# ram_stream_reader

### Metal 1, ram_stream_reader

Bar = 20 µm. Supply wires on this layer in gray.
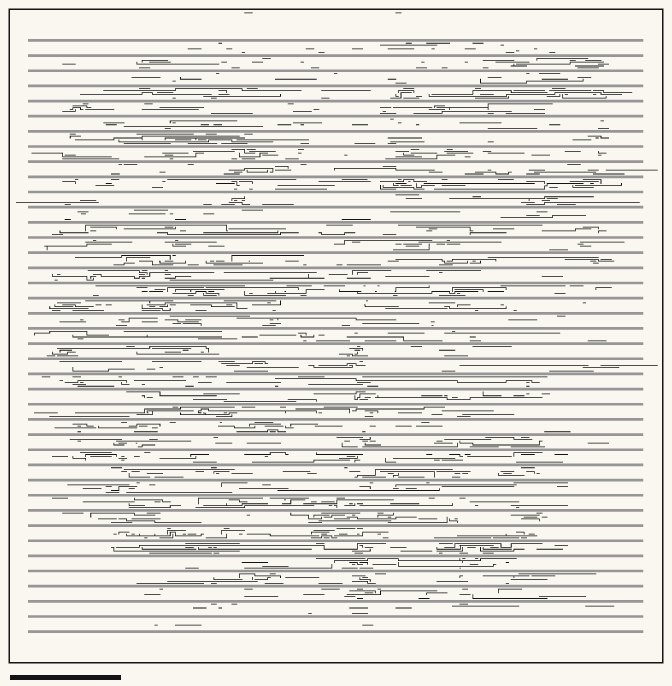
### Signal wires on met2, ram_stream_reader

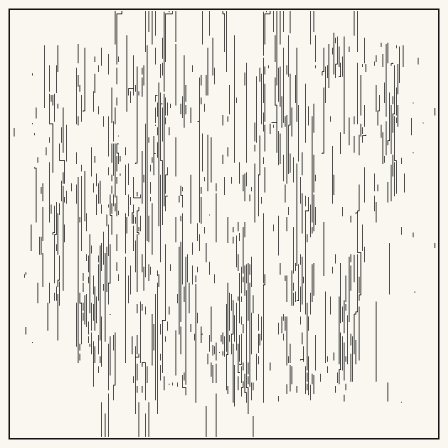
### The metal 3 layer, ram_stream_reader

Bar = 20 µm.
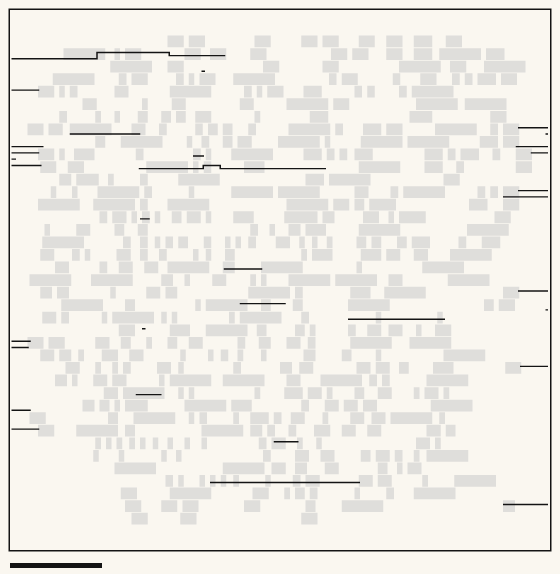
### config.mk
export PLATFORM = sky130hd
export DESIGN_NAME = ram_stream_reader
export DESIGN_NICKNAME = d
export VERILOG_FILES = /design/src/rtl/ram512_pkg.sv /design/src/rtl/skid_fifo2.sv /design/src/rtl/ram_stream_reader.sv
export SDC_FILE = /design/constraint.sdc
export NUM_CORES = 1
export LEC_CHECK = 0
export CAP_MARGIN = 20
export CELL_PAD_IN_SITES_DETAIL_PLACEMENT = 1
export CELL_PAD_IN_SITES_GLOBAL_PLACEMENT = 1
export CORE_MARGIN = 3
export CORE_UTILIZATION = 30
export CTS_CLUSTER_DIAMETER = 100
export DETAILED_ROUTE_END_ITERATION = 8
export GPL_TIMING_DRIVEN = 0
export PLACE_DENSITY_LB_ADDON = 0.1
export SYNTH_ARGS = -nofsm -noshare
export SYNTH_HDL_FRONTEND = slang
export SYNTH_HIERARCHICAL = 1
export SYNTH_SLANG_ARGS = --single-unit
### constraint.sdc
create_clock -name clk -period 5.08 [get_ports clk]
set_input_delay 0.762 -clock clk [delete_from_list [all_inputs] [get_ports clk]]
set_output_delay 0.762 -clock clk [all_outputs]
set_load 0.005 [all_outputs]
### src/rtl/ram512_pkg.sv
// Shared definitions for the 512-entry RAM stream reader: default widths and FSM encoding.
package ram512_pkg;

    localparam int unsigned AWIDTH_DEF = 9;
    localparam int unsigned DWIDTH_DEF = 8;

    typedef enum logic [1:0] {
        ST_IDLE  = 2'd0,
        ST_READ  = 2'd1,
        ST_DRAIN = 2'd2
    } rd_state_e;

endpackage

### src/rtl/skid_fifo2.sv
// Two-entry output buffer. When empty, the incoming word is presented at dout in the
// same cycle, so a beat can be pushed and popped together without ever being stored.
module skid_fifo2 #(
    parameter int unsigned DWIDTH = 8
) (
    input  logic              clk,
    input  logic              rst_n,
    input  logic              push,
    input  logic [DWIDTH-1:0] din,
    input  logic              pop,
    output logic [DWIDTH-1:0] dout,
    output logic [1:0]        count
);

    logic [DWIDTH-1:0] mem [2];
    logic              wr_ptr;
    logic              rd_ptr;
    logic              bypass;
    logic              store;
    logic              take;

    assign bypass = (count == 2'd0);
    assign store  = push & ~(bypass & pop);
    assign take   = pop & ~bypass;

    assign dout = bypass ? (push ? din : '0) : mem[rd_ptr];

    always_ff @(posedge clk or negedge rst_n) begin
        if (!rst_n) begin
            mem[0] <= '0;
            mem[1] <= '0;
            wr_ptr <= 1'b0;
            rd_ptr <= 1'b0;
            count  <= 2'd0;
        end else begin
            if (store) begin
                mem[wr_ptr] <= din;
                wr_ptr      <= ~wr_ptr;
            end
            if (take) begin
                rd_ptr <= ~rd_ptr;
            end
            count <= count + 2'(store) - 2'(take);
        end
    end

endmodule

### src/rtl/ram_stream_reader.sv
// Burst reader: issues sequential RAM reads from start_addr and streams the returned words
// out on a valid/ready port, never requesting more data than the 2-entry buffer can hold.
module ram_stream_reader
    import ram512_pkg::*;
#(
    parameter int unsigned AWIDTH = AWIDTH_DEF,
    parameter int unsigned DWIDTH = DWIDTH_DEF
) (
    input  logic              clk,
    input  logic              rst_n,
    input  logic              start,
    input  logic [AWIDTH-1:0] start_addr,
    input  logic [AWIDTH:0]   length,
    output logic              busy,
    output logic              done,
    output logic [AWIDTH-1:0] mem_addr,
    output logic              mem_re,
    input  logic [DWIDTH-1:0] mem_rdata,
    output logic              m_valid,
    input  logic              m_ready,
    output logic [DWIDTH-1:0] m_data,
    output logic              m_last
);

    localparam int unsigned LW = AWIDTH + 1;

    rd_state_e     state;
    rd_state_e     state_nxt;
    logic [LW-1:0] remaining;
    logic [LW-1:0] len_q;
    logic [LW-1:0] beat_cnt;
    logic          rd_pending;
    logic [1:0]    fifo_count;
    logic [2:0]    credit;
    logic          accept;
    logic          issue;
    logic          pop;
    logic          last_hs;
    logic          done_nxt;

    skid_fifo2 #(.DWIDTH(DWIDTH)) u_fifo (
        .clk   (clk),
        .rst_n (rst_n),
        .push  (rd_pending),
        .din   (mem_rdata),
        .pop   (pop),
        .dout  (m_data),
        .count (fifo_count)
    );

    assign busy    = (state != ST_IDLE);
    assign accept  = start & (state == ST_IDLE);
    assign m_valid = (fifo_count != 2'd0) | rd_pending;
    assign m_last  = m_valid & (beat_cnt == len_q - LW'(1));
    assign pop     = m_valid & m_ready;
    assign last_hs = pop & m_last;

    // Buffer slots already claimed: stored words plus reads still on their way back.
    assign credit = 3'(fifo_count) + 3'(rd_pending) + 3'(mem_re) - 3'(pop);
    assign issue  = (state == ST_READ) & (remaining != '0) & (credit < 3'd2);

    always_ff @(posedge clk or negedge rst_n) begin
        if (!rst_n) begin
            state <= ST_IDLE;
        end else begin
            state <= state_nxt;
        end
    end

    always_comb begin
        state_nxt = state;
        done_nxt  = 1'b0;
        case (state)
            ST_IDLE: begin
                if (start) begin
                    if (length == '0) begin
                        done_nxt = 1'b1;
                    end else begin
                        state_nxt = ST_READ;
                    end
                end
            end
            ST_READ: begin
                if ((remaining == '0) || (issue && (remaining == LW'(1)))) begin
                    state_nxt = ST_DRAIN;
                end
            end
            ST_DRAIN: begin
                if (last_hs) begin
                    state_nxt = ST_IDLE;
                    done_nxt  = 1'b1;
                end
            end
            default: state_nxt = ST_IDLE;
        endcase
    end

    // Read issue, address walk and beat counting.
    always_ff @(posedge clk or negedge rst_n) begin
        if (!rst_n) begin
            mem_re     <= 1'b0;
            mem_addr   <= '0;
            remaining  <= '0;
            len_q      <= '0;
            beat_cnt   <= '0;
            rd_pending <= 1'b0;
            done       <= 1'b0;
        end else begin
            done       <= done_nxt;
            rd_pending <= mem_re;
            if (pop) begin
                beat_cnt <= beat_cnt + LW'(1);
            end
            if (accept && (length != '0)) begin
                mem_re    <= 1'b1;
                mem_addr  <= start_addr;
                remaining <= length - LW'(1);
                len_q     <= length;
                beat_cnt  <= '0;
            end else begin
                mem_re <= issue;
                if (issue) begin
                    mem_addr  <= mem_addr + AWIDTH'(1);
                    remaining <= remaining - LW'(1);
                end
            end
        end
    end

endmodule

==> run_results.csv <==
group,metric,value,unit
critical_path,crit_family,"buffers and inverters",
layout,buffers,66,
logic_synthesis,post-synth-top-count-cell,"dfrtp_1",
logic_synthesis,topCellsByArea,"dfrtp_1 (43%), xor2_1 (5.7%), xnor2_1 (5.2%)",
logic_synthesis,syn_inst,384,
layout,final_util,39.90,%
run_status,status,"complete, no violations",
placed_design,pre_cts_ws,-0.1391,ns
die,rows,39,
critical_path,regToRegStartpoint,"u_fifo/count[1]",
routing,drc,0,
power_and_ir_drop,p_leak,1.950,nW
sta,slew_viol_final,0,
sta,layout_min_cycle_time,4.666,ns
routing,drt-vias-per-instance,5.121,
power_and_ir_drop,clock_power,0.590,mW
die,taps,143,
layout,comb_cells,290,
sta,period_used_share,91.85,%
placed_design,placed_cell_area,0.004392,mm²
critical_path,worst_ep_arrival_time,4.88,ns
power_and_ir_drop,largestPowerGroup,"combinational logic",
logic_synthesis,ys.flop_type,"dfrtp_1",
clock_network,cts_tree,"built",
clock_network,numCtsBuffers,9,
critical_path,crit_chain,"clkdlybuf4s50_1, and2_1, ha_1, inv_1, ha_1, a21o_1, fa_1, xnor2_1, nor2_1, and3_1, clkbuf_1, clkbuf_1, nand2_1, o311ai_0, nand2_1",
routing,first_pass_iters,4,
global_routing,grt_pass1_wl,16.82,mm
layout,drive_gt1_share,10.20,%
logic_synthesis,synth.top_cells.by_count,"dfrtp_1 (64), nand2_1 (46), nor2_1 (26)",
routing,drtAntennaViolNets,0,
die,fp_util,31.55,%
worst_hold_path,hold_start,"mem_re",
global_routing,overflow,0,
layout,seq_share,34.27,%
critical_path,path_max_fanout,14,
placed_design,dp_hpwl,7.225,mm
critical_path,end_kind,"flip-flop",
routing,drt_iter0_drc,78,
placed_design,place_inst,579,
layout,clock_area_share,6.104,%
Notes on 'Metal 1' of ram_stream_reader above:
main direction: horizontal
share of all routed wire: 47%
longest straight run: 33.1 µm
wire length on this layer: 4700 µm
Post-Route WL: 10.05 mm
met1 usage: 21.33%

Notes on 'Signal wires on met2' of ram_stream_reader above:
main direction: vertical
wire length on this layer: 4920 µm
routing usage on met2: 25.71%
DR vias: 3042

Notes on 'The metal 3 layer' of ram_stream_reader above:
longest straight run: 32.2 µm
wire length on this layer: 286 µm
main direction: horizontal
GR Layer Usage met3: 4.267%

==> logic make-up (layout without fill, tap and decap cells) <==
kind of cell	after synthesis	in the layout	share of synthesized area [%]
AND/OR/NAND/NOR	151	151	20.59
buffers and inverters	30	97	3.454
flip-flops	64	64	43.35
AND-OR/OR-AND	55	55	9.889
adder cells (fa/ha/maj)	11	11	3.928
multiplexers	27	27	7.890
XOR/XNOR	46	46	10.90
==> routing by layer <==
metal  vias to the layer above  share of wire, %  GRT usage, %
met3                        10               2.8         4.267
met4                         0               1.4         6.040
li1                       1469                 -             -
met5                         -                 0             0
met1                      1525                47         21.33
met2                        38                49         25.71

# tx_packeting

**config.mk**
```make
export PLATFORM = sky130hd
export DESIGN_NAME = tx_packeting
export DESIGN_NICKNAME = d
export VERILOG_FILES = /design/src/rtl/doce_pkg.sv /design/src/rtl/axis_reg_slice.sv /design/src/rtl/tx_packeting.sv
export SDC_FILE = /design/constraint.sdc
export NUM_CORES = 1
export LEC_CHECK = 0
export CAP_MARGIN = 15
export CORE_AREA = 2 2 116 118
export DETAILED_ROUTE_END_ITERATION = 10
export DIE_AREA = 0 0 118 120
export PLACE_DENSITY = 0.81
export SYNTH_ARGS = -nofsm -noshare
export SYNTH_HDL_FRONTEND = slang
export SYNTH_SLANG_ARGS = --single-unit
export TNS_END_PERCENT = 5
```
**constraint.sdc**
```tcl
create_clock -name clock -period 3.96 [get_ports clock]
set_clock_uncertainty 0.15 [all_clocks]
set_input_delay 0.594 -clock clock [delete_from_list [all_inputs] [get_ports clock]]
set_output_delay 0.594 -clock clock [all_outputs]
set_load 0.05 [all_outputs]
```
**src/rtl/doce_pkg.sv**
```systemverilog
// Shared DoCE transport definitions: header field layout, magic tag and packetizer states.
package doce_pkg;

  localparam int MAGIC_LSB = 112;
  localparam int DST_LSB   = 96;
  localparam int SRC_LSB   = 80;
  localparam int LEN_LSB   = 72;
  localparam int SEQ_LSB   = 64;

  localparam logic [15:0] DOCE_HDR_MAGIC = 16'hD0CE;

  typedef enum logic [1:0] {
    ST_IDLE    = 2'd0,
    ST_HDR     = 2'd1,
    ST_PAYLOAD = 2'd2,
    ST_DRAIN   = 2'd3
  } tx_state_e;

  // Lower 64 bits of the header beat are reserved and sent as zero.
  function automatic logic [127:0] build_hdr(input logic [15:0] magic,
                                             input logic [15:0] dst,
                                             input logic [15:0] src,
                                             input logic [7:0]  len,
                                             input logic [7:0]  seq);
    logic [127:0] h;
    h = 128'h0;
    h[MAGIC_LSB +: 16] = magic;
    h[DST_LSB   +: 16] = dst;
    h[SRC_LSB   +: 16] = src;
    h[LEN_LSB   +: 8]  = len;
    h[SEQ_LSB   +: 8]  = seq;
    return h;
  endfunction

endpackage

```
**src/rtl/axis_reg_slice.sv**
```systemverilog
// Single-entry AXI-stream output register; the producer writes only when load_o is high.
module axis_reg_slice #(
  parameter int DATA_W = 128,
  parameter int KEEP_W = 4
) (
  input  logic              clock,
  input  logic              reset,
  input  logic              wr_i,
  input  logic [DATA_W-1:0] tdata_i,
  input  logic [KEEP_W-1:0] tkeep_i,
  input  logic              tlast_i,
  input  logic              ready_i,
  output logic              load_o,
  output logic              valid_o,
  output logic [DATA_W-1:0] tdata_o,
  output logic [KEEP_W-1:0] tkeep_o,
  output logic              tlast_o
);

  logic              valid_q;
  logic [DATA_W-1:0] tdata_q;
  logic [KEEP_W-1:0] tkeep_q;
  logic              tlast_q;

  assign load_o  = !valid_q || ready_i;
  assign valid_o = valid_q;
  assign tdata_o = tdata_q;
  assign tkeep_o = tkeep_q;
  assign tlast_o = tlast_q;

  // Register advances only when empty or being drained, so a stalled beat stays stable.
  always_ff @(posedge clock) begin
    if (reset) begin
      valid_q <= 1'b0;
      tdata_q <= '0;
      tkeep_q <= '0;
      tlast_q <= 1'b0;
    end else if (load_o) begin
      valid_q <= wr_i;
      if (wr_i) begin
        tdata_q <= tdata_i;
        tkeep_q <= tkeep_i;
        tlast_q <= tlast_i;
      end
    end
  end

endmodule

```
**src/rtl/tx_packeting.sv**
```systemverilog
// DoCE transmit packetizer: header beat then payload beats into a registered output stage.
// Define TX_PACKETING_LEN_CHECK_EN to enforce the declared payload length (forced tlast, drain, io_len_err).
module tx_packeting
  import doce_pkg::*;
#(
  parameter logic [15:0] SRC_NODE_ID = 16'h0000,
  parameter logic [15:0] HDR_MAGIC   = DOCE_HDR_MAGIC
) (
  input  logic         clock,
  input  logic         reset,
  input  logic         io_pkt_hdr_valid,
  output logic         io_pkt_hdr_ready,
  input  logic [15:0]  io_pkt_hdr_bits_dst,
  input  logic [7:0]   io_pkt_hdr_bits_len,
  input  logic         io_axis_str_from_trans_valid,
  output logic         io_axis_str_from_trans_ready,
  input  logic [127:0] io_axis_str_from_trans_bits_tdata,
  input  logic [3:0]   io_axis_str_from_trans_bits_tkeep,
  input  logic         io_axis_str_from_trans_bits_tlast,
  output logic         io_axi_str_to_router_valid,
  input  logic         io_axi_str_to_router_ready,
  output logic [127:0] io_axi_str_to_router_bits_tdata,
  output logic [3:0]   io_axi_str_to_router_bits_tkeep,
  output logic         io_axi_str_to_router_bits_tlast,
  output logic         io_len_err
);

  tx_state_e    state_q, state_d;
  logic [7:0]   seq_q, seq_d;
  logic         load_s;
  logic         wr_s;
  logic [127:0] out_data_s;
  logic [3:0]   out_keep_s;
  logic         out_last_s;
  logic         hdr_ready_s;
  logic         axis_ready_s;

`ifdef TX_PACKETING_LEN_CHECK_EN
  logic [7:0]   len_q, len_d;
  logic [7:0]   cnt_q, cnt_d;
  logic         len_err_q, len_err_d;
  logic         last_exp_s;

  assign last_exp_s = (cnt_q == (len_q - 8'd1));
  assign io_len_err = len_err_q;
`else
  assign io_len_err = 1'b0;
`endif

  assign io_pkt_hdr_ready             = hdr_ready_s;
  assign io_axis_str_from_trans_ready = axis_ready_s;

  // Next-state, handshake readies and output-register write data.
  always_comb begin
    state_d      = state_q;
    seq_d        = seq_q;
    hdr_ready_s  = 1'b0;
    axis_ready_s = 1'b0;
    wr_s         = 1'b0;
    out_data_s   = 128'h0;
    out_keep_s   = 4'h0;
    out_last_s   = 1'b0;
`ifdef TX_PACKETING_LEN_CHECK_EN
    len_d        = len_q;
    cnt_d        = cnt_q;
    len_err_d    = len_err_q;
`endif
    case (state_q)
      ST_IDLE: begin
        hdr_ready_s = load_s;
        if (io_pkt_hdr_valid && load_s) begin
          wr_s       = 1'b1;
          out_data_s = build_hdr(HDR_MAGIC, io_pkt_hdr_bits_dst, SRC_NODE_ID,
                                 io_pkt_hdr_bits_len, seq_q);
          out_keep_s = 4'hF;
          out_last_s = (io_pkt_hdr_bits_len == 8'd0);
          seq_d      = seq_q + 8'd1;
`ifdef TX_PACKETING_LEN_CHECK_EN
          len_d      = io_pkt_hdr_bits_len;
          cnt_d      = 8'd0;
`endif
          if (io_pkt_hdr_bits_len == 8'd0) begin
            state_d = ST_IDLE;
          end else begin
            state_d = ST_PAYLOAD;
          end
        end else begin
          state_d = ST_IDLE;
        end
      end
      ST_PAYLOAD: begin
        axis_ready_s = load_s;
        if (io_axis_str_from_trans_valid && load_s) begin
          wr_s       = 1'b1;
          out_data_s = io_axis_str_from_trans_bits_tdata;
          out_keep_s = io_axis_str_from_trans_bits_tkeep;
`ifdef TX_PACKETING_LEN_CHECK_EN
          cnt_d      = cnt_q + 8'd1;
          out_last_s = last_exp_s || io_axis_str_from_trans_bits_tlast;
          if (last_exp_s) begin
            if (io_axis_str_from_trans_bits_tlast) begin
              state_d = ST_IDLE;
            end else begin
              len_err_d = 1'b1;
              state_d   = ST_DRAIN;
            end
          end else if (io_axis_str_from_trans_bits_tlast) begin
            len_err_d = 1'b1;
            state_d   = ST_IDLE;
          end else begin
            state_d = ST_PAYLOAD;
          end
`else
          out_last_s = io_axis_str_from_trans_bits_tlast;
          if (io_axis_str_from_trans_bits_tlast) begin
            state_d = ST_IDLE;
          end else begin
            state_d = ST_PAYLOAD;
          end
`endif
        end else begin
          state_d = ST_PAYLOAD;
        end
      end
`ifdef TX_PACKETING_LEN_CHECK_EN
      // Surplus beats are swallowed without touching the output register.
      ST_DRAIN: begin
        axis_ready_s = 1'b1;
        if (io_axis_str_from_trans_valid && io_axis_str_from_trans_bits_tlast) begin
          state_d = ST_IDLE;
        end else begin
          state_d = ST_DRAIN;
        end
      end
`endif
      default: begin
        state_d = ST_IDLE;
      end
    endcase
  end

  // FSM and packet bookkeeping registers.
  always_ff @(posedge clock) begin
    if (reset) begin
      state_q   <= ST_IDLE;
      seq_q     <= 8'd0;
`ifdef TX_PACKETING_LEN_CHECK_EN
      len_q     <= 8'd0;
      cnt_q     <= 8'd0;
      len_err_q <= 1'b0;
`endif
    end else begin
      state_q   <= state_d;
      seq_q     <= seq_d;
`ifdef TX_PACKETING_LEN_CHECK_EN
      len_q     <= len_d;
      cnt_q     <= cnt_d;
      len_err_q <= len_err_d;
`endif
    end
  end

  axis_reg_slice #(
    .DATA_W (128),
    .KEEP_W (4)
  ) u_out_reg (
    .clock   (clock),
    .reset   (reset),
    .wr_i    (wr_s),
    .tdata_i (out_data_s),
    .tkeep_i (out_keep_s),
    .tlast_i (out_last_s),
    .ready_i (io_axi_str_to_router_ready),
    .load_o  (load_s),
    .valid_o (io_axi_str_to_router_valid),
    .tdata_o (io_axi_str_to_router_bits_tdata),
    .tkeep_o (io_axi_str_to_router_bits_tkeep),
    .tlast_o (io_axi_str_to_router_bits_tlast)
  );

endmodule

```
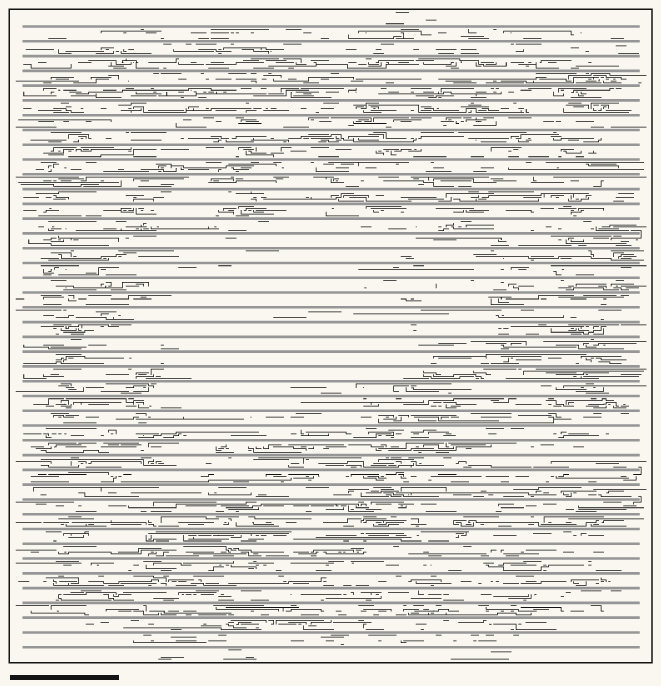
*Metal 1, tx_packeting*
Bar = 20 µm. Supply wires on this layer in gray.
nets with wire on the layer: 833
longest straight run: 32.2 µm
Post-Route WL: 16.66 mm
DR vias: 5154
met1 usage: 25.25%

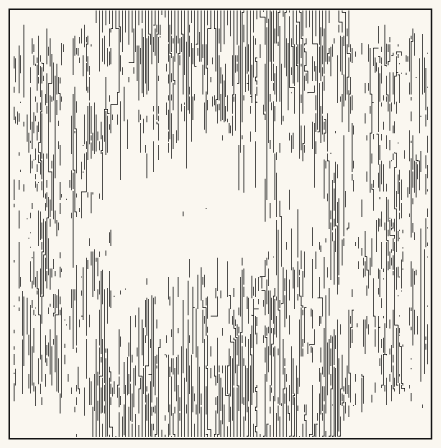
*Signal wires on met2, tx_packeting*
wire length on this layer: 8500 µm
nets with wire on the layer: 862
longest straight run: 48.3 µm
share of all routed wire: 51%
routing usage on met2: 39.97%

==> run_results.csv <==
group,metric,value,unit
power_and_ir_drop,p_total,3.758,mW
routing,wl_met1,6.544,mm
critical_path,startpoint,"io_axi_str_to_router_ready",
sta,relSlewSlack,39.25,%
layout,ff_count,143,
global_routing,overflow,0,
placed_design,io_buffer_count,297,
global_routing,grtUsageTotal,22.77,%
power_and_ir_drop,p_int,2.695,mW
routing,topRoutingLayerUsed,"met4",
logic_synthesis,synth-area-yosys,0.005145,mm²
routing,drt_iter0_drc,348,
die,die_area,0.01416,mm²
critical_path,r2r_end,"u_out_reg.tdata_o[32]",
logic_synthesis,top_logic_kind,"AND-OR/OR-AND gates",
global_routing,grt_start_max_net_pins,90,
die,taps,176,
sta,period_used_share,77.60,%
layout,sh_comb_area,22.98,%
logic_synthesis,synth_top_area_share,55.64,%
routing,first_pass_iters,5,
clock_network,cts_tree,"built",
critical_path,path_max_fanout,8,
power_and_ir_drop,power.share.combinational,20.3,%
logic_synthesis,async_reset_ff_share,0,%
layout,final_net_count,966,
clock_network,cts_hold_buf,0,
die,core,0.01298,mm²
logic_synthesis,ys_types,30,
run_status,status,"complete, no violations",
worst_hold_path,worstHoldPathCells,2,
layout,register_area,0.002863,mm²
critical_path,startpoint_type,"input pin",
power_and_ir_drop,clock_power,1.45,mW
logic_synthesis,post-synth-top-count-cell,"dfxtp_1",
routing,met2WireLength,8.498,mm
layout,clock_area_share,6.335,%
sta,rsz0062_at_grt,"no",
job,warning_count,26,
layout,largestClassByArea,"non-clock buffers",
worst_hold_path,hold_start,"u_out_reg.tdata_o[73]",
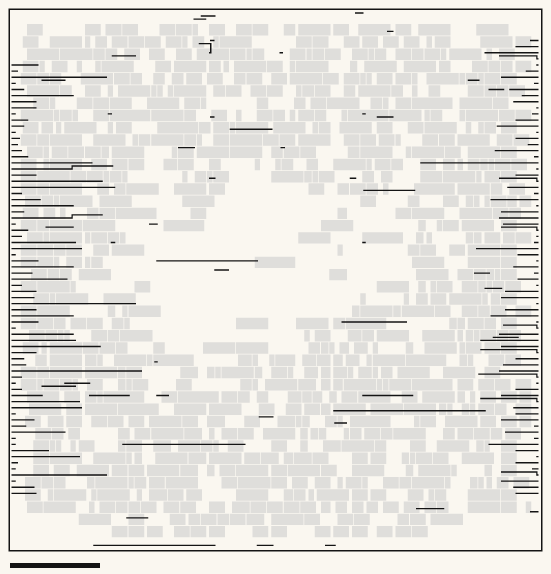
*The metal 3 layer, tx_packeting*
Bar = 20 µm.
main direction: horizontal
nets with wire on the layer: 172
wire length on this layer: 1240 µm
share of all routed wire: 7.5%
GR Layer Usage met3: 7.414%

## registers in the layout, indices dropped and copies added, names as in the netlist
signal / count
u_out_reg.tlast_o: 1
seq_q: 8
u_out_reg.tdata_o: 128
state_q: 1
u_out_reg.tkeep_o: 4
u_out_reg.valid_o: 1
## critical path, delay by kind of cell
family | cells | cell delay (ns)
buffers and inverters | 2 | 1.27
AND/OR/NAND/NOR | 2 | 0.45

# id_ex_operand_stage

### Metal 1, id_ex_operand_stage

Bar = 50 µm. Supply wires on this layer in gray.
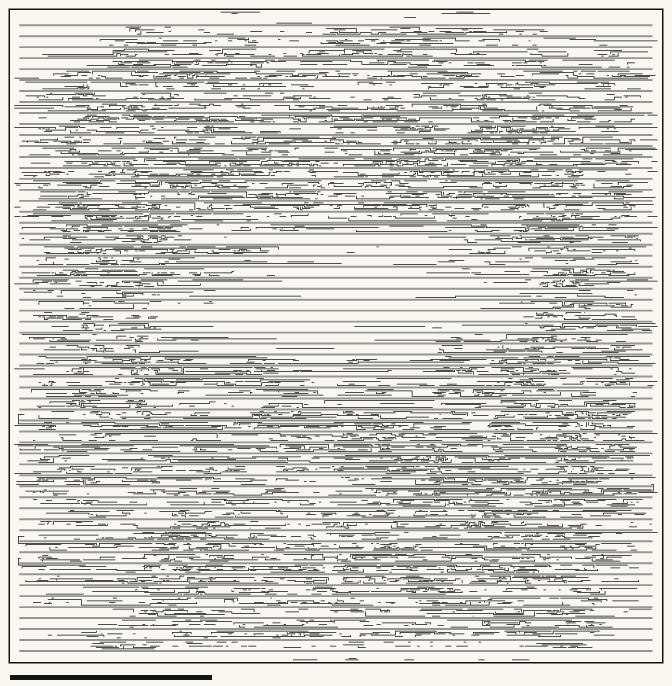
### Signal wires on met2, id_ex_operand_stage

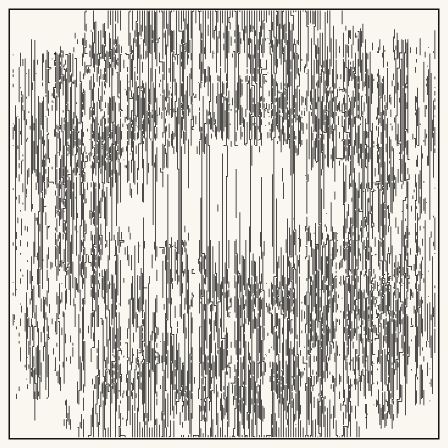
[src/rtl/pipeline_pkg.sv]
// Shared pipeline types: ALU operation codes, SrcA select encoding and the
// EX-stage control bundle used by the ID/EX operand stage.
package pipeline_pkg;

    localparam logic [3:0] ALU_ADD  = 4'b0000;
    localparam logic [3:0] ALU_SUB  = 4'b0001;
    localparam logic [3:0] ALU_XOR  = 4'b0010;
    localparam logic [3:0] ALU_OR   = 4'b0011;
    localparam logic [3:0] ALU_AND  = 4'b0100;
    localparam logic [3:0] ALU_SRL  = 4'b0101;
    localparam logic [3:0] ALU_SLL  = 4'b0110;
    localparam logic [3:0] ALU_SRA  = 4'b0111;
    localparam logic [3:0] ALU_SLT  = 4'b1000;
    localparam logic [3:0] ALU_SLTU = 4'b1001;
    localparam logic [3:0] ALU_BEQ  = 4'b1010;
    localparam logic [3:0] ALU_BNE  = 4'b1011;
    localparam logic [3:0] ALU_BGE  = 4'b1100;
    localparam logic [3:0] ALU_BLT  = 4'b1101;

    typedef enum logic [1:0] {
        A_REG  = 2'd0,
        A_PC   = 2'd1,
        A_ZERO = 2'd2,
        A_RSVD = 2'd3
    } a_sel_t;

    typedef struct packed {
        logic reg_write;
        logic mem_read;
        logic mem_write;
        logic branch;
    } ex_ctrl_t;

    localparam ex_ctrl_t BUBBLE_CTRL = '{reg_write: 1'b0, mem_read: 1'b0,
                                         mem_write: 1'b0, branch: 1'b0};

endpackage

[src/rtl/forward_mux.sv]
// Operand bypass select: MEM result beats WB result beats the stored operand;
// register x0 is never bypassed.
module forward_mux #(
    parameter int DATA_WIDTH     = 32,
    parameter int REG_ADDR_WIDTH = 5
) (
    input  logic [REG_ADDR_WIDTH-1:0] rs_i,
    input  logic [DATA_WIDTH-1:0]     op_i,
    input  logic                      mem_reg_write_i,
    input  logic [REG_ADDR_WIDTH-1:0] mem_rd_i,
    input  logic [DATA_WIDTH-1:0]     mem_result_i,
    input  logic                      wb_reg_write_i,
    input  logic [REG_ADDR_WIDTH-1:0] wb_rd_i,
    input  logic [DATA_WIDTH-1:0]     wb_result_i,
    output logic [DATA_WIDTH-1:0]     fwd_o
);

    logic rs_nonzero;
    logic mem_hit;
    logic wb_hit;

    assign rs_nonzero = (rs_i != '0);
    assign mem_hit    = mem_reg_write_i && (mem_rd_i == rs_i) && rs_nonzero;
    assign wb_hit     = wb_reg_write_i  && (wb_rd_i  == rs_i) && rs_nonzero;

    always_comb begin
        fwd_o = op_i;
        if (mem_hit) begin
            fwd_o = mem_result_i;
        end else if (wb_hit) begin
            fwd_o = wb_result_i;
        end
    end

endmodule

[src/rtl/id_ex_operand_stage.sv]
// ID/EX pipeline register with load-use bubble insertion, capture-time WB
// bypass and combinational MEM/WB forwarding into the ALU operands.
module id_ex_operand_stage
    import pipeline_pkg::*;
#(
    parameter int DATA_WIDTH     = 32,
    parameter int OPCODE_LENGTH  = 4,
    parameter int REG_ADDR_WIDTH = 5
) (
    input  logic                      clk,
    input  logic                      rst_n,
    input  logic                      id_valid,
    input  logic [DATA_WIDTH-1:0]     id_pc,
    input  logic [DATA_WIDTH-1:0]     id_rd1,
    input  logic [DATA_WIDTH-1:0]     id_rd2,
    input  logic [DATA_WIDTH-1:0]     id_imm,
    input  logic [REG_ADDR_WIDTH-1:0] id_rs1,
    input  logic [REG_ADDR_WIDTH-1:0] id_rs2,
    input  logic [REG_ADDR_WIDTH-1:0] id_rd,
    input  logic                      id_uses_rs1,
    input  logic                      id_uses_rs2,
    input  logic [OPCODE_LENGTH-1:0]  id_alu_op,
    input  logic [1:0]                id_a_sel,
    input  logic                      id_b_imm,
    input  logic                      id_reg_write,
    input  logic                      id_mem_read,
    input  logic                      id_mem_write,
    input  logic                      id_branch,
    input  logic                      mem_reg_write,
    input  logic [REG_ADDR_WIDTH-1:0] mem_rd,
    input  logic [DATA_WIDTH-1:0]     mem_result,
    input  logic                      wb_reg_write,
    input  logic [REG_ADDR_WIDTH-1:0] wb_rd,
    input  logic [DATA_WIDTH-1:0]     wb_result,
    input  logic                      flush,
    input  logic                      hold,
    output logic                      stall_id,
    output logic                      ex_valid,
    output logic [DATA_WIDTH-1:0]     ex_src_a,
    output logic [DATA_WIDTH-1:0]     ex_src_b,
    output logic [OPCODE_LENGTH-1:0]  ex_operation,
    output logic [DATA_WIDTH-1:0]     ex_store_data,
    output logic [DATA_WIDTH-1:0]     ex_pc,
    output logic [REG_ADDR_WIDTH-1:0] ex_rd,
    output logic                      ex_reg_write,
    output logic                      ex_mem_read,
    output logic                      ex_mem_write,
    output logic                      ex_branch
);

    typedef struct packed {
        logic                      valid;
        logic [DATA_WIDTH-1:0]     pc;
        logic [DATA_WIDTH-1:0]     op1;
        logic [DATA_WIDTH-1:0]     op2;
        logic [DATA_WIDTH-1:0]     imm;
        logic [REG_ADDR_WIDTH-1:0] rs1;
        logic [REG_ADDR_WIDTH-1:0] rs2;
        logic [REG_ADDR_WIDTH-1:0] rd;
        logic [OPCODE_LENGTH-1:0]  alu_op;
        a_sel_t                    a_sel;
        logic                      b_imm;
        ex_ctrl_t                  ctrl;
    } ex_reg_t;

    ex_reg_t ex_q;
    ex_reg_t ex_d;

    logic [DATA_WIDTH-1:0] fwd1;
    logic [DATA_WIDTH-1:0] fwd2;
    logic [DATA_WIDTH-1:0] cap1;
    logic [DATA_WIDTH-1:0] cap2;
    logic                  load_use;

    forward_mux #(
        .DATA_WIDTH     (DATA_WIDTH),
        .REG_ADDR_WIDTH (REG_ADDR_WIDTH)
    ) u_fwd_rs1 (
        .rs_i            (ex_q.rs1),
        .op_i            (ex_q.op1),
        .mem_reg_write_i (mem_reg_write),
        .mem_rd_i        (mem_rd),
        .mem_result_i    (mem_result),
        .wb_reg_write_i  (wb_reg_write),
        .wb_rd_i         (wb_rd),
        .wb_result_i     (wb_result),
        .fwd_o           (fwd1)
    );

    forward_mux #(
        .DATA_WIDTH     (DATA_WIDTH),
        .REG_ADDR_WIDTH (REG_ADDR_WIDTH)
    ) u_fwd_rs2 (
        .rs_i            (ex_q.rs2),
        .op_i            (ex_q.op2),
        .mem_reg_write_i (mem_reg_write),
        .mem_rd_i        (mem_rd),
        .mem_result_i    (mem_result),
        .wb_reg_write_i  (wb_reg_write),
        .wb_rd_i         (wb_rd),
        .wb_result_i     (wb_result),
        .fwd_o           (fwd2)
    );

    // The register file is read before WB writes it, so a same-cycle WB
    // producer has to be picked up while the instruction is captured.
    assign cap1 = (wb_reg_write && (wb_rd == id_rs1) && (id_rs1 != '0)) ? wb_result : id_rd1;
    assign cap2 = (wb_reg_write && (wb_rd == id_rs2) && (id_rs2 != '0)) ? wb_result : id_rd2;

    assign load_use = id_valid && ex_q.valid && ex_q.ctrl.mem_read && (ex_q.rd != '0) &&
                      ((id_uses_rs1 && (ex_q.rd == id_rs1)) ||
                       (id_uses_rs2 && (ex_q.rd == id_rs2)));

    assign stall_id = load_use && !flush && !hold;

    always_comb begin
        ex_d = ex_q;
        if (flush || (!hold && (load_use || !id_valid))) begin
            ex_d        = '0;
            ex_d.ctrl   = BUBBLE_CTRL;
            ex_d.alu_op = OPCODE_LENGTH'(ALU_ADD);
        end else if (hold) begin
            // Keep re-latching the bypassed operands so a producer retiring
            // from WB during the stall is still seen afterwards.
            ex_d.op1 = fwd1;
            ex_d.op2 = fwd2;
        end else begin
            ex_d.valid          = 1'b1;
            ex_d.pc             = id_pc;
            ex_d.op1            = cap1;
            ex_d.op2            = cap2;
            ex_d.imm            = id_imm;
            ex_d.rs1            = id_rs1;
            ex_d.rs2            = id_rs2;
            ex_d.rd             = id_rd;
            ex_d.alu_op         = id_alu_op;
            ex_d.a_sel          = a_sel_t'(id_a_sel);
            ex_d.b_imm          = id_b_imm;
            ex_d.ctrl.reg_write = id_reg_write;
            ex_d.ctrl.mem_read  = id_mem_read;
            ex_d.ctrl.mem_write = id_mem_write;
            ex_d.ctrl.branch    = id_branch;
        end
    end

    always_ff @(posedge clk or negedge rst_n) begin
        if (!rst_n) begin
            ex_q <= '0;
        end else begin
            ex_q <= ex_d;
        end
    end

    always_comb begin
        case (ex_q.a_sel)
            A_REG:   ex_src_a = fwd1;
            A_PC:    ex_src_a = ex_q.pc;
            default: ex_src_a = '0;
        endcase
    end

    assign ex_src_b      = ex_q.b_imm ? ex_q.imm : fwd2;
    assign ex_store_data = fwd2;
    assign ex_valid      = ex_q.valid;
    assign ex_operation  = ex_q.alu_op;
    assign ex_pc         = ex_q.pc;
    assign ex_rd         = ex_q.rd;
    assign ex_reg_write  = ex_q.valid && ex_q.ctrl.reg_write;
    assign ex_mem_read   = ex_q.valid && ex_q.ctrl.mem_read;
    assign ex_mem_write  = ex_q.valid && ex_q.ctrl.mem_write;
    assign ex_branch     = ex_q.valid && ex_q.ctrl.branch;

endmodule
[config.mk]
export PLATFORM = sky130hd
export DESIGN_NAME = id_ex_operand_stage
export DESIGN_NICKNAME = d
export VERILOG_FILES = /design/src/rtl/pipeline_pkg.sv /design/src/rtl/forward_mux.sv /design/src/rtl/id_ex_operand_stage.sv
export SDC_FILE = /design/constraint.sdc
export NUM_CORES = 1
export LEC_CHECK = 0
export ABC_CLOCK_PERIOD_IN_PS = 2500
export CORE_MARGIN = 2
export CORE_UTILIZATION = 41
export DETAILED_ROUTE_END_ITERATION = 10
export HOLD_SLACK_MARGIN = 0.03
export PLACE_DENSITY = 0.76
export SLEW_MARGIN = 15
export SYNTH_ARGS = -nofsm -noshare
export SYNTH_HDL_FRONTEND = slang
export SYNTH_HIERARCHICAL = 1
export SYNTH_SLANG_ARGS = --single-unit
[constraint.sdc]
create_clock -name clk -period 2.5 [get_ports clk]
set_input_delay 0.25 -clock clk [delete_from_list [all_inputs] [get_ports clk]]
set_output_delay 0.25 -clock clk [all_outputs]
set_load 0.03 [all_outputs]
==> run_results.csv <==
group,metric,value,unit
logic_synthesis,top_logic_kind,"AND-OR/OR-AND gates",
sta,whs,0.3501,ns
critical_path,crit_family,"buffers and inverters",
placed_design,placed_cell_area,0.01513,mm²
sta,setup_viol,109,
routing,first_pass_iters,5,
sta,period_used_share,122.5,%
worst_hold_path,worstHoldPathCells,3,
power_and_ir_drop,switching_share,32.64,%
sta,layout_min_cycle_time,3.063,ns
power_and_ir_drop,worst_ir_drop_vdd,0.4075,mV
power_and_ir_drop,pg_seq,2.69,mW
logic_synthesis,syn_inst,1087,
logic_synthesis,netlist.top_cell.by_area,"dfrtp_1",
run_status,status,"finished with violations",
run_status,violations,"setup timing",
sta,tns,-44.90,ns
layout,drive_gt1_share,40.40,%
logic_synthesis,postSynthSeqShare,38.13,%
logic_synthesis,ys_sh_xor,3.271,%
logic_synthesis,topCellsByArea,"dfrtp_1 (38%), a22o_2 (8.0%), a32oi_1 (5.5%)",
clock_network,clk_pin_slew,0.07,ns
worst_hold_path,hold_class,"input pin to flip-flop",
placed_design,place_inst,1794,
sta,setup_slack,-0.5634,ns
die,fp_util,41.83,%
routing,drc,0,
About 'Metal 1' of id_ex_operand_stage:
wire length on this layer: 17900 µm
share of all routed wire: 38%
longest straight run: 50.6 µm
nets with wire on the layer: 1587
DR vias: 11630
met1 usage: 40.62%
Post-Route WL: 47.15 mm

About 'Signal wires on met2' of id_ex_operand_stage:
nets with wire on the layer: 1630
longest straight run: 94.9 µm
wire length on this layer: 23.0 mm
share of all routed wire: 49%
routing usage on met2: 55.85%

routing by layer:
metal	up-vias	share of wire [%]	global-route usage [%]
met5	-	0	0
li1	4944	-	-
met3	158	8.3	7.139
met4	0	5.0	16.27
met1	5751	38	40.62
met2	772	49	55.85
worst max-delay path by stage:
stage / end / slack (ns) / cells after the start
4_1_cts: ex_src_b[17] / -0.54 / 10
5_1_grt: ex_src_a[10] / -0.64 / 10
3_5_place_dp: ex_src_b[11] / -0.44 / 8
2_1_floorplan: ex_src_b[15] / -0.05 / 6
3_3_place_gp: ex_src_a[9] / -0.42 / 11
6_report: ex_src_b[17] / -0.56 / 10

# byte_lsu

===== config.mk =====
export PLATFORM = sky130hd
export DESIGN_NAME = byte_lsu
export DESIGN_NICKNAME = d
export VERILOG_FILES = /design/src/rtl/byte_lsu.sv
export SDC_FILE = /design/constraint.sdc
export NUM_CORES = 1
export LEC_CHECK = 0
export ABC_AREA = 0
export ABC_CLOCK_PERIOD_IN_PS = 3900
export CORE_ASPECT_RATIO = 1.4
export CORE_MARGIN = 2
export CORE_UTILIZATION = 50
export CTS_CLUSTER_SIZE = 12
export DETAILED_ROUTE_END_ITERATION = 6
export HOLD_SLACK_MARGIN = 0.08
export MAX_ROUTING_LAYER = met4
export PLACE_DENSITY = 0.82
export REMOVE_ABC_BUFFERS = 1
export SYNTH_ARGS = -nofsm -noshare
export SYNTH_HDL_FRONTEND = slang
export SYNTH_SLANG_ARGS = --single-unit

===== constraint.sdc =====
create_clock -name clk -period 3.9 [get_ports clk]
set_clock_uncertainty 0.2 [all_clocks]
set_input_delay 1.17 -clock clk [delete_from_list [all_inputs] [get_ports clk]]
set_output_delay 1.17 -clock clk [all_outputs]
set_load 0.05 [all_outputs]

===== src/rtl/byte_lsu.sv =====
// Byte-serial load/store initiator: splits one RISC-V LB/LH/LW/LBU/LHU/SB/SH/SW
// into 1, 2 or 4 little-endian byte accesses. Optional MISALIGN_TRAP_EN rejects misaligned halves/words.
//
// state  | meaning
// -------+----------------------------------------------------------
// IDLE   | ready for a request; latches fields on req_valid
// XFER   | one memory byte access per cycle, byte index k_q
// RESP   | one-cycle response pulse, then back to IDLE
module byte_lsu #(
  parameter int ADDR_W = 8
) (
  input  logic              clk,
  input  logic              rst,
  input  logic              req_valid,
  output logic              req_ready,
  input  logic              req_we,
  input  logic [2:0]        req_funct3,
  input  logic [ADDR_W-1:0] req_addr,
  input  logic [31:0]       req_wdata,
  output logic              resp_valid,
  output logic [31:0]       resp_rdata,
  output logic              resp_err,
  output logic              mem_re,
  output logic              mem_we,
  output logic [ADDR_W-1:0] mem_addr,
  output logic [7:0]        mem_wdata,
  input  logic [7:0]        mem_rdata
);

  typedef enum logic [1:0] {
    S_IDLE = 2'd0,
    S_XFER = 2'd1,
    S_RESP = 2'd2
  } state_t;

  state_t state_q, state_d;

  logic              we_q;
  logic [2:0]        f3_q;
  logic [ADDR_W-1:0] addr_q;
  logic [31:0]       wdata_q;
  logic [31:0]       rdata_q;
  logic              err_q;
  logic [1:0]        k_q;
  logic [1:0]        left_q;

  logic              req_legal;
  logic [1:0]        n_last;
  logic [31:0]       load_ext;

  // Legality of the incoming request, evaluated only while IDLE.
  always_comb begin
    req_legal = 1'b0;
    case (req_funct3)
      3'b000, 3'b001, 3'b010: req_legal = 1'b1;
      3'b100, 3'b101:         req_legal = !req_we;
      default:                req_legal = 1'b0;
    endcase
`ifdef MISALIGN_TRAP_EN
    if (req_funct3[1:0] == 2'b01 && req_addr[0])
      req_legal = 1'b0;
    if (req_funct3[1:0] == 2'b10 && req_addr[1:0] != 2'b00)
      req_legal = 1'b0;
`endif
  end

  // Index of the last byte (N-1); loads the down-counter on accept.
  always_comb begin
    case (req_funct3[1:0])
      2'b00:   n_last = 2'd0;
      2'b01:   n_last = 2'd1;
      default: n_last = 2'd3;
    endcase
  end

  always_comb begin
    case (f3_q)
      3'b000:  load_ext = {{24{rdata_q[7]}}, rdata_q[7:0]};
      3'b001:  load_ext = {{16{rdata_q[15]}}, rdata_q[15:0]};
      3'b010:  load_ext = rdata_q;
      3'b100:  load_ext = {24'd0, rdata_q[7:0]};
      3'b101:  load_ext = {16'd0, rdata_q[15:0]};
      default: load_ext = 32'd0;
    endcase
  end

  always_ff @(posedge clk or posedge rst) begin
    if (rst) begin
      state_q <= S_IDLE;
    end else begin
      state_q <= state_d;
    end
  end

  always_comb begin
    state_d    = state_q;
    req_ready  = 1'b0;
    resp_valid = 1'b0;
    resp_err   = 1'b0;
    resp_rdata = 32'd0;
    mem_re     = 1'b0;
    mem_we     = 1'b0;
    mem_addr   = '0;
    mem_wdata  = 8'd0;
    case (state_q)
      S_IDLE: begin
        req_ready = 1'b1;
        if (req_valid)
          state_d = req_legal ? S_XFER : S_RESP;
      end
      S_XFER: begin
        mem_re    = !we_q;
        mem_we    = we_q;
        mem_addr  = addr_q + ADDR_W'(k_q);
        mem_wdata = wdata_q[{k_q, 3'b000} +: 8];
        if (left_q == 2'd0)
          state_d = S_RESP;
      end
      S_RESP: begin
        resp_valid = 1'b1;
        resp_err   = err_q;
        resp_rdata = (err_q || we_q) ? 32'd0 : load_ext;
        state_d    = S_IDLE;
      end
      default: state_d = S_IDLE;
    endcase
  end

  // Request latch, byte index (up) and remaining-byte count (down, terminal at 0).
  always_ff @(posedge clk or posedge rst) begin
    if (rst) begin
      we_q    <= 1'b0;
      f3_q    <= 3'd0;
      addr_q  <= '0;
      wdata_q <= 32'd0;
      rdata_q <= 32'd0;
      err_q   <= 1'b0;
      k_q     <= 2'd0;
      left_q  <= 2'd0;
    end else if (state_q == S_IDLE && req_valid) begin
      we_q    <= req_we;
      f3_q    <= req_funct3;
      addr_q  <= req_addr;
      wdata_q <= req_wdata;
      rdata_q <= 32'd0;
      err_q   <= !req_legal;
      k_q     <= 2'd0;
      left_q  <= n_last;
    end else if (state_q == S_XFER) begin
      if (!we_q)
        rdata_q[{k_q, 3'b000} +: 8] <= mem_rdata;
      k_q    <= k_q + 2'd1;
      left_q <= left_q - 2'd1;
    end
  end

endmodule


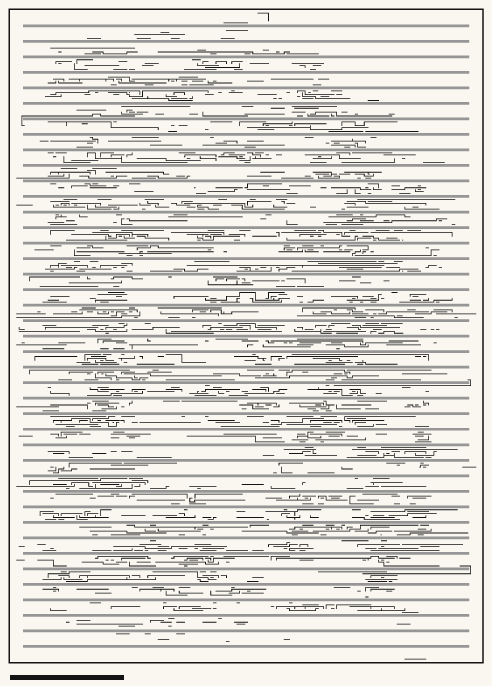
*Metal 1, byte_lsu*
Bar = 20 µm. Supply wires on this layer in gray.
share of all routed wire: 40%
wire length on this layer: 4350 µm
met1 usage: 30.11%
DR vias: 3752
Post-Route WL: 10.90 mm

==> how the worst max path moves through the flow <==
stage	cells past startpoint	to	from	slack, ns
finish	4	resp_rdata[31]	state_q[1]	0.18
floorplan	3	err_q	req_valid	-1.22
global route	4	resp_rdata[20]	state_q[1]	0.04
detailed placement	4	resp_rdata[31]	state_q[1]	0.55
global placement	4	resp_rdata[18]	we_q	0.60
CTS	4	resp_rdata[31]	state_q[1]	0.18
==> layer usage <==
metal	vias up	part of all wire (%)	track usage, %
met5	-	0	-
met4	0	2.9	12.13
met3	26	6.1	5.284
met2	128	51	42.31
met1	1806	40	30.11
li1	1792	-	-
==> run_results.csv <==
group,metric,value,unit
run_status,status,"complete, no violations",
power_and_ir_drop,p_switching,1.670,mW
placed_design,dp_hpwl,7.923,mm
die,taps,105,
layout,seq_share,33.93,%
layout,inv_count,6,
worst_hold_path,worstHoldPathCells,2,
layout,final_util,71.96,%
die,die_width,82.78,µm
sta,relSlewSlack,44.32,%
critical_path,crit_type,"flip-flop to output port",
worst_hold_path,hold_class,"flip-flop to flip-flop",
placed_design,place_inst,670,
sta,fmax,268.9,MHz
placed_design,placed_cell_area,0.005833,mm²
layout,reg.largest.list,"rdata_q: 32 flops, wdata_q: 32 flops, addr_q: 8 flops",
sta,rsz0062_at_grt,"no",

# cmd_decoder

### Metal 1, cmd_decoder

Bar = 50 µm. Supply wires on this layer in gray.
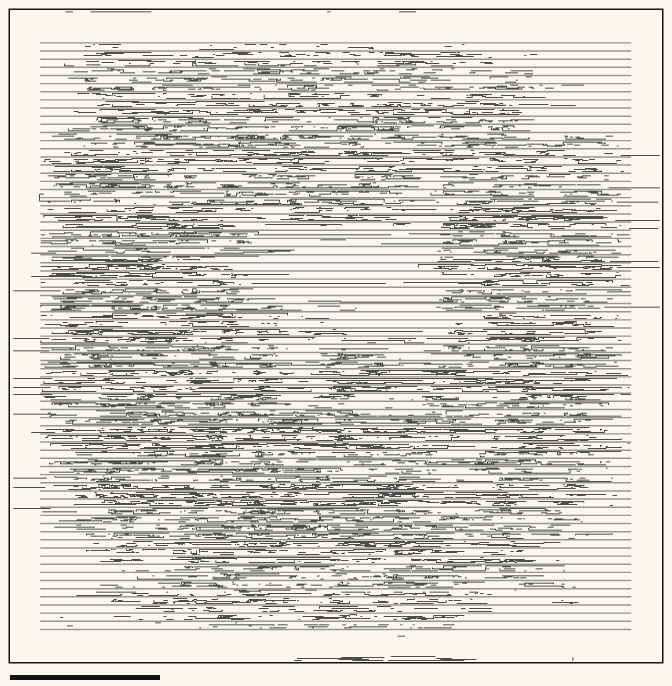
$ cat src/rtl/cmd_pkg.sv
// Shared definitions for the UART command decoder: opcodes, load-FSM states
// and the payload values that select which shadow a RESET command restores.
package cmd_pkg;

    typedef enum logic [3:0] {
        OP_RESET       = 4'd0,
        OP_LOAD_INT    = 4'd1,
        OP_LOAD_SAMPLE = 4'd2,
        OP_LOAD_LINE   = 4'd3,
        OP_ENABLE      = 4'd12,
        OP_COMMIT      = 4'd13
    } opcode_t;

    // The state remembers which shadow register the nibble stream is filling.
    typedef enum logic [1:0] {
        ST_IDLE        = 2'd0,
        ST_LOAD_INT    = 2'd1,
        ST_LOAD_SAMPLE = 2'd2,
        ST_LOAD_LINE   = 2'd3
    } state_t;

    // RESET-command payloads; any other payload restores nothing.
    localparam logic [3:0] RST_SEL_INT     = 4'd1;
    localparam logic [3:0] RST_SEL_SAMPLE  = 4'd2;
    localparam logic [3:0] RST_SEL_LINE    = 4'd3;
    localparam logic [3:0] RST_SEL_ENABLES = 4'd12;

    localparam int NIBBLE_W = 4;

    // Map a LOAD_x opcode onto the FSM state that owns its nibble stream.
    function automatic state_t load_target(input logic [3:0] op);
        state_t st;
        case (op)
            OP_LOAD_INT:    st = ST_LOAD_INT;
            OP_LOAD_SAMPLE: st = ST_LOAD_SAMPLE;
            OP_LOAD_LINE:   st = ST_LOAD_LINE;
            default:        st = ST_IDLE;
        endcase
        return st;
    endfunction

endpackage

$ cat src/rtl/shadow_reg.sv
// One shadow/live register pair. The shadow is written by the decoder one
// command at a time; the live copy only follows the shadow on a commit strobe,
// so a multi-byte update never appears half-finished on the outputs.
module shadow_reg #(
    parameter int           W    = 1,
    parameter logic [W-1:0] INIT = '0
) (
    input  logic         clk,
    input  logic         reset_n,
    input  logic         i_load,
    input  logic [W-1:0] i_load_data,
    input  logic         i_commit,
    output logic [W-1:0] o_shadow,
    output logic [W-1:0] o_live
);

    logic [W-1:0] r_shadow;
    logic [W-1:0] r_live;

    // Shadow takes decoder writes; live copies the shadow on commit.
    always_ff @(posedge clk or negedge reset_n) begin
        if (!reset_n) begin
            r_shadow <= INIT;
            r_live   <= INIT;
        end else begin
            if (i_load) begin
                r_shadow <= i_load_data;
            end
            if (i_commit) begin
                r_live <= r_shadow;
            end
        end
    end

    assign o_shadow = r_shadow;
    assign o_live   = r_live;

endmodule

$ cat src/rtl/cmd_decoder.sv
// UART command decoder. Each valid byte carries an opcode in [3:0] and a
// payload nibble in [7:4]. LOAD commands assemble wide values nibble by
// nibble into shadow registers; COMMIT publishes every shadow at once.
module cmd_decoder
    import cmd_pkg::*;
#(
    parameter int               WIDTH                    = 64,
    parameter logic [WIDTH-1:0] INITIAL_ACTIVE_LINE      = '0,
    parameter logic [WIDTH-1:0] INITIAL_SAMPLE_TIME      = WIDTH'(20),
    parameter logic [WIDTH-1:0] INITIAL_INTEGRATION_TIME = WIDTH'(20000),
    parameter logic [2:0]       INITIAL_ENABLES          = 3'b000
) (
    input  logic             clk,
    input  logic             reset_n,
    input  logic [7:0]       rx_data,
    input  logic             rx_valid,
    output logic [WIDTH-1:0] sample_time,
    output logic [WIDTH-1:0] integration_time,
    output logic [WIDTH-1:0] active_line,
    output logic             transmit_enable,
    output logic             integration_clock_enable,
    output logic             sample_clock_enable,
    output logic             commit_pulse,
    output logic             cmd_error
);

    localparam int NIBBLES = WIDTH / NIBBLE_W;
    localparam int IDX_W   = (NIBBLES > 1) ? $clog2(NIBBLES) : 1;
    // Index left behind after the first nibble of a fresh load sequence.
    localparam logic [IDX_W-1:0] IDX_AFTER_FIRST = (NIBBLES > 1) ? IDX_W'(1) : '0;
    localparam logic [IDX_W-1:0] IDX_LAST        = IDX_W'(NIBBLES - 1);

    logic [3:0]       w_opcode;
    logic [3:0]       w_payload;

    state_t           r_state;
    state_t           w_state_next;
    logic [IDX_W-1:0] r_idx;
    logic [IDX_W-1:0] w_idx_next;
    logic [IDX_W-1:0] w_idx_inc;
    logic [IDX_W-1:0] w_nib_idx;

    logic             r_commit_pulse;
    logic             r_cmd_error;
    logic             w_commit;
    logic             w_error;

    logic             w_ld_int;
    logic             w_ld_sample;
    logic             w_ld_line;
    logic             w_ld_en;
    logic             w_restore;
    logic [2:0]       w_en_data;

    logic [WIDTH-1:0] w_sh_int;
    logic [WIDTH-1:0] w_sh_sample;
    logic [WIDTH-1:0] w_sh_line;
    logic [WIDTH-1:0] w_merge_int;
    logic [WIDTH-1:0] w_merge_sample;
    logic [WIDTH-1:0] w_merge_line;
    logic [WIDTH-1:0] w_data_int;
    logic [WIDTH-1:0] w_data_sample;
    logic [WIDTH-1:0] w_data_line;
    logic [2:0]       w_sh_en;
    logic [2:0]       w_live_en;

    assign w_opcode  = rx_data[3:0];
    assign w_payload = rx_data[7:4];

    // The nibble index wraps so the 17th nibble of a stream lands on nibble 0.
    assign w_idx_inc = (r_idx == IDX_LAST) ? '0 : r_idx + IDX_W'(1);

    // Splice the payload into the addressed nibble of each candidate shadow.
    for (genvar gi = 0; gi < NIBBLES; gi++) begin : g_nib
        logic w_sel;
        assign w_sel = (w_nib_idx == IDX_W'(gi));
        assign w_merge_int[NIBBLE_W*gi +: NIBBLE_W] =
            w_sel ? w_payload : w_sh_int[NIBBLE_W*gi +: NIBBLE_W];
        assign w_merge_sample[NIBBLE_W*gi +: NIBBLE_W] =
            w_sel ? w_payload : w_sh_sample[NIBBLE_W*gi +: NIBBLE_W];
        assign w_merge_line[NIBBLE_W*gi +: NIBBLE_W] =
            w_sel ? w_payload : w_sh_line[NIBBLE_W*gi +: NIBBLE_W];
    end

    // A RESET command loads the initial value instead of a spliced nibble.
    assign w_data_int    = w_restore ? INITIAL_INTEGRATION_TIME : w_merge_int;
    assign w_data_sample = w_restore ? INITIAL_SAMPLE_TIME      : w_merge_sample;
    assign w_data_line   = w_restore ? INITIAL_ACTIVE_LINE      : w_merge_line;

    // Decode one command per valid byte: next FSM state, index and strobes.
    always_comb begin
        w_state_next = r_state;
        w_idx_next   = r_idx;
        w_nib_idx    = r_idx;
        w_ld_int     = 1'b0;
        w_ld_sample  = 1'b0;
        w_ld_line    = 1'b0;
        w_ld_en      = 1'b0;
        w_restore    = 1'b0;
        w_en_data    = w_sh_en;
        w_commit     = 1'b0;
        w_error      = 1'b0;

        if (rx_valid) begin
            case (w_opcode)
                OP_RESET: begin
                    w_state_next = ST_IDLE;
                    w_idx_next   = '0;
                    case (w_payload)
                        RST_SEL_INT: begin
                            w_ld_int  = 1'b1;
                            w_restore = 1'b1;
                        end
                        RST_SEL_SAMPLE: begin
                            w_ld_sample = 1'b1;
                            w_restore   = 1'b1;
                        end
                        RST_SEL_LINE: begin
                            w_ld_line = 1'b1;
                            w_restore = 1'b1;
                        end
                        RST_SEL_ENABLES: begin
                            w_ld_en   = 1'b1;
                            w_en_data = INITIAL_ENABLES;
                        end
                        default: ;
                    endcase
                end
                OP_LOAD_INT, OP_LOAD_SAMPLE, OP_LOAD_LINE: begin
                    w_ld_int    = (w_opcode == OP_LOAD_INT);
                    w_ld_sample = (w_opcode == OP_LOAD_SAMPLE);
                    w_ld_line   = (w_opcode == OP_LOAD_LINE);
                    if (r_state == load_target(w_opcode)) begin
                        w_nib_idx  = r_idx;
                        w_idx_next = w_idx_inc;
                    end else begin
                        // Switching targets restarts the stream at nibble 0.
                        w_nib_idx    = '0;
                        w_idx_next   = IDX_AFTER_FIRST;
                        w_state_next = load_target(w_opcode);
                    end
                end
                OP_ENABLE: begin
                    w_ld_en   = 1'b1;
                    w_en_data = w_payload[2:0];
                end
                OP_COMMIT: begin
                    w_commit     = 1'b1;
                    w_state_next = ST_IDLE;
                    w_idx_next   = '0;
                end
                default: begin
                    w_error = 1'b1;
                end
            endcase
        end
    end

    // FSM state, nibble index and the one-cycle status pulses.
    always_ff @(posedge clk or negedge reset_n) begin
        if (!reset_n) begin
            r_state        <= ST_IDLE;
            r_idx          <= '0;
            r_commit_pulse <= 1'b0;
            r_cmd_error    <= 1'b0;
        end else begin
            r_state        <= w_state_next;
            r_idx          <= w_idx_next;
            r_commit_pulse <= w_commit;
            r_cmd_error    <= w_error;
        end
    end

    shadow_reg #(
        .W    (WIDTH),
        .INIT (INITIAL_INTEGRATION_TIME)
    ) u_int (
        .clk         (clk),
        .reset_n     (reset_n),
        .i_load      (w_ld_int),
        .i_load_data (w_data_int),
        .i_commit    (w_commit),
        .o_shadow    (w_sh_int),
        .o_live      (integration_time)
    );

    shadow_reg #(
        .W    (WIDTH),
        .INIT (INITIAL_SAMPLE_TIME)
    ) u_sample (
        .clk         (clk),
        .reset_n     (reset_n),
        .i_load      (w_ld_sample),
        .i_load_data (w_data_sample),
        .i_commit    (w_commit),
        .o_shadow    (w_sh_sample),
        .o_live      (sample_time)
    );

    shadow_reg #(
        .W    (WIDTH),
        .INIT (INITIAL_ACTIVE_LINE)
    ) u_line (
        .clk         (clk),
        .reset_n     (reset_n),
        .i_load      (w_ld_line),
        .i_load_data (w_data_line),
        .i_commit    (w_commit),
        .o_shadow    (w_sh_line),
        .o_live      (active_line)
    );

    // Enable bits: [2] transmit, [1] integration clock, [0] sample clock.
    for (genvar gi = 0; gi < 3; gi++) begin : g_en
        shadow_reg #(
            .W    (1),
            .INIT (INITIAL_ENABLES[gi])
        ) u_en (
            .clk         (clk),
            .reset_n     (reset_n),
            .i_load      (w_ld_en),
            .i_load_data (w_en_data[gi]),
            .i_commit    (w_commit),
            .o_shadow    (w_sh_en[gi]),
            .o_live      (w_live_en[gi])
        );
    end

    assign transmit_enable          = w_live_en[2];
    assign integration_clock_enable = w_live_en[1];
    assign sample_clock_enable      = w_live_en[0];
    assign commit_pulse             = r_commit_pulse;
    assign cmd_error                = r_cmd_error;

endmodule

$ cat config.mk
export PLATFORM = sky130hd
export DESIGN_NAME = cmd_decoder
export DESIGN_NICKNAME = d
export VERILOG_FILES = /design/src/rtl/cmd_pkg.sv /design/src/rtl/shadow_reg.sv /design/src/rtl/cmd_decoder.sv
export SDC_FILE = /design/constraint.sdc
export NUM_CORES = 1
export LEC_CHECK = 0
export CORE_MARGIN = 10
export CORE_UTILIZATION = 52
export DETAILED_ROUTE_END_ITERATION = 8
export GPL_TIMING_DRIVEN = 1
export PLACE_DENSITY = 0.73
export SLEW_MARGIN = 40
export SYNTH_ARGS = -nofsm -noshare
export SYNTH_HDL_FRONTEND = slang
export SYNTH_HIERARCHICAL = 1
export SYNTH_SLANG_ARGS = --single-unit
export TNS_END_PERCENT = 1
$ cat constraint.sdc
create_clock -name clk -period 2.1 [get_ports clk]
set_clock_uncertainty 0.2 [all_clocks]
set_input_delay 0.42 -clock clk [delete_from_list [all_inputs] [get_ports clk]]
set_output_delay 0.42 -clock clk [all_outputs]
set_load 0.01 [all_outputs]
==> run_results.csv <==
group,metric,value,unit
run_status,status,"finished with violations",
run_status,violations,"setup timing",
critical_path,startpoint,"r_state[0]",
critical_path,regToRegSetupSlack,-0.16,ns
die,die_area,0.04739,mm²
critical_path,cp.required,2.33,ns
layout,layout_top_cell,"dfrtp_1",
logic_synthesis,ys_sh_xor,0.08003,%
critical_path,path_buffers,2,
sta,setup_viol,171,
critical_path,path_max_fanout,12,
critical_path,startpoint_type,"flip-flop",
sta,tns,-12.10,ns
power_and_ir_drop,p_switching,4.986,mW
sta,setup_slack,-0.1581,ns
die,rows,72,
sta,slew_viol_final,0,
placed_design,globalplace.congestion,0.8473,
layout,lay_top_cells,"dfrtp_1 (383), mux2_4 (364), nand2_1 (191)",
logic_synthesis,async_reset_ff_share,100.0,%
placed_design,place_inst,2163,
## Picture notes: 'Metal 1' of cmd_decoder
nets with wire on the layer: 1579
wire length on this layer: 22.0 mm
main direction: horizontal
Post-Route WL: 49.14 mm
DR vias: 12160
met1 usage: 28.02%

==> state kept, by name, summed over array words and instances (netlist names), 2 cells and up <==
name	cells
g_en.u_en/o_live	3
g_en.u_en/o_shadow	3
r_idx	4
r_state	2
u_int/o_live	64
u_int/o_shadow	64
u_line/o_live	64
u_line/o_shadow	64
u_sample/o_live	64
u_sample/o_shadow	64
==> area by class of cell <==
class	count	area, µm²	area share, %
clock inverter	5	31.28	0.1251
multi-input combinational	876	9239	36.94
timing repair buffer	365	3790	15.15
tap	518	648.1	2.591
sequential	398	9978	39.89
clock buffer	69	1276	5.103
inverter	13	48.80	0.1951

# ahb2apb_master_arbiter

==> src/rtl/ahb_apb_pkg.sv <==
// Shared definitions for the AHB-to-APB bridge front end: transfer types,
// arbiter state encoding and a constant-evaluable clog2.
package ahb_apb_pkg;

  localparam logic [1:0] HTRANS_IDLE   = 2'b00;
  localparam logic [1:0] HTRANS_NONSEQ = 2'b10;

  typedef enum logic [1:0] {
    ARB_IDLE = 2'd0,
    ARB_ADDR = 2'd1,
    ARB_DATA = 2'd2,
    ARB_RESP = 2'd3
  } arb_state_e;

  function automatic int clog2(input int value);
    int width;
    width = 0;
    while ((1 << width) < value) width++;
    return width;
  endfunction

endpackage

==> src/rtl/rr_arbiter.sv <==
// Combinational round-robin pick: first eligible requester strictly after
// pointer, wrapping; returns both one-hot grant and its index.
module rr_arbiter
  import ahb_apb_pkg::*;
#(
  parameter int NUM_MASTERS = 2,
  parameter int IDX_W       = clog2(NUM_MASTERS)
) (
  input  logic [NUM_MASTERS-1:0] eligible,
  input  logic [IDX_W-1:0]       pointer,
  output logic [NUM_MASTERS-1:0] grant,
  output logic [IDX_W-1:0]       idx
);

  logic             found;
  logic [IDX_W-1:0] cand;

  always_comb begin
    grant = '0;
    idx   = '0;
    found = 1'b0;
    cand  = '0;
    for (int off = 1; off <= NUM_MASTERS; off++) begin
      cand = IDX_W'((int'(pointer) + off) % NUM_MASTERS);
      if (!found && eligible[cand]) begin
        found       = 1'b1;
        grant[cand] = 1'b1;
        idx         = cand;
      end
    end
  end

endmodule

==> src/rtl/ahb2apb_master_arbiter.sv <==
// Round-robin front end that lets several one-shot requesters share the
// AHB side of the AHB-to-APB bridge, one NONSEQ single transfer at a time.
module ahb2apb_master_arbiter
  import ahb_apb_pkg::*;
#(
  parameter int NUM_MASTERS = 2,
  parameter int ADDR_W      = 32,
  parameter int DATA_W      = 32,
  parameter int TIMEOUT     = 16
) (
  input  logic                          hclk,
  input  logic                          hresetn,
  input  logic [NUM_MASTERS-1:0]        req,
  input  logic [NUM_MASTERS-1:0]        req_write,
  input  logic [NUM_MASTERS*ADDR_W-1:0] req_addr,
  input  logic [NUM_MASTERS*DATA_W-1:0] req_wdata,
  output logic [NUM_MASTERS-1:0]        gnt,
  output logic [NUM_MASTERS-1:0]        done,
  output logic                          err,
  output logic [DATA_W-1:0]             rdata,
  output logic                          hselapb,
  output logic [1:0]                    htrans,
  output logic [ADDR_W-1:0]             haddr,
  output logic                          hwrite,
  output logic [DATA_W-1:0]             hwdata,
  input  logic                          hready,
  input  logic                          hresp,
  input  logic [DATA_W-1:0]             hrdata
);

  localparam int IDX_W = clog2(NUM_MASTERS);
  localparam int CNT_W = (TIMEOUT > 0) ? clog2(TIMEOUT + 1) : 1;

  arb_state_e             state_q;
  logic [IDX_W-1:0]       ptr_q;
  logic [IDX_W-1:0]       gidx_q;
  logic [NUM_MASTERS-1:0] mask_q;
  logic                   write_q;
  logic [ADDR_W-1:0]      addr_q;
  logic [DATA_W-1:0]      wdata_q;
  logic [CNT_W-1:0]       cnt_q;

  logic [NUM_MASTERS-1:0] eligible;
  logic [NUM_MASTERS-1:0] sel_gnt;
  logic [IDX_W-1:0]       sel_idx;
  logic [CNT_W-1:0]       cnt_inc;
  logic                   stall_expired;

  // The previous winner is excluded for exactly one IDLE cycle after RESP.
  assign eligible = req & ~mask_q;

  rr_arbiter #(
    .NUM_MASTERS(NUM_MASTERS),
    .IDX_W      (IDX_W)
  ) u_rr (
    .eligible(eligible),
    .pointer (ptr_q),
    .grant   (sel_gnt),
    .idx     (sel_idx)
  );

  assign cnt_inc       = (&cnt_q) ? cnt_q : cnt_q + 1'b1;
  assign stall_expired = (TIMEOUT != 0) && (cnt_inc == CNT_W'(TIMEOUT));

  always_ff @(posedge hclk or negedge hresetn) begin
    if (!hresetn) begin
      state_q <= ARB_IDLE;
      ptr_q   <= IDX_W'(NUM_MASTERS - 1);
      gidx_q  <= '0;
      mask_q  <= '0;
      write_q <= 1'b0;
      addr_q  <= '0;
      wdata_q <= '0;
      cnt_q   <= '0;
      gnt     <= '0;
      done    <= '0;
      err     <= 1'b0;
      rdata   <= '0;
    end else begin
      case (state_q)
        ARB_IDLE: begin
          mask_q <= '0;
          if (|eligible) begin
            gidx_q  <= sel_idx;
            gnt     <= sel_gnt;
            write_q <= req_write[sel_idx];
            addr_q  <= req_addr[int'(sel_idx)*ADDR_W +: ADDR_W];
            wdata_q <= req_wdata[int'(sel_idx)*DATA_W +: DATA_W];
            cnt_q   <= '0;
            state_q <= ARB_ADDR;
          end
        end
        ARB_ADDR: begin
          if (hready) begin
            cnt_q   <= '0;
            state_q <= ARB_DATA;
          end else if (stall_expired) begin
            done    <= gnt;
            err     <= 1'b1;
            rdata   <= '0;
            state_q <= ARB_RESP;
          end else begin
            cnt_q <= cnt_inc;
          end
        end
        ARB_DATA: begin
          if (hready) begin
            done    <= gnt;
            err     <= hresp;
            rdata   <= write_q ? '0 : hrdata;
            state_q <= ARB_RESP;
          end else if (stall_expired) begin
            done    <= gnt;
            err     <= 1'b1;
            rdata   <= '0;
            state_q <= ARB_RESP;
          end else begin
            cnt_q <= cnt_inc;
          end
        end
        ARB_RESP: begin
          done    <= '0;
          err     <= 1'b0;
          rdata   <= '0;
          gnt     <= '0;
          ptr_q   <= gidx_q;
          mask_q  <= gnt;
          state_q <= ARB_IDLE;
        end
        default: state_q <= ARB_IDLE;
      endcase
    end
  end

  // Bus side is a pure decode of state and latched payload; req never reaches it.
  assign hselapb = (state_q == ARB_ADDR);
  assign htrans  = (state_q == ARB_ADDR) ? HTRANS_NONSEQ : HTRANS_IDLE;
  assign haddr   = (state_q == ARB_ADDR) ? addr_q : '0;
  assign hwrite  = (state_q == ARB_ADDR) ? write_q : 1'b0;
  assign hwdata  = (state_q == ARB_DATA) ? wdata_q : '0;

endmodule

==> config.mk <==
export PLATFORM = sky130hd
export DESIGN_NAME = ahb2apb_master_arbiter
export DESIGN_NICKNAME = d
export VERILOG_FILES = /design/src/rtl/ahb_apb_pkg.sv /design/src/rtl/rr_arbiter.sv /design/src/rtl/ahb2apb_master_arbiter.sv
export SDC_FILE = /design/constraint.sdc
export NUM_CORES = 1
export LEC_CHECK = 0
export CAP_MARGIN = 40
export CORE_ASPECT_RATIO = 1.2
export CORE_MARGIN = 10
export CORE_UTILIZATION = 45
export CTS_BUF_LIST = sky130_fd_sc_hd__clkbuf_4 sky130_fd_sc_hd__clkbuf_8
export CTS_CLUSTER_DIAMETER = 80
export DETAILED_ROUTE_END_ITERATION = 6
export PLACE_DENSITY = 0.88
export SYNTH_ARGS = -nofsm -noshare
export SYNTH_HDL_FRONTEND = slang
export SYNTH_SLANG_ARGS = --single-unit
==> constraint.sdc <==
create_clock -name hclk -period 6.1 [get_ports hclk]
set_input_delay 0.915 -clock hclk [delete_from_list [all_inputs] [get_ports hclk]]
set_output_delay 0.915 -clock hclk [all_outputs]
set_load 0.05 [all_outputs]
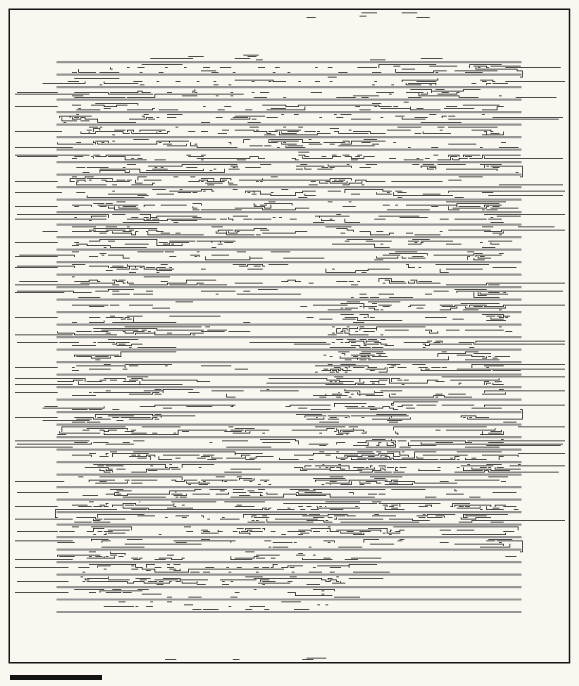
*Metal 1, ahb2apb_master_arbiter*
Bar = 20 µm. Supply wires on this layer in gray.
longest straight run: 30.8 µm
wire length on this layer: 7030 µm
nets with wire on the layer: 862
share of all routed wire: 38%
met1 usage: 23.06%
DR vias: 4994
Post-Route WL: 18.46 mm

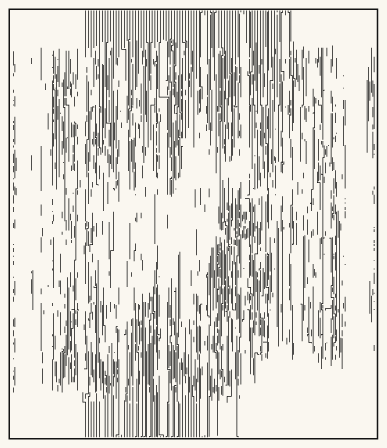
*Signal wires on met2, ahb2apb_master_arbiter*
longest straight run: 48.4 µm
main direction: vertical
share of all routed wire: 53%
wire length on this layer: 9700 µm
routing usage on met2: 38.15%

registers in the layout, indices dropped and copies added (netlist names):
name     flops
done         2
cnt_q        5
addr_q      32
write_q      1
ptr_q        1
state_q      2
mask_q       2
wdata_q     32
err          1
gnt          2
rdata       32
gidx_q       1
cell type report:
cell class | instances | area [µm²] | area share [%]
Tap cell | 161 | 201.4 | 2.293
Clock buffer | 22 | 284.0 | 3.233
Sequential cell | 113 | 2829 | 32.20
Inverter | 4 | 15.01 | 0.1709
Timing Repair Buffer | 277 | 2795 | 31.81
Multi-Input combinational cell | 380 | 2551 | 29.04
Clock inverter | 10 | 110.1 | 1.253
==> run_results.csv <==
group,metric,value,unit
run_status,status,"complete, no violations",
logic_synthesis,ys.flop_type,"dfrtp_1",
layout,lay_top_cells,"clkdlybuf4s50_1 (270), dfrtp_1 (112), nand2_1 (75)",
routing,topRoutingLayerUsed,"met4",
logic_synthesis,topCellsByArea,"dfrtp_1 (50%), mux2i_1 (12%), and2_1 (7.5%)",
placed_design,globalplace.congestion,0.8144,
placed_design,dp_hpwl,14.29,mm
clock_network,cts_max_path_buffers,2,
global_routing,grt_pass1_wl,29.15,mm
job,max_cap_violations,0,
power_and_ir_drop,p_leak,3.830,nW
layout,layout_top_cell,"clkdlybuf4s50_1",
placed_design,io_buffer_count,271,
logic_synthesis,yosys_warnings,0,
die,rows,44,
job,warning_count,32,
sta,fmax,263.0,MHz
logic_synthesis,ys.flops,113,
power_and_ir_drop,pwr-share-seq,29.1,%
power_and_ir_drop,p_comb,2.56,mW
layout,fillCellCount,853,
layout,fin_cells,967,
power_and_ir_drop,power.share.combinational,55.8,%
critical_path,path_max_fanout,28,
logic_synthesis,async_reset_ff_share,100.0,%
global_routing,grtUsageMet3,7.066,%
logic_synthesis,ys_types,44,
sta,tns,0,ns
layout,final_net_count,967,
sta,hold_violations,0,
routing,drt_iter0_drc,255,
critical_path,critPathSlowestCell,"clkdlybuf4s50_1",
clock_network,htreeDepth,4,
logic_synthesis,synth.top_cells.by_count,"dfrtp_1 (112), nand2_1 (76), and2_1 (67)",
worst_hold_path,hold_class,"flip-flop to flip-flop",
critical_path,path_buffers,3,
die,io_pins,273,
clock_network,clk_latency,0.43,ns

# fadd_arbiter

### Metal 1, fadd_arbiter

Bar = 50 µm. Supply wires on this layer in gray.
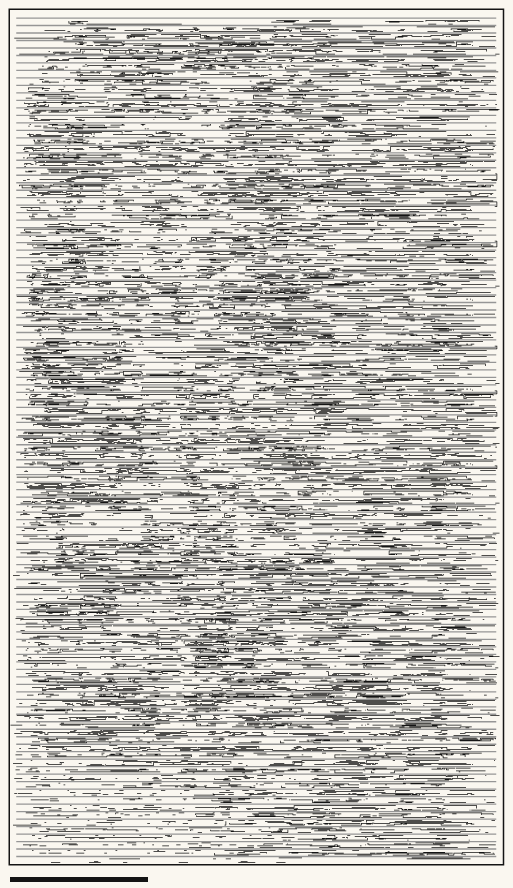
### Signal wires on met2, fadd_arbiter

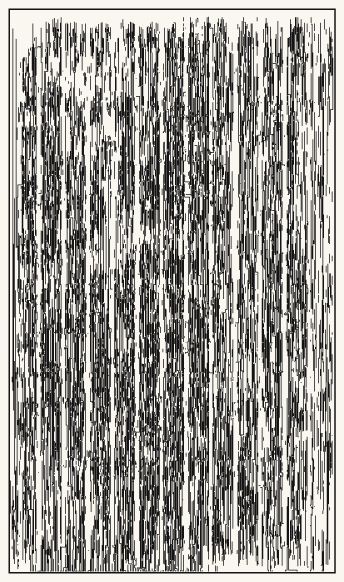
### The metal 3 layer, fadd_arbiter

Bar = 50 µm.
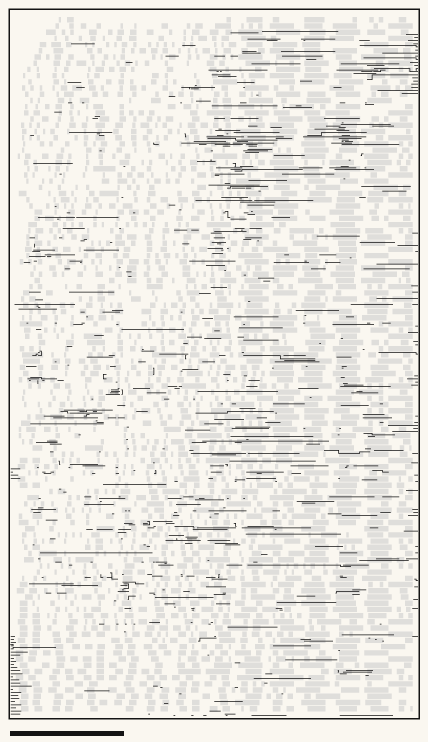
**src/rtl/fadd_arb_pkg.sv**
```systemverilog
// rtl/fadd_arb_pkg.sv - shared types and helpers for the fadd arbiter
package fadd_arb_pkg;

    localparam int FP_W     = 32;
    localparam int MAX_NREQ = 8;

    function automatic int clog2(input int n);
        int r;
        r = 0;
        while ((1 << r) < n) r++;
        return r;
    endfunction

    localparam int ID_W = clog2(MAX_NREQ);

    typedef struct packed {
        logic            valid;
        logic [ID_W-1:0] id;
    } tag_t;

    typedef struct packed {
        logic [FP_W-1:0] y;
        logic            ovf;
    } res_t;

endpackage

```
**src/rtl/fadd.sv**
```systemverilog
// rtl/fadd.sv - pipelined single-precision adder (truncating, denormals flushed)
module fadd #(
    parameter int NSTAGE = 2
) (
    input  logic        clk,
    input  logic        rstn,
    input  logic [31:0] x1,
    input  logic [31:0] x2,
    output logic [31:0] y,
    output logic        ovf
);

    logic [31:0] big, sml, res;
    logic [7:0]  ea, eb, diff;
    logic [23:0] ma, mb, mb_sh;
    logic [24:0] sum;
    logic [4:0]  lz;
    logic        found, res_ovf;
    logic [9:0]  exp_n;
    logic [22:0] mant;
    logic [32:0] pipe [NSTAGE];

    always_comb begin
        big   = (x1[30:0] >= x2[30:0]) ? x1 : x2;
        sml   = (x1[30:0] >= x2[30:0]) ? x2 : x1;
        ea    = big[30:23];
        eb    = sml[30:23];
        ma    = {ea != 8'd0, big[22:0]};
        mb    = {eb != 8'd0, sml[22:0]};
        diff  = ea - eb;
        mb_sh = mb >> diff;
        sum   = (big[31] == sml[31]) ? ({1'b0, ma} + {1'b0, mb_sh})
                                     : ({1'b0, ma} - {1'b0, mb_sh});
        lz    = '0;
        found = 1'b0;
        for (int k = 23; k >= 0; k--) begin
            if (!found && sum[k]) begin
                found = 1'b1;
                lz    = 5'(23 - k);
            end
        end
        if (sum[24]) begin
            exp_n = {2'b00, ea} + 10'd1;
            mant  = sum[23:1];
        end else begin
            exp_n = {2'b00, ea} - {5'b0, lz};
            mant  = 23'(sum[23:0] << lz);
        end
        res     = '0;
        res_ovf = 1'b0;
        // Inf/NaN operands collapse to a signed infinity; exp_n[9] marks underflow
        if (ea == 8'hFF) begin
            res = {big[31], 8'hFF, 23'd0};
        end else if (!found && !sum[24]) begin
            res = '0;
        end else if (!exp_n[9] && exp_n >= 10'd255) begin
            res     = {big[31], 8'hFF, 23'd0};
            res_ovf = 1'b1;
        end else if (exp_n[9] || exp_n == 10'd0) begin
            res = '0;
        end else begin
            res = {big[31], exp_n[7:0], mant};
        end
    end

    always_ff @(posedge clk) begin
        if (!rstn) begin
            for (int k = 0; k < NSTAGE; k++) pipe[k] <= '0;
        end else begin
            pipe[0] <= {res_ovf, res};
            for (int k = 1; k < NSTAGE; k++) pipe[k] <= pipe[k-1];
        end
    end

    assign y   = pipe[NSTAGE-1][31:0];
    assign ovf = pipe[NSTAGE-1][32];

endmodule

```
**src/rtl/fadd_arb_fifo.sv**
```systemverilog
// rtl/fadd_arb_fifo.sv - per-requester first-word fall-through result FIFO
module fadd_arb_fifo
    import fadd_arb_pkg::*;
#(
    parameter int DEPTH = 4
) (
    input  logic clk,
    input  logic rstn,
    input  logic push,
    input  res_t push_data,
    input  logic pop,
    output logic valid,
    output res_t head
);

    localparam int AW = clog2(DEPTH);

    res_t        mem [DEPTH];
    logic [AW:0] wr_ptr, rd_ptr;
    logic        full;

    assign full  = (wr_ptr[AW] != rd_ptr[AW]) && (wr_ptr[AW-1:0] == rd_ptr[AW-1:0]);
    assign valid = (wr_ptr != rd_ptr);
    assign head  = valid ? mem[rd_ptr[AW-1:0]] : '0;

    always_ff @(posedge clk) begin
        if (push) mem[wr_ptr[AW-1:0]] <= push_data;
    end

    always_ff @(posedge clk) begin
        if (!rstn) begin
            wr_ptr <= '0;
            rd_ptr <= '0;
        end else begin
            assert (!(push && full));
            if (push)          wr_ptr <= wr_ptr + 1'b1;
            if (pop && valid)  rd_ptr <= rd_ptr + 1'b1;
        end
    end

endmodule

```
**src/rtl/fadd_arbiter.sv**
```systemverilog
// rtl/fadd_arbiter.sv - round-robin sharing of one pipelined fadd; FADD_ARB_OVF_STICKY_EN adds sticky ovf
module fadd_arbiter
    import fadd_arb_pkg::*;
#(
    parameter int NREQ   = 2,
    parameter int RDEPTH = 4,
    parameter int FLAT   = 2
) (
    input  logic              clk,
    input  logic              rstn,
    input  logic [NREQ-1:0]   req_valid,
    output logic [NREQ-1:0]   req_ready,
    input  logic [32*NREQ-1:0] req_x1,
    input  logic [32*NREQ-1:0] req_x2,
    output logic [NREQ-1:0]   resp_valid,
    input  logic [NREQ-1:0]   resp_ready,
    output logic [32*NREQ-1:0] resp_y,
    output logic [NREQ-1:0]   resp_ovf
`ifdef FADD_ARB_OVF_STICKY_EN
    ,
    output logic [NREQ-1:0]   ovf_sticky,
    input  logic [NREQ-1:0]   ovf_clr
`endif
);

    localparam int IW = clog2(NREQ);
    localparam int CW = clog2(RDEPTH) + 1;

    logic [IW-1:0]   ptr, gnt_id;
    logic            gnt_found;
    logic [NREQ-1:0] elig, pop;
    logic [CW-1:0]   credit [NREQ];
    tag_t            tag_pipe [FLAT];
    tag_t            tag_out;
    logic [31:0]     x1, x2, fy;
    logic            fovf;
    int              cand;

    always_comb begin
        for (int i = 0; i < NREQ; i++) elig[i] = req_valid[i] && (credit[i] != '0);
    end

    // Search starts one past the last grant so every eligible requester waits < NREQ cycles
    always_comb begin
        gnt_found = 1'b0;
        gnt_id    = '0;
        cand      = 0;
        for (int k = 1; k <= NREQ; k++) begin
            cand = (int'(ptr) + k) % NREQ;
            if (!gnt_found && elig[IW'(cand)]) begin
                gnt_found = 1'b1;
                gnt_id    = IW'(cand);
            end
        end
    end

    always_comb begin
        req_ready = '0;
        x1        = '0;
        x2        = '0;
        for (int i = 0; i < NREQ; i++) begin
            if (gnt_found && gnt_id == IW'(i)) begin
                req_ready[i] = 1'b1;
                x1           = req_x1[32*i +: 32];
                x2           = req_x2[32*i +: 32];
            end
        end
    end

    fadd #(.NSTAGE(FLAT)) u_fadd (
        .clk  (clk),
        .rstn (rstn),
        .x1   (x1),
        .x2   (x2),
        .y    (fy),
        .ovf  (fovf)
    );

    always_ff @(posedge clk) begin
        if (!rstn) begin
            ptr <= IW'(NREQ - 1);
            for (int i = 0; i < NREQ; i++) credit[i] <= CW'(RDEPTH);
            for (int k = 0; k < FLAT; k++) tag_pipe[k] <= '0;
        end else begin
            if (gnt_found) ptr <= gnt_id;
            for (int i = 0; i < NREQ; i++)
                credit[i] <= credit[i] - CW'(req_ready[i]) + CW'(pop[i]);
            tag_pipe[0] <= '{valid: gnt_found, id: ID_W'(gnt_id)};
            for (int k = 1; k < FLAT; k++) tag_pipe[k] <= tag_pipe[k-1];
        end
    end

    assign tag_out = tag_pipe[FLAT-1];

    for (genvar i = 0; i < NREQ; i++) begin : g_fifo
        res_t head;

        assign pop[i] = resp_valid[i] && resp_ready[i];

        fadd_arb_fifo #(.DEPTH(RDEPTH)) u_fifo (
            .clk       (clk),
            .rstn      (rstn),
            .push      (tag_out.valid && tag_out.id == ID_W'(i)),
            .push_data ('{y: fy, ovf: fovf}),
            .pop       (pop[i]),
            .valid     (resp_valid[i]),
            .head      (head)
        );

        assign resp_y[32*i +: 32] = head.y;
        assign resp_ovf[i]        = head.ovf;
    end

`ifdef FADD_ARB_OVF_STICKY_EN
    always_ff @(posedge clk) begin
        if (!rstn) begin
            ovf_sticky <= '0;
        end else begin
            for (int i = 0; i < NREQ; i++) begin
                if (pop[i] && resp_ovf[i]) ovf_sticky[i] <= 1'b1;
                else if (ovf_clr[i])       ovf_sticky[i] <= 1'b0;
            end
        end
    end
`endif

endmodule

```
**config.mk**
```make
export PLATFORM = sky130hd
export DESIGN_NAME = fadd_arbiter
export DESIGN_NICKNAME = d
export VERILOG_FILES = /design/src/rtl/fadd_arb_pkg.sv /design/src/rtl/fadd.sv /design/src/rtl/fadd_arb_fifo.sv /design/src/rtl/fadd_arbiter.sv
export SDC_FILE = /design/constraint.sdc
export NUM_CORES = 1
export LEC_CHECK = 0
export CAP_MARGIN = 20
export CELL_PAD_IN_SITES_DETAIL_PLACEMENT = 2
export CELL_PAD_IN_SITES_GLOBAL_PLACEMENT = 2
export CORE_ASPECT_RATIO = 1.75
export CORE_MARGIN = 2
export CORE_UTILIZATION = 42
export DETAILED_ROUTE_END_ITERATION = 7
export GPL_TIMING_DRIVEN = 0
export HOLD_SLACK_MARGIN = 0.06
export PLACE_DENSITY_LB_ADDON = 0.1
export SYNTH_ARGS = -nofsm -noshare
export SYNTH_HDL_FRONTEND = slang
export SYNTH_SLANG_ARGS = --single-unit
```
**constraint.sdc**
```tcl
create_clock -name clk -period 45.4 [get_ports clk]
set_input_delay 9.08 -clock clk [delete_from_list [all_inputs] [get_ports clk]]
set_output_delay 9.08 -clock clk [all_outputs]
set_load 0.01 [all_outputs]
```
==> run_results.csv <==
group,metric,value,unit
layout,sh_comb_area,44.89,%
die,die_width,179.0,µm
critical_path,startpoint_type,"input pin",
die,fp_util,42.39,%
logic_synthesis,synth_area,0.02251,mm²
layout,clock_area_share,3.715,%
clock_network,cts_resized,0,
logic_synthesis,edf_count,264,
critical_path,critPathSlowestCell,"a22oi_1",
logic_synthesis,yosys.area_share.simple,17.13,%
sta,rsz0062_at_grt,"no",
layout,register_area,0.009729,mm²
job,warning_count,35,
run_status,status,"complete, no violations",
critical_path,worst_ep_arrival_time,29.43,ns
die,die_area,0.05555,mm²
Notes on 'Metal 1' of fadd_arbiter above:
wire length on this layer: 35.8 mm
main direction: horizontal
share of all routed wire: 33%
longest straight run: 46.5 µm
nets with wire on the layer: 2439
Post-Route WL: 108.0 mm
DR vias: 20080
met1 usage: 38.38%

Notes on 'Signal wires on met2' of fadd_arbiter above:
main direction: vertical
nets with wire on the layer: 2445
wire length on this layer: 57.6 mm
longest straight run: 200 µm
share of all routed wire: 53%
routing usage on met2: 72.58%

Notes on 'The metal 3 layer' of fadd_arbiter above:
main direction: horizontal
longest straight run: 55.2 µm
nets with wire on the layer: 391
wire length on this layer: 4450 µm
GR Layer Usage met3: 3.434%

[layer usage]
layer,GRT usage (%),wire (µm),up-vias
li1,-,-,8442
met4,30.19,10050,2
met5,0,9,-
met2,72.58,57610,931
met1,38.38,35840,10270
met3,3.434,4451,430
[registers in the layout (all words and copies together) (netlist names), named ones only]
signal                cells
u_fadd.pipe              66
tag_pipe                  4
credit                    3
g_fifo.u_fifo.rd_ptr      6
g_fifo.u_fifo.wr_ptr      6
g_fifo.u_fifo.mem       264
ptr                       1

# down_counter_timer

### Metal 1, down_counter_timer

Bar = 10 µm. Supply wires on this layer in gray.
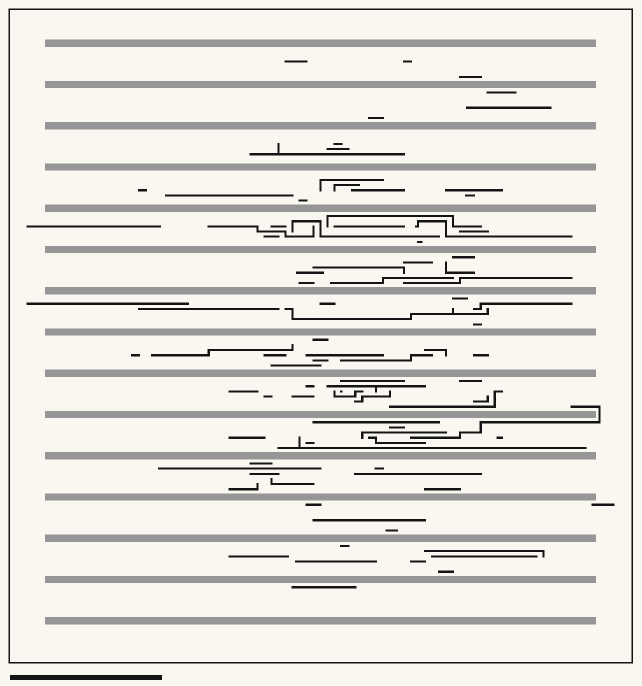
### Signal wires on met2, down_counter_timer

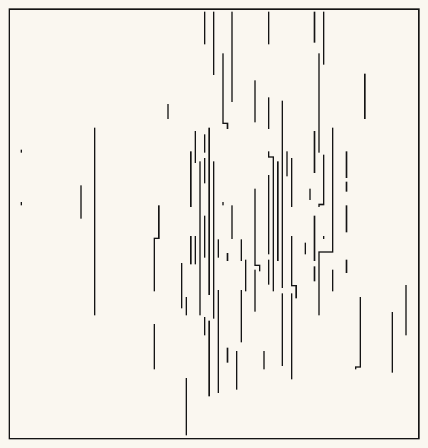
### The metal 3 layer, down_counter_timer

Bar = 10 µm.
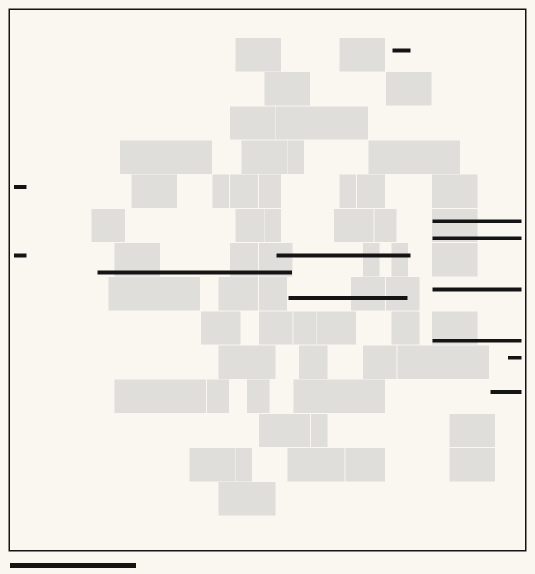
--- config.mk ---
export PLATFORM = sky130hd
export DESIGN_NAME = down_counter_timer
export DESIGN_NICKNAME = d
export VERILOG_FILES = /design/src/rtl/down_counter_timer.sv
export SDC_FILE = /design/constraint.sdc
export NUM_CORES = 1
export LEC_CHECK = 0
export CAP_MARGIN = 20
export CORE_AREA = 2 2 39 41
export DETAILED_ROUTE_END_ITERATION = 10
export DIE_AREA = 0 0 41 43
export PLACE_DENSITY = 0.53
export SYNTH_ARGS = -nofsm -noshare
export SYNTH_HDL_FRONTEND = slang
export SYNTH_SLANG_ARGS = --single-unit
--- constraint.sdc ---
create_clock -name clk -period 3.67 [get_ports clk]
set_clock_uncertainty 0.05 [all_clocks]
set_input_delay 0.5505 -clock clk [delete_from_list [all_inputs] [get_ports clk]]
set_output_delay 0.5505 -clock clk [all_outputs]
set_load 0.03 [all_outputs]
--- src/rtl/down_counter_timer.sv ---
// Loadable down-counter timer: counts a start value down once per DIV enabled clocks,
// pulses done on reaching zero, then stops or reloads the last loaded value.
module down_counter_timer #(
    parameter int WIDTH       = 4,
    parameter int DIV         = 1,
    parameter bit AUTO_RELOAD = 1'b0
) (
    input  logic             clk,
    input  logic             rst,
    input  logic             load,
    input  logic [WIDTH-1:0] load_val,
    input  logic             stop,
    input  logic             en,
    output logic [WIDTH-1:0] count,
    output logic             busy,
    output logic             done
);

    // A one-bit prescaler is kept for DIV==1; it simply never leaves zero.
    localparam int             PW      = (DIV > 1) ? $clog2(DIV) : 1;
    localparam logic [PW-1:0]  PS_LAST = PW'(DIV - 1);
    localparam logic [WIDTH-1:0] ONE   = WIDTH'(1);

    typedef enum logic {
        IDLE = 1'b0,
        RUN  = 1'b1
    } state_t;

    state_t           state, state_n;
    logic [WIDTH-1:0] count_n;
    logic [WIDTH-1:0] reload, reload_n;
    logic [PW-1:0]    presc, presc_n;
    logic             done_n;

    always_ff @(posedge clk) begin
        if (!rst) begin
            state  <= IDLE;
            count  <= '0;
            reload <= '0;
            presc  <= '0;
            done   <= 1'b0;
        end else begin
            state  <= state_n;
            count  <= count_n;
            reload <= reload_n;
            presc  <= presc_n;
            done   <= done_n;
        end
    end

    always_comb begin
        state_n  = state;
        count_n  = count;
        reload_n = reload;
        presc_n  = presc;
        done_n   = 1'b0;

        if (load) begin
            count_n  = load_val;
            reload_n = load_val;
            presc_n  = '0;
            if (load_val != '0) begin
                state_n = RUN;
            end else begin
                // Zero start value expires immediately without entering RUN.
                state_n = IDLE;
                done_n  = 1'b1;
            end
        end else if (stop) begin
            state_n = IDLE;
        end else if (state == RUN && en) begin
            if (presc == PS_LAST) begin
                presc_n = '0;
                if (count == ONE) begin
                    done_n = 1'b1;
                    if (AUTO_RELOAD) begin
                        count_n = reload;
                    end else begin
                        count_n = '0;
                        state_n = IDLE;
                    end
                end else begin
                    count_n = count - ONE;
                end
            end else begin
                presc_n = presc + PW'(1);
            end
        end
    end

    assign busy = (state == RUN);

endmodule

==> run_results.csv <==
group,metric,value,unit
sta,worstMarginPinSlew,0.3662,ns
power_and_ir_drop,p_total,0.1803,mW
layout,final_util,39.51,%
logic_synthesis,ys_sh_xor,4.762,%
layout,syn_to_final_growth,48.64,%
logic_synthesis,ys_sh_aoi,17.01,%
run_status,status,"complete, no violations",
die,die_area,0.001763,mm²
sta,setup_viol,0,
layout,final_net_count,70,
critical_path,r2r_end,"done",
placed_design,globalplace.congestion,0.6560,
layout,inv_count,5,
critical_path,reg2regPathDepth,4,
logic_synthesis,postSynthSeqShare,32.65,%
layout,clock_area_share,4.119,%
logic_synthesis,synth.top_cells.by_count,"dfxtp_1 (6), inv_1 (5), nand2_1 (3)",
layout,buffers,14,
layout,seq_share,21.97,%
About 'Metal 1' of down_counter_timer:
share of all routed wire: 45%
main direction: horizontal
longest straight run: 20.2 µm
nets with wire on the layer: 58
DR vias: 349
met1 usage: 10.51%

About 'Signal wires on met2' of down_counter_timer:
wire length on this layer: 380 µm
share of all routed wire: 45%
Post-Route WL: 842 µm
routing usage on met2: 16.25%

About 'The metal 3 layer' of down_counter_timer:
main direction: horizontal
share of all routed wire: 8.0%
wire length on this layer: 67.4 µm
nets with wire on the layer: 10
longest straight run: 15.2 µm
GR Layer Usage met3: 7.853%

==> worst max path at each step <==
stage	to	cells past startpoint
4_1_cts	count[2]	1
5_1_grt	count[2]	1
3_3_place_gp	count[2]	3
6_report	count[2]	1
2_1_floorplan	count[2]	5
3_5_place_dp	count[2]	3
==> worst min-delay path, stage by stage (launching register included) <==
cell	delay, ns
dfxtp_1	0.36
nand3b_1	0.11
a31oi_1	0.07
==> flip-flops by register name, summed over array words and instances (netlist names) <==
register and flops:
count 4, busy 1, done 1
==> report_power, final <==
part           switching, mW  internal, mW
combinational         0.0219        0.0239
sequential           0.00477        0.0693
clock                 0.0234        0.0370

# score_keeper

### Metal 1, score_keeper

Bar = 20 µm. Supply wires on this layer in gray.
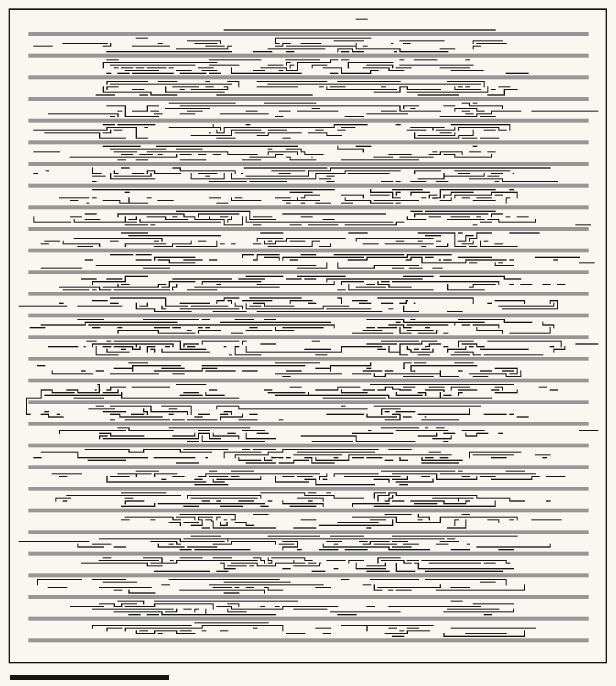
### Signal wires on met2, score_keeper

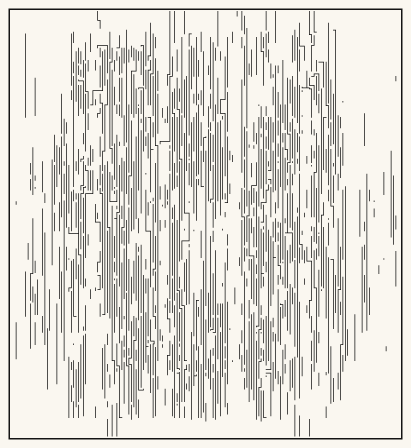
===== config.mk =====
export PLATFORM = sky130hd
export DESIGN_NAME = score_keeper
export DESIGN_NICKNAME = d
export VERILOG_FILES = /design/src/rtl/score_keeper.sv
export SDC_FILE = /design/constraint.sdc
export NUM_CORES = 1
export LEC_CHECK = 0
export CAP_MARGIN = 10
export CORE_ASPECT_RATIO = 1.1
export CORE_MARGIN = 2
export CORE_UTILIZATION = 45
export CTS_CLUSTER_SIZE = 20
export DETAILED_ROUTE_END_ITERATION = 12
export GPL_ROUTABILITY_DRIVEN = 0
export PLACE_DENSITY = 0.72
export SYNTH_ARGS = -nofsm -noshare
export SYNTH_HDL_FRONTEND = slang
export SYNTH_SLANG_ARGS = --single-unit

===== constraint.sdc =====
create_clock -name clk -period 2.1 [get_ports clk]
set_clock_uncertainty 0.15 [all_clocks]
set_input_delay 0.42 -clock clk [delete_from_list [all_inputs] [get_ports clk]]
set_output_delay 0.42 -clock clk [all_outputs]
set_load 0.03 [all_outputs]

===== src/rtl/score_keeper.sv =====
// score_keeper
//   BCD score counter with high-score tracking for the Frogger display path.
//   Each 0->1 transition of inc adds one point while a game is in progress.
//   The score stops at all nines and does not wrap. On game_over the high
//   score keeps the larger of itself and the current score.
//   Both values are shown as per-digit BCD nibbles. Leading zeros are blanked
//   to 4'hF, so each nibble can drive one seven-segment decoder directly.
//
// Ports
//   clk        system clock; all state changes on the rising edge
//   reset      synchronous, active-high; overrides every other input
//   inc        level input; each rising transition scores one point
//   game_over  one-cycle pulse: the frog lost its last life
//   new_game   one-cycle pulse: restart play and clear the score
//   digits     current score, digit i at [4i+3:4i], 4'hF = blank
//   hi_digits  high score, same encoding as digits
//   playing    1 while a game is in progress, 0 after game over
//   saturated  1 while the score is all nines
module score_keeper #(
  parameter int DIGITS = 4
) (
  input  logic                  clk,
  input  logic                  reset,
  input  logic                  inc,
  input  logic                  game_over,
  input  logic                  new_game,
  output logic [4*DIGITS-1:0]   digits,
  output logic [4*DIGITS-1:0]   hi_digits,
  output logic                  playing,
  output logic                  saturated
);

  typedef enum logic {PLAY, OVER} state_t;

  state_t              state_reg;
  logic [4*DIGITS-1:0] score_reg;
  logic [4*DIGITS-1:0] hi_reg;
  logic                inc_q_reg;

  logic [4*DIGITS-1:0] score_next;
  logic [DIGITS:0]     carry;
  logic [DIGITS:0]     score_lz;   // bit i: digit i and every digit above it are zero
  logic [DIGITS:0]     hi_lz;
  logic                inc_edge;

  assign inc_edge = inc & ~inc_q_reg;

  // The increment ripples up from digit 0. A digit advances only when every
  // digit below it is 9. Carry out of the top digit means the score is all
  // nines, so that bit also acts as the saturation flag.
  always_comb begin
    carry      = '0;
    score_next = score_reg;
    carry[0]   = 1'b1;
    for (int i = 0; i < DIGITS; i++) begin
      carry[i+1] = carry[i] & (score_reg[4*i +: 4] == 4'd9);
      if (carry[i]) begin
        if (score_reg[4*i +: 4] == 4'd9) begin
          score_next[4*i +: 4] = 4'd0;
        end else begin
          score_next[4*i +: 4] = score_reg[4*i +: 4] + 4'd1;
        end
      end
    end
  end

  // Leading-zero flags are built from the most significant digit downward.
  always_comb begin
    score_lz         = '0;
    hi_lz            = '0;
    score_lz[DIGITS] = 1'b1;
    hi_lz[DIGITS]    = 1'b1;
    for (int i = DIGITS - 1; i >= 0; i--) begin
      score_lz[i] = score_lz[i+1] & (score_reg[4*i +: 4] == 4'd0);
      hi_lz[i]    = hi_lz[i+1]    & (hi_reg[4*i +: 4]    == 4'd0);
    end
  end

  // Digit 0 always shows, so a zero score displays as a single "0".
  genvar gi;
  generate
    for (gi = 0; gi < DIGITS; gi++) begin : g_blank
      if (gi == 0) begin : g_lsd
        assign digits[3:0]    = score_reg[3:0];
        assign hi_digits[3:0] = hi_reg[3:0];
      end else begin : g_upper
        assign digits[4*gi +: 4]    = score_lz[gi] ? 4'hF : score_reg[4*gi +: 4];
        assign hi_digits[4*gi +: 4] = hi_lz[gi]    ? 4'hF : hi_reg[4*gi +: 4];
      end
    end
  endgenerate

  assign saturated = carry[DIGITS];
  assign playing   = (state_reg == PLAY);

  // Priority on each edge: reset > new_game > game_over > inc edge.
  always_ff @(posedge clk) begin
    if (reset) begin
      state_reg <= PLAY;
      score_reg <= '0;
      hi_reg    <= '0;
      inc_q_reg <= 1'b0;
    end else begin
      inc_q_reg <= inc;
      if (new_game) begin
        // An abandoned game does not count toward the high score.
        state_reg <= PLAY;
        score_reg <= '0;
      end else if (state_reg == PLAY) begin
        if (game_over) begin
          state_reg <= OVER;
          // Packed BCD with the MSD in the top bits orders like an unsigned number.
          if (score_reg > hi_reg) begin
            hi_reg <= score_reg;
          end
        end else if (inc_edge && !carry[DIGITS]) begin
          score_reg <= score_next;
        end
      end
    end
  end

endmodule


==> run_results.csv <==
group,metric,value,unit
sta,setup_viol,40,
layout,inv_count,20,
layout,drive_gt1_share,59.82,%
layout,combGateArea,0.002193,mm²
clock_network,cts_hold_buf,0,
layout,lay_top_cells,"buf_4 (85), buf_6 (45), dfxtp_2 (22)",
global_routing,grtUsageTotal,26.35,%
sta,worstMarginPinSlew,0.4972,ns
layout,ff_count,34,
run_status,violations,"setup timing",
power_and_ir_drop,p_int,0.9451,mW
run_status,status,"finished with violations",
critical_path,critPathCapture,"hi_reg[13]",
clock_network,htreeDepth,2,
sta,setup_slack,-0.3507,ns
layout,register_area,719.4,µm²
critical_path,path_buffers,3,
routing,wl_met3,761,µm
layout,comb_cells,231,
layout,fillCellCount,263,
routing,drt-vias-per-instance,6.156,
routing,met2WireLength,5.013,mm
clock_network,cts_tree,"built",
logic_synthesis,synth_area,0.002482,mm²
critical_path,regToRegSetupSlack,-0.35,ns
global_routing,grt_pass1_vias,2589,
logic_synthesis,top_logic_kind,"simple AND/OR/NAND/NOR gates",
critical_path,crit_path_max_incr_delay,0.45,ns
clock_network,post_cts_buffers,17,
die,taps,75,
Notes on 'Metal 1' of score_keeper above:
longest straight run: 34.0 µm
main direction: horizontal
share of all routed wire: 41%
wire length on this layer: 4240 µm
nets with wire on the layer: 427
DR vias: 3158
Post-Route WL: 10.36 mm
met1 usage: 35.59%

Notes on 'Signal wires on met2' of score_keeper above:
wire length on this layer: 5010 µm
share of all routed wire: 48%
longest straight run: 41.1 µm
main direction: vertical
nets with wire on the layer: 419
routing usage on met2: 43.01%

==> stage by stage <==
stage	cells	hold slack, ns	power, mW	cell area (µm²)
2_1_floorplan	313	0.3194	0.7004	2648
3_3_place_gp	470	0.3792	0.7246	3436
3_5_place_dp	470	0.3842	0.7255	3436
4_1_cts	497	0.3560	1.235	3918
5_1_grt	513	0.3665	1.282	4487
6_report	513	0.3398	1.259	4487
==> routing by layer <==
| layer | vias to the layer above | GRT usage, % |
|---|---|---|
| met4 | 0 | 7.143 |
| met3 | 44 | 4.663 |
| met5 | - | 0 |
| li1 | 1399 | - |
| met2 | 180 | 43.01 |
| met1 | 1535 | 35.59 |

# adc_sample_conditioner

[config.mk]
export PLATFORM = sky130hd
export DESIGN_NAME = adc_sample_conditioner
export DESIGN_NICKNAME = d
export VERILOG_FILES = /design/src/rtl/pedal_pkg.sv /design/src/rtl/sample_fifo.sv /design/src/rtl/adc_sample_conditioner.sv
export SDC_FILE = /design/constraint.sdc
export NUM_CORES = 1
export LEC_CHECK = 0
export ABC_AREA = 1
export CAP_MARGIN = 30
export CELL_PAD_IN_SITES_DETAIL_PLACEMENT = 0
export CELL_PAD_IN_SITES_GLOBAL_PLACEMENT = 2
export CORE_MARGIN = 8
export CORE_UTILIZATION = 39
export CTS_CLUSTER_SIZE = 20
export DETAILED_ROUTE_END_ITERATION = 12
export PLACE_DENSITY = 0.77
export SYNTH_ARGS = -nofsm -noshare
export SYNTH_HDL_FRONTEND = slang
export SYNTH_SLANG_ARGS = --single-unit
[constraint.sdc]
create_clock -name CLOCK -period 4.15 [get_ports CLOCK]
set_clock_uncertainty 0.2 [all_clocks]
set_input_delay 0.415 -clock CLOCK [delete_from_list [all_inputs] [get_ports CLOCK]]
set_output_delay 0.415 -clock CLOCK [all_outputs]
set_load 0.05 [all_outputs]
[src/rtl/pedal_pkg.sv]
// Shared types and conversion helpers for the pedal audio path.
// adc_to_sample turns an offset-binary ADC word into a left-justified signed sample.
package pedal_pkg;

  localparam int ADC_W    = 12;
  localparam int SAMPLE_W = 16;

  typedef logic signed [SAMPLE_W-1:0] sample_t;

  // Flipping the MSB moves mid-scale (0x800) to zero.
  function automatic sample_t adc_to_sample(input logic [ADC_W-1:0] adc);
    return sample_t'({~adc[ADC_W-1], adc[ADC_W-2:0], 4'b0000});
  endfunction

  function automatic sample_t sat16(input logic signed [17:0] v);
    if (v > 18'sd32767)
      return 16'sh7FFF;
    else if (v < -18'sd32768)
      return 16'sh8000;
    else
      return sample_t'(v[15:0]);
  endfunction

endpackage

[src/rtl/sample_fifo.sv]
// Show-ahead synchronous FIFO; a push into a full FIFO is accepted when a pop
// happens in the same cycle. head_o reads zero while empty.
module sample_fifo #(
  parameter int DEPTH = 4,
  parameter int W     = 16
) (
  input  logic         clk_i,
  input  logic         rst_ni,
  input  logic         push_i,
  input  logic [W-1:0] data_i,
  input  logic         pop_i,
  output logic         full_o,
  output logic         empty_o,
  output logic [W-1:0] head_o
);

  localparam int AW = (DEPTH > 1) ? $clog2(DEPTH) : 1;

  logic [W-1:0]  mem_q [DEPTH];
  logic [AW-1:0] wr_ptr_q, wr_ptr_d;
  logic [AW-1:0] rd_ptr_q, rd_ptr_d;
  logic [AW:0]   count_q, count_d;
  logic          push_ok, pop_ok;

  assign empty_o = (count_q == '0);
  assign full_o  = (count_q == (AW+1)'(DEPTH));
  assign pop_ok  = pop_i && !empty_o;
  assign push_ok = push_i && (!full_o || pop_ok);
  assign head_o  = empty_o ? '0 : mem_q[rd_ptr_q];

  always_comb begin
    wr_ptr_d = wr_ptr_q;
    rd_ptr_d = rd_ptr_q;
    count_d  = count_q;
    if (push_ok) wr_ptr_d = wr_ptr_q + 1'b1;
    if (pop_ok)  rd_ptr_d = rd_ptr_q + 1'b1;
    unique case ({push_ok, pop_ok})
      2'b10:   count_d = count_q + 1'b1;
      2'b01:   count_d = count_q - 1'b1;
      default: count_d = count_q;
    endcase
  end

  always_ff @(posedge clk_i or negedge rst_ni) begin
    if (!rst_ni) begin
      wr_ptr_q <= '0;
      rd_ptr_q <= '0;
      count_q  <= '0;
    end else begin
      wr_ptr_q <= wr_ptr_d;
      rd_ptr_q <= rd_ptr_d;
      count_q  <= count_d;
    end
  end

  // Storage needs no reset: nothing is visible until count_q says so.
  always_ff @(posedge clk_i) begin
    if (push_ok) mem_q[wr_ptr_q] <= data_i;
  end

endmodule

[src/rtl/adc_sample_conditioner.sv]
// Decimates the free-running ADC word to FS_HZ, removes DC with a one-pole
// high-pass and streams signed 16-bit samples through a small FIFO.
module adc_sample_conditioner
  import pedal_pkg::*;
#(
  parameter int CLK_HZ     = 50_000_000,
  parameter int FS_HZ      = 48_000,
  parameter int K          = 10,
  parameter int FIFO_DEPTH = 4
) (
  input  logic             CLOCK,
  input  logic             RESET,
  input  logic [ADC_W-1:0] ADC_CH,
  input  logic             BYPASS,
  input  logic             CLEAR_OVF,
  output logic             SAMPLE_VALID,
  output logic [15:0]      SAMPLE_DATA,
  input  logic             SAMPLE_READY,
  output logic             OVERFLOW
);

  localparam int DIV   = CLK_HZ / FS_HZ;
  localparam int CNT_W = $clog2(DIV);

  logic [CNT_W-1:0] count_q, count_d;
  logic             tick;
  logic             s1_valid_q;
  sample_t          x_q;
  logic             s2_valid_q;
  sample_t          y_q, y_d;
  sample_t          x_prev_q, x_prev_d;
  sample_t          y_prev_q, y_prev_d;
  logic signed [17:0] acc;
  logic             ovf_q, ovf_d;
  logic             pop, drop, fifo_full, fifo_empty;

  assign tick = (count_q == CNT_W'(DIV - 1));

  // Stage 2: 18-bit accumulator leaves headroom for a full-scale step on top of y_prev.
  always_comb begin
    count_d  = tick ? '0 : count_q + 1'b1;
    acc      = 18'(x_q) - 18'(x_prev_q) + 18'(y_prev_q) - 18'(y_prev_q >>> K);
    y_d      = y_q;
    x_prev_d = x_prev_q;
    y_prev_d = y_prev_q;
    if (s1_valid_q) begin
      x_prev_d = x_q;
      if (BYPASS) begin
        y_d      = x_q;
        y_prev_d = '0;
      end else begin
        y_d      = sat16(acc);
        y_prev_d = sat16(acc);
      end
    end
  end

  always_ff @(posedge CLOCK or negedge RESET) begin
    if (!RESET) begin
      count_q    <= '0;
      s1_valid_q <= 1'b0;
      x_q        <= '0;
      s2_valid_q <= 1'b0;
      y_q        <= '0;
      x_prev_q   <= '0;
      y_prev_q   <= '0;
      ovf_q      <= 1'b0;
    end else begin
      count_q    <= count_d;
      s1_valid_q <= tick;
      if (tick) x_q <= adc_to_sample(ADC_CH);
      s2_valid_q <= s1_valid_q;
      y_q        <= y_d;
      x_prev_q   <= x_prev_d;
      y_prev_q   <= y_prev_d;
      ovf_q      <= ovf_d;
    end
  end

  // Stream: a sample transfers on any rising edge where SAMPLE_VALID && SAMPLE_READY;
  // SAMPLE_DATA holds while VALID is high and READY is low.
  assign pop  = SAMPLE_VALID && SAMPLE_READY;
  assign drop = s2_valid_q && fifo_full && !pop;

  always_comb begin
    ovf_d = ovf_q;
    if (CLEAR_OVF) ovf_d = 1'b0;
    if (drop)      ovf_d = 1'b1;
  end

  sample_fifo #(
    .DEPTH (FIFO_DEPTH),
    .W     (SAMPLE_W)
  ) u_fifo (
    .clk_i   (CLOCK),
    .rst_ni  (RESET),
    .push_i  (s2_valid_q),
    .data_i  (y_q),
    .pop_i   (pop),
    .full_o  (fifo_full),
    .empty_o (fifo_empty),
    .head_o  (SAMPLE_DATA)
  );

  assign SAMPLE_VALID = !fifo_empty;
  assign OVERFLOW     = ovf_q;

endmodule

==> run_results.csv <==
group,metric,value,unit
run_status,status,"complete, no violations",
layout,diodes,0,
layout,largest_reg_flops,64,
clock_network,post_cts_buffers,0,
critical_path,critPathSlowestCell,"fa_1",
clock_network,htreeDepth,4,
routing,wire_per_inst,15.03,µm
logic_synthesis,ys.flop_type,"dfrtp_1",
critical_path,crit_family,"adder cells",
die,rows,49,
logic_synthesis,netlist.top_cell.by_area,"edfxtp_1",
die,die_width,151.8,µm
die,taps,229,
sta,worstMarginPinSlew,0.7971,ns
die,io_pins,35,
layout,comb_cells,483,
job,warning_count,32,
## where the power goes
part | total (mW) | switching [mW] | internal [mW]
combinational | 1.22 | 0.842 | 0.374
clock | 1.64 | 0.555 | 1.08
sequential | 1.46 | 0.0173 | 1.44
## cell families (layout without fill, tap and decap cells)
kind of cell,count (synthesis),count (layout),synth area share [%]
and+or+nand+nor,310,310,18.02
xor gates and xnor gates,20,20,2.435
AOI/OAI and AO/OA,99,99,7.236
buffers and inverters,145,199,7.880
DFF,137,137,52.11
adders and majority gates,54,54,12.32
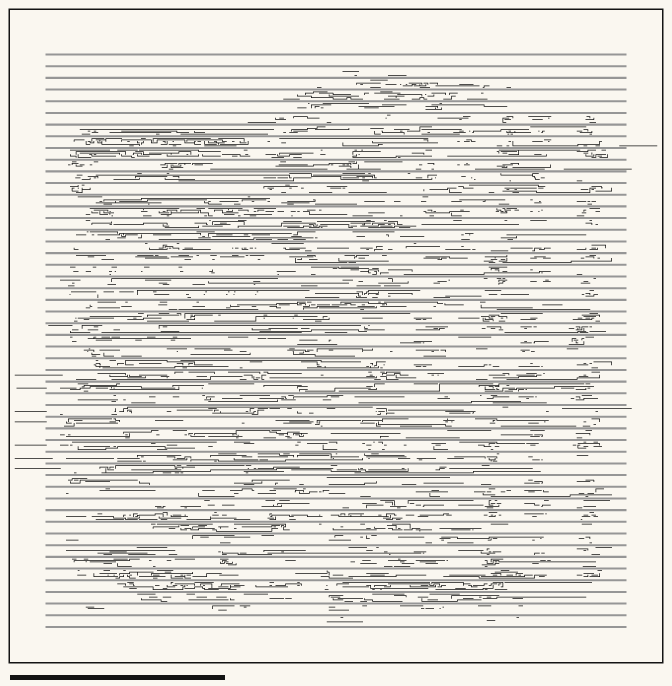
*Metal 1, adc_sample_conditioner*
Bar = 50 µm. Supply wires on this layer in gray.
longest straight run: 57.0 µm
main direction: horizontal
wire length on this layer: 7080 µm
nets with wire on the layer: 816
met1 usage: 17.58%
Post-Route WL: 15.75 mm
DR vias: 4941

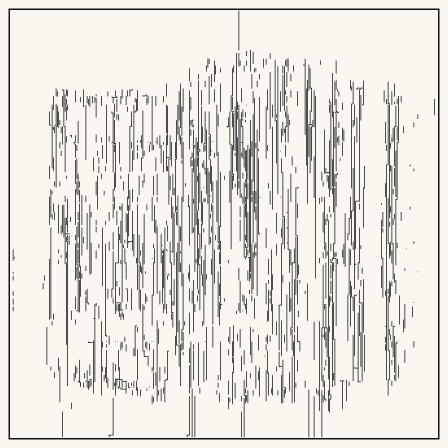
*Signal wires on met2, adc_sample_conditioner*
nets with wire on the layer: 651
wire length on this layer: 7810 µm
routing usage on met2: 24.11%

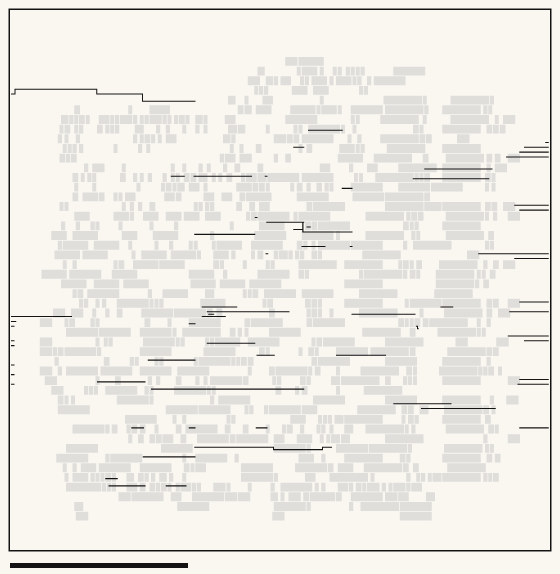
*The metal 3 layer, adc_sample_conditioner*
Bar = 50 µm.
wire length on this layer: 626 µm
main direction: horizontal
GR Layer Usage met3: 3.274%


# phy_tx_lane_sched

**src/rtl/phy_tx_lane_sched.sv**
```systemverilog
// Four-lane round-robin scheduler feeding the phy_tx serializer, with a sync preamble after reset.
// Optional feature macro: PHY_TX_SCHED_IDLE_EN (fill empty slots with IDLE_SYM in RUN).
module phy_tx_lane_sched #(
  parameter int                DATA_W     = 8,
  parameter int                FIFO_DEPTH = 4,
  parameter int                SYNC_CNT   = 4,
  parameter logic [DATA_W-1:0] IDLE_SYM   = 8'hBC
) (
  input  logic              clk,
  input  logic              reset,
  input  logic [DATA_W-1:0] in0,
  input  logic [DATA_W-1:0] in1,
  input  logic [DATA_W-1:0] in2,
  input  logic [DATA_W-1:0] in3,
  input  logic              valid0,
  input  logic              valid1,
  input  logic              valid2,
  input  logic              valid3,
  output logic              ready0,
  output logic              ready1,
  output logic              ready2,
  output logic              ready3,
  input  logic              out_ready,
  output logic [DATA_W-1:0] data_out,
  output logic              valid_out,
  output logic [1:0]        lane_out,
  output logic              busy
);

  localparam int PTR_W = (FIFO_DEPTH > 1) ? $clog2(FIFO_DEPTH) : 1;
  localparam int CNT_W = PTR_W + 1;
  localparam int SC_W  = $clog2(SYNC_CNT + 1);
  localparam logic [CNT_W-1:0] FULL_CNT  = CNT_W'(FIFO_DEPTH);
  localparam logic [SC_W-1:0]  SYNC_INIT = SC_W'(SYNC_CNT);

  typedef enum logic {ST_SYNC, ST_RUN} state_t;

  state_t            state_q, state_d;
  logic [SC_W-1:0]   sync_cnt_q, sync_cnt_d;
  logic [1:0]        rr_ptr_q, rr_ptr_d;
  logic [DATA_W-1:0] data_out_q, data_out_d;
  logic              valid_out_q, valid_out_d;
  logic [1:0]        lane_out_q, lane_out_d;
  logic [3:0]        ready_q, ready_d;
  logic              busy_q, busy_d;

  logic [DATA_W-1:0] mem_q [4][FIFO_DEPTH];
  logic [DATA_W-1:0] mem_d [4][FIFO_DEPTH];
  logic [PTR_W-1:0]  wr_ptr_q [4];
  logic [PTR_W-1:0]  wr_ptr_d [4];
  logic [PTR_W-1:0]  rd_ptr_q [4];
  logic [PTR_W-1:0]  rd_ptr_d [4];
  logic [CNT_W-1:0]  count_q [4];
  logic [CNT_W-1:0]  count_d [4];

  logic [DATA_W-1:0] lane_in [4];
  logic [3:0]        lane_valid;
  logic [3:0]        push;
  logic [3:0]        pop;
  logic [3:0]        nonempty;
  logic [3:0]        nonempty_d;

  logic              xfer;
  logic              slot_free;
  logic              sync_done;
  logic              grant_found;
  logic [1:0]        grant_lane;
  logic [1:0]        arb_idx;

  assign lane_in[0] = in0;
  assign lane_in[1] = in1;
  assign lane_in[2] = in2;
  assign lane_in[3] = in3;
  assign lane_valid = {valid3, valid2, valid1, valid0};

  assign xfer      = valid_out_q && out_ready;
  assign slot_free = !valid_out_q || xfer;
  assign sync_done = (state_q == ST_SYNC) && xfer && (sync_cnt_q == SC_W'(1));

  always_comb begin
    for (int i = 0; i < 4; i++) begin
      push[i]     = lane_valid[i] && ready_q[i];
      nonempty[i] = (count_q[i] != '0);
    end
  end

  // Lowest offset from rr_ptr wins; scanning downwards lets the nearest lane overwrite.
  always_comb begin
    grant_found = 1'b0;
    grant_lane  = rr_ptr_q;
    arb_idx     = rr_ptr_q;
    for (int k = 3; k >= 0; k--) begin
      arb_idx = rr_ptr_q + 2'(k);
      if (nonempty[arb_idx]) begin
        grant_found = 1'b1;
        grant_lane  = arb_idx;
      end
    end
  end

  always_ff @(posedge clk) begin
    if (reset) begin
      state_q    <= ST_SYNC;
      sync_cnt_q <= SYNC_INIT;
    end else begin
      state_q    <= state_d;
      sync_cnt_q <= sync_cnt_d;
    end
  end

  always_comb begin
    state_d    = state_q;
    sync_cnt_d = sync_cnt_q;
    if (state_q == ST_SYNC && xfer) begin
      sync_cnt_d = sync_cnt_q - SC_W'(1);
      if (sync_done) begin
        state_d = ST_RUN;
      end
    end
  end

  // The final sync transfer frees the slot, so lane arbitration starts on that same edge.
  always_comb begin
    data_out_d  = data_out_q;
    valid_out_d = valid_out_q;
    lane_out_d  = lane_out_q;
    rr_ptr_d    = rr_ptr_q;
    pop         = '0;
    if (slot_free) begin
      if (state_q == ST_SYNC && !sync_done) begin
        data_out_d  = IDLE_SYM;
        lane_out_d  = 2'd0;
        valid_out_d = 1'b1;
      end else if (grant_found) begin
        pop[grant_lane] = 1'b1;
        data_out_d      = mem_q[grant_lane][rd_ptr_q[grant_lane]];
        lane_out_d      = grant_lane;
        valid_out_d     = 1'b1;
        rr_ptr_d        = grant_lane + 2'd1;
      end else begin
`ifdef PHY_TX_SCHED_IDLE_EN
        data_out_d  = IDLE_SYM;
        lane_out_d  = 2'd0;
        valid_out_d = 1'b1;
`else
        valid_out_d = 1'b0;
`endif
      end
    end
  end

  always_comb begin
    mem_d = mem_q;
    for (int i = 0; i < 4; i++) begin
      wr_ptr_d[i] = wr_ptr_q[i];
      rd_ptr_d[i] = rd_ptr_q[i];
      count_d[i]  = count_q[i];
      if (push[i]) begin
        mem_d[i][wr_ptr_q[i]] = lane_in[i];
        wr_ptr_d[i]           = wr_ptr_q[i] + PTR_W'(1);
      end
      if (pop[i]) begin
        rd_ptr_d[i] = rd_ptr_q[i] + PTR_W'(1);
      end
      if (push[i] && !pop[i]) begin
        count_d[i] = count_q[i] + CNT_W'(1);
      end else if (!push[i] && pop[i]) begin
        count_d[i] = count_q[i] - CNT_W'(1);
      end
      ready_d[i]    = (count_d[i] != FULL_CNT);
      nonempty_d[i] = (count_d[i] != '0);
    end
  end

  assign busy_d = (|nonempty_d) || valid_out_d;

  always_ff @(posedge clk) begin
    mem_q <= mem_d;
  end

  always_ff @(posedge clk) begin
    if (reset) begin
      rr_ptr_q    <= 2'd0;
      data_out_q  <= '0;
      valid_out_q <= 1'b0;
      lane_out_q  <= 2'd0;
      ready_q     <= 4'b0000;
      busy_q      <= 1'b0;
      for (int i = 0; i < 4; i++) begin
        wr_ptr_q[i] <= '0;
        rd_ptr_q[i] <= '0;
        count_q[i]  <= '0;
      end
    end else begin
      rr_ptr_q    <= rr_ptr_d;
      data_out_q  <= data_out_d;
      valid_out_q <= valid_out_d;
      lane_out_q  <= lane_out_d;
      ready_q     <= ready_d;
      busy_q      <= busy_d;
      for (int i = 0; i < 4; i++) begin
        wr_ptr_q[i] <= wr_ptr_d[i];
        rd_ptr_q[i] <= rd_ptr_d[i];
        count_q[i]  <= count_d[i];
      end
    end
  end

  assign data_out  = data_out_q;
  assign valid_out = valid_out_q;
  assign lane_out  = lane_out_q;
  assign busy      = busy_q;
  assign ready0    = ready_q[0];
  assign ready1    = ready_q[1];
  assign ready2    = ready_q[2];
  assign ready3    = ready_q[3];

endmodule

```
**config.mk**
```make
export PLATFORM = sky130hd
export DESIGN_NAME = phy_tx_lane_sched
export DESIGN_NICKNAME = d
export VERILOG_FILES = /design/src/rtl/phy_tx_lane_sched.sv
export SDC_FILE = /design/constraint.sdc
export NUM_CORES = 1
export LEC_CHECK = 0
export CAP_MARGIN = 0
export CORE_MARGIN = 2
export CORE_UTILIZATION = 57
export DETAILED_ROUTE_END_ITERATION = 16
export PLACE_DENSITY = 0.78
export SETUP_SLACK_MARGIN = 0.2
export SYNTH_ARGS = -nofsm -noshare
export SYNTH_HDL_FRONTEND = slang
export SYNTH_SLANG_ARGS = --single-unit
```
**constraint.sdc**
```tcl
create_clock -name clk -period 5.88 [get_ports clk]
set_input_delay 0.882 -clock clk [delete_from_list [all_inputs] [get_ports clk]]
set_output_delay 0.882 -clock clk [all_outputs]
set_load 0.01 [all_outputs]
```
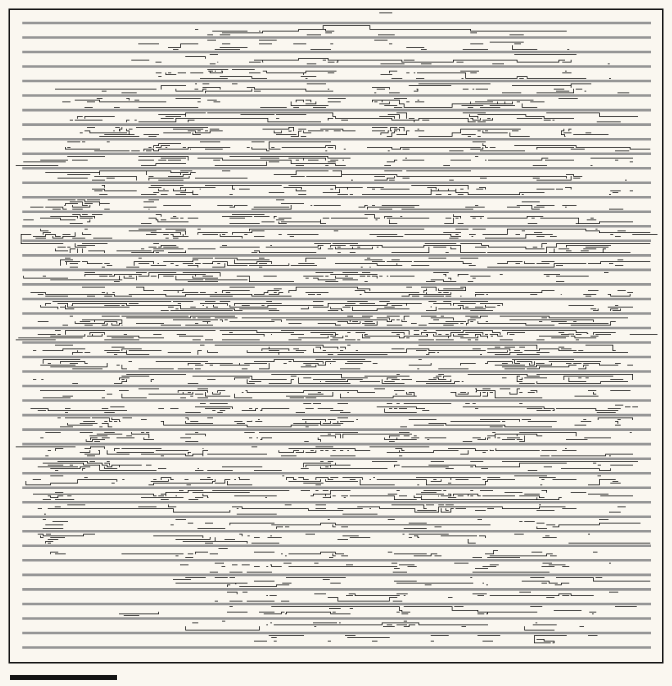
*Metal 1, phy_tx_lane_sched*
Bar = 20 µm. Supply wires on this layer in gray.
main direction: horizontal
nets with wire on the layer: 725
DR vias: 5270
Post-Route WL: 17.19 mm
met1 usage: 29.44%

==> run_results.csv <==
group,metric,value,unit
placed_design,io_buffer_count,54,
critical_path,crit_type,"flip-flop to flip-flop",
layout,nonClkBufAreaFrac,6.055,%
layout,final_area,0.009216,mm²
logic_synthesis,muxShareOfSynthArea,6.861,%
logic_synthesis,ys_sh_aoi,7.789,%
layout,clock_area_share,6.571,%
layout,sh_comb_area,31.43,%
worst_hold_path,hold_class,"flip-flop to flip-flop",
sta,worstMarginPinSlew,1.133,ns
critical_path,critPathCapture,"data_out[4]",
global_routing,antenna_found_initial,0,
power_and_ir_drop,p_switching,0.9065,mW
critical_path,cp.required,6.21,ns
routing,first_pass_iters,5,
layout,final_util,66.92,%
clock_network,root_buffer,"clkbuf_16",
layout,drive_gt1_share,6.513,%
die,core,0.01377,mm²
logic_synthesis,yosys_warnings,0,
layout,nClkBuffers,18,
power_and_ir_drop,p_comb,0.648,mW
critical_path,worst_ep_arrival_time,4.23,ns
critical_path,regToRegStartpoint,"count_q[2][0]",
critical_path,r2r_end,"data_out[4]",
logic_synthesis,yosys.area_share.simple,14.59,%
placed_design,place_inst,885,
layout,fillCellCount,1050,
global_routing,grt_start_max_net_pins,70,
layout,lay_top_cells,"nand2_1 (128), edfxtp_1 (128), clkdlybuf4s50_1 (53)",
clock_network,clk_pin_slew,0.07,ns
logic_synthesis,synth-area-yosys,0.007951,mm²
critical_path,startpoint,"count_q[2][0]",
sta,setup_viol,0,
run_status,status,"complete, no violations",
placed_design,pre_cts_ws,2.092,ns
critical_path,crit_path_max_incr_delay,0.73,ns
routing,drt_iter0_drc,431,
routing,drc,0,
placed_design,dp_hpwl,12.07,mm
layout,fin_cells,917,
clock_network,clk_latency,0.43,ns
critical_path,regToRegSetupSlack,1.97,ns
global_routing,grt_pass1_wl,26.55,mm
power_and_ir_drop,p_clk_share,35.8,%
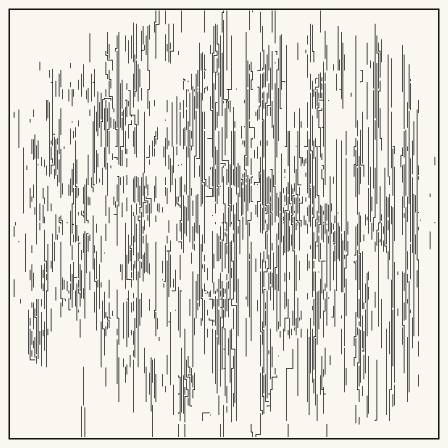
*Signal wires on met2, phy_tx_lane_sched*
share of all routed wire: 51%
main direction: vertical
nets with wire on the layer: 681
routing usage on met2: 41.76%

[worst max-delay path: cells and delay by family, from the launching register on]
| kind | cells | cell delay, ns |
|---|---|---|
| DFF | 1 | 0.38 |
| AOI/OAI and AO/OA | 3 | 1.38 |
| adders and majority gates | 1 | 0.22 |
| buffers and inverters | 2 | 0.51 |
| and+or+nand+nor | 3 | 0.77 |
| muxes | 2 | 0.53 |
[registers in the layout, indices dropped and copies added (netlist names)]
name        cells
mem_q         128
wr_ptr_q        8
sync_cnt_q      3
lane_out        2
rd_ptr_q        8
data_out        8
valid_out       1
ready_q         4
count_q        12
busy            1
rr_ptr_q        2
state_q         1

# approx_adder_pipe_flat

### Metal 1, approx_adder_pipe_flat

Bar = 50 µm. Supply wires on this layer in gray.
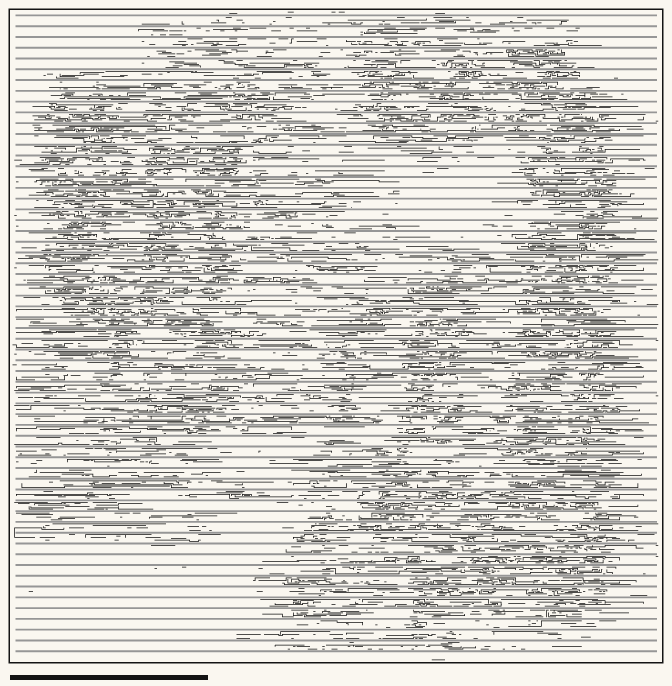
### Signal wires on met2, approx_adder_pipe_flat

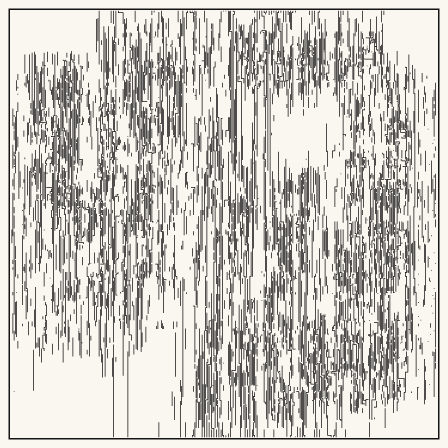
### The metal 3 layer, approx_adder_pipe_flat

Bar = 50 µm.
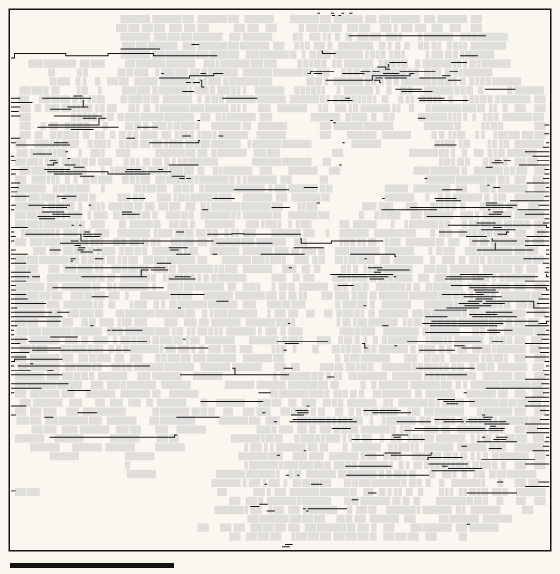
**config.mk**
```make
export PLATFORM = sky130hd
export DESIGN_NAME = approx_adder_pipe_flat
export DESIGN_NICKNAME = d
export VERILOG_FILES = /design/src/rtl/approx_adder_if.sv /design/src/rtl/approx_adder_pipe.sv /design/src/flat_wrapper.sv
export SDC_FILE = /design/constraint.sdc
export NUM_CORES = 1
export LEC_CHECK = 0
export CAP_MARGIN = 10
export CORE_UTILIZATION = 55
export CTS_CLUSTER_DIAMETER = 30
export DETAILED_ROUTE_END_ITERATION = 8
export PLACE_DENSITY = 0.9
export SYNTH_ARGS = -nofsm -noshare
export SYNTH_HDL_FRONTEND = slang
export SYNTH_SLANG_ARGS = --single-unit
```
**constraint.sdc**
```tcl
create_clock -name clk -period 11 [get_ports clk]
set_input_delay 2.75 -clock clk [delete_from_list [all_inputs] [get_ports clk]]
set_output_delay 2.75 -clock clk [all_outputs]
set_load 0.05 [all_outputs]
```
**src/rtl/approx_adder_if.sv**
```systemverilog
// Stream interface for the approximate adder pipeline.
//
// Groups the operand (input) handshake and the result (output) handshake.
//   master : stimulus side; drives operands and out_ready, observes results.
//   slave  : adder side; accepts operands, drives in_ready and results.
//
// Signals:
//   in_valid / in_ready  operand beat handshake
//   a, b                 operands, WIDTH bits
//   trunc                number of approximated LSBs for the beat
//   out_valid / out_ready result beat handshake
//   sum_apx, sum_exact, err  result payload, WIDTH+1 bits each
interface approx_adder_if #(
    parameter int WIDTH = 16
);
    localparam int TW = $clog2(WIDTH + 1) + 1;

    logic             in_valid;
    logic             in_ready;
    logic [WIDTH-1:0] a;
    logic [WIDTH-1:0] b;
    logic [TW-1:0]    trunc;
    logic             out_valid;
    logic             out_ready;
    logic [WIDTH:0]   sum_apx;
    logic [WIDTH:0]   sum_exact;
    logic [WIDTH:0]   err;

    modport master (
        output in_valid, a, b, trunc, out_ready,
        input  in_ready, out_valid, sum_apx, sum_exact, err
    );

    modport slave (
        input  in_valid, a, b, trunc, out_ready,
        output in_ready, out_valid, sum_apx, sum_exact, err
    );
endinterface

```
**src/rtl/approx_adder_pipe.sv**
```systemverilog
// Pipelined truncation-approximate adder with a built-in error monitor.
//
// The low k = min(trunc, WIDTH) bits of both operands are ignored, so no
// carry enters bit k and the low k result bits are zero. The exact sum is
// computed alongside, and the difference is carried down the pipeline with
// the result so the statistics see exactly the beat being delivered.
//
// Ports:
//   clk, rst     clock (rising edge) and asynchronous active-high reset
//   bus          approx_adder_if slave: operand and result handshakes
//   stat_clr     synchronous clear of all statistics (wins over an update)
//   n_samples    result beats transferred (saturating)
//   n_errors     transferred beats with err != 0 (saturating)
//   err_max      largest err transferred
//   err_sum      sum of err over transferred beats (saturating)
module approx_adder_pipe #(
    parameter int WIDTH  = 16,
    parameter int STAGES = 2,
    parameter int CNT_W  = 32
) (
    input  logic                   clk,
    input  logic                   rst,
    approx_adder_if.slave          bus,
    input  logic                   stat_clr,
    output logic [CNT_W-1:0]       n_samples,
    output logic [CNT_W-1:0]       n_errors,
    output logic [WIDTH:0]         err_max,
    output logic [CNT_W+WIDTH-1:0] err_sum
);
    localparam int TW   = $clog2(WIDTH + 1) + 1;
    localparam int SW   = WIDTH + 1;
    localparam int CW1  = CNT_W + 1;
    localparam int ESW1 = CNT_W + WIDTH + 1;

    logic [TW-1:0]    k;
    logic [WIDTH-1:0] keep_mask;
    logic [SW-1:0]    apx_in;
    logic [SW-1:0]    exact_in;
    logic [SW-1:0]    err_in;

    logic [STAGES-1:0] vld;
    logic [STAGES-1:0] adv;
    logic [SW-1:0]     apx_q   [STAGES];
    logic [SW-1:0]     exact_q [STAGES];
    logic [SW-1:0]     err_q   [STAGES];

    logic              out_xfer;
    logic [CW1-1:0]    samples_inc;
    logic [CW1-1:0]    errors_inc;
    logic [ESW1-1:0]   sum_inc;

    // Masking both operands' low k bits before a full-width add is the same
    // as ((a>>k)+(b>>k))<<k, and the mask is all zeros when k == WIDTH.
    always_comb begin
        k         = (bus.trunc > TW'(WIDTH)) ? TW'(WIDTH) : bus.trunc;
        keep_mask = ~(WIDTH'((SW'(1) << k) - SW'(1)));
        exact_in  = {1'b0, bus.a} + {1'b0, bus.b};
        apx_in    = {1'b0, bus.a & keep_mask} + {1'b0, bus.b & keep_mask};
        err_in    = exact_in - apx_in;
    end

    // A stage may take new data when some stage at or after it is empty, or
    // when the output is being consumed. Written in this closed form so no
    // advance bit depends on another.
    always_comb begin
        adv = '0;
        for (int i = 0; i < STAGES; i++) begin
            adv[i] = bus.out_ready;
            for (int j = i; j < STAGES; j++) begin
                if (!vld[j]) begin
                    adv[i] = 1'b1;
                end
            end
        end
    end

    assign bus.in_ready = adv[0];

    // Stage 0 captures a, b and trunc's effect on an input transfer; later
    // stages shift forward when allowed. Payload only loads with a valid beat
    // so a stalled or drained output keeps its last value.
    always_ff @(posedge clk or posedge rst) begin
        if (rst) begin
            vld <= '0;
            for (int i = 0; i < STAGES; i++) begin
                apx_q[i]   <= '0;
                exact_q[i] <= '0;
                err_q[i]   <= '0;
            end
        end else begin
            if (adv[0]) begin
                vld[0] <= bus.in_valid;
                if (bus.in_valid) begin
                    apx_q[0]   <= apx_in;
                    exact_q[0] <= exact_in;
                    err_q[0]   <= err_in;
                end
            end
            for (int i = 1; i < STAGES; i++) begin
                if (adv[i]) begin
                    vld[i] <= vld[i-1];
                    if (vld[i-1]) begin
                        apx_q[i]   <= apx_q[i-1];
                        exact_q[i] <= exact_q[i-1];
                        err_q[i]   <= err_q[i-1];
                    end
                end
            end
        end
    end

    assign bus.out_valid = vld[STAGES-1];
    assign bus.sum_apx   = apx_q[STAGES-1];
    assign bus.sum_exact = exact_q[STAGES-1];
    assign bus.err       = err_q[STAGES-1];

    assign out_xfer = vld[STAGES-1] & bus.out_ready;

    // One extra bit on each increment exposes overflow so counters can stick
    // at all-ones instead of wrapping.
    always_comb begin
        samples_inc = {1'b0, n_samples} + CW1'(1);
        errors_inc  = {1'b0, n_errors} + CW1'(1);
        sum_inc     = {1'b0, err_sum} + ESW1'(err_q[STAGES-1]);
    end

    // Statistics follow delivered beats only; a clear in the same cycle as a
    // transfer discards that beat's contribution.
    always_ff @(posedge clk or posedge rst) begin
        if (rst) begin
            n_samples <= '0;
            n_errors  <= '0;
            err_max   <= '0;
            err_sum   <= '0;
        end else if (stat_clr) begin
            n_samples <= '0;
            n_errors  <= '0;
            err_max   <= '0;
            err_sum   <= '0;
        end else if (out_xfer) begin
            n_samples <= samples_inc[CNT_W] ? '1 : samples_inc[CNT_W-1:0];
            if (err_q[STAGES-1] != '0) begin
                n_errors <= errors_inc[CNT_W] ? '1 : errors_inc[CNT_W-1:0];
            end
            if (err_q[STAGES-1] > err_max) begin
                err_max <= err_q[STAGES-1];
            end
            err_sum <= sum_inc[ESW1-1] ? '1 : sum_inc[ESW1-2:0];
        end
    end
endmodule

```
**src/flat_wrapper.sv**
```systemverilog
// flat-port wrapper written by rule: the top's interface ports become plain ports
module approx_adder_pipe_flat 
#(
    parameter int WIDTH  = 16,
    parameter int STAGES = 2,
    parameter int CNT_W  = 32
)
  (clk, rst, stat_clr, n_samples, n_errors, err_max, err_sum, bus_in_valid, bus_a, bus_b, bus_trunc, bus_out_ready, bus_in_ready, bus_out_valid, bus_sum_apx, bus_sum_exact, bus_err);
  approx_adder_if #(.WIDTH(WIDTH)) bus_i ();
  input  logic clk;
  input  logic rst;
  input  logic stat_clr;
  output logic [CNT_W-1:0] n_samples;
  output logic [CNT_W-1:0] n_errors;
  output logic [WIDTH:0] err_max;
  output logic [CNT_W+WIDTH-1:0] err_sum;
  input wire logic [$bits(bus_i.in_valid)-1:0] bus_in_valid;
  input wire logic [$bits(bus_i.a)-1:0] bus_a;
  input wire logic [$bits(bus_i.b)-1:0] bus_b;
  input wire logic [$bits(bus_i.trunc)-1:0] bus_trunc;
  input wire logic [$bits(bus_i.out_ready)-1:0] bus_out_ready;
  output wire logic [$bits(bus_i.in_ready)-1:0] bus_in_ready;
  output wire logic [$bits(bus_i.out_valid)-1:0] bus_out_valid;
  output wire logic [$bits(bus_i.sum_apx)-1:0] bus_sum_apx;
  output wire logic [$bits(bus_i.sum_exact)-1:0] bus_sum_exact;
  output wire logic [$bits(bus_i.err)-1:0] bus_err;
  assign bus_i.in_valid = bus_in_valid;
  assign bus_i.a = bus_a;
  assign bus_i.b = bus_b;
  assign bus_i.trunc = bus_trunc;
  assign bus_i.out_ready = bus_out_ready;
  assign bus_in_ready = bus_i.in_ready;
  assign bus_out_valid = bus_i.out_valid;
  assign bus_sum_apx = bus_i.sum_apx;
  assign bus_sum_exact = bus_i.sum_exact;
  assign bus_err = bus_i.err;
  approx_adder_pipe #(.WIDTH(WIDTH), .STAGES(STAGES), .CNT_W(CNT_W)) u_core (.clk(clk), .rst(rst), .bus(bus_i), .stat_clr(stat_clr), .n_samples(n_samples), .n_errors(n_errors), .err_max(err_max), .err_sum(err_sum));
endmodule
```
==> run_results.csv <==
group,metric,value,unit
placed_design,dp_hpwl,27.08,mm
logic_synthesis,edf_count,0,
critical_path,critPathCapture,"u_core.err_q[32]",
layout,final_area,0.01859,mm²
worst_hold_path,hold_start,"u_core.err_q[29]",
logic_synthesis,postSynthSeqShare,40.11,%
logic_synthesis,ys_types,75,
job,warning_count,26,
critical_path,cp.required,11.42,ns
sta,setup_slack,1.950,ns
global_routing,grt_pass1_vias,12890,
critical_path,reg2regPathDepth,14,
logic_synthesis,synth_top_area_share,40.11,%
clock_network,clk_latency,0.57,ns
global_routing,grtUsageTotal,29.75,%
logic_synthesis,yosys_warnings,0,
clock_network,root_buffer,"clkbuf_16",
run_status,status,"complete, no violations",
power_and_ir_drop,p_int,2.623,mW
power_and_ir_drop,pg_seq,1.17,mW
logic_synthesis,synth_area,0.01454,mm²
clock_network,cts_hold_buf,0,
critical_path,path_depth,27,
power_and_ir_drop,p_per_area,225.6,mW/mm²
sta,tns,0,ns
die,die_width,164.6,µm
About 'Metal 1' of approx_adder_pipe_flat:
nets with wire on the layer: 1712
wire length on this layer: 15800 µm
Post-Route WL: 40.06 mm
met1 usage: 37.57%
DR vias: 13260

About 'Signal wires on met2' of approx_adder_pipe_flat:
main direction: vertical
wire length on this layer: 19500 µm
nets with wire on the layer: 1677
routing usage on met2: 49.22%

About 'The metal 3 layer' of approx_adder_pipe_flat:
main direction: horizontal
longest straight run: 41.6 µm
share of all routed wire: 7.6%
GR Layer Usage met3: 4.947%

cell type report:
type / count / area [µm²] / share of cell area [%]
Timing Repair Buffer: 236 / 2327 / 12.52
Sequential cell: 233 / 5831 / 31.36
Tap cell: 335 / 419.2 / 2.255
Clock inverter: 39 / 461.7 / 2.484
Clock buffer: 62 / 1411 / 7.592
Multi-Input combinational cell: 1167 / 7825 / 42.09
Inverter: 82 / 315.3 / 1.696
metal layers:
layer	global-route usage, %	up-vias	routed length (µm)
met5	0	-	0
met4	15.05	0	1736
met3	4.947	126	3052
met2	49.22	676	19490
met1	37.57	6362	15770
li1	-	6100	-

# d_jal_redirect

## src/rtl/d_jal_redirect.sv

```systemverilog
// d_jal_redirect: decode-stage jal resolver and return-address stack.
//   Selects the oldest valid jal in the decode group, computes its word
//   target and, when fetch predicted something else, emits a registered
//   one-cycle redirect with a kill mask for younger lanes. Calls push
//   pc+1 onto a circular RAS that fetch pops when it predicts a return.
// Ports:
//   clk, rst            clock, async active-high reset
//   in_valid, pc, imm,  per-lane decode group (lane 0 oldest)
//   jump_code, is_call
//   pc_predicted        fetch next-PC prediction for this group
//   stall, flush_in     decode hold, E-stage redirect (highest priority)
//   ras_pop             fetch predicted a return this cycle
//   redirect_valid/pc   registered redirect pulse and target
//   kill_mask           lanes younger than the resolved jal
//   ras_top, ras_empty  registered RAS top of stack / empty flag
//   mispredict_cnt      saturating redirect counter
module d_jal_redirect #(
  parameter int LANES     = 2,
  parameter int PC_W      = 13,
  parameter int RAS_DEPTH = 4,
  parameter int CNT_W     = 16
) (
  input  logic                  clk,
  input  logic                  rst,
  input  logic [LANES-1:0]      in_valid,
  input  logic [LANES*PC_W-1:0] pc,
  input  logic [LANES*32-1:0]   imm,
  input  logic [LANES*2-1:0]    jump_code,
  input  logic [LANES-1:0]      is_call,
  input  logic [PC_W-1:0]       pc_predicted,
  input  logic                  stall,
  input  logic                  flush_in,
  input  logic                  ras_pop,
  output logic                  redirect_valid,
  output logic [PC_W-1:0]       redirect_pc,
  output logic [LANES-1:0]      kill_mask,
  output logic [PC_W-1:0]       ras_top,
  output logic                  ras_empty,
  output logic [CNT_W-1:0]      mispredict_cnt
);

  localparam int PTR_W = (RAS_DEPTH > 1) ? $clog2(RAS_DEPTH) : 1;
  localparam logic [PTR_W:0] CNT_FULL = (PTR_W+1)'(RAS_DEPTH);

  logic                 shadow;
  logic                 accept;
  logic                 sel_found;
  logic                 blocked;
  logic [PC_W-1:0]      sel_pc;
  logic [PC_W-1:0]      sel_off;
  logic                 sel_call;
  logic [LANES-1:0]     kill_next;
  logic [PC_W-1:0]      target;
  logic                 mispredict;
  logic                 push;
  logic [PC_W-1:0]      push_val;

  logic [PC_W-1:0]      ras_mem [RAS_DEPTH];
  logic [PTR_W-1:0]     ras_ptr;
  logic [PTR_W:0]       ras_cnt;
  logic [PTR_W-1:0]     ptr_inc;
  logic [PTR_W-1:0]     ptr_dec;

  assign accept = !stall && !flush_in && !shadow;

  // Walk lanes oldest first. An earlier valid E-resolved jump blocks any
  // later jal; once a jal is found, every later lane lands in the kill mask.
  always_comb begin
    sel_found = 1'b0;
    blocked   = 1'b0;
    sel_pc    = '0;
    sel_off   = '0;
    sel_call  = 1'b0;
    kill_next = '0;
    for (int i = 0; i < LANES; i++) begin
      if (sel_found) begin
        kill_next[i] = 1'b1;
      end else if (!blocked && in_valid[i]) begin
        if (jump_code[i*2 +: 2] == 2'b10) begin
          sel_found = 1'b1;
          sel_pc    = pc[i*PC_W +: PC_W];
          sel_off   = imm[i*32 + 2 +: PC_W];
          sel_call  = is_call[i];
        end else if (jump_code[i*2 +: 2] != 2'b00) begin
          blocked = 1'b1;
        end
      end
    end
  end

  assign target     = sel_pc + sel_off;
  assign mispredict = accept && sel_found && (target != pc_predicted);
  assign push       = accept && sel_found && sel_call;
  assign push_val   = sel_pc + PC_W'(1);
  assign ptr_inc    = ras_ptr + PTR_W'(1);
  assign ptr_dec    = ras_ptr - PTR_W'(1);

  always_ff @(posedge clk or posedge rst) begin
    if (rst) begin
      redirect_valid <= 1'b0;
      redirect_pc    <= '0;
      kill_mask      <= '0;
      shadow         <= 1'b0;
      mispredict_cnt <= '0;
    end else begin
      // A mispredict implies accept, so flush and shadow both clear here.
      redirect_valid <= mispredict;
      shadow         <= mispredict;
      if (mispredict) begin
        redirect_pc <= target;
        kill_mask   <= kill_next;
        if (mispredict_cnt != '1) mispredict_cnt <= mispredict_cnt + CNT_W'(1);
      end
    end
  end

  always_ff @(posedge clk or posedge rst) begin
    if (rst) begin
      ras_ptr   <= '0;
      ras_cnt   <= '0;
      ras_top   <= '0;
      ras_empty <= 1'b1;
    end else if (push && ras_pop && ras_cnt != '0) begin
      // Return leaves and call enters together: replace the top in place.
      ras_top <= push_val;
    end else if (push) begin
      ras_ptr   <= ptr_inc;
      ras_top   <= push_val;
      ras_empty <= 1'b0;
      if (ras_cnt != CNT_FULL) ras_cnt <= ras_cnt + (PTR_W+1)'(1);
    end else if (ras_pop && ras_cnt != '0) begin
      ras_ptr <= ptr_dec;
      ras_cnt <= ras_cnt - (PTR_W+1)'(1);
      if (ras_cnt == (PTR_W+1)'(1)) begin
        ras_top   <= '0;
        ras_empty <= 1'b1;
      end else begin
        ras_top <= ras_mem[ptr_dec];
      end
    end
  end

  // Storage carries no reset; entries are only read below a valid count.
  always_ff @(posedge clk) begin
    if (push && ras_pop && ras_cnt != '0) ras_mem[ras_ptr] <= push_val;
    else if (push)                        ras_mem[ptr_inc] <= push_val;
  end

endmodule
```

## config.mk

```make
export PLATFORM = sky130hd
export DESIGN_NAME = d_jal_redirect
export DESIGN_NICKNAME = d
export VERILOG_FILES = /design/src/rtl/d_jal_redirect.sv
export SDC_FILE = /design/constraint.sdc
export NUM_CORES = 1
export LEC_CHECK = 0
export CAP_MARGIN = 5
export CORE_UTILIZATION = 40
export CTS_BUF_LIST = sky130_fd_sc_hd__clkbuf_4 sky130_fd_sc_hd__clkbuf_8 sky130_fd_sc_hd__clkbuf_16
export CTS_CLUSTER_DIAMETER = 200
export CTS_CLUSTER_SIZE = 10
export DETAILED_ROUTE_END_ITERATION = 8
export MAX_ROUTING_LAYER = met4
export PLACE_DENSITY = 0.74
export SYNTH_ARGS = -nofsm -noshare
export SYNTH_HDL_FRONTEND = slang
export SYNTH_SLANG_ARGS = --single-unit
```

## constraint.sdc

```tcl
create_clock -name clk -period 5.1 [get_ports clk]
set_input_delay 1.53 -clock clk [delete_from_list [all_inputs] [get_ports clk]]
set_output_delay 1.53 -clock clk [all_outputs]
set_load 0.02 [all_outputs]
```

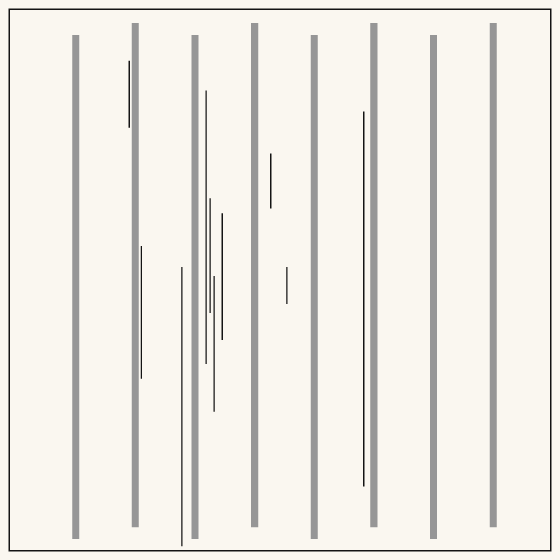
*Met4 routing, d_jal_redirect*
Supply wires on this layer in gray.
nets with wire on the layer: 8
share of all routed wire: 2.2%
wire length on this layer: 360 µm
main direction: vertical
Post-Route WL: 16.34 mm
DR vias: 4837

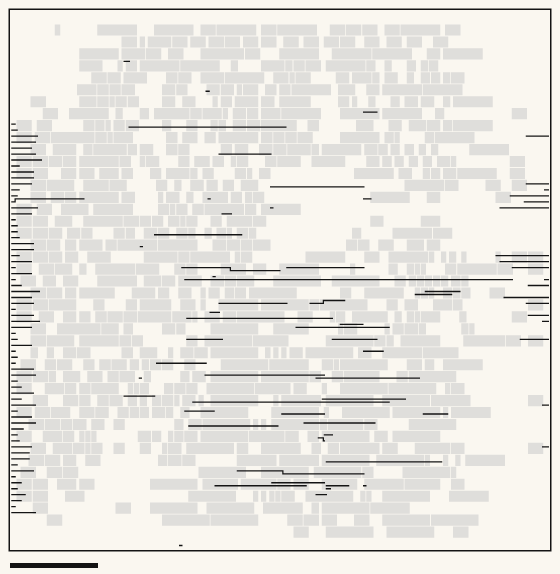
*The metal 3 layer, d_jal_redirect*
Bar = 20 µm.
longest straight run: 74.5 µm
wire length on this layer: 948 µm
main direction: horizontal
nets with wire on the layer: 111
GR Layer Usage met3: 3.020%

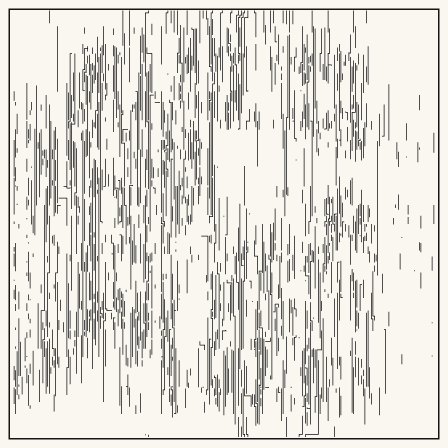
*Signal wires on met2, d_jal_redirect*
nets with wire on the layer: 708
longest straight run: 64.9 µm
share of all routed wire: 49%
wire length on this layer: 7970 µm
routing usage on met2: 37.11%

==> run_results.csv <==
group,metric,value,unit
run_status,status,"complete, no violations",
layout,layout_top_cell,"clkdlybuf4s50_1",
logic_synthesis,post-synth-top-count-cell,"edfxtp_1",
logic_synthesis,synth_area_per_cell,11.78,µm²
layout,reg.largest.list,"ras_mem: 52 flops, mispredict_cnt: 16 flops",
sta,period_used_share,97.36,%
power_and_ir_drop,switching_share,32.25,%
layout,final_net_count,842,
critical_path,crit_path_max_incr_delay,0.48,ns
critical_path,path_depth,16,
power_and_ir_drop,pwr-share-seq,41.3,%
critical_path,critPathCapture,"redirect_pc[2]",
clock_network,cts_tree,"built",
routing,wire_per_inst,18.29,µm
placed_design,io_buffer_count,122,
clock_network,root_buffer,"clkbuf_16",
sta,tns,0,ns
routing,topRoutingLayerUsed,"met4",
die,core,0.01404,mm²
clock_network,cts_sinks,102,
die,die_h,122.9,µm
die,rows,43,
clock_network,cts_max_path_buffers,2,
power_and_ir_drop,p_per_area,314.0,mW/mm²
logic_synthesis,synth_area,0.005844,mm²
## cell families after synthesis
logic type                 count (synthesis)
and+or+nand+nor                          142
adders and majority gates                 18
DFF                                      102
buffers and inverters                     43
other                                      1
AOI/OAI and AO/OA                        108
xor gates and xnor gates                  53
muxes                                     29
## area by class of cell
type	count	area (µm²)
fillers	1096	5375
multi-input cells	352	3234
flip-flops and latches	102	2814
repair buffers	226	2047
clock buffers	11	240.2
well taps	180	225.2
inverters	17	63.81
clock inverters	5	42.54

# syn_weight_sched

### Metal 1, syn_weight_sched

Bar = 50 µm. Supply wires on this layer in gray.
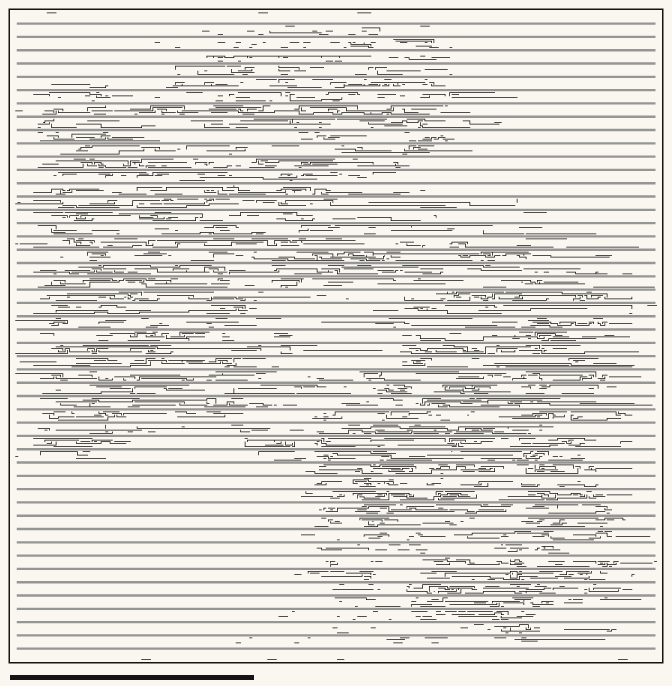
### Signal wires on met2, syn_weight_sched

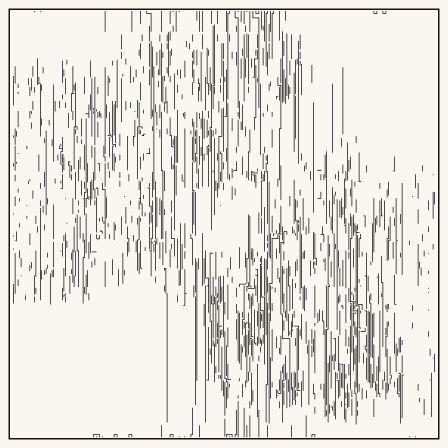
### src/rtl/syn_weight_sched.sv
// Synaptic weight scheduler: scans a 64-row weight RAM once per start, summing the weights of
// spiking presynaptic rows into a saturating current, and arbitrates host writes against the scan.
module syn_weight_sched #(
    parameter int NEURON_ADR = 5,
    parameter int WEIGHTS    = 10,
    parameter int ACC_W      = 18
) (
    input  logic                              clk,
    input  logic                              rst_n,
    input  logic                              start,
    input  logic [2**(NEURON_ADR+1)-1:0]      spike_vec,
    output logic                              busy,
    output logic                              done,
    output logic signed [ACC_W-1:0]           i_syn,
    output logic                              sat,
    input  logic                              cfg_req,
    input  logic [NEURON_ADR:0]               cfg_addr,
    input  logic [WEIGHTS:0]                  cfg_data,
    output logic                              cfg_ack,
    output logic                              ram_we,
    output logic [NEURON_ADR:0]               ram_a,
    output logic [WEIGHTS:0]                  ram_di,
    output logic [NEURON_ADR:0]               ram_dpra,
    input  logic [WEIGHTS:0]                  ram_dpo
);
    localparam int AW    = NEURON_ADR + 1;
    localparam int DEPTH = 2**AW;

    typedef enum logic [1:0] {IDLE, SCAN, DONE} state_e;

    state_e                  state_q;
    logic [DEPTH-1:0]        spk_q;
    logic [AW-1:0]           idx_q;
    logic signed [ACC_W-1:0] acc_q, acc_d, i_syn_q;
    logic                    sat_run_q, sat_run_d, sat_q, busy_q, done_q;

    logic signed [ACC_W:0]   sum;
    logic                    ovf;
    logic                    hit;

    // One extra guard bit: an overflow shows up as the top two bits disagreeing.
    always_comb begin
        hit       = spk_q[idx_q];
        sum       = {acc_q[ACC_W-1], acc_q} + {{(ACC_W-WEIGHTS){ram_dpo[WEIGHTS]}}, ram_dpo};
        ovf       = sum[ACC_W] ^ sum[ACC_W-1];
        acc_d     = acc_q;
        sat_run_d = sat_run_q;
        if (hit) begin
            sat_run_d = sat_run_q | ovf;
            if (!ovf)
                acc_d = sum[ACC_W-1:0];
            else if (sum[ACC_W])
                acc_d = {1'b1, {(ACC_W-1){1'b0}}};
            else
                acc_d = {1'b0, {(ACC_W-1){1'b1}}};
        end
    end

    always_ff @(posedge clk or negedge rst_n) begin
        if (!rst_n) begin
            state_q   <= IDLE;
            spk_q     <= '0;
            idx_q     <= '0;
            acc_q     <= '0;
            sat_run_q <= 1'b0;
            i_syn_q   <= '0;
            sat_q     <= 1'b0;
            busy_q    <= 1'b0;
            done_q    <= 1'b0;
        end else begin
            case (state_q)
                IDLE: if (start) begin
                    spk_q     <= spike_vec;
                    acc_q     <= '0;
                    sat_run_q <= 1'b0;
                    idx_q     <= '0;
                    busy_q    <= 1'b1;
                    state_q   <= SCAN;
                end
                SCAN: begin
                    acc_q     <= acc_d;
                    sat_run_q <= sat_run_d;
                    // Index parks on the last row rather than wrapping.
                    if (idx_q == AW'(DEPTH-1)) begin
                        i_syn_q <= acc_d;
                        sat_q   <= sat_run_d;
                        done_q  <= 1'b1;
                        state_q <= DONE;
                    end else begin
                        idx_q <= idx_q + AW'(1);
                    end
                end
                DONE: begin
                    done_q  <= 1'b0;
                    busy_q  <= 1'b0;
                    state_q <= IDLE;
                end
                default: state_q <= IDLE;
            endcase
        end
    end

    // Writes only land while idle, so a run always sees one consistent weight set.
    assign cfg_ack  = cfg_req & (state_q == IDLE);
    assign ram_we   = cfg_ack;
    assign ram_a    = cfg_addr;
    assign ram_di   = cfg_data;
    assign ram_dpra = idx_q;
    assign busy     = busy_q;
    assign done     = done_q;
    assign i_syn    = i_syn_q;
    assign sat      = sat_q;
endmodule

### config.mk
export PLATFORM = sky130hd
export DESIGN_NAME = syn_weight_sched
export DESIGN_NICKNAME = d
export VERILOG_FILES = /design/src/rtl/syn_weight_sched.sv
export SDC_FILE = /design/constraint.sdc
export NUM_CORES = 1
export LEC_CHECK = 0
export CORE_UTILIZATION = 35
export CTS_CLUSTER_SIZE = 40
export DETAILED_ROUTE_END_ITERATION = 16
export PLACE_DENSITY = 0.68
export SLEW_MARGIN = 10
export SYNTH_ARGS = -nofsm -noshare
export SYNTH_HDL_FRONTEND = slang
export SYNTH_SLANG_ARGS = --single-unit
### constraint.sdc
create_clock -name clk -period 5.97 [get_ports clk]
set_clock_uncertainty 0.05 [all_clocks]
set_input_delay 1.4925 -clock clk [delete_from_list [all_inputs] [get_ports clk]]
set_output_delay 1.4925 -clock clk [all_outputs]
set_load 0.01 [all_outputs]
==> run_results.csv <==
group,metric,value,unit
logic_synthesis,synth_area_per_cell,9.205,µm²
power_and_ir_drop,switching_share,42.90,%
sta,tns,0,ns
critical_path,crit_path_max_incr_delay,0.58,ns
power_and_ir_drop,p_leak,3.412,nW
clock_network,cts_tree,"built",
power_and_ir_drop,clock_power,0.653,mW
clock_network,numCtsBuffers,9,
logic_synthesis,postSynthSeqShare,46.42,%
run_status,status,"complete, no violations",
logic_synthesis,post-synth-top-count-cell,"nand2_1",
power_and_ir_drop,p_int,2.425,mW
critical_path,crit_chain,"clkdlybuf4s50_1, ha_1, o21ai_0, o21bai_1, o21a_1, o31ai_1, a211o_1, a21oi_4, nand2_1, o2bb2ai_1",
sta,whs,0.4228,ns
global_routing,antenna_found_initial,0,
critical_path,cp.required,6.20,ns
sta,period_used_share,73.40,%
job,max_cap_violations,0,
logic_synthesis,ys_types,57,
layout,final_area,0.007458,mm²
global_routing,grt_start_max_net_pins,73,
placed_design,dp_hpwl,10.23,mm
logic_synthesis,edf_count,0,
routing,drt_iter0_drc,320,
logic_synthesis,ys_cells,656,
power_and_ir_drop,p_comb,2.22,mW
logic_synthesis,synth_area,0.006038,mm²
power_and_ir_drop,worst_ir_drop_vdd,0.2432,mV
die,die_h,133.3,µm
die,io_pins,142,
layout,largest_reg_flops,64,
critical_path,reg2regPathDepth,8,
logic_synthesis,top_logic_kind,"simple AND/OR/NAND/NOR gates",
placed_design,globalplace.congestion,0.8632,
Notes on 'Metal 1' of syn_weight_sched above:
share of all routed wire: 48%
wire length on this layer: 7090 µm
Post-Route WL: 14.62 mm
met1 usage: 24.53%

Notes on 'Signal wires on met2' of syn_weight_sched above:
share of all routed wire: 46%
longest straight run: 42.5 µm
nets with wire on the layer: 659
DR vias: 4805
routing usage on met2: 25.90%

==> final cells by class <==
class | count | area, µm²
Fill cell | 1619 | 9243
Multi-Input combinational cell | 487 | 2923
Sequential cell | 112 | 2803
Timing Repair Buffer | 112 | 1106
Tap cell | 220 | 275.3
Clock buffer | 9 | 225.2
Clock inverter | 7 | 96.34
Inverter | 8 | 30.03
==> metrics by stage <==
step                power, mW  instances  worst slack, ns
detailed placement      3.613        939            1.219
floorplan               3.022        656            2.088
global route            4.603        955            1.359
CTS                     4.278        955            1.586
global placement        3.564        939            1.316
finish                  4.246        955            1.588

# led_sequencer

### Metal 1, led_sequencer

Bar = 20 µm. Supply wires on this layer in gray.
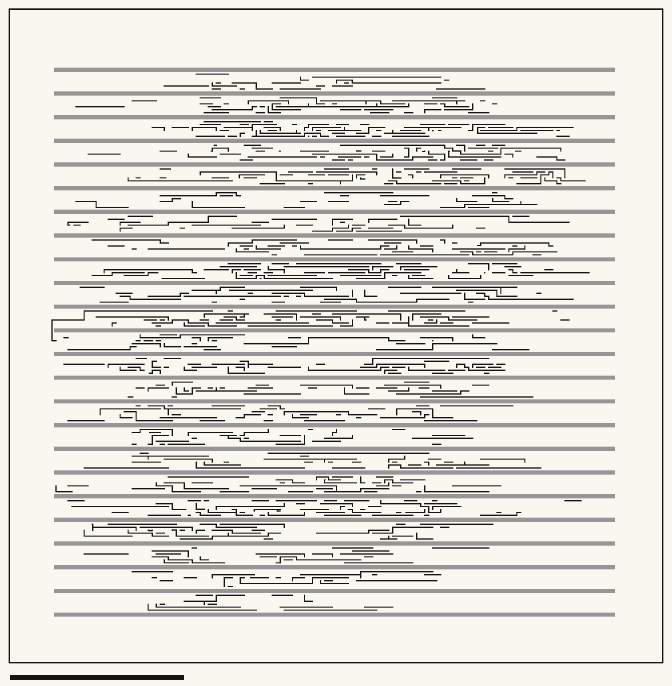
### Signal wires on met2, led_sequencer

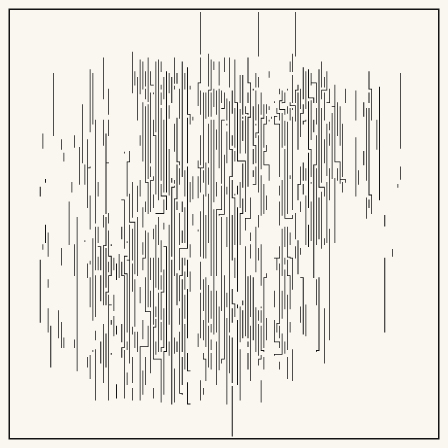
File: src/rtl/led_sequencer.sv
// LED pattern engine: prescaled stepping through up/down/rotate/bounce patterns,
// with pause, manual single-step and seeded mode switching.
module led_sequencer #(
  parameter int WIDTH = 8,
  parameter int DIV   = 1000000
) (
  input  logic             clk,
  input  logic             rst,
  input  logic             en,
  input  logic [1:0]       mode,
  input  logic             step_now,
  output logic [WIDTH-1:0] leds,
  output logic             tick
);

  localparam int CW = (DIV > 1) ? $clog2(DIV) : 1;
  localparam logic [CW-1:0] CNT_MAX = CW'(DIV - 1);

  typedef enum logic [1:0] {
    MODE_UP     = 2'b00,
    MODE_DOWN   = 2'b01,
    MODE_ROT    = 2'b10,
    MODE_BOUNCE = 2'b11
  } mode_t;

  typedef enum logic {
    LEFT  = 1'b0,
    RIGHT = 1'b1
  } dir_t;

  mode_t            mode_q, mode_d, mode_in;
  dir_t             dir, dir_d, stepped_dir;
  logic [CW-1:0]    cnt, cnt_d;
  logic [WIDTH-1:0] leds_d, stepped, seed;
  logic             tick_d, adv;

  assign mode_in = mode_t'(mode);

  always_comb begin
    stepped     = leds;
    stepped_dir = dir;
    case (mode_q)
      MODE_UP:   stepped = leds + WIDTH'(1);
      MODE_DOWN: stepped = leds - WIDTH'(1);
      MODE_ROT:  stepped = {leds[WIDTH-2:0], leds[WIDTH-1]};
      MODE_BOUNCE: begin
        // Reversal happens on the step that leaves an end, so ends are shown once.
        if (dir == LEFT) begin
          if (leds[WIDTH-1]) begin
            stepped_dir = RIGHT;
            stepped     = leds >> 1;
          end else begin
            stepped     = leds << 1;
          end
        end else begin
          if (leds[0]) begin
            stepped_dir = LEFT;
            stepped     = leds << 1;
          end else begin
            stepped     = leds >> 1;
          end
        end
      end
      default: ;
    endcase
  end

  always_comb begin
    case (mode_in)
      MODE_UP:   seed = '0;
      MODE_DOWN: seed = '1;
      default:   seed = WIDTH'(1);
    endcase
  end

  assign adv = (en && (cnt == CNT_MAX)) || (!en && step_now);

  always_comb begin
    mode_d = mode_q;
    leds_d = leds;
    dir_d  = dir;
    cnt_d  = cnt;
    tick_d = 1'b0;
    if (mode_in != mode_q) begin
      mode_d = mode_in;
      leds_d = seed;
      dir_d  = LEFT;
      cnt_d  = '0;
    end else if (adv) begin
      leds_d = stepped;
      dir_d  = stepped_dir;
      tick_d = 1'b1;
      // A manual step while paused leaves the frozen count untouched.
      if (en) cnt_d = '0;
    end else if (en) begin
      cnt_d = cnt + CW'(1);
    end
  end

  always_ff @(posedge clk or posedge rst) begin
    if (rst) begin
      mode_q <= MODE_UP;
      leds   <= '0;
      dir    <= LEFT;
      cnt    <= '0;
      tick   <= 1'b0;
    end else begin
      mode_q <= mode_d;
      leds   <= leds_d;
      dir    <= dir_d;
      cnt    <= cnt_d;
      tick   <= tick_d;
    end
  end

endmodule

File: config.mk
export PLATFORM = sky130hd
export DESIGN_NAME = led_sequencer
export DESIGN_NICKNAME = d
export VERILOG_FILES = /design/src/rtl/led_sequencer.sv
export SDC_FILE = /design/constraint.sdc
export NUM_CORES = 1
export LEC_CHECK = 0
export CAP_MARGIN = 25
export CORE_MARGIN = 5
export CORE_UTILIZATION = 53
export CTS_BUF_LIST = sky130_fd_sc_hd__clkbuf_16
export CTS_CLUSTER_SIZE = 30
export DETAILED_ROUTE_END_ITERATION = 8
export PLACE_DENSITY = 0.82
export SYNTH_ARGS = -nofsm -noshare
export SYNTH_HDL_FRONTEND = slang
export SYNTH_SLANG_ARGS = --single-unit
File: constraint.sdc
create_clock -name clk -period 2.2 [get_ports clk]
set_clock_uncertainty 0.2 [all_clocks]
set_input_delay 0.55 -clock clk [delete_from_list [all_inputs] [get_ports clk]]
set_output_delay 0.55 -clock clk [all_outputs]
set_load 0.05 [all_outputs]
==> run_results.csv <==
group,metric,value,unit
logic_synthesis,floorplan.nets,259,
layout,nonClkBufAreaFrac,14.05,%
routing,wl_met1,2.413,mm
sta,period_used_share,99.50,%
power_and_ir_drop,largestPowerGroup,"sequential cells",
power_and_ir_drop,p_int,1.284,mW
sta,tns,0,ns
logic_synthesis,yosys_warnings,0,
layout,fillCellCount,295,
global_routing,grt_start_max_net_pins,33,
logic_synthesis,ys.flop_type,"dfrtp_1",
die,die_area,0.005604,mm²
clock_network,cts_tree,"built",
routing,met2WireLength,2.966,mm
die,fp_util,55.34,%
logic_synthesis,ys_types,57,
global_routing,top_usage_layer,"met2",
critical_path,crit_type,"input pin to flip-flop",
worst_hold_path,hold_start,"cnt[19]",
logic_synthesis,synth_area,0.002230,mm²
placed_design,io_buffer_count,14,
critical_path,path_depth,8,
global_routing,grtUsageTotal,22.81,%
die,io_pins,15,
power_and_ir_drop,switching_share,33.20,%
global_routing,overflow,0,
logic_synthesis,ys_sh_aoi,15.10,%
layout,ff_count,32,
layout,seq_share,28.31,%
layout,final_net_count,293,
clock_network,clk_latency,0.28,ns
layout,comb_cells,191,
worst_hold_path,worstHoldPathCells,2,
critical_path,startpoint,"mode[1]",
die,taps,50,
run_status,status,"complete, no violations",
logic_synthesis,postSynthSeqShare,35.91,%
placed_design,placed_cell_area,0.002564,mm²
critical_path,end_kind,"flip-flop",
clock_network,cts_sinks,32,
power_and_ir_drop,clock_power,0.637,mW
power_and_ir_drop,power.share.combinational,31.7,%
layout,buffers,46,
logic_synthesis,synth-area-yosys,0.002230,mm²
Notes on 'Metal 1' of led_sequencer above:
main direction: horizontal
share of all routed wire: 40%
longest straight run: 18.4 µm
wire length on this layer: 2410 µm
DR vias: 2136
met1 usage: 30.80%
Post-Route WL: 5.987 mm

Notes on 'Signal wires on met2' of led_sequencer above:
wire length on this layer: 2970 µm
nets with wire on the layer: 251
longest straight run: 27.2 µm
main direction: vertical
share of all routed wire: 50%
routing usage on met2: 36.94%

[stage by stage]
stage          setup slack [ns]  std cells
2_1_floorplan         -0.003687        251
3_3_place_gp            -0.2581        324
3_5_place_dp            -0.3431        324
4_1_cts                 0.03104        334
5_1_grt                -0.04825        335
6_report                0.01092        335
[timing repair]
item                                    CTS  global route
endpoints found under the setup margin    6            24
pin swaps                                 4             5
buffers inserted                          3             1
resized                                   5            18
[registers in the layout, indices dropped and copies added (netlist names)]
signal	count
mode_q	2
dir	1
leds	8
cnt	20
tick	1

# wb_macro_bridge

**src/rtl/wb_bridge_pkg.sv**
```systemverilog
// rtl/wb_bridge_pkg.sv - shared states, region codes and status layout for the macro bridge
package wb_bridge_pkg;

  typedef enum logic [2:0] {
    IDLE,
    REQ,
    LOCAL,
    ERR,
    RESP
  } state_e;

  localparam logic [1:0] RGN_SLV_LO = 2'b00;
  localparam logic [1:0] RGN_SLV_HI = 2'b01;
  localparam logic [1:0] RGN_LOCAL  = 2'b10;
  localparam logic [1:0] RGN_UNMAP  = 2'b11;

  localparam int ST_TO_LSB    = 0;
  localparam int ST_UNMAP_BIT = 4;
  localparam int ST_LAST_LSB  = 8;
  localparam int ST_CNT_LSB   = 16;
  localparam int ST_CNT_CLR   = 31;

  localparam logic [31:0] ERR_DATA_DEF = 32'hDEAD_BEEF;

  function automatic logic [15:0] sat_inc16(input logic [15:0] v);
    return (v == 16'hFFFF) ? v : v + 16'd1;
  endfunction

endpackage

```
**src/rtl/wb_bridge_timer.sv**
```systemverilog
// rtl/wb_bridge_timer.sv - request timer, cleared by load, holds at terminal count
module wb_bridge_timer #(
  parameter int TIMEOUT = 255,
  parameter int W       = 16
) (
  input  logic i_clk,
  input  logic i_rst_n,
  input  logic i_load,
  input  logic i_en,
  output logic o_tc
);

  logic [W-1:0] r_cnt;

  assign o_tc = (r_cnt == W'(TIMEOUT - 1));

  always_ff @(posedge i_clk) begin
    if (!i_rst_n || i_load) begin
      r_cnt <= '0;
    end else if (i_en && !o_tc) begin
      r_cnt <= r_cnt + 1'b1;
    end
  end

endmodule

```
**src/rtl/wb_macro_bridge.sv**
```systemverilog
// rtl/wb_macro_bridge.sv - decodes one upstream WB access to a single macro, local status or error
module wb_macro_bridge
  import wb_bridge_pkg::*;
#(
  parameter logic [31:0] ADDR_BASE = 32'h3000_0000,
  parameter int          NUM_SLV   = 4,
  parameter int          SEL_LSB   = 16,
  parameter int          TIMEOUT   = 255,
  parameter logic [31:0] ERR_DATA  = ERR_DATA_DEF
) (
  input  logic                   wb_clk_i,
  input  logic                   wb_rst_ni,
  input  logic                   wbs_stb_i,
  input  logic                   wbs_cyc_i,
  input  logic                   wbs_we_i,
  input  logic [3:0]             wbs_sel_i,
  input  logic [31:0]            wbs_adr_i,
  input  logic [31:0]            wbs_dat_i,
  output logic                   wbs_ack_o,
  output logic [31:0]            wbs_dat_o,
  output logic                   m_cyc_o,
  output logic [NUM_SLV-1:0]     m_stb_o,
  output logic                   m_we_o,
  output logic [3:0]             m_sel_o,
  output logic [31:0]            m_adr_o,
  output logic [31:0]            m_dat_o,
  input  logic [NUM_SLV-1:0]     m_ack_i,
  input  logic [NUM_SLV*32-1:0]  m_dat_i,
  output logic                   err_irq_o
);

  state_e      r_state;
  state_e      w_next;
  logic        w_accept;
  logic        w_to_err;
  logic        w_in_base;
  logic [1:0]  w_in_rgn;
  logic        w_req;
  logic        w_tc;
  logic [31:0] w_status;
  logic [31:0] w_resp_dat;

  logic [31:0] r_adr;
  logic [31:0] r_dat;
  logic        r_we;
  logic [3:0]  r_sel;
  logic [1:0]  r_idx;
  logic        r_err_to;
  logic        r_ack_q;
  logic [31:0] r_rdat_q;
  logic        r_ack_o;
  logic [31:0] r_dat_o;

  logic [3:0]  r_to_flags;
  logic        r_unmap;
  logic [7:0]  r_last_adr;
  logic [15:0] r_err_cnt;

  assign w_in_base = (wbs_adr_i[31:20] == ADDR_BASE[31:20]);
  assign w_in_rgn  = wbs_adr_i[SEL_LSB+3:SEL_LSB+2];
  assign w_req     = (r_state == REQ);
  assign w_status  = {r_err_cnt, r_last_adr, 3'b000, r_unmap, r_to_flags};

  wb_bridge_timer #(
    .TIMEOUT (TIMEOUT),
    .W       (16)
  ) u_timer (
    .i_clk   (wb_clk_i),
    .i_rst_n (wb_rst_ni),
    .i_load  (!w_req),
    .i_en    (w_req),
    .o_tc    (w_tc)
  );

  // Abort wins over a pending ack, which in turn wins over the timeout.
  always_comb begin
    w_next   = r_state;
    w_accept = 1'b0;
    w_to_err = 1'b0;
    case (r_state)
      IDLE: begin
        if (wbs_cyc_i && wbs_stb_i) begin
          w_accept = 1'b1;
          if (!w_in_base || w_in_rgn == RGN_UNMAP) begin
            w_next = ERR;
          end else if (w_in_rgn == RGN_LOCAL) begin
            w_next = LOCAL;
          end else begin
            w_next = REQ;
          end
        end
      end
      REQ: begin
        if (!wbs_cyc_i) begin
          w_next = IDLE;
        end else if (r_ack_q) begin
          w_next = RESP;
        end else if (w_tc) begin
          w_next   = ERR;
          w_to_err = 1'b1;
        end
      end
      LOCAL:   w_next = RESP;
      ERR:     w_next = RESP;
      RESP:    w_next = IDLE;
      default: w_next = IDLE;
    endcase
  end

  always_comb begin
    w_resp_dat = '0;
    case (r_state)
      REQ:     w_resp_dat = r_we ? 32'h0 : r_rdat_q;
      LOCAL:   w_resp_dat = r_we ? 32'h0 : w_status;
      ERR:     w_resp_dat = ERR_DATA;
      default: w_resp_dat = '0;
    endcase
  end

  always_ff @(posedge wb_clk_i) begin
    if (!wb_rst_ni) begin
      r_state    <= IDLE;
      r_adr      <= '0;
      r_dat      <= '0;
      r_we       <= 1'b0;
      r_sel      <= '0;
      r_idx      <= '0;
      r_err_to   <= 1'b0;
      r_ack_q    <= 1'b0;
      r_rdat_q   <= '0;
      r_ack_o    <= 1'b0;
      r_dat_o    <= '0;
      r_to_flags <= '0;
      r_unmap    <= 1'b0;
      r_last_adr <= '0;
      r_err_cnt  <= '0;
    end else begin
      r_state <= w_next;
      if (w_accept) begin
        r_adr    <= wbs_adr_i;
        r_dat    <= wbs_dat_i;
        r_we     <= wbs_we_i;
        r_sel    <= wbs_sel_i;
        r_idx    <= wbs_adr_i[SEL_LSB+1:SEL_LSB];
        r_err_to <= 1'b0;
      end else if (w_to_err) begin
        r_err_to <= 1'b1;
      end
      // Slave ack and data get one input register stage before the FSM acts on them.
      r_ack_q  <= w_req && m_ack_i[r_idx];
      r_rdat_q <= m_dat_i[{r_idx, 5'd0} +: 32];
      r_ack_o  <= (w_next == RESP);
      r_dat_o  <= (w_next == RESP) ? w_resp_dat : 32'h0;

      if (r_state == ERR) begin
        if (r_err_to) begin
          r_to_flags[r_idx] <= 1'b1;
        end else begin
          r_unmap <= 1'b1;
        end
        r_last_adr <= r_adr[SEL_LSB+7:SEL_LSB];
        r_err_cnt  <= sat_inc16(r_err_cnt);
      end else if (r_state == LOCAL && r_we) begin
        r_to_flags <= r_to_flags & ~r_dat[ST_TO_LSB+3:ST_TO_LSB];
        r_unmap    <= r_unmap & ~r_dat[ST_UNMAP_BIT];
        r_last_adr <= r_last_adr & ~r_dat[ST_LAST_LSB+7:ST_LAST_LSB];
        if (r_dat[ST_CNT_CLR]) begin
          r_err_cnt <= '0;
        end
      end
    end
  end

  assign wbs_ack_o = r_ack_o;
  assign wbs_dat_o = r_dat_o;
  assign err_irq_o = (r_state == ERR);
  assign m_cyc_o   = w_req;
  assign m_stb_o   = w_req ? (NUM_SLV'(1) << r_idx) : '0;
  assign m_we_o    = w_req & r_we;
  assign m_sel_o   = w_req ? r_sel : 4'h0;
  assign m_adr_o   = w_req ? r_adr : 32'h0;
  assign m_dat_o   = w_req ? r_dat : 32'h0;

endmodule

```
**config.mk**
```make
export PLATFORM = sky130hd
export DESIGN_NAME = wb_macro_bridge
export DESIGN_NICKNAME = d
export VERILOG_FILES = /design/src/rtl/wb_bridge_pkg.sv /design/src/rtl/wb_bridge_timer.sv /design/src/rtl/wb_macro_bridge.sv
export SDC_FILE = /design/constraint.sdc
export NUM_CORES = 1
export LEC_CHECK = 0
export CORE_UTILIZATION = 30
export CTS_CLUSTER_DIAMETER = 60
export DETAILED_ROUTE_END_ITERATION = 8
export PLACE_DENSITY_LB_ADDON = 0.25
export SYNTH_ARGS = -nofsm -noshare
export SYNTH_HDL_FRONTEND = slang
export SYNTH_SLANG_ARGS = --single-unit
```
**constraint.sdc**
```tcl
create_clock -name wb_clk_i -period 1.8 [get_ports wb_clk_i]
set_input_delay 0.18 -clock wb_clk_i [delete_from_list [all_inputs] [get_ports wb_clk_i]]
set_output_delay 0.18 -clock wb_clk_i [all_outputs]
set_load 0.1 [all_outputs]
```
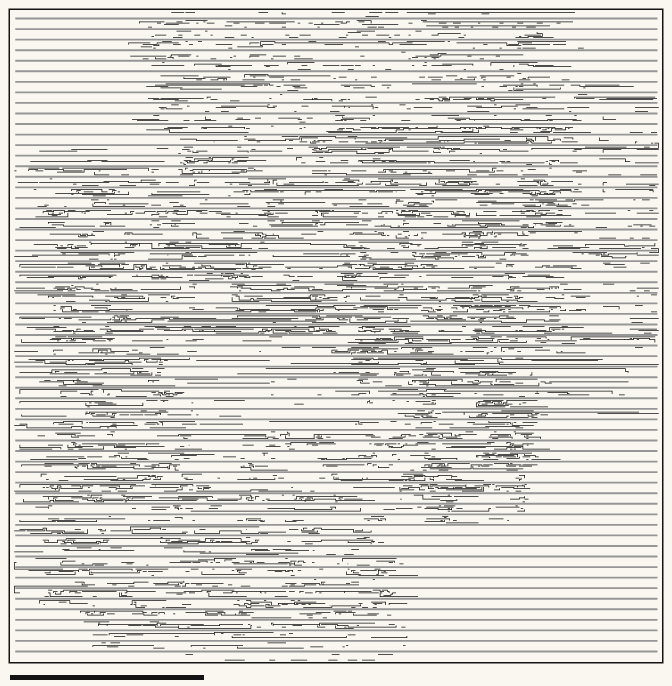
*Metal 1, wb_macro_bridge*
Bar = 50 µm. Supply wires on this layer in gray.
longest straight run: 50.6 µm
main direction: horizontal
Post-Route WL: 28.10 mm
met1 usage: 23.62%

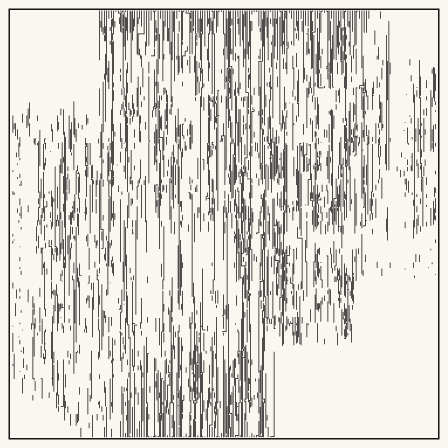
*Signal wires on met2, wb_macro_bridge*
nets with wire on the layer: 1246
share of all routed wire: 49%
longest straight run: 80.2 µm
wire length on this layer: 13800 µm
main direction: vertical
DR vias: 7944
routing usage on met2: 32.68%

==> run_results.csv <==
group,metric,value,unit
routing,drt_iter0_drc,316,
sta,whs,0.2788,ns
layout,nClkBuffers,19,
logic_synthesis,synth-adder-area-share,0.4534,%
logic_synthesis,synth-area-yosys,0.008279,mm²
clock_network,cts_max_path_buffers,2,
logic_synthesis,ys_sh_aoi,13.96,%
layout,final_net_count,1493,
logic_synthesis,topCellsByArea,"dfxtp_1 (44%), and2_1 (9.3%), mux4_2 (9.0%)",
layout,inv_count,18,
worst_hold_path,holdPathEnd,"r_adr[9]",
critical_path,path_max_fanout,7,
sta,setup_viol,74,
die,fp_util,30.63,%
logic_synthesis,synth_top_area_share,44.49,%
routing,drc,0,
global_routing,grt_pass1_wl,42.28,mm
clock_network,htreeDepth,4,
logic_synthesis,ys_sh_xor,0.3174,%
run_status,violations,"setup timing",
die,core,0.02703,mm²
critical_path,regToRegSetupSlack,0.05,ns
layout,combGateArea,0.004497,mm²
sta,setup_slack,-0.2580,ns
placed_design,pre_cts_ws,-0.07439,ns
clock_network,clk_latency,0.44,ns
logic_synthesis,netlist.top_cell.by_area,"dfxtp_1",
critical_path,regToRegStartpoint,"r_err_cnt[1]",
power_and_ir_drop,p_total,9.678,mW
sta,relSlewSlack,56.29,%
global_routing,grt_start_max_net_pins,70,
critical_path,startpoint_type,"flip-flop",
placed_design,place_inst,1584,
die,die_area,0.02827,mm²
clock_network,cts_hold_buf,0,
clock_network,clk_pin_slew,0.08,ns
critical_path,worst_ep_arrival_time,1.88,ns
critical_path,reg2regPathDepth,5,
layout,seq_share,26.25,%
critical_path,startpoint,"r_state[2]",
global_routing,grt_pass1_vias,7669,
layout,fillCellCount,2412,
sta,slew_viol_final,0,
run_status,status,"finished with violations",
layer usage:
metal	up-vias	track usage, %	part of all wire (%)
met5	-	0	0
met3	29	5.689	6.3
met2	208	32.68	49
met4	0	5.415	1.9
li1	3949	-	-
met1	3758	23.62	43
report_power, final:
part | internal (mW) | total [mW] | switching [mW]
Clock | 2.13 | 3.95 | 1.82
Combinational | 0.823 | 1.45 | 0.626
Sequential | 4.21 | 4.28 | 0.0782
critical path: stages (launching register included):
cell,delay [ns]
dfxtp_2,0.32
or3b_4,0.44
clkinv_8,0.10
buf_8,0.13
clkbuf_16,0.14
and2_4,0.15
buf_12,0.16

# fetch_decode_pipe

==> src/rtl/fetch_decode_pipe.sv <==
// Two-stage RV64 front end: PC/fetch FSM with one-entry skid buffer feeding an
// IF/ID register, plus decode, immediate generation and a bypassed register file.
module fetch_decode_pipe #(
    parameter int              XLEN     = 64,
    parameter logic [XLEN-1:0] RESET_PC = '0,
    parameter int              PC_STEP  = 4
) (
    input  logic            clk,
    input  logic            rst_n,
    output logic            imem_req,
    output logic [XLEN-1:0] imem_addr,
    input  logic            imem_valid,
    input  logic [31:0]     imem_rdata,
    input  logic            redirect_valid,
    input  logic [XLEN-1:0] redirect_pc,
    input  logic            stall,
    input  logic            wb_en,
    input  logic [4:0]      wb_addr,
    input  logic [XLEN-1:0] wb_data,
    output logic            id_valid,
    output logic [XLEN-1:0] id_pc,
    output logic [XLEN-1:0] rd1,
    output logic [XLEN-1:0] rd2,
    output logic [4:0]      write_addr,
    output logic [XLEN-1:0] imm,
    output logic [3:0]      alu_control_signal,
    output logic            RegWrite,
    output logic            MemRead,
    output logic            MemtoReg,
    output logic            MemWrite,
    output logic            Branch,
    output logic            invOp,
    output logic            invFunc
);

    typedef enum logic [1:0] {
        ST_RESET = 2'd0,
        ST_FETCH = 2'd1,
        ST_SKID  = 2'd2
    } fetch_state_t;

    fetch_state_t    state, state_next;
    logic [XLEN-1:0] pc;
    logic [31:0]     id_instr;
    logic [31:0]     skid_instr;
    logic [XLEN-1:0] skid_pc;
    logic [XLEN-1:0] regs [32];

    logic take_word, to_skid, skid_to_id, id_drain;

    assign imem_addr = pc;

    always_comb begin
        state_next = state;
        imem_req   = 1'b0;
        take_word  = 1'b0;
        to_skid    = 1'b0;
        skid_to_id = 1'b0;
        id_drain   = 1'b0;
        case (state)
            ST_RESET: state_next = ST_FETCH;
            ST_FETCH: begin
                imem_req = 1'b1;
                if (imem_valid) begin
                    if (!id_valid || !stall) begin
                        take_word = 1'b1;
                    end else begin
                        to_skid    = 1'b1;
                        state_next = ST_SKID;
                    end
                end else if (!stall) begin
                    id_drain = 1'b1;
                end
            end
            ST_SKID: begin
                if (!stall) begin
                    skid_to_id = 1'b1;
                    state_next = ST_FETCH;
                end
            end
            default: state_next = ST_RESET;
        endcase
        if (redirect_valid) begin
            state_next = ST_FETCH;
        end
    end

    // Redirect outranks every fetch action, so the datapath checks it before the FSM strobes.
    always_ff @(posedge clk) begin
        if (!rst_n) begin
            state      <= ST_RESET;
            pc         <= RESET_PC;
            id_valid   <= 1'b0;
            id_pc      <= '0;
            id_instr   <= '0;
            skid_instr <= '0;
            skid_pc    <= '0;
        end else begin
            state <= state_next;
            if (redirect_valid) begin
                pc       <= redirect_pc & ~XLEN'(3);
                id_valid <= 1'b0;
            end else begin
                if (take_word) begin
                    id_instr <= imem_rdata;
                    id_pc    <= pc;
                    id_valid <= 1'b1;
                    pc       <= pc + XLEN'(PC_STEP);
                end
                if (to_skid) begin
                    skid_instr <= imem_rdata;
                    skid_pc    <= pc;
                    pc         <= pc + XLEN'(PC_STEP);
                end
                if (skid_to_id) begin
                    id_instr <= skid_instr;
                    id_pc    <= skid_pc;
                    id_valid <= 1'b1;
                end
                if (id_drain) begin
                    id_valid <= 1'b0;
                end
            end
        end
    end

    always_ff @(posedge clk) begin
        if (!rst_n) begin
            for (int i = 0; i < 32; i++) begin
                regs[i] <= '0;
            end
        end else if (wb_en && (wb_addr != 5'd0)) begin
            regs[wb_addr] <= wb_data;
        end
    end

    logic [4:0] rs1, rs2;
    assign rs1        = id_instr[19:15];
    assign rs2        = id_instr[24:20];
    assign write_addr = id_instr[11:7];

    // Write-back bypass lets a same-cycle write reach decode without a bubble.
    always_comb begin
        rd1 = regs[rs1];
        rd2 = regs[rs2];
        if (rs1 == 5'd0) begin
            rd1 = '0;
        end else if (wb_en && (wb_addr == rs1)) begin
            rd1 = wb_data;
        end
        if (rs2 == 5'd0) begin
            rd2 = '0;
        end else if (wb_en && (wb_addr == rs2)) begin
            rd2 = wb_data;
        end
    end

    logic [6:0] opcode, funct7;
    logic [2:0] funct3;
    assign opcode = id_instr[6:0];
    assign funct3 = id_instr[14:12];
    assign funct7 = id_instr[31:25];

    always_comb begin
        RegWrite           = 1'b0;
        MemRead            = 1'b0;
        MemtoReg           = 1'b0;
        MemWrite           = 1'b0;
        Branch             = 1'b0;
        alu_control_signal = 4'b0000;
        invOp              = 1'b0;
        invFunc            = 1'b0;
        imm                = '0;
        if (id_valid) begin
            case (opcode)
                7'b0110011: begin
                    RegWrite = 1'b1;
                    if (funct7 == 7'b0000000 && funct3 == 3'b000)      alu_control_signal = 4'b0010;
                    else if (funct7 == 7'b0100000 && funct3 == 3'b000) alu_control_signal = 4'b0110;
                    else if (funct7 == 7'b0000000 && funct3 == 3'b111) alu_control_signal = 4'b0000;
                    else if (funct7 == 7'b0000000 && funct3 == 3'b110) alu_control_signal = 4'b0001;
                    else                                               invFunc = 1'b1;
                end
                7'b0010011: begin
                    RegWrite = 1'b1;
                    imm      = {{(XLEN-12){id_instr[31]}}, id_instr[31:20]};
                    case (funct3)
                        3'b000:  alu_control_signal = 4'b0010;
                        3'b111:  alu_control_signal = 4'b0000;
                        3'b110:  alu_control_signal = 4'b0001;
                        default: invFunc = 1'b1;
                    endcase
                end
                7'b0000011: begin
                    RegWrite           = 1'b1;
                    MemRead            = 1'b1;
                    MemtoReg           = 1'b1;
                    alu_control_signal = 4'b0010;
                    imm                = {{(XLEN-12){id_instr[31]}}, id_instr[31:20]};
                end
                7'b0100011: begin
                    MemWrite           = 1'b1;
                    alu_control_signal = 4'b0010;
                    imm                = {{(XLEN-12){id_instr[31]}}, id_instr[31:25], id_instr[11:7]};
                end
                7'b1100011: begin
                    Branch             = 1'b1;
                    alu_control_signal = 4'b0110;
                    imm                = {{(XLEN-13){id_instr[31]}}, id_instr[31], id_instr[7],
                                          id_instr[30:25], id_instr[11:8], 1'b0};
                end
                default: invOp = 1'b1;
            endcase
            // An unsupported instruction must not produce side effects downstream.
            if (invOp || invFunc) begin
                RegWrite           = 1'b0;
                MemRead            = 1'b0;
                MemtoReg           = 1'b0;
                MemWrite           = 1'b0;
                Branch             = 1'b0;
                alu_control_signal = 4'b1111;
                imm                = '0;
            end
        end
    end

endmodule

==> config.mk <==
export PLATFORM = sky130hd
export DESIGN_NAME = fetch_decode_pipe
export DESIGN_NICKNAME = d
export VERILOG_FILES = /design/src/rtl/fetch_decode_pipe.sv
export SDC_FILE = /design/constraint.sdc
export NUM_CORES = 2
export LEC_CHECK = 0
export ABC_CLOCK_PERIOD_IN_PS = 8100
export CAP_MARGIN = 20
export CORE_MARGIN = 1.5
export CORE_UTILIZATION = 55
export CTS_CLUSTER_SIZE = 28
export DETAILED_ROUTE_END_ITERATION = 10
export PLACE_DENSITY_LB_ADDON = 0.08
export SKIP_CTS_REPAIR_TIMING = 1
export SLEW_MARGIN = 30
export SYNTH_ARGS = -nofsm -noshare
export SYNTH_HDL_FRONTEND = slang
export SYNTH_SLANG_ARGS = --single-unit
export TNS_END_PERCENT = 50
==> constraint.sdc <==
create_clock -name clk -period 8.1 [get_ports clk]
set_clock_uncertainty 0.15 [all_clocks]
set_input_delay 1.62 -clock clk [delete_from_list [all_inputs] [get_ports clk]]
set_output_delay 1.62 -clock clk [all_outputs]
set_load 0.02 [all_outputs]
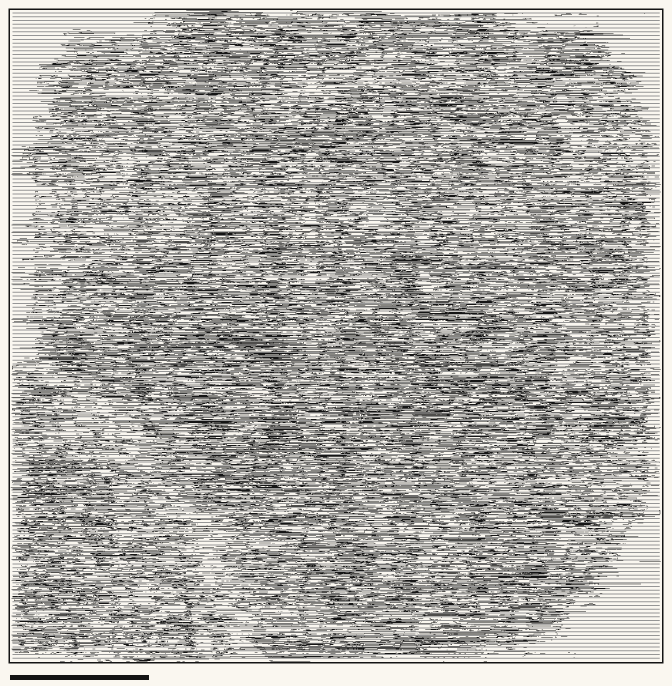
*Metal 1, fetch_decode_pipe*
Bar = 100 µm. Supply wires on this layer in gray.
share of all routed wire: 33%
longest straight run: 96.1 µm
nets with wire on the layer: 8428
met1 usage: 54.61%
Post-Route WL: 482.6 mm
DR vias: 86480

==> run_results.csv <==
group,metric,value,unit
power_and_ir_drop,p_per_area,216.7,mW/mm²
global_routing,grt_pass1_vias,82460,
global_routing,antenna_found_initial,90,
global_routing,grtUsageTotal,43.12,%
clock_network,clk_latency,0.95,ns
critical_path,regToRegSetupSlack,4.47,ns
power_and_ir_drop,p_comb,4.02,mW
critical_path,startpoint,"wb_addr[4]",
logic_synthesis,ys.flop_type,"edfxtp_1",
logic_synthesis,post-synth-top-count-cell,"edfxtp_1",
sta,slew_viol_final,0,
critical_path,end_kind,"output port",
placed_design,place_inst,11170,
run_status,status,"complete, no violations",
placed_design,globalplace.congestion,0.9052,
critical_path,crit_family,"buffers and inverters",
critical_path,path_depth,8,
placed_design,placed_cell_area,0.1291,mm²
power_and_ir_drop,pg_seq,14.0,mW
routing,wl_met1,158.0,mm
logic_synthesis,ys_cells,8378,
sta,relSlewSlack,20.20,%
clock_network,cts_max_path_buffers,4,
power_and_ir_drop,worst_ir_drop_vdd,0.2542,mV
logic_synthesis,synth-area-yosys,0.1199,mm²
sta,hold_violations,0,
clock_network,clk_pin_slew,0.05,ns
sta,setup_viol,0,
power_and_ir_drop,p_clk_share,39.5,%
routing,topRoutingLayerUsed,"met5",
critical_path,crit_chain,"clkdlybuf4s50_1, xnor2_1, and4_1, nand3_4, buf_4, o221ai_1, a21oi_1, clkdlybuf4s50_1",
logic_synthesis,yosys.area_share.simple,13.92,%
critical_path,r2r_end,"imem_addr[56]",
layout,lay_top_cells,"edfxtp_1 (2048), and2_1 (1995), mux4_2 (1076)",
critical_path,path_buffers,3,
layout,fin_cells,11730,
worst_hold_path,hold_start,"skid_pc[47]",
critical_path,critPathCapture,"rd1[19]",
logic_synthesis,postSynthSeqShare,55.66,%
routing,wl_met3,77.78,mm
logic_synthesis,ys_sh_aoi,5.143,%
critical_path,startpoint_type,"input pin",
critical_path,critPathSlowestCell,"clkdlybuf4s50_1",
routing,wire_per_inst,41.15,µm
sta,worstMarginPinSlew,1.197,ns
[final cells by class]
| cell class | count | area share (%) |
|---|---|---|
| Sequential cell | 2311 | 48.57 |
| Multi-Input combinational cell | 5192 | 36.62 |
| Timing Repair Buffer | 803 | 6.007 |
| Clock buffer | 362 | 5.493 |
| Tap cell | 2854 | 2.596 |
| Clock inverter | 96 | 0.4921 |
| Antenna cell | 102 | 0.1856 |
| Inverter | 10 | 0.03730 |
[worst min-delay path, stage by stage (launching register included)]
cell,delay [ns]
dfxtp_1,0.30
nand2_1,0.05
a21oi_1,0.05

# muldiv_sequencer

### Metal 1, muldiv_sequencer

Bar = 50 µm. Supply wires on this layer in gray.
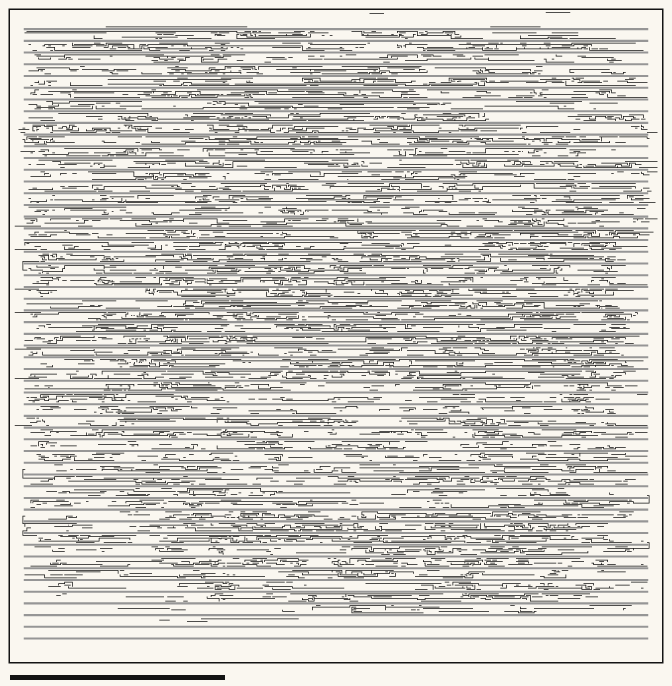
### Signal wires on met2, muldiv_sequencer

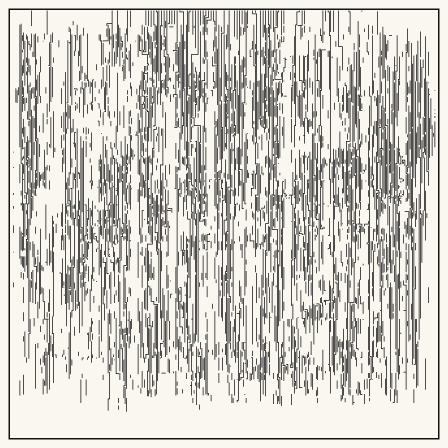
**src/rtl/muldiv_sequencer.sv**
```systemverilog
// muldiv_sequencer
//   Multi-cycle multiply/divide controller owning the HI/LO register pair.
//   Decodes R-type funct codes MULT/MULTU/DIV/DIVU/MFHI/MFLO/MTHI/MTLO.
//   MULT/DIV run a 32-iteration shift-add / restoring-divide sequence on
//   operand magnitudes, followed by one sign-fixup cycle that writes HI/LO.
//
// Ports
//   clk, rst_n        clock (rising edge), asynchronous active-low reset
//   op_valid          instruction in execute is valid
//   is_rtype          opcode is R-type; alu_ctrl_in then holds funct
//   alu_ctrl_in[5:0]  funct / opcode
//   rs_val, rt_val    operands (dividend/multiplicand/MT source, divisor/multiplier)
//   stall             combinational interlock while a sequence is in flight
//   busy              sequence in flight
//   done              one-cycle pulse when MULT/DIV updates HI/LO
//   div_zero          one-cycle pulse on divide by zero
//   hi, lo            architectural HI/LO
//   mf_data           combinational MFHI/MFLO read data, else 0
//
// Configuration
//   MULDIV_DIV_EN     when defined, DIV/DIVU and div_zero are implemented;
//                     otherwise those codes are ignored and div_zero is 0.
module muldiv_sequencer (
    input  logic        clk,
    input  logic        rst_n,
    input  logic        op_valid,
    input  logic        is_rtype,
    input  logic [5:0]  alu_ctrl_in,
    input  logic [31:0] rs_val,
    input  logic [31:0] rt_val,
    output logic        stall,
    output logic        busy,
    output logic        done,
    output logic        div_zero,
    output logic [31:0] hi,
    output logic [31:0] lo,
    output logic [31:0] mf_data
);
    localparam logic [5:0] F_MFHI  = 6'h10;
    localparam logic [5:0] F_MTHI  = 6'h11;
    localparam logic [5:0] F_MFLO  = 6'h12;
    localparam logic [5:0] F_MTLO  = 6'h13;
    localparam logic [5:0] F_MULT  = 6'h18;
    localparam logic [5:0] F_MULTU = 6'h19;

    typedef enum logic [1:0] {IDLE, RUN, FIXUP} state_t;

    state_t      state, state_next;
    logic [4:0]  cnt;
    logic [63:0] acc;        // product accumulator, or remainder:quotient
    logic [31:0] mcand;      // multiplicand, or divisor
    logic        neg_q;
    logic [63:0] acc_step;
    logic [32:0] mul_sum;
    logic [63:0] prod;
    logic [31:0] res_hi, res_lo;

    logic dec, is_mul, is_dv, is_mfhi, is_mflo, is_mthi, is_mtlo;
    logic start_mul, start_div, sgn;
    logic [31:0] a_mag, b_mag;

    assign dec     = op_valid && is_rtype;
    assign is_mul  = dec && (alu_ctrl_in == F_MULT || alu_ctrl_in == F_MULTU);
    assign is_mfhi = dec && (alu_ctrl_in == F_MFHI);
    assign is_mflo = dec && (alu_ctrl_in == F_MFLO);
    assign is_mthi = dec && (alu_ctrl_in == F_MTHI);
    assign is_mtlo = dec && (alu_ctrl_in == F_MTLO);
`ifdef MULDIV_DIV_EN
    logic op_div, neg_r;
    logic [31:0] div_diff;
    assign is_dv     = dec && (alu_ctrl_in == 6'h1A || alu_ctrl_in == 6'h1B);
    assign start_div = is_dv && !busy && (rt_val != '0);
`else
    assign is_dv     = 1'b0;
    assign start_div = 1'b0;
`endif
    assign start_mul = is_mul && !busy;

    // Even funct codes (0x18, 0x1A) are the signed variants.
    assign sgn   = !alu_ctrl_in[0];
    assign a_mag = (sgn && rs_val[31]) ? (~rs_val + 32'd1) : rs_val;
    assign b_mag = (sgn && rt_val[31]) ? (~rt_val + 32'd1) : rt_val;

    always_ff @(posedge clk or negedge rst_n) begin
        if (!rst_n) state <= IDLE;
        else        state <= state_next;
    end

    always_comb begin
        state_next = state;
        busy       = (state != IDLE);
        stall      = (is_mul || is_dv || is_mfhi || is_mflo || is_mthi || is_mtlo) && busy;
        mf_data    = is_mfhi ? hi : (is_mflo ? lo : '0);
        case (state)
            IDLE:    if (start_mul || start_div) state_next = RUN;
            RUN:     if (cnt == 5'd31) state_next = FIXUP;
            FIXUP:   state_next = IDLE;
            default: state_next = IDLE;
        endcase
    end

    // One iteration: shift-add multiply (right shift, multiplier in low half)
    // or restoring divide (left shift, trial subtract on the upper 33 bits).
    always_comb begin
        mul_sum  = {1'b0, acc[63:32]} + (acc[0] ? {1'b0, mcand} : 33'd0);
        acc_step = {mul_sum, acc[31:1]};
`ifdef MULDIV_DIV_EN
        div_diff = acc[62:31] - mcand;
        if (op_div) begin
            if (acc[63:31] >= {1'b0, mcand}) acc_step = {div_diff, acc[30:0], 1'b1};
            else                             acc_step = {acc[62:0], 1'b0};
        end
`endif
    end

    always_comb begin
        prod   = neg_q ? (~acc + 64'd1) : acc;
        res_hi = prod[63:32];
        res_lo = prod[31:0];
`ifdef MULDIV_DIV_EN
        if (op_div) begin
            res_lo = neg_q ? (~acc[31:0] + 32'd1) : acc[31:0];
            res_hi = neg_r ? (~acc[63:32] + 32'd1) : acc[63:32];
        end
`endif
    end

    always_ff @(posedge clk or negedge rst_n) begin
        if (!rst_n) begin
            cnt   <= '0;
            acc   <= '0;
            mcand <= '0;
            neg_q <= 1'b0;
            hi    <= '0;
            lo    <= '0;
            done  <= 1'b0;
`ifdef MULDIV_DIV_EN
            op_div   <= 1'b0;
            neg_r    <= 1'b0;
            div_zero <= 1'b0;
`endif
        end else begin
            done <= 1'b0;
`ifdef MULDIV_DIV_EN
            div_zero <= is_dv && !busy && (rt_val == '0);
`endif
            case (state)
                IDLE: begin
                    if (start_mul || start_div) begin
                        cnt   <= '0;
                        neg_q <= sgn && (rs_val[31] ^ rt_val[31]);
`ifdef MULDIV_DIV_EN
                        op_div <= start_div;
                        neg_r  <= sgn && rs_val[31];
                        if (start_div) begin
                            mcand <= b_mag;
                            acc   <= {32'd0, a_mag};
                        end else begin
                            mcand <= a_mag;
                            acc   <= {32'd0, b_mag};
                        end
`else
                        mcand <= a_mag;
                        acc   <= {32'd0, b_mag};
`endif
                    end else if (is_mthi) begin
                        hi <= rs_val;
                    end else if (is_mtlo) begin
                        lo <= rs_val;
                    end
                end
                RUN: begin
                    cnt <= cnt + 5'd1;
                    acc <= acc_step;
                end
                FIXUP: begin
                    hi   <= res_hi;
                    lo   <= res_lo;
                    done <= 1'b1;
                end
                default: ;
            endcase
        end
    end

`ifndef MULDIV_DIV_EN
    assign div_zero = 1'b0;
`endif
endmodule
```
**config.mk**
```make
export PLATFORM = sky130hd
export DESIGN_NAME = muldiv_sequencer
export DESIGN_NICKNAME = d
export VERILOG_FILES = /design/src/rtl/muldiv_sequencer.sv
export SDC_FILE = /design/constraint.sdc
export NUM_CORES = 1
export LEC_CHECK = 0
export ABC_AREA = 0
export CAP_MARGIN = 20
export CORE_MARGIN = 3
export CORE_UTILIZATION = 56
export DETAILED_ROUTE_END_ITERATION = 12
export DONT_BUFFER_PORTS = 1
export PLACE_DENSITY = 0.69
export SLEW_MARGIN = 20
export SYNTH_ARGS = -nofsm -noshare
export SYNTH_HDL_FRONTEND = slang
export SYNTH_SLANG_ARGS = --single-unit
```
**constraint.sdc**
```tcl
create_clock -name clk -period 4.9 [get_ports clk]
set_input_delay 1.47 -clock clk [delete_from_list [all_inputs] [get_ports clk]]
set_output_delay 1.47 -clock clk [all_outputs]
set_load 0.02 [all_outputs]
```
==> run_results.csv <==
group,metric,value,unit
run_status,status,"complete, no violations",
critical_path,crit_path_max_incr_delay,0.38,ns
critical_path,regToRegStartpoint,"acc[0]",
die,rows,52,
worst_hold_path,hold_start,"mcand[18]",
sta,layout_min_cycle_time,4.197,ns
clock_network,root_buffer,"clkbuf_16",
power_and_ir_drop,p_total,5.325,mW
critical_path,crit_chain,"nand4b_1, nor4b_2, buf_4, a22o_1",
layout,nClkBuffers,19,
power_and_ir_drop,clock_power,1.35,mW
routing,first_pass_iters,7,
logic_synthesis,floorplan.nets,1521,
clock_network,htreeDepth,4,
clock_network,cts_tree,"built",
layout,drive_gt1_share,5.865,%
die,core,0.02049,mm²
power_and_ir_drop,p_per_area,424.6,mW/mm²
die,taps,270,
layout,fin_cells,1634,
power_and_ir_drop,p_comb,1.70,mW
clock_network,cts_max_path_buffers,2,
layout,seq_share,33.73,%
layout,largestClassByArea,"combinational gates",
logic_synthesis,ys_types,69,
routing,drt-vias-per-instance,6.584,
critical_path,crit_family,"simple AND/OR/NAND/NOR gates",
sta,relSlewSlack,21.28,%
placed_design,place_inst,1602,
placed_design,placed_cell_area,0.01196,mm²
power_and_ir_drop,worst_ir_drop_vdd,0.2519,mV
placed_design,pre_cts_ws,0.7190,ns
critical_path,path_max_fanout,32,
critical_path,startpoint,"alu_ctrl_in[5]",
logic_synthesis,ys.flop_type,"dfrtp_1",
Notes on 'Metal 1' of muldiv_sequencer above:
wire length on this layer: 15500 µm
share of all routed wire: 43%
nets with wire on the layer: 1382
main direction: horizontal
longest straight run: 50.1 µm
Post-Route WL: 36.47 mm
DR vias: 10760
met1 usage: 43.95%

Notes on 'Signal wires on met2' of muldiv_sequencer above:
nets with wire on the layer: 1143
share of all routed wire: 46%
main direction: vertical
routing usage on met2: 48.92%

==> routing by layer <==
layer / wire length [µm] / vias to the layer above / track usage, %
met3: 3231 / 76 / 7.271
met2: 16610 / 493 / 48.92
li1: - / 5067 / -
met4: 1082 / 4 / 10.74
met5: 27 / - / 0
met1: 15520 / 5119 / 43.95
==> flip-flops by register name, summed over array words and instances (netlist names) <==
register,cells
done,1
state,2
hi,32
neg_q,1
cnt,5
lo,32
mcand,32
acc,64
==> tightest hold or removal path: stages (launching register included) <==
cell and delay [ns]:
dfrtp_1 0.34, nand2_1 0.04, o21ai_0 0.06

# ret_addr_stack

File: config.mk
export PLATFORM = sky130hd
export DESIGN_NAME = ret_addr_stack
export DESIGN_NICKNAME = d
export VERILOG_FILES = /design/src/rtl/wisc_pkg.sv /design/src/rtl/ras_mem.sv /design/src/rtl/ret_addr_stack.sv
export SDC_FILE = /design/constraint.sdc
export NUM_CORES = 1
export LEC_CHECK = 0
export CORE_ASPECT_RATIO = 1.2
export CORE_MARGIN = 10
export CORE_UTILIZATION = 57
export CTS_CLUSTER_DIAMETER = 100
export DETAILED_ROUTE_END_ITERATION = 7
export GPL_TIMING_DRIVEN = 0
export MAX_ROUTING_LAYER = met4
export PLACE_DENSITY = 0.78
export SYNTH_ARGS = -nofsm -noshare
export SYNTH_HDL_FRONTEND = slang
export SYNTH_SLANG_ARGS = --single-unit
File: constraint.sdc
create_clock -name clk -period 3.55 [get_ports clk]
set_input_delay 0.71 -clock clk [delete_from_list [all_inputs] [get_ports clk]]
set_output_delay 0.71 -clock clk [all_outputs]
set_load 0.005 [all_outputs]
File: src/rtl/wisc_pkg.sv
// wisc_pkg: shared word/PC types and the return-stack operation decode used by ret_addr_stack.
package wisc_pkg;
    localparam int WORD_W = 16;
    localparam logic [WORD_W-1:0] PC_RST = 16'h0000;
    typedef logic [WORD_W-1:0] pc_t;
    typedef enum logic [1:0] {OP_NONE, OP_PUSH, OP_POP, OP_REPL} ras_op_e;
endpackage

File: src/rtl/ras_mem.sv
// ras_mem: DEPTH x AW register array, one synchronous write port and one asynchronous read port.
module ras_mem #(
    parameter int DEPTH = 8,
    parameter int AW    = 16,
    parameter int PW    = 3
) (
    input  logic          clk,
    input  logic          we,
    input  logic [PW-1:0] waddr,
    input  logic [AW-1:0] wdata,
    input  logic [PW-1:0] raddr,
    output logic [AW-1:0] rdata
);
    logic [AW-1:0] r_mem [DEPTH];
    always_ff @(posedge clk)
        if (we) r_mem[waddr] <= wdata;
    assign rdata = r_mem[raddr];
endmodule

File: src/rtl/ret_addr_stack.sv
// ret_addr_stack: hardware return-address stack with zero-cycle top-of-stack read and sticky errors.
// Define RAS_WRAP_EN to let a push while full overwrite the oldest entry instead of being dropped.
module ret_addr_stack
    import wisc_pkg::*;
#(
    parameter int DEPTH = 8,
    parameter int AW    = 16,
    parameter int PW    = 3
) (
    input  logic          clk,
    input  logic          rst_n,
    input  logic          en,
    input  logic          push,
    input  logic [AW-1:0] push_addr,
    input  logic          pop,
    output logic [AW-1:0] ret_addr,
    output logic          empty,
    output logic          full,
    output logic [PW:0]   count,
    output logic          ovf_err,
    output logic          unf_err
);
`ifdef RAS_WRAP_EN
    localparam bit WRAP = 1'b1;
`else
    localparam bit WRAP = 1'b0;
`endif
    localparam logic [PW:0] FULL_CNT = (PW+1)'(DEPTH);
    logic [PW-1:0] r_sp;
    logic [PW:0]   r_count;
    logic          r_ovf, r_unf;
    ras_op_e       w_op;
    logic          w_empty, w_full, w_push_ok, w_pop_ok, w_we;
    logic [PW-1:0] w_top, w_waddr, w_sp_nxt;
    logic [PW:0]   w_count_nxt;
    logic [AW-1:0] w_rdata;
    // push+pop on an empty stack degrades to a plain push (the pop half is flagged as underflow)
    always_comb begin
        w_empty     = r_count == '0;
        w_full      = r_count == FULL_CNT;
        w_top       = r_sp - PW'(1);
        w_op        = !en ? OP_NONE :
                      (push && pop) ? (w_empty ? OP_PUSH : OP_REPL) :
                      push ? OP_PUSH : pop ? OP_POP : OP_NONE;
        w_push_ok   = w_op == OP_PUSH && (!w_full || WRAP);
        w_pop_ok    = w_op == OP_POP && !w_empty;
        w_we        = w_push_ok || w_op == OP_REPL;
        w_waddr     = w_op == OP_REPL ? w_top : r_sp;
        w_sp_nxt    = w_push_ok ? r_sp + PW'(1) : w_pop_ok ? w_top : r_sp;
        w_count_nxt = (w_push_ok && !w_full) ? r_count + (PW+1)'(1) :
                      w_pop_ok ? r_count - (PW+1)'(1) : r_count;
    end
    always_ff @(posedge clk or negedge rst_n)
        if (!rst_n) begin
            r_sp    <= '0;
            r_count <= '0;
            r_ovf   <= 1'b0;
            r_unf   <= 1'b0;
        end else if (en) begin
            r_sp    <= w_sp_nxt;
            r_count <= w_count_nxt;
            r_ovf   <= r_ovf | (w_op == OP_PUSH && w_full);
            r_unf   <= r_unf | (pop && w_empty);
        end
    ras_mem #(.DEPTH(DEPTH), .AW(AW), .PW(PW)) u_mem (
        .clk   (clk),
        .we    (w_we),
        .waddr (w_waddr),
        .wdata (push_addr),
        .raddr (w_top),
        .rdata (w_rdata)
    );
    assign ret_addr = w_empty ? AW'(PC_RST) : w_rdata;
    assign empty    = w_empty;
    assign full     = w_full;
    assign count    = r_count;
    assign ovf_err  = r_ovf;
    assign unf_err  = r_unf;
endmodule

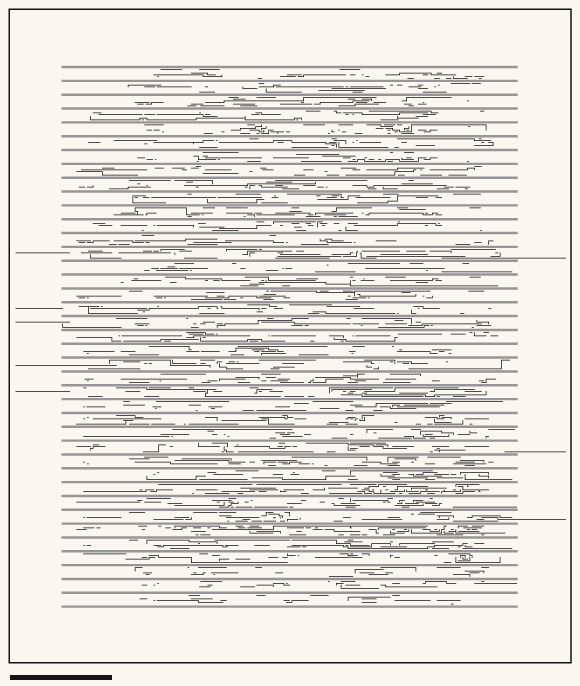
*Metal 1, ret_addr_stack*
Bar = 20 µm. Supply wires on this layer in gray.
longest straight run: 30.4 µm
main direction: horizontal
nets with wire on the layer: 369
met1 usage: 21.79%
Post-Route WL: 12.41 mm
DR vias: 3036

==> run_results.csv <==
group,metric,value,unit
run_status,status,"complete, no violations",
critical_path,crit_type,"flip-flop to output port",
die,die_area,0.01412,mm²
worst_hold_path,hold_class,"flip-flop to flip-flop",
layout,final_area,0.007032,mm²
sta,clock_skew,0.01168,ns
logic_synthesis,synth.top_cells.by_count,"edfxtp_1 (128), nand2_1 (37), mux4_2 (32)",
critical_path,end_kind,"output port",
sta,period_used_share,97.05,%
clock_network,numCtsBuffers,17,
global_routing,top_usage_layer,"met2",
critical_path,crit_top_cell,"buf_8",
sta,setup_slack,0.1046,ns
logic_synthesis,netlist.top_cell.by_area,"edfxtp_1",
logic_synthesis,synth_area,0.005558,mm²
layout,comb_cells,144,
routing,wire_per_inst,24.47,µm
logic_synthesis,yosys_warnings,0,
layout,combGateArea,0.001469,mm²
layout,nonClkBufAreaFrac,10.60,%
sta,relSlewSlack,54.53,%
routing,drt-vias-per-instance,5.988,
critical_path,crit_path_max_incr_delay,0.45,ns
logic_synthesis,syn_inst,297,
layout,syn_to_final_growth,26.52,%
layout,buffers,69,
routing,met2WireLength,6.775,mm
power_and_ir_drop,p_int,4.509,mW
clock_network,htreeDepth,4,
die,core,0.009515,mm²
power_and_ir_drop,p_total,6.605,mW
layout,lay_top_cells,"edfxtp_1 (128), nand2_1 (37), clkdlybuf4s50_1 (34)",
power_and_ir_drop,largestPowerGroup,"combinational logic",
logic_synthesis,synth-area-yosys,0.005558,mm²
routing,drtAntennaViolNets,0,
layout,register_area,0.004069,mm²
sta,layout_min_cycle_time,3.445,ns
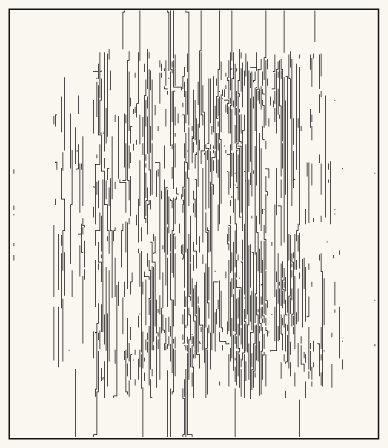
*Signal wires on met2, ret_addr_stack*
nets with wire on the layer: 351
wire length on this layer: 6780 µm
main direction: vertical
routing usage on met2: 31.19%

[final timing paths]
check / from / end / slack [ns] / depth (start not counted)
max: r_sp[0] / ret_addr[14] / 0.10 / 10
min reg2reg: ovf_err / ovf_err / 0.47 / 1
min in group asynchronous: rst_n / count[2] / 0.61 / 1
min: ovf_err / ovf_err / 0.47 / 1
max in group asynchronous: rst_n / count[3] / 2.65 / 1
max reg2reg: r_sp[0] / u_mem.r_mem[5][0] / 0.72 / 10
[repair_timing]
item,in CTS,in global routing
pin swaps,2,0
endpoints found under the setup margin,38,13
buffers inserted,3,0
resized,28,13

# exec_unit_flat

### The clock network, exec_unit_flat

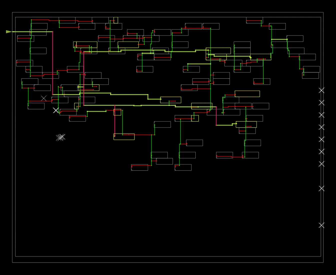
[src/rtl/exec_pkg.sv]
// Shared definitions for the execute unit: funct3 encodings for ALU and
// branch operations, operation field width and the control FSM states.
package exec_pkg;

  localparam int unsigned OP_W = 3;

  // ALU funct3 encodings (alt selects SUB for ADD and SRA for SRL)
  localparam logic [OP_W-1:0] ALU_ADD  = 3'b000;
  localparam logic [OP_W-1:0] ALU_SLL  = 3'b001;
  localparam logic [OP_W-1:0] ALU_SLT  = 3'b010;
  localparam logic [OP_W-1:0] ALU_SLTU = 3'b011;
  localparam logic [OP_W-1:0] ALU_XOR  = 3'b100;
  localparam logic [OP_W-1:0] ALU_SRL  = 3'b101;
  localparam logic [OP_W-1:0] ALU_OR   = 3'b110;
  localparam logic [OP_W-1:0] ALU_AND  = 3'b111;

  // Branch funct3 encodings (010/011 are unused and never taken)
  localparam logic [OP_W-1:0] BR_BEQ  = 3'b000;
  localparam logic [OP_W-1:0] BR_BNE  = 3'b001;
  localparam logic [OP_W-1:0] BR_BLT  = 3'b100;
  localparam logic [OP_W-1:0] BR_BGE  = 3'b101;
  localparam logic [OP_W-1:0] BR_BLTU = 3'b110;
  localparam logic [OP_W-1:0] BR_BGEU = 3'b111;

  typedef enum logic [1:0] {
    IDLE  = 2'd0,
    SHIFT = 2'd1,
    DONE  = 2'd2
  } state_t;

endpackage

[src/rtl/exec_if.sv]
// Operation/result handshake bundle of the execute unit.
// master: operation source and result consumer; slave: the execute unit.
//   in_valid/in_ready  operation handshake; in_op/in_alt/in_br/in_x/in_y payload
//   out_valid/out_ready result handshake; out_data (ALU), out_taken (branch)
interface exec_if
  import exec_pkg::*;
#(
  parameter int unsigned XLEN = 32
);
  logic            in_valid;
  logic            in_ready;
  logic [OP_W-1:0] in_op;
  logic            in_alt;
  logic            in_br;
  logic [XLEN-1:0] in_x;
  logic [XLEN-1:0] in_y;
  logic            out_valid;
  logic            out_ready;
  logic [XLEN-1:0] out_data;
  logic            out_taken;

  modport master (
    output in_valid, in_op, in_alt, in_br, in_x, in_y, out_ready,
    input  in_ready, out_valid, out_data, out_taken
  );

  modport slave (
    input  in_valid, in_op, in_alt, in_br, in_x, in_y, out_ready,
    output in_ready, out_valid, out_data, out_taken
  );
endinterface

[src/rtl/exec_shifter.sv]
// Iterative shifter: shifts by up to SHIFT_STEP bits per cycle.
//   clk, resetn         clock, synchronous active-low clear
//   load                capture in_value/in_shamt/left/arith
//   step                perform one step on the held value
//   next_value          value after the current step (combinational)
//   last                current step consumes the remaining amount
module exec_shifter #(
  parameter int unsigned XLEN       = 32,
  parameter int unsigned SHIFT_STEP = 1
) (
  input  logic                     clk,
  input  logic                     resetn,
  input  logic                     load,
  input  logic                     step,
  input  logic [XLEN-1:0]          in_value,
  input  logic [$clog2(XLEN)-1:0]  in_shamt,
  input  logic                     left,
  input  logic                     arith,
  output logic [XLEN-1:0]          next_value,
  output logic                     last
);
  localparam int unsigned SHW = $clog2(XLEN);
  // One extra bit so SHIFT_STEP == XLEN is representable
  localparam int unsigned CW  = SHW + 1;

  logic [XLEN-1:0] value;
  logic [SHW-1:0]  rem;
  logic            left_q;
  logic            arith_q;
  logic [CW-1:0]   rem_w;
  logic [CW-1:0]   amt_c;

  assign rem_w = CW'(rem);
  assign amt_c = (rem_w > CW'(SHIFT_STEP)) ? CW'(SHIFT_STEP) : rem_w;
  assign last  = (rem_w <= CW'(SHIFT_STEP));

  // Arithmetic right shift replicates the sign bit captured at load
  always_comb begin
    next_value = value >> amt_c;
    if (left_q) begin
      next_value = value << amt_c;
    end else if (arith_q) begin
      next_value = $unsigned($signed(value) >>> amt_c);
    end
  end

  always_ff @(posedge clk) begin
    if (!resetn) begin
      value   <= '0;
      rem     <= '0;
      left_q  <= 1'b0;
      arith_q <= 1'b0;
    end else if (load) begin
      value   <= in_value;
      rem     <= in_shamt;
      left_q  <= left;
      arith_q <= arith;
    end else if (step) begin
      value   <= next_value;
      rem     <= rem - SHW'(amt_c);
    end
  end
endmodule

[src/rtl/exec_unit.sv]
// Execute unit: one RV32I-style ALU or branch-compare op per handshake.
// Shifts use an iterative shifter; the result is held until consumed.
//   clk, resetn  clock, synchronous active-low reset
//   bus          exec_if slave: operation in, result out
module exec_unit
  import exec_pkg::*;
#(
  parameter int unsigned XLEN       = 32,
  parameter int unsigned SHIFT_STEP = 1
) (
  input logic  clk,
  input logic  resetn,
  exec_if.slave bus
);
  localparam int unsigned SHW = $clog2(XLEN);

  state_t          state;
  logic            accept_c;
  logic            is_shift_c;
  logic            start_shift_c;
  logic            step_c;
  logic            sh_last_c;
  logic [SHW-1:0]  shamt_c;
  logic [XLEN-1:0] alu_c;
  logic [XLEN-1:0] sh_next_c;
  logic            br_c;

  // Ready when idle, or when the held result is being consumed this cycle
  assign bus.in_ready  = resetn && (state == IDLE || (state == DONE && bus.out_ready));
  assign accept_c      = bus.in_valid && bus.in_ready;
  assign shamt_c       = bus.in_y[SHW-1:0];
  assign is_shift_c    = !bus.in_br && (bus.in_op == ALU_SLL || bus.in_op == ALU_SRL);
  assign start_shift_c = accept_c && is_shift_c && (shamt_c != '0);
  assign step_c        = (state == SHIFT);

  exec_shifter #(
    .XLEN       (XLEN),
    .SHIFT_STEP (SHIFT_STEP)
  ) u_shifter (
    .clk        (clk),
    .resetn     (resetn),
    .load       (start_shift_c),
    .step       (step_c),
    .in_value   (bus.in_x),
    .in_shamt   (shamt_c),
    .left       (bus.in_op == ALU_SLL),
    .arith      (bus.in_alt),
    .next_value (sh_next_c),
    .last       (sh_last_c)
  );

  // Single-cycle ALU; a shift by zero passes the operand through
  always_comb begin
    alu_c = '0;
    case (bus.in_op)
      ALU_ADD:          alu_c = bus.in_alt ? bus.in_x - bus.in_y : bus.in_x + bus.in_y;
      ALU_SLL, ALU_SRL: alu_c = bus.in_x;
      ALU_SLT:          alu_c = XLEN'($signed(bus.in_x) < $signed(bus.in_y));
      ALU_SLTU:         alu_c = XLEN'(bus.in_x < bus.in_y);
      ALU_XOR:          alu_c = bus.in_x ^ bus.in_y;
      ALU_OR:           alu_c = bus.in_x | bus.in_y;
      ALU_AND:          alu_c = bus.in_x & bus.in_y;
      default:          alu_c = '0;
    endcase
  end

  // Branch condition
  always_comb begin
    br_c = 1'b0;
    case (bus.in_op)
      BR_BEQ:  br_c = (bus.in_x == bus.in_y);
      BR_BNE:  br_c = (bus.in_x != bus.in_y);
      BR_BLT:  br_c = ($signed(bus.in_x) < $signed(bus.in_y));
      BR_BGE:  br_c = ($signed(bus.in_x) >= $signed(bus.in_y));
      BR_BLTU: br_c = (bus.in_x < bus.in_y);
      BR_BGEU: br_c = (bus.in_x >= bus.in_y);
      default: br_c = 1'b0;
    endcase
  end

  // Control FSM and result registers; an accept restarts from any ready state
  always_ff @(posedge clk) begin
    if (!resetn) begin
      state         <= IDLE;
      bus.out_valid <= 1'b0;
      bus.out_data  <= '0;
      bus.out_taken <= 1'b0;
    end else if (accept_c) begin
      bus.out_taken <= bus.in_br ? br_c : 1'b0;
      if (start_shift_c) begin
        state         <= SHIFT;
        bus.out_valid <= 1'b0;
        bus.out_data  <= '0;
      end else begin
        state         <= DONE;
        bus.out_valid <= 1'b1;
        bus.out_data  <= bus.in_br ? '0 : alu_c;
      end
    end else begin
      case (state)
        SHIFT: begin
          if (sh_last_c) begin
            state         <= DONE;
            bus.out_valid <= 1'b1;
            bus.out_data  <= sh_next_c;
          end
        end
        DONE: begin
          if (bus.out_ready) begin
            state         <= IDLE;
            bus.out_valid <= 1'b0;
          end
        end
        default: state <= IDLE;
      endcase
    end
  end
endmodule
[src/flat_wrapper.sv]
// flat-port wrapper written by rule: the top's interface ports become plain ports
module exec_unit_flat import exec_pkg::*;
#(
  parameter int unsigned XLEN       = 32,
  parameter int unsigned SHIFT_STEP = 1
)
  (clk, resetn, bus_in_valid, bus_in_op, bus_in_alt, bus_in_br, bus_in_x, bus_in_y, bus_out_ready, bus_in_ready, bus_out_valid, bus_out_data, bus_out_taken);
  exec_if #(.XLEN(XLEN)) bus_i ();
  input logic clk;
  input logic resetn;
  input wire logic [$bits(bus_i.in_valid)-1:0] bus_in_valid;
  input wire logic [$bits(bus_i.in_op)-1:0] bus_in_op;
  input wire logic [$bits(bus_i.in_alt)-1:0] bus_in_alt;
  input wire logic [$bits(bus_i.in_br)-1:0] bus_in_br;
  input wire logic [$bits(bus_i.in_x)-1:0] bus_in_x;
  input wire logic [$bits(bus_i.in_y)-1:0] bus_in_y;
  input wire logic [$bits(bus_i.out_ready)-1:0] bus_out_ready;
  output wire logic [$bits(bus_i.in_ready)-1:0] bus_in_ready;
  output wire logic [$bits(bus_i.out_valid)-1:0] bus_out_valid;
  output wire logic [$bits(bus_i.out_data)-1:0] bus_out_data;
  output wire logic [$bits(bus_i.out_taken)-1:0] bus_out_taken;
  assign bus_i.in_valid = bus_in_valid;
  assign bus_i.in_op = bus_in_op;
  assign bus_i.in_alt = bus_in_alt;
  assign bus_i.in_br = bus_in_br;
  assign bus_i.in_x = bus_in_x;
  assign bus_i.in_y = bus_in_y;
  assign bus_i.out_ready = bus_out_ready;
  assign bus_in_ready = bus_i.in_ready;
  assign bus_out_valid = bus_i.out_valid;
  assign bus_out_data = bus_i.out_data;
  assign bus_out_taken = bus_i.out_taken;
  exec_unit #(.XLEN(XLEN), .SHIFT_STEP(SHIFT_STEP)) u_core (.clk(clk), .resetn(resetn), .bus(bus_i));
endmodule
[config.mk]
export PLATFORM = sky130hd
export DESIGN_NAME = exec_unit_flat
export DESIGN_NICKNAME = d
export VERILOG_FILES = /design/src/rtl/exec_pkg.sv /design/src/rtl/exec_if.sv /design/src/rtl/exec_shifter.sv /design/src/rtl/exec_unit.sv /design/src/flat_wrapper.sv
export SDC_FILE = /design/constraint.sdc
export NUM_CORES = 1
export LEC_CHECK = 0
export CORE_ASPECT_RATIO = 0.8
export CORE_UTILIZATION = 63
export DETAILED_ROUTE_END_ITERATION = 8
export PLACE_DENSITY = 0.92
export SKIP_CTS_REPAIR_TIMING = 1
export SLEW_MARGIN = 25
export SYNTH_ARGS = -nofsm -noshare
export SYNTH_HDL_FRONTEND = slang
export SYNTH_SLANG_ARGS = --single-unit
export TNS_END_PERCENT = 50
[constraint.sdc]
create_clock -name clk -period 6.8 [get_ports clk]
set_clock_uncertainty 0.15 [all_clocks]
set_input_delay 1.36 -clock clk [delete_from_list [all_inputs] [get_ports clk]]
set_output_delay 1.36 -clock clk [all_outputs]
set_load 0.02 [all_outputs]
==> run_results.csv <==
group,metric,value,unit
logic_synthesis,synth_top_area_share,16.06,%
power_and_ir_drop,p_per_area,155.7,mW/mm²
routing,num_vias,10810,
layout,comb_cells,1049,
layout,fin_cells,1552,
layout,nonClkBufAreaFrac,11.01,%
die,die_area,0.01534,mm²
layout,clock_area_share,2.963,%
critical_path,r2r_end,"u_core.bus.out_data[26]",
sta,slew_viol_final,0,
run_status,status,"finished with violations",
global_routing,antenna_found_initial,0,
die,die_width,138.2,µm
power_and_ir_drop,p_leak,4.337,nW
logic_synthesis,synth_area,0.009350,mm²
job,max_cap_violations,0,
critical_path,critPathCapture,"u_core.bus.out_data[30]",
routing,drc,28,
logic_synthesis,edf_count,0,
routing,topRoutingLayerUsed,"met4",
global_routing,overflow,0,
layout,diodes,0,
layout,register_area,0.001503,mm²
run_status,violations,"DRC",
global_routing,grt_util_met2,66.70,%
logic_synthesis,async_reset_ff_share,0,%
placed_design,io_buffer_count,107,
sta,fmax,201.4,MHz
global_routing,use_met1,56.22,%
critical_path,reg2regPathDepth,10,
power_and_ir_drop,p_clk_share,31.3,%
sta,worstMarginPinSlew,1.014,ns
die,taps,184,
clock_network,root_buffer,"clkbuf_16",
sta,hold_violations,0,
placed_design,dp_hpwl,24.01,mm
power_and_ir_drop,worst_ir_drop_vdd,0.1651,mV
sta,layout_min_cycle_time,4.965,ns
logic_synthesis,yosys_warnings,0,
power_and_ir_drop,p_int,1.033,mW
job,warning_count,92,
sta,setup_viol,0,
sta,whs,0.3209,ns
logic_synthesis,synth-adder-area-share,13.81,%
critical_path,startpoint_type,"input pin",
## Picture notes: 'The clock network' of exec_unit_flat
Sink Count: 75
CTS buffer count: 9
clk_buf instances: 10
seq_cells: 75

power by group through the flow:
stage	clock, mW	sequential (mW)	combinational (mW)
3_5_place_dp	0	0.485	0.633
2_1_floorplan	0	0.495	0.410
4_1_cts	0.518	0.475	0.639
3_3_place_gp	0	0.485	0.627
6_report	0.521	0.477	0.665
5_1_grt	0.540	0.478	0.709
worst max-delay path: cells and delay by family:
family	cells	cell delay (ns)
compound gates	7	2.03
buf+inv	1	0.52
simple gates	1	0.16
fa+ha+maj	2	0.77
xor+xnor	1	0.19

# tree_walk_classifier

<file path="src/rtl/tree_cls_pkg.sv">
// Shared types and width helpers for the programmable decision-tree walker and
// its forest wrapper.
package tree_cls_pkg;

    localparam int DEF_N_FEAT    = 51;
    localparam int DEF_N_NODES   = 64;
    localparam int DEF_MAX_DEPTH = 16;
    localparam int DEF_CLASS_W   = 2;

    function automatic int idx_w(input int n);
        return (n <= 2) ? 1 : $clog2(n);
    endfunction

    function automatic int node_w(input int n_feat, input int n_nodes, input int class_w);
        return 1 + idx_w(n_feat) + 2 * idx_w(n_nodes) + class_w;
    endfunction

    localparam int DEF_FIDX_W = idx_w(DEF_N_FEAT);
    localparam int DEF_NIDX_W = idx_w(DEF_N_NODES);

    typedef enum logic [1:0] {
        IDLE = 2'd0,
        WALK = 2'd1,
        DONE = 2'd2
    } state_t;

    // Field order matches the cfg_wdata packing: {is_leaf, feat_idx, child_t, child_f, class}.
    typedef struct packed {
        logic                   is_leaf;
        logic [DEF_FIDX_W-1:0]  feat_idx;
        logic [DEF_NIDX_W-1:0]  child_t;
        logic [DEF_NIDX_W-1:0]  child_f;
        logic [DEF_CLASS_W-1:0] leaf_class;
    } node_t;

endpackage

</file>
<file path="src/rtl/tree_node_mem.sv">
// Node table: flop array with one write port and an asynchronous read port.
// Cleared to zero on reset so an unprogrammed tree can never yield a class.
module tree_node_mem #(
    parameter int N_NODES = 64,
    parameter int NIDX_W  = 6,
    parameter int NODE_W  = 21
) (
    input  logic              clk,
    input  logic              rst_n,
    input  logic              we,
    input  logic [NIDX_W-1:0] waddr,
    input  logic [NODE_W-1:0] wdata,
    input  logic [NIDX_W-1:0] raddr,
    output logic [NODE_W-1:0] rdata
);

    logic [NODE_W-1:0] mem_reg [0:N_NODES-1];

    generate
        for (genvar gi = 0; gi < N_NODES; gi++) begin : g_entry
            always_ff @(posedge clk or negedge rst_n) begin
                if (!rst_n) begin
                    mem_reg[gi] <= '0;
                end else if (we && (waddr == NIDX_W'(gi))) begin
                    mem_reg[gi] <= wdata;
                end
            end
        end
    endgenerate

    assign rdata = mem_reg[raddr];

endmodule

</file>
<file path="src/rtl/tree_walk_classifier.sv">
// Sequential binary decision-tree classifier: latches one feature vector, walks
// the node table one node per clock and returns the leaf class over valid/ready.
module tree_walk_classifier
    import tree_cls_pkg::*;
#(
    parameter  int N_FEAT    = DEF_N_FEAT,
    parameter  int N_NODES   = DEF_N_NODES,
    parameter  int MAX_DEPTH = DEF_MAX_DEPTH,
    parameter  int CLASS_W   = DEF_CLASS_W,
    localparam int FIDX_W    = idx_w(N_FEAT),
    localparam int NIDX_W    = idx_w(N_NODES),
    localparam int NODE_W    = node_w(N_FEAT, N_NODES, CLASS_W)
) (
    input  logic               clk,
    input  logic               rst_n,
    input  logic               cfg_we,
    input  logic [NIDX_W-1:0]  cfg_addr,
    input  logic [NODE_W-1:0]  cfg_wdata,
    output logic               cfg_ready,
    input  logic               in_valid,
    output logic               in_ready,
    input  logic [N_FEAT-1:0]  in_feat,
    output logic               out_valid,
    input  logic               out_ready,
    output logic [CLASS_W-1:0] out_class,
    output logic               out_err,
    output logic [4:0]         out_depth
);

    // Feature vector padded to the full index range so indices >= N_FEAT read 0.
    localparam int FEXT_W = 1 << FIDX_W;

    state_t              state_reg, state_next;
    logic [N_FEAT-1:0]   feat_reg, feat_next;
    logic [NIDX_W-1:0]   cur_reg, cur_next;
    logic [4:0]          depth_reg, depth_next;
    logic [CLASS_W-1:0]  class_reg, class_next;
    logic                err_reg, err_next;

    logic [NODE_W-1:0]   node_word;
    logic                node_is_leaf;
    logic [FIDX_W-1:0]   node_feat_idx;
    logic [NIDX_W-1:0]   node_child_t;
    logic [NIDX_W-1:0]   node_child_f;
    logic [CLASS_W-1:0]  node_class;
    logic [FEXT_W-1:0]   feat_ext;
    logic [NIDX_W-1:0]   sel_child;
    logic                is_idle;

    assign is_idle   = (state_reg == IDLE);
    assign cfg_ready = is_idle;
    assign in_ready  = is_idle;
    assign out_valid = (state_reg == DONE);
    assign out_class = class_reg;
    assign out_err   = err_reg;
    assign out_depth = depth_reg;

    tree_node_mem #(
        .N_NODES (N_NODES),
        .NIDX_W  (NIDX_W),
        .NODE_W  (NODE_W)
    ) u_mem (
        .clk   (clk),
        .rst_n (rst_n),
        .we    (cfg_we && cfg_ready),
        .waddr (cfg_addr),
        .wdata (cfg_wdata),
        .raddr (cur_reg),
        .rdata (node_word)
    );

    assign node_class    = node_word[CLASS_W-1:0];
    assign node_child_f  = node_word[CLASS_W +: NIDX_W];
    assign node_child_t  = node_word[CLASS_W+NIDX_W +: NIDX_W];
    assign node_feat_idx = node_word[CLASS_W+2*NIDX_W +: FIDX_W];
    assign node_is_leaf  = node_word[NODE_W-1];

    assign feat_ext  = FEXT_W'(feat_reg);
    assign sel_child = feat_ext[node_feat_idx] ? node_child_t : node_child_f;

    always_ff @(posedge clk or negedge rst_n) begin
        if (!rst_n) begin
            state_reg <= IDLE;
            feat_reg  <= '0;
            cur_reg   <= '0;
            depth_reg <= '0;
            class_reg <= '0;
            err_reg   <= 1'b0;
        end else begin
            state_reg <= state_next;
            feat_reg  <= feat_next;
            cur_reg   <= cur_next;
            depth_reg <= depth_next;
            class_reg <= class_next;
            err_reg   <= err_next;
        end
    end

    always_comb begin
        state_next = state_reg;
        feat_next  = feat_reg;
        cur_next   = cur_reg;
        depth_next = depth_reg;
        class_next = class_reg;
        err_next   = err_reg;
        unique case (state_reg)
            IDLE: begin
                if (in_valid) begin
                    feat_next  = in_feat;
                    cur_next   = '0;
                    depth_next = '0;
                    state_next = WALK;
                end
            end
            WALK: begin
                if (node_is_leaf) begin
                    class_next = node_class;
                    err_next   = 1'b0;
                    state_next = DONE;
                end else if (depth_reg == 5'(MAX_DEPTH)) begin
                    class_next = '0;
                    err_next   = 1'b1;
                    state_next = DONE;
                end else if (int'(sel_child) >= N_NODES) begin
                    class_next = '0;
                    err_next   = 1'b1;
                    state_next = DONE;
                end else begin
                    cur_next   = sel_child;
                    depth_next = depth_reg + 5'd1;
                end
            end
            DONE: begin
                if (out_ready) begin
                    state_next = IDLE;
                end
            end
            default: state_next = IDLE;
        endcase
    end

endmodule

</file>
<file path="config.mk">
export PLATFORM = sky130hd
export DESIGN_NAME = tree_walk_classifier
export DESIGN_NICKNAME = d
export VERILOG_FILES = /design/src/rtl/tree_cls_pkg.sv /design/src/rtl/tree_node_mem.sv /design/src/rtl/tree_walk_classifier.sv
export SDC_FILE = /design/constraint.sdc
export NUM_CORES = 2
export LEC_CHECK = 0
export ABC_AREA = 0
export ABC_CLOCK_PERIOD_IN_PS = 4000
export CORE_MARGIN = 2
export CORE_UTILIZATION = 60
export CTS_BUF_LIST = sky130_fd_sc_hd__clkbuf_8
export CTS_CLUSTER_DIAMETER = 80
export CTS_CLUSTER_SIZE = 10
export DETAILED_ROUTE_END_ITERATION = 12
export GPL_TIMING_DRIVEN = 1
export PLACE_DENSITY_LB_ADDON = 0.08
export SYNTH_ARGS = -nofsm -noshare
export SYNTH_HDL_FRONTEND = slang
export SYNTH_HIERARCHICAL = 1
export SYNTH_SLANG_ARGS = --single-unit
</file>
<file path="constraint.sdc">
create_clock -name clk -period 4 [get_ports clk]
set_input_delay 0.4 -clock clk [delete_from_list [all_inputs] [get_ports clk]]
set_output_delay 0.4 -clock clk [all_outputs]
set_load 0.01 [all_outputs]
</file>
==> run_results.csv <==
group,metric,value,unit
run_status,status,"complete, no violations",
logic_synthesis,yosys.area_share.simple,1.468,%
worst_hold_path,hold_class,"input pin to flip-flop",
clock_network,htreeDepth,4,
logic_synthesis,synth-adder-area-share,0.03894,%
die,fp_util,60.28,%
logic_synthesis,synth-area-yosys,0.06426,mm²
logic_synthesis,floorplan.nets,4169,
layout,largest_reg_flops,1344,
die,io_pins,94,
critical_path,cp.required,4.74,ns
logic_synthesis,edf_count,0,
logic_synthesis,ys_sh_aoi,1.988,%
placed_design,globalplace.congestion,0.9408,
layout,final_util,65.10,%
global_routing,grtUsageMet3,6.162,%
placed_design,pre_cts_ws,0.1162,ns
routing,wl_met3,12.05,mm
layout,layout_top_cell,"dfrtp_1",
## report_power, final
part           internal (mW)  switching [mW]
clock network           3.67            4.84
registers               16.6            1.38
logic                   4.85            4.80
## layout make-up
class | instances | area [µm²] | area share, %
clock inverter | 9 | 60.06 | 0.08654
multi-input combinational | 2253 | 27110 | 39.06
clock buffer | 165 | 2271 | 3.272
timing repair buffer | 306 | 2823 | 4.067
antenna | 12 | 30.03 | 0.04327
inverter | 6 | 22.52 | 0.03245
tap | 1403 | 1755 | 2.530
sequential | 1411 | 35330 | 50.91
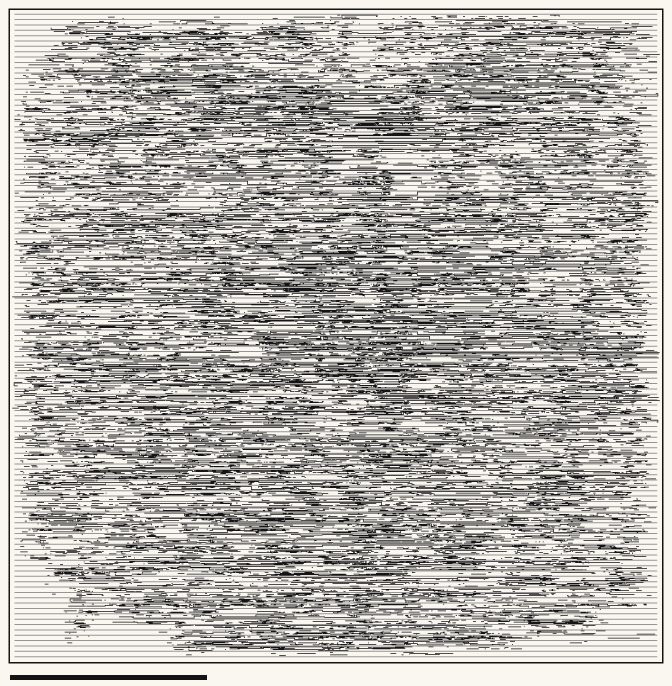
*Metal 1, tree_walk_classifier*
Bar = 100 µm. Supply wires on this layer in gray.
share of all routed wire: 43%
nets with wire on the layer: 4051
wire length on this layer: 74.0 mm
longest straight run: 125 µm
DR vias: 36890
met1 usage: 46.64%
Post-Route WL: 171.6 mm

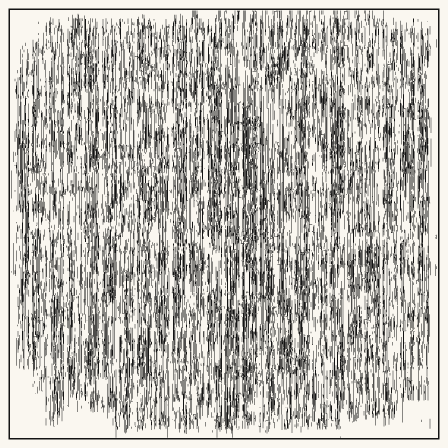
*Signal wires on met2, tree_walk_classifier*
wire length on this layer: 80.0 mm
main direction: vertical
share of all routed wire: 47%
nets with wire on the layer: 4013
routing usage on met2: 48.99%


# xalu_ise_arb_flat

### Metal 1, xalu_ise_arb_flat

Bar = 50 µm. Supply wires on this layer in gray.
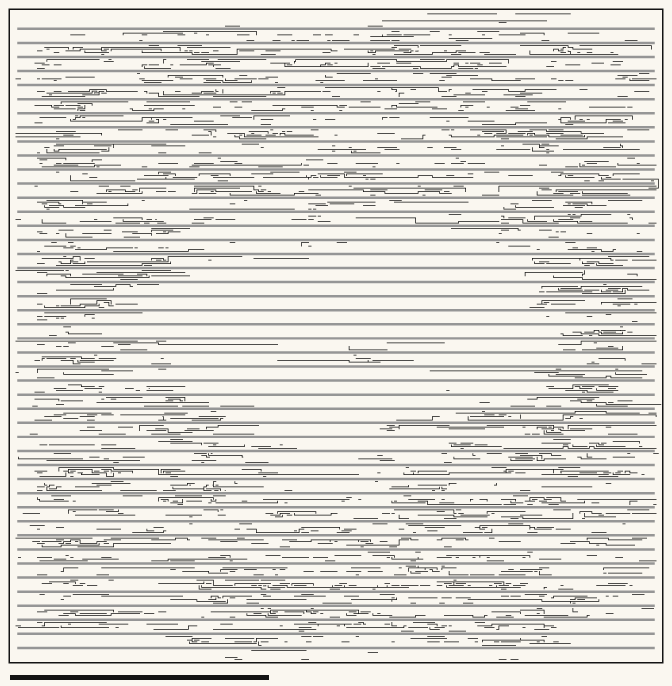
### Signal wires on met2, xalu_ise_arb_flat

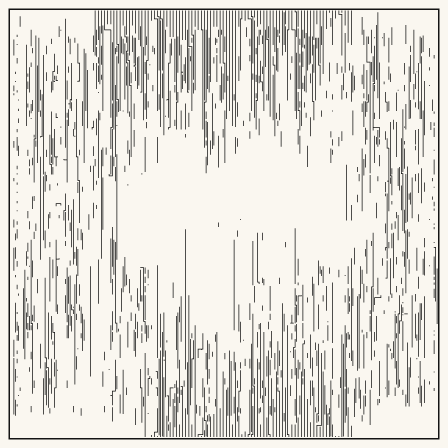
<file path="src/rtl/xalu_ise_arb_if.sv">
// Bundle of the requester, response and xalu_ise-facing signals for xalu_ise_arb.
// The slave modport is the arbiter's view; master is the environment's view.
interface xalu_ise_arb_if;
    logic [1:0]  req_valid;
    logic [1:0]  req_ready;
    logic [4:0]  req0_fn;
    logic [6:0]  req0_imm;
    logic [31:0] req0_in1;
    logic [31:0] req0_in2;
    logic [4:0]  req1_fn;
    logic [6:0]  req1_imm;
    logic [31:0] req1_in1;
    logic [31:0] req1_in2;
    logic [1:0]  rsp_valid;
    logic [1:0]  rsp_ready;
    logic [31:0] rsp_out;
    logic        rsp_err;
    logic [4:0]  x_fn;
    logic [6:0]  x_imm;
    logic [31:0] x_in1;
    logic [31:0] x_in2;
    logic        x_val;
    logic        x_oval;
    logic [31:0] x_out;
    logic        busy;

    modport slave (
        input  req_valid, req0_fn, req0_imm, req0_in1, req0_in2,
               req1_fn, req1_imm, req1_in1, req1_in2, rsp_ready, x_oval, x_out,
        output req_ready, rsp_valid, rsp_out, rsp_err,
               x_fn, x_imm, x_in1, x_in2, x_val, busy
    );

    modport master (
        output req_valid, req0_fn, req0_imm, req0_in1, req0_in2,
               req1_fn, req1_imm, req1_in1, req1_in2, rsp_ready, x_oval, x_out,
        input  req_ready, rsp_valid, rsp_out, rsp_err,
               x_fn, x_imm, x_in1, x_in2, x_val, busy
    );
endinterface

</file>
<file path="src/rtl/xalu_ise_arb.sv">
// Two-requester round-robin arbiter in front of a single xalu_ise datapath.
// Issues one op at a time, waits ISE_LAT cycles, returns result or error to the owner.
module xalu_ise_arb #(
    parameter int unsigned ISE_LAT = 0
) (
    input  logic           ise_clk,
    input  logic           ise_rst,
    xalu_ise_arb_if.slave  arb
);

    typedef enum logic [1:0] {
        S_IDLE,
        S_ISSUE,
        S_WAIT,
        S_RESP
    } state_t;

    localparam logic [2:0] LAT_M1 = (ISE_LAT == 0) ? 3'd0 : 3'(ISE_LAT - 1);

    state_t      r_state;
    state_t      w_next;
    logic        r_prio;
    logic        r_gnt;
    logic [2:0]  r_cnt;
    logic [4:0]  r_fn;
    logic [6:0]  r_imm;
    logic [31:0] r_in1;
    logic [31:0] r_in2;
    logic [31:0] r_rsp_out;
    logic        r_rsp_err;

    logic        w_gnt;
    logic        w_accept;
    logic        w_capture;
    logic        w_x_val;
    logic [1:0]  w_req_ready;
    logic [1:0]  w_rsp_valid;

    // Tie goes to r_prio; otherwise the single valid requester wins.
    assign w_gnt = (arb.req_valid == 2'b11) ? r_prio : arb.req_valid[1];

    always_comb begin
        w_next      = r_state;
        w_accept    = 1'b0;
        w_capture   = 1'b0;
        w_x_val     = 1'b0;
        w_req_ready = '0;
        w_rsp_valid = '0;
        case (r_state)
            S_IDLE: begin
                if (|arb.req_valid) begin
                    w_accept    = 1'b1;
                    w_req_ready = w_gnt ? 2'b10 : 2'b01;
                    w_next      = S_ISSUE;
                end
            end
            S_ISSUE: begin
                w_x_val = 1'b1;
                if (ISE_LAT == 0) begin
                    w_capture = 1'b1;
                    w_next    = S_RESP;
                end else begin
                    w_next = S_WAIT;
                end
            end
            S_WAIT: begin
                if (r_cnt == LAT_M1) begin
                    w_capture = 1'b1;
                    w_next    = S_RESP;
                end
            end
            S_RESP: begin
                w_rsp_valid = r_gnt ? 2'b10 : 2'b01;
                if (arb.rsp_ready[r_gnt]) begin
                    w_next = S_IDLE;
                end
            end
            default: w_next = S_IDLE;
        endcase
    end

    always_ff @(posedge ise_clk or posedge ise_rst) begin
        if (ise_rst) begin
            r_state <= S_IDLE;
        end else begin
            r_state <= w_next;
        end
    end

    always_ff @(posedge ise_clk or posedge ise_rst) begin
        if (ise_rst) begin
            r_prio    <= 1'b0;
            r_gnt     <= 1'b0;
            r_cnt     <= '0;
            r_fn      <= '0;
            r_imm     <= '0;
            r_in1     <= '0;
            r_in2     <= '0;
            r_rsp_out <= '0;
            r_rsp_err <= 1'b0;
        end else begin
            if (w_accept) begin
                r_gnt  <= w_gnt;
                r_prio <= ~w_gnt;
                r_fn   <= w_gnt ? arb.req1_fn  : arb.req0_fn;
                r_imm  <= w_gnt ? arb.req1_imm : arb.req0_imm;
                r_in1  <= w_gnt ? arb.req1_in1 : arb.req0_in1;
                r_in2  <= w_gnt ? arb.req1_in2 : arb.req0_in2;
            end
            if (r_state == S_ISSUE) begin
                r_cnt <= '0;
            end else if (r_state == S_WAIT) begin
                r_cnt <= r_cnt + 3'd1;
            end
            if (w_capture) begin
                r_rsp_err <= ~arb.x_oval;
                r_rsp_out <= arb.x_oval ? arb.x_out : '0;
            end
        end
    end

    assign arb.req_ready = w_req_ready;
    assign arb.rsp_valid = w_rsp_valid;
    assign arb.rsp_out   = r_rsp_out;
    assign arb.rsp_err   = r_rsp_err;
    assign arb.x_fn      = r_fn;
    assign arb.x_imm     = r_imm;
    assign arb.x_in1     = r_in1;
    assign arb.x_in2     = r_in2;
    assign arb.x_val     = w_x_val;
    assign arb.busy      = (r_state != S_IDLE);

endmodule

</file>
<file path="src/flat_wrapper.sv">
// flat-port wrapper written by rule: the top's interface ports become plain ports
module xalu_ise_arb_flat 
#(
    parameter int unsigned ISE_LAT = 0
)
  (ise_clk, ise_rst, arb_req_valid, arb_req0_fn, arb_req0_imm, arb_req0_in1, arb_req0_in2, arb_req1_fn, arb_req1_imm, arb_req1_in1, arb_req1_in2, arb_rsp_ready, arb_x_oval, arb_x_out, arb_req_ready, arb_rsp_valid, arb_rsp_out, arb_rsp_err, arb_x_fn, arb_x_imm, arb_x_in1, arb_x_in2, arb_x_val, arb_busy);
  xalu_ise_arb_if arb_i ();
  input  logic ise_clk;
  input  logic ise_rst;
  input wire logic [$bits(arb_i.req_valid)-1:0] arb_req_valid;
  input wire logic [$bits(arb_i.req0_fn)-1:0] arb_req0_fn;
  input wire logic [$bits(arb_i.req0_imm)-1:0] arb_req0_imm;
  input wire logic [$bits(arb_i.req0_in1)-1:0] arb_req0_in1;
  input wire logic [$bits(arb_i.req0_in2)-1:0] arb_req0_in2;
  input wire logic [$bits(arb_i.req1_fn)-1:0] arb_req1_fn;
  input wire logic [$bits(arb_i.req1_imm)-1:0] arb_req1_imm;
  input wire logic [$bits(arb_i.req1_in1)-1:0] arb_req1_in1;
  input wire logic [$bits(arb_i.req1_in2)-1:0] arb_req1_in2;
  input wire logic [$bits(arb_i.rsp_ready)-1:0] arb_rsp_ready;
  input wire logic [$bits(arb_i.x_oval)-1:0] arb_x_oval;
  input wire logic [$bits(arb_i.x_out)-1:0] arb_x_out;
  output wire logic [$bits(arb_i.req_ready)-1:0] arb_req_ready;
  output wire logic [$bits(arb_i.rsp_valid)-1:0] arb_rsp_valid;
  output wire logic [$bits(arb_i.rsp_out)-1:0] arb_rsp_out;
  output wire logic [$bits(arb_i.rsp_err)-1:0] arb_rsp_err;
  output wire logic [$bits(arb_i.x_fn)-1:0] arb_x_fn;
  output wire logic [$bits(arb_i.x_imm)-1:0] arb_x_imm;
  output wire logic [$bits(arb_i.x_in1)-1:0] arb_x_in1;
  output wire logic [$bits(arb_i.x_in2)-1:0] arb_x_in2;
  output wire logic [$bits(arb_i.x_val)-1:0] arb_x_val;
  output wire logic [$bits(arb_i.busy)-1:0] arb_busy;
  assign arb_i.req_valid = arb_req_valid;
  assign arb_i.req0_fn = arb_req0_fn;
  assign arb_i.req0_imm = arb_req0_imm;
  assign arb_i.req0_in1 = arb_req0_in1;
  assign arb_i.req0_in2 = arb_req0_in2;
  assign arb_i.req1_fn = arb_req1_fn;
  assign arb_i.req1_imm = arb_req1_imm;
  assign arb_i.req1_in1 = arb_req1_in1;
  assign arb_i.req1_in2 = arb_req1_in2;
  assign arb_i.rsp_ready = arb_rsp_ready;
  assign arb_i.x_oval = arb_x_oval;
  assign arb_i.x_out = arb_x_out;
  assign arb_req_ready = arb_i.req_ready;
  assign arb_rsp_valid = arb_i.rsp_valid;
  assign arb_rsp_out = arb_i.rsp_out;
  assign arb_rsp_err = arb_i.rsp_err;
  assign arb_x_fn = arb_i.x_fn;
  assign arb_x_imm = arb_i.x_imm;
  assign arb_x_in1 = arb_i.x_in1;
  assign arb_x_in2 = arb_i.x_in2;
  assign arb_x_val = arb_i.x_val;
  assign arb_busy = arb_i.busy;
  xalu_ise_arb #(.ISE_LAT(ISE_LAT)) u_core (.ise_clk(ise_clk), .ise_rst(ise_rst), .arb(arb_i));
endmodule
</file>
<file path="config.mk">
export PLATFORM = sky130hd
export DESIGN_NAME = xalu_ise_arb_flat
export DESIGN_NICKNAME = d
export VERILOG_FILES = /design/src/rtl/xalu_ise_arb_if.sv /design/src/rtl/xalu_ise_arb.sv /design/src/flat_wrapper.sv
export SDC_FILE = /design/constraint.sdc
export NUM_CORES = 1
export LEC_CHECK = 0
export ABC_CLOCK_PERIOD_IN_PS = 3650
export CAP_MARGIN = 5
export CORE_MARGIN = 1
export CORE_UTILIZATION = 34
export CTS_BUF_LIST = sky130_fd_sc_hd__clkbuf_4 sky130_fd_sc_hd__clkbuf_8 sky130_fd_sc_hd__clkbuf_16
export DETAILED_ROUTE_END_ITERATION = 8
export HOLD_SLACK_MARGIN = 0.1
export PLACE_DENSITY = 0.77
export SKIP_LAST_GASP = 1
export SLEW_MARGIN = 20
export SYNTH_ARGS = -nofsm -noshare
export SYNTH_HDL_FRONTEND = slang
export SYNTH_SLANG_ARGS = --single-unit
</file>
<file path="constraint.sdc">
create_clock -name ise_clk -period 3.65 [get_ports ise_clk]
set_clock_uncertainty 0.15 [all_clocks]
set_input_delay 0.73 -clock ise_clk [delete_from_list [all_inputs] [get_ports ise_clk]]
set_output_delay 0.73 -clock ise_clk [all_outputs]
set_load 0.03 [all_outputs]
</file>
==> run_results.csv <==
group,metric,value,unit
global_routing,grtUsageMet3,7.094,%
run_status,status,"complete, no violations",
die,fp_util,35.46,%
logic_synthesis,synth_area_per_cell,10.06,µm²
logic_synthesis,ys_sh_xor,0,%
power_and_ir_drop,pwr-share-seq,28.5,%
worst_hold_path,hold_start,"u_core.arb.x_in1[29]",
logic_synthesis,floorplan.nets,717,
power_and_ir_drop,p_clk_share,22.5,%
sta,setup_slack,0.7964,ns
logic_synthesis,synth-area-yosys,0.005231,mm²
logic_synthesis,ys.flop_type,"dfrtp_1",
power_and_ir_drop,p_switching,3.063,mW
critical_path,regToRegStartpoint,"u_core.r_state[1]",
critical_path,path_max_fanout,4,
sta,tns,0,ns
critical_path,end_kind,"output port",
power_and_ir_drop,largestPowerGroup,"combinational logic",
critical_path,critPathCapture,"arb_busy",
critical_path,cp.required,2.77,ns
routing,drt-vias-per-instance,4.591,
critical_path,critPathSlowestCell,"clkdlybuf4s50_1",
logic_synthesis,synth-adder-area-share,1.435,%
global_routing,top_usage_layer,"met2",
power_and_ir_drop,switching_share,40.42,%
logic_synthesis,postSynthSeqShare,55.49,%
global_routing,antenna_found_initial,0,
global_routing,grt_start_max_net_pins,155,
critical_path,crit_top_cell,"inv_1",
clock_network,post_cts_buffers,0,
placed_design,io_buffer_count,305,
job,max_cap_violations,0,
clock_network,clk_pin_slew,0.05,ns
logic_synthesis,synth.top_cells.by_count,"nand2_1 (144), dfrtp_1 (116), o21ai_0 (92)",
power_and_ir_drop,p_per_area,839.5,mW/mm²
layout,fin_cells,1011,
Notes on 'Metal 1' of xalu_ise_arb_flat above:
share of all routed wire: 40%
longest straight run: 40.9 µm
wire length on this layer: 6260 µm
met1 usage: 22.80%
Post-Route WL: 15.56 mm
DR vias: 4642

Notes on 'Signal wires on met2' of xalu_ise_arb_flat above:
share of all routed wire: 50%
nets with wire on the layer: 803
main direction: vertical
wire length on this layer: 7740 µm
routing usage on met2: 34.84%

==> cells by family (layout without fill, tap and decap cells) <==
logic type,after synthesis,in the layout
AND/OR/NAND/NOR,151,151
flip-flops,116,116
multiplexers,79,79
buffers and inverters,48,355
AND-OR/OR-AND,120,120
adder cells (fa/ha/maj),6,6
==> layout make-up <==
class	count	area [µm²]	area share (%)
clock buffers	25	523.0	5.793
clock inverters	7	93.84	1.040
inverters	11	45.04	0.4990
multi-input cells	356	2095	23.20
flip-flops and latches	116	2903	32.16
well taps	184	230.2	2.550
repair buffers	312	3138	34.76


==> layout pictures side by side <==
The metal 3 layer.
picture 1
Bar = 20 µm.
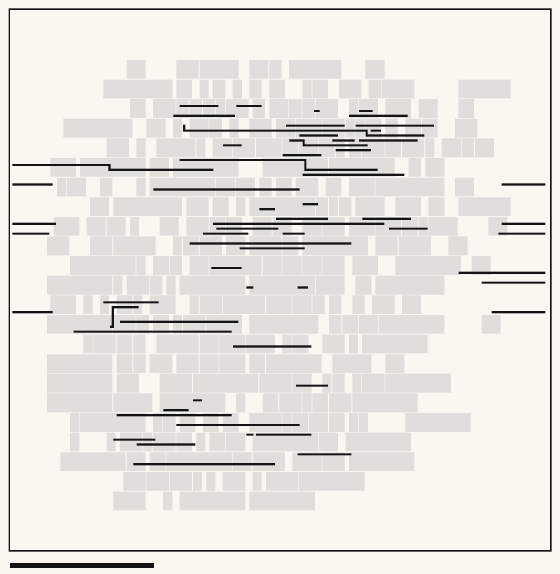
picture 2
Bar = 20 µm.
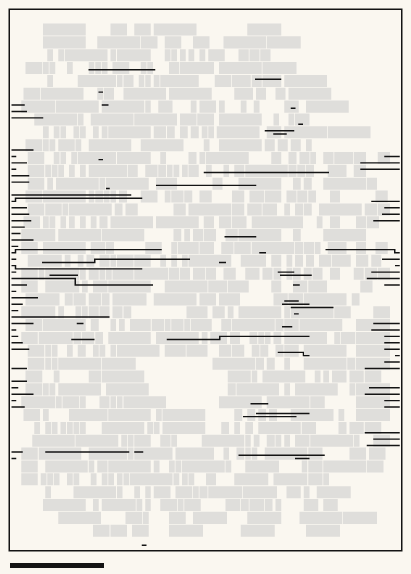
picture 3
Bar = 20 µm.
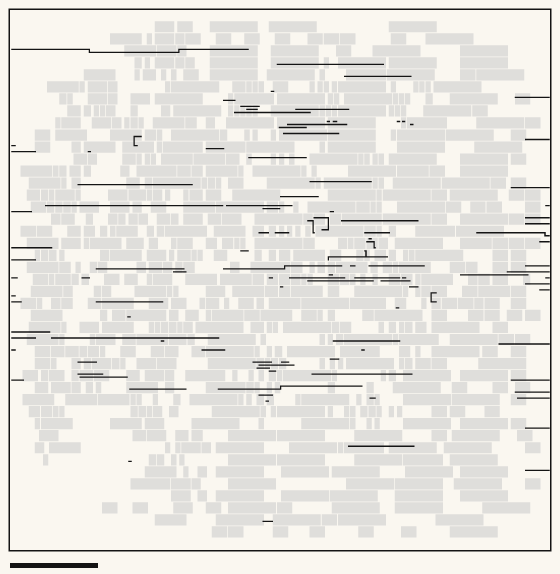
picture 4
Bar = 50 µm.
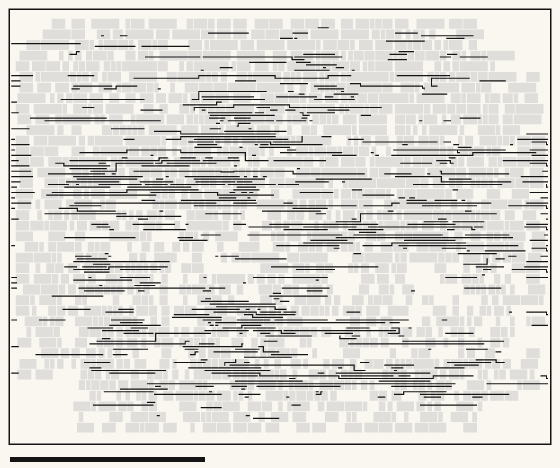
picture 5
Bar = 20 µm.
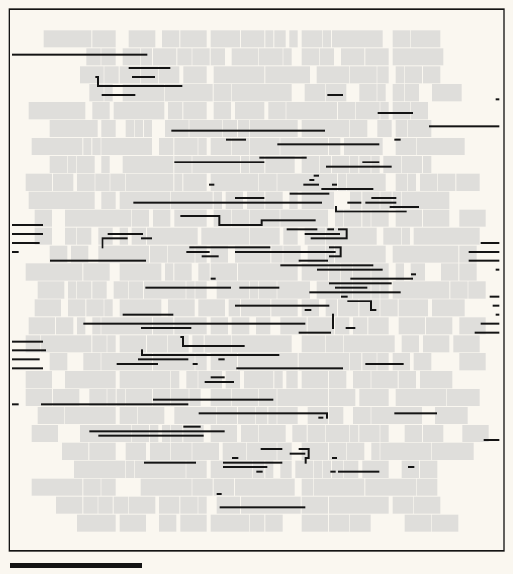
picture 6
Bar = 50 µm.
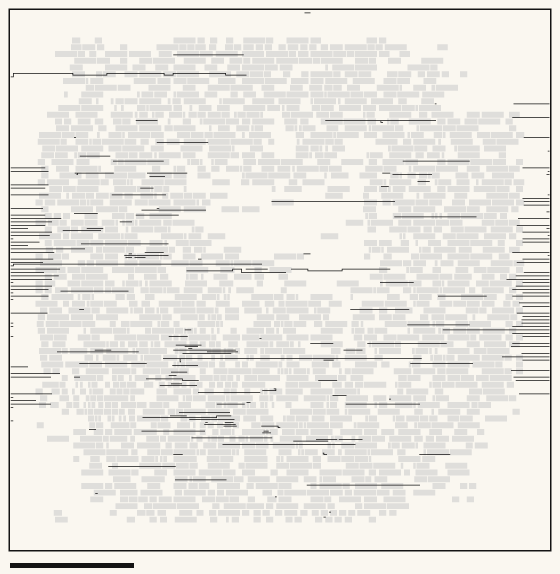
Of these, largest die: picture 6
Picture 3 is phy_tx_lane_sched.
Picture 6 is cmd_decoder.
Picture 2 is byte_lsu.
Picture 1 is led_sequencer.
Picture 4 is exec_unit_flat.
Picture 5 is score_keeper.

Key to picture 2:
wire length on this layer: 662 µm
main direction: horizontal
nets with wire on the layer: 89
longest straight run: 30.8 µm


## Gallery

Met4 routing.
Supply wires on this layer in gray.
panel A
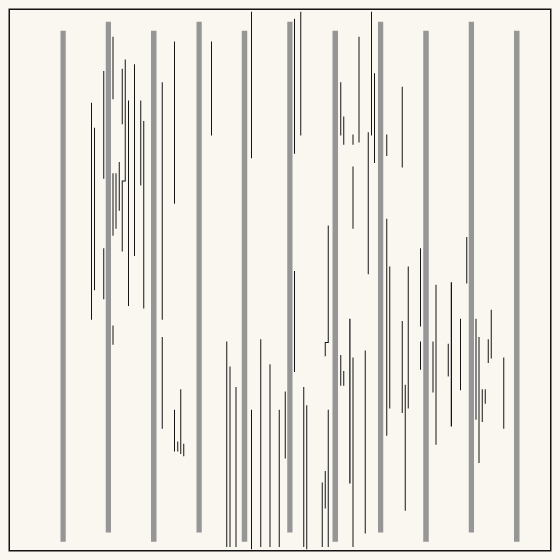
panel B
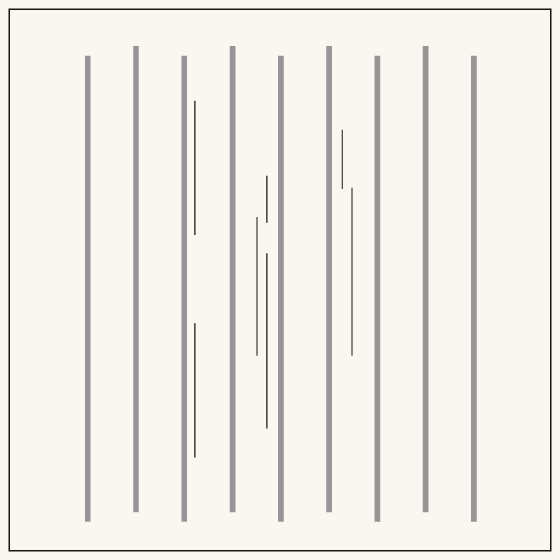
panel C
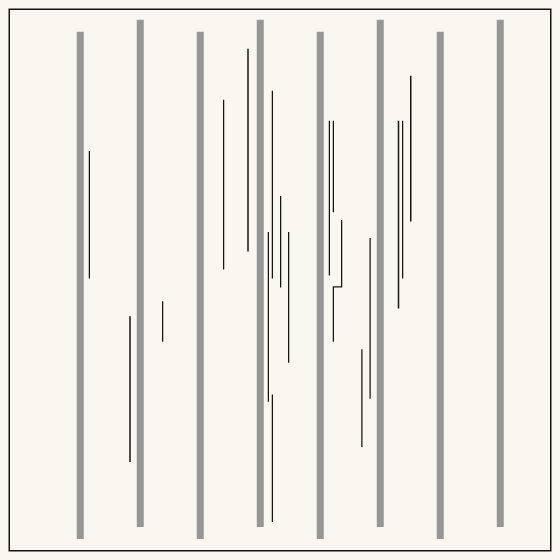
panel D
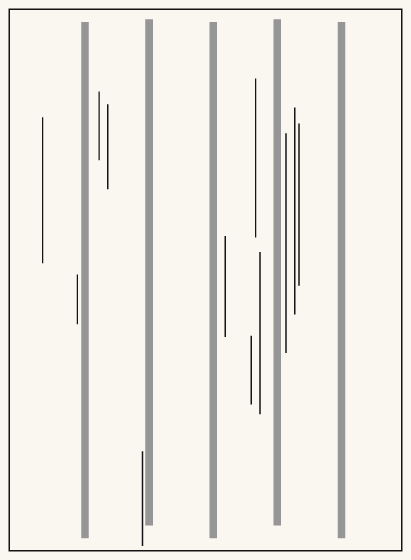
panel E
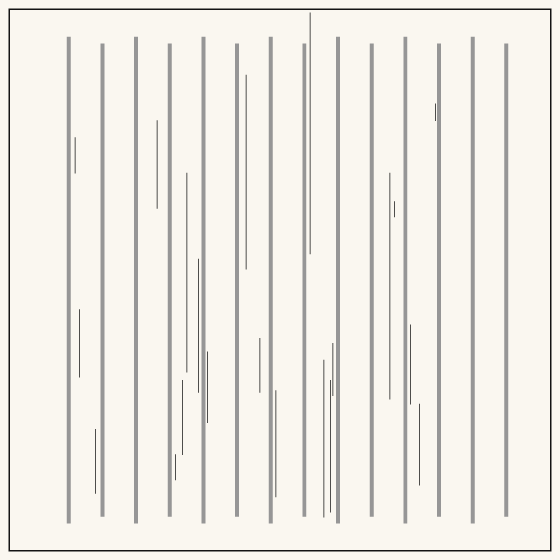
panel F
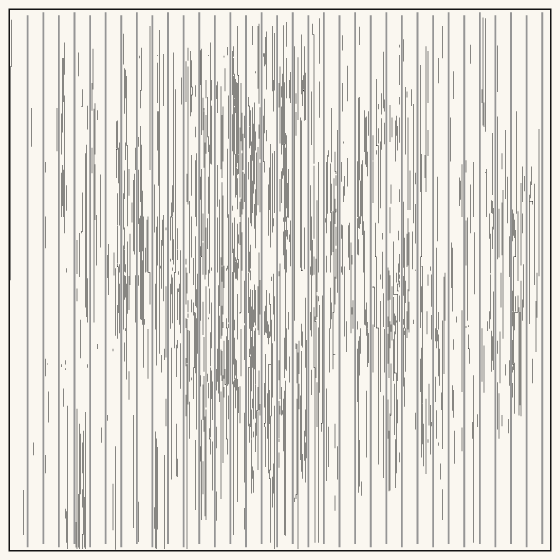
phy_tx_lane_sched -> panel C
fetch_decode_pipe -> panel F
id_ex_operand_stage -> panel A
byte_lsu -> panel D
adc_sample_conditioner -> panel B
cmd_decoder -> panel E

No activity file was given, so power comes from the tool's default toggle rates.
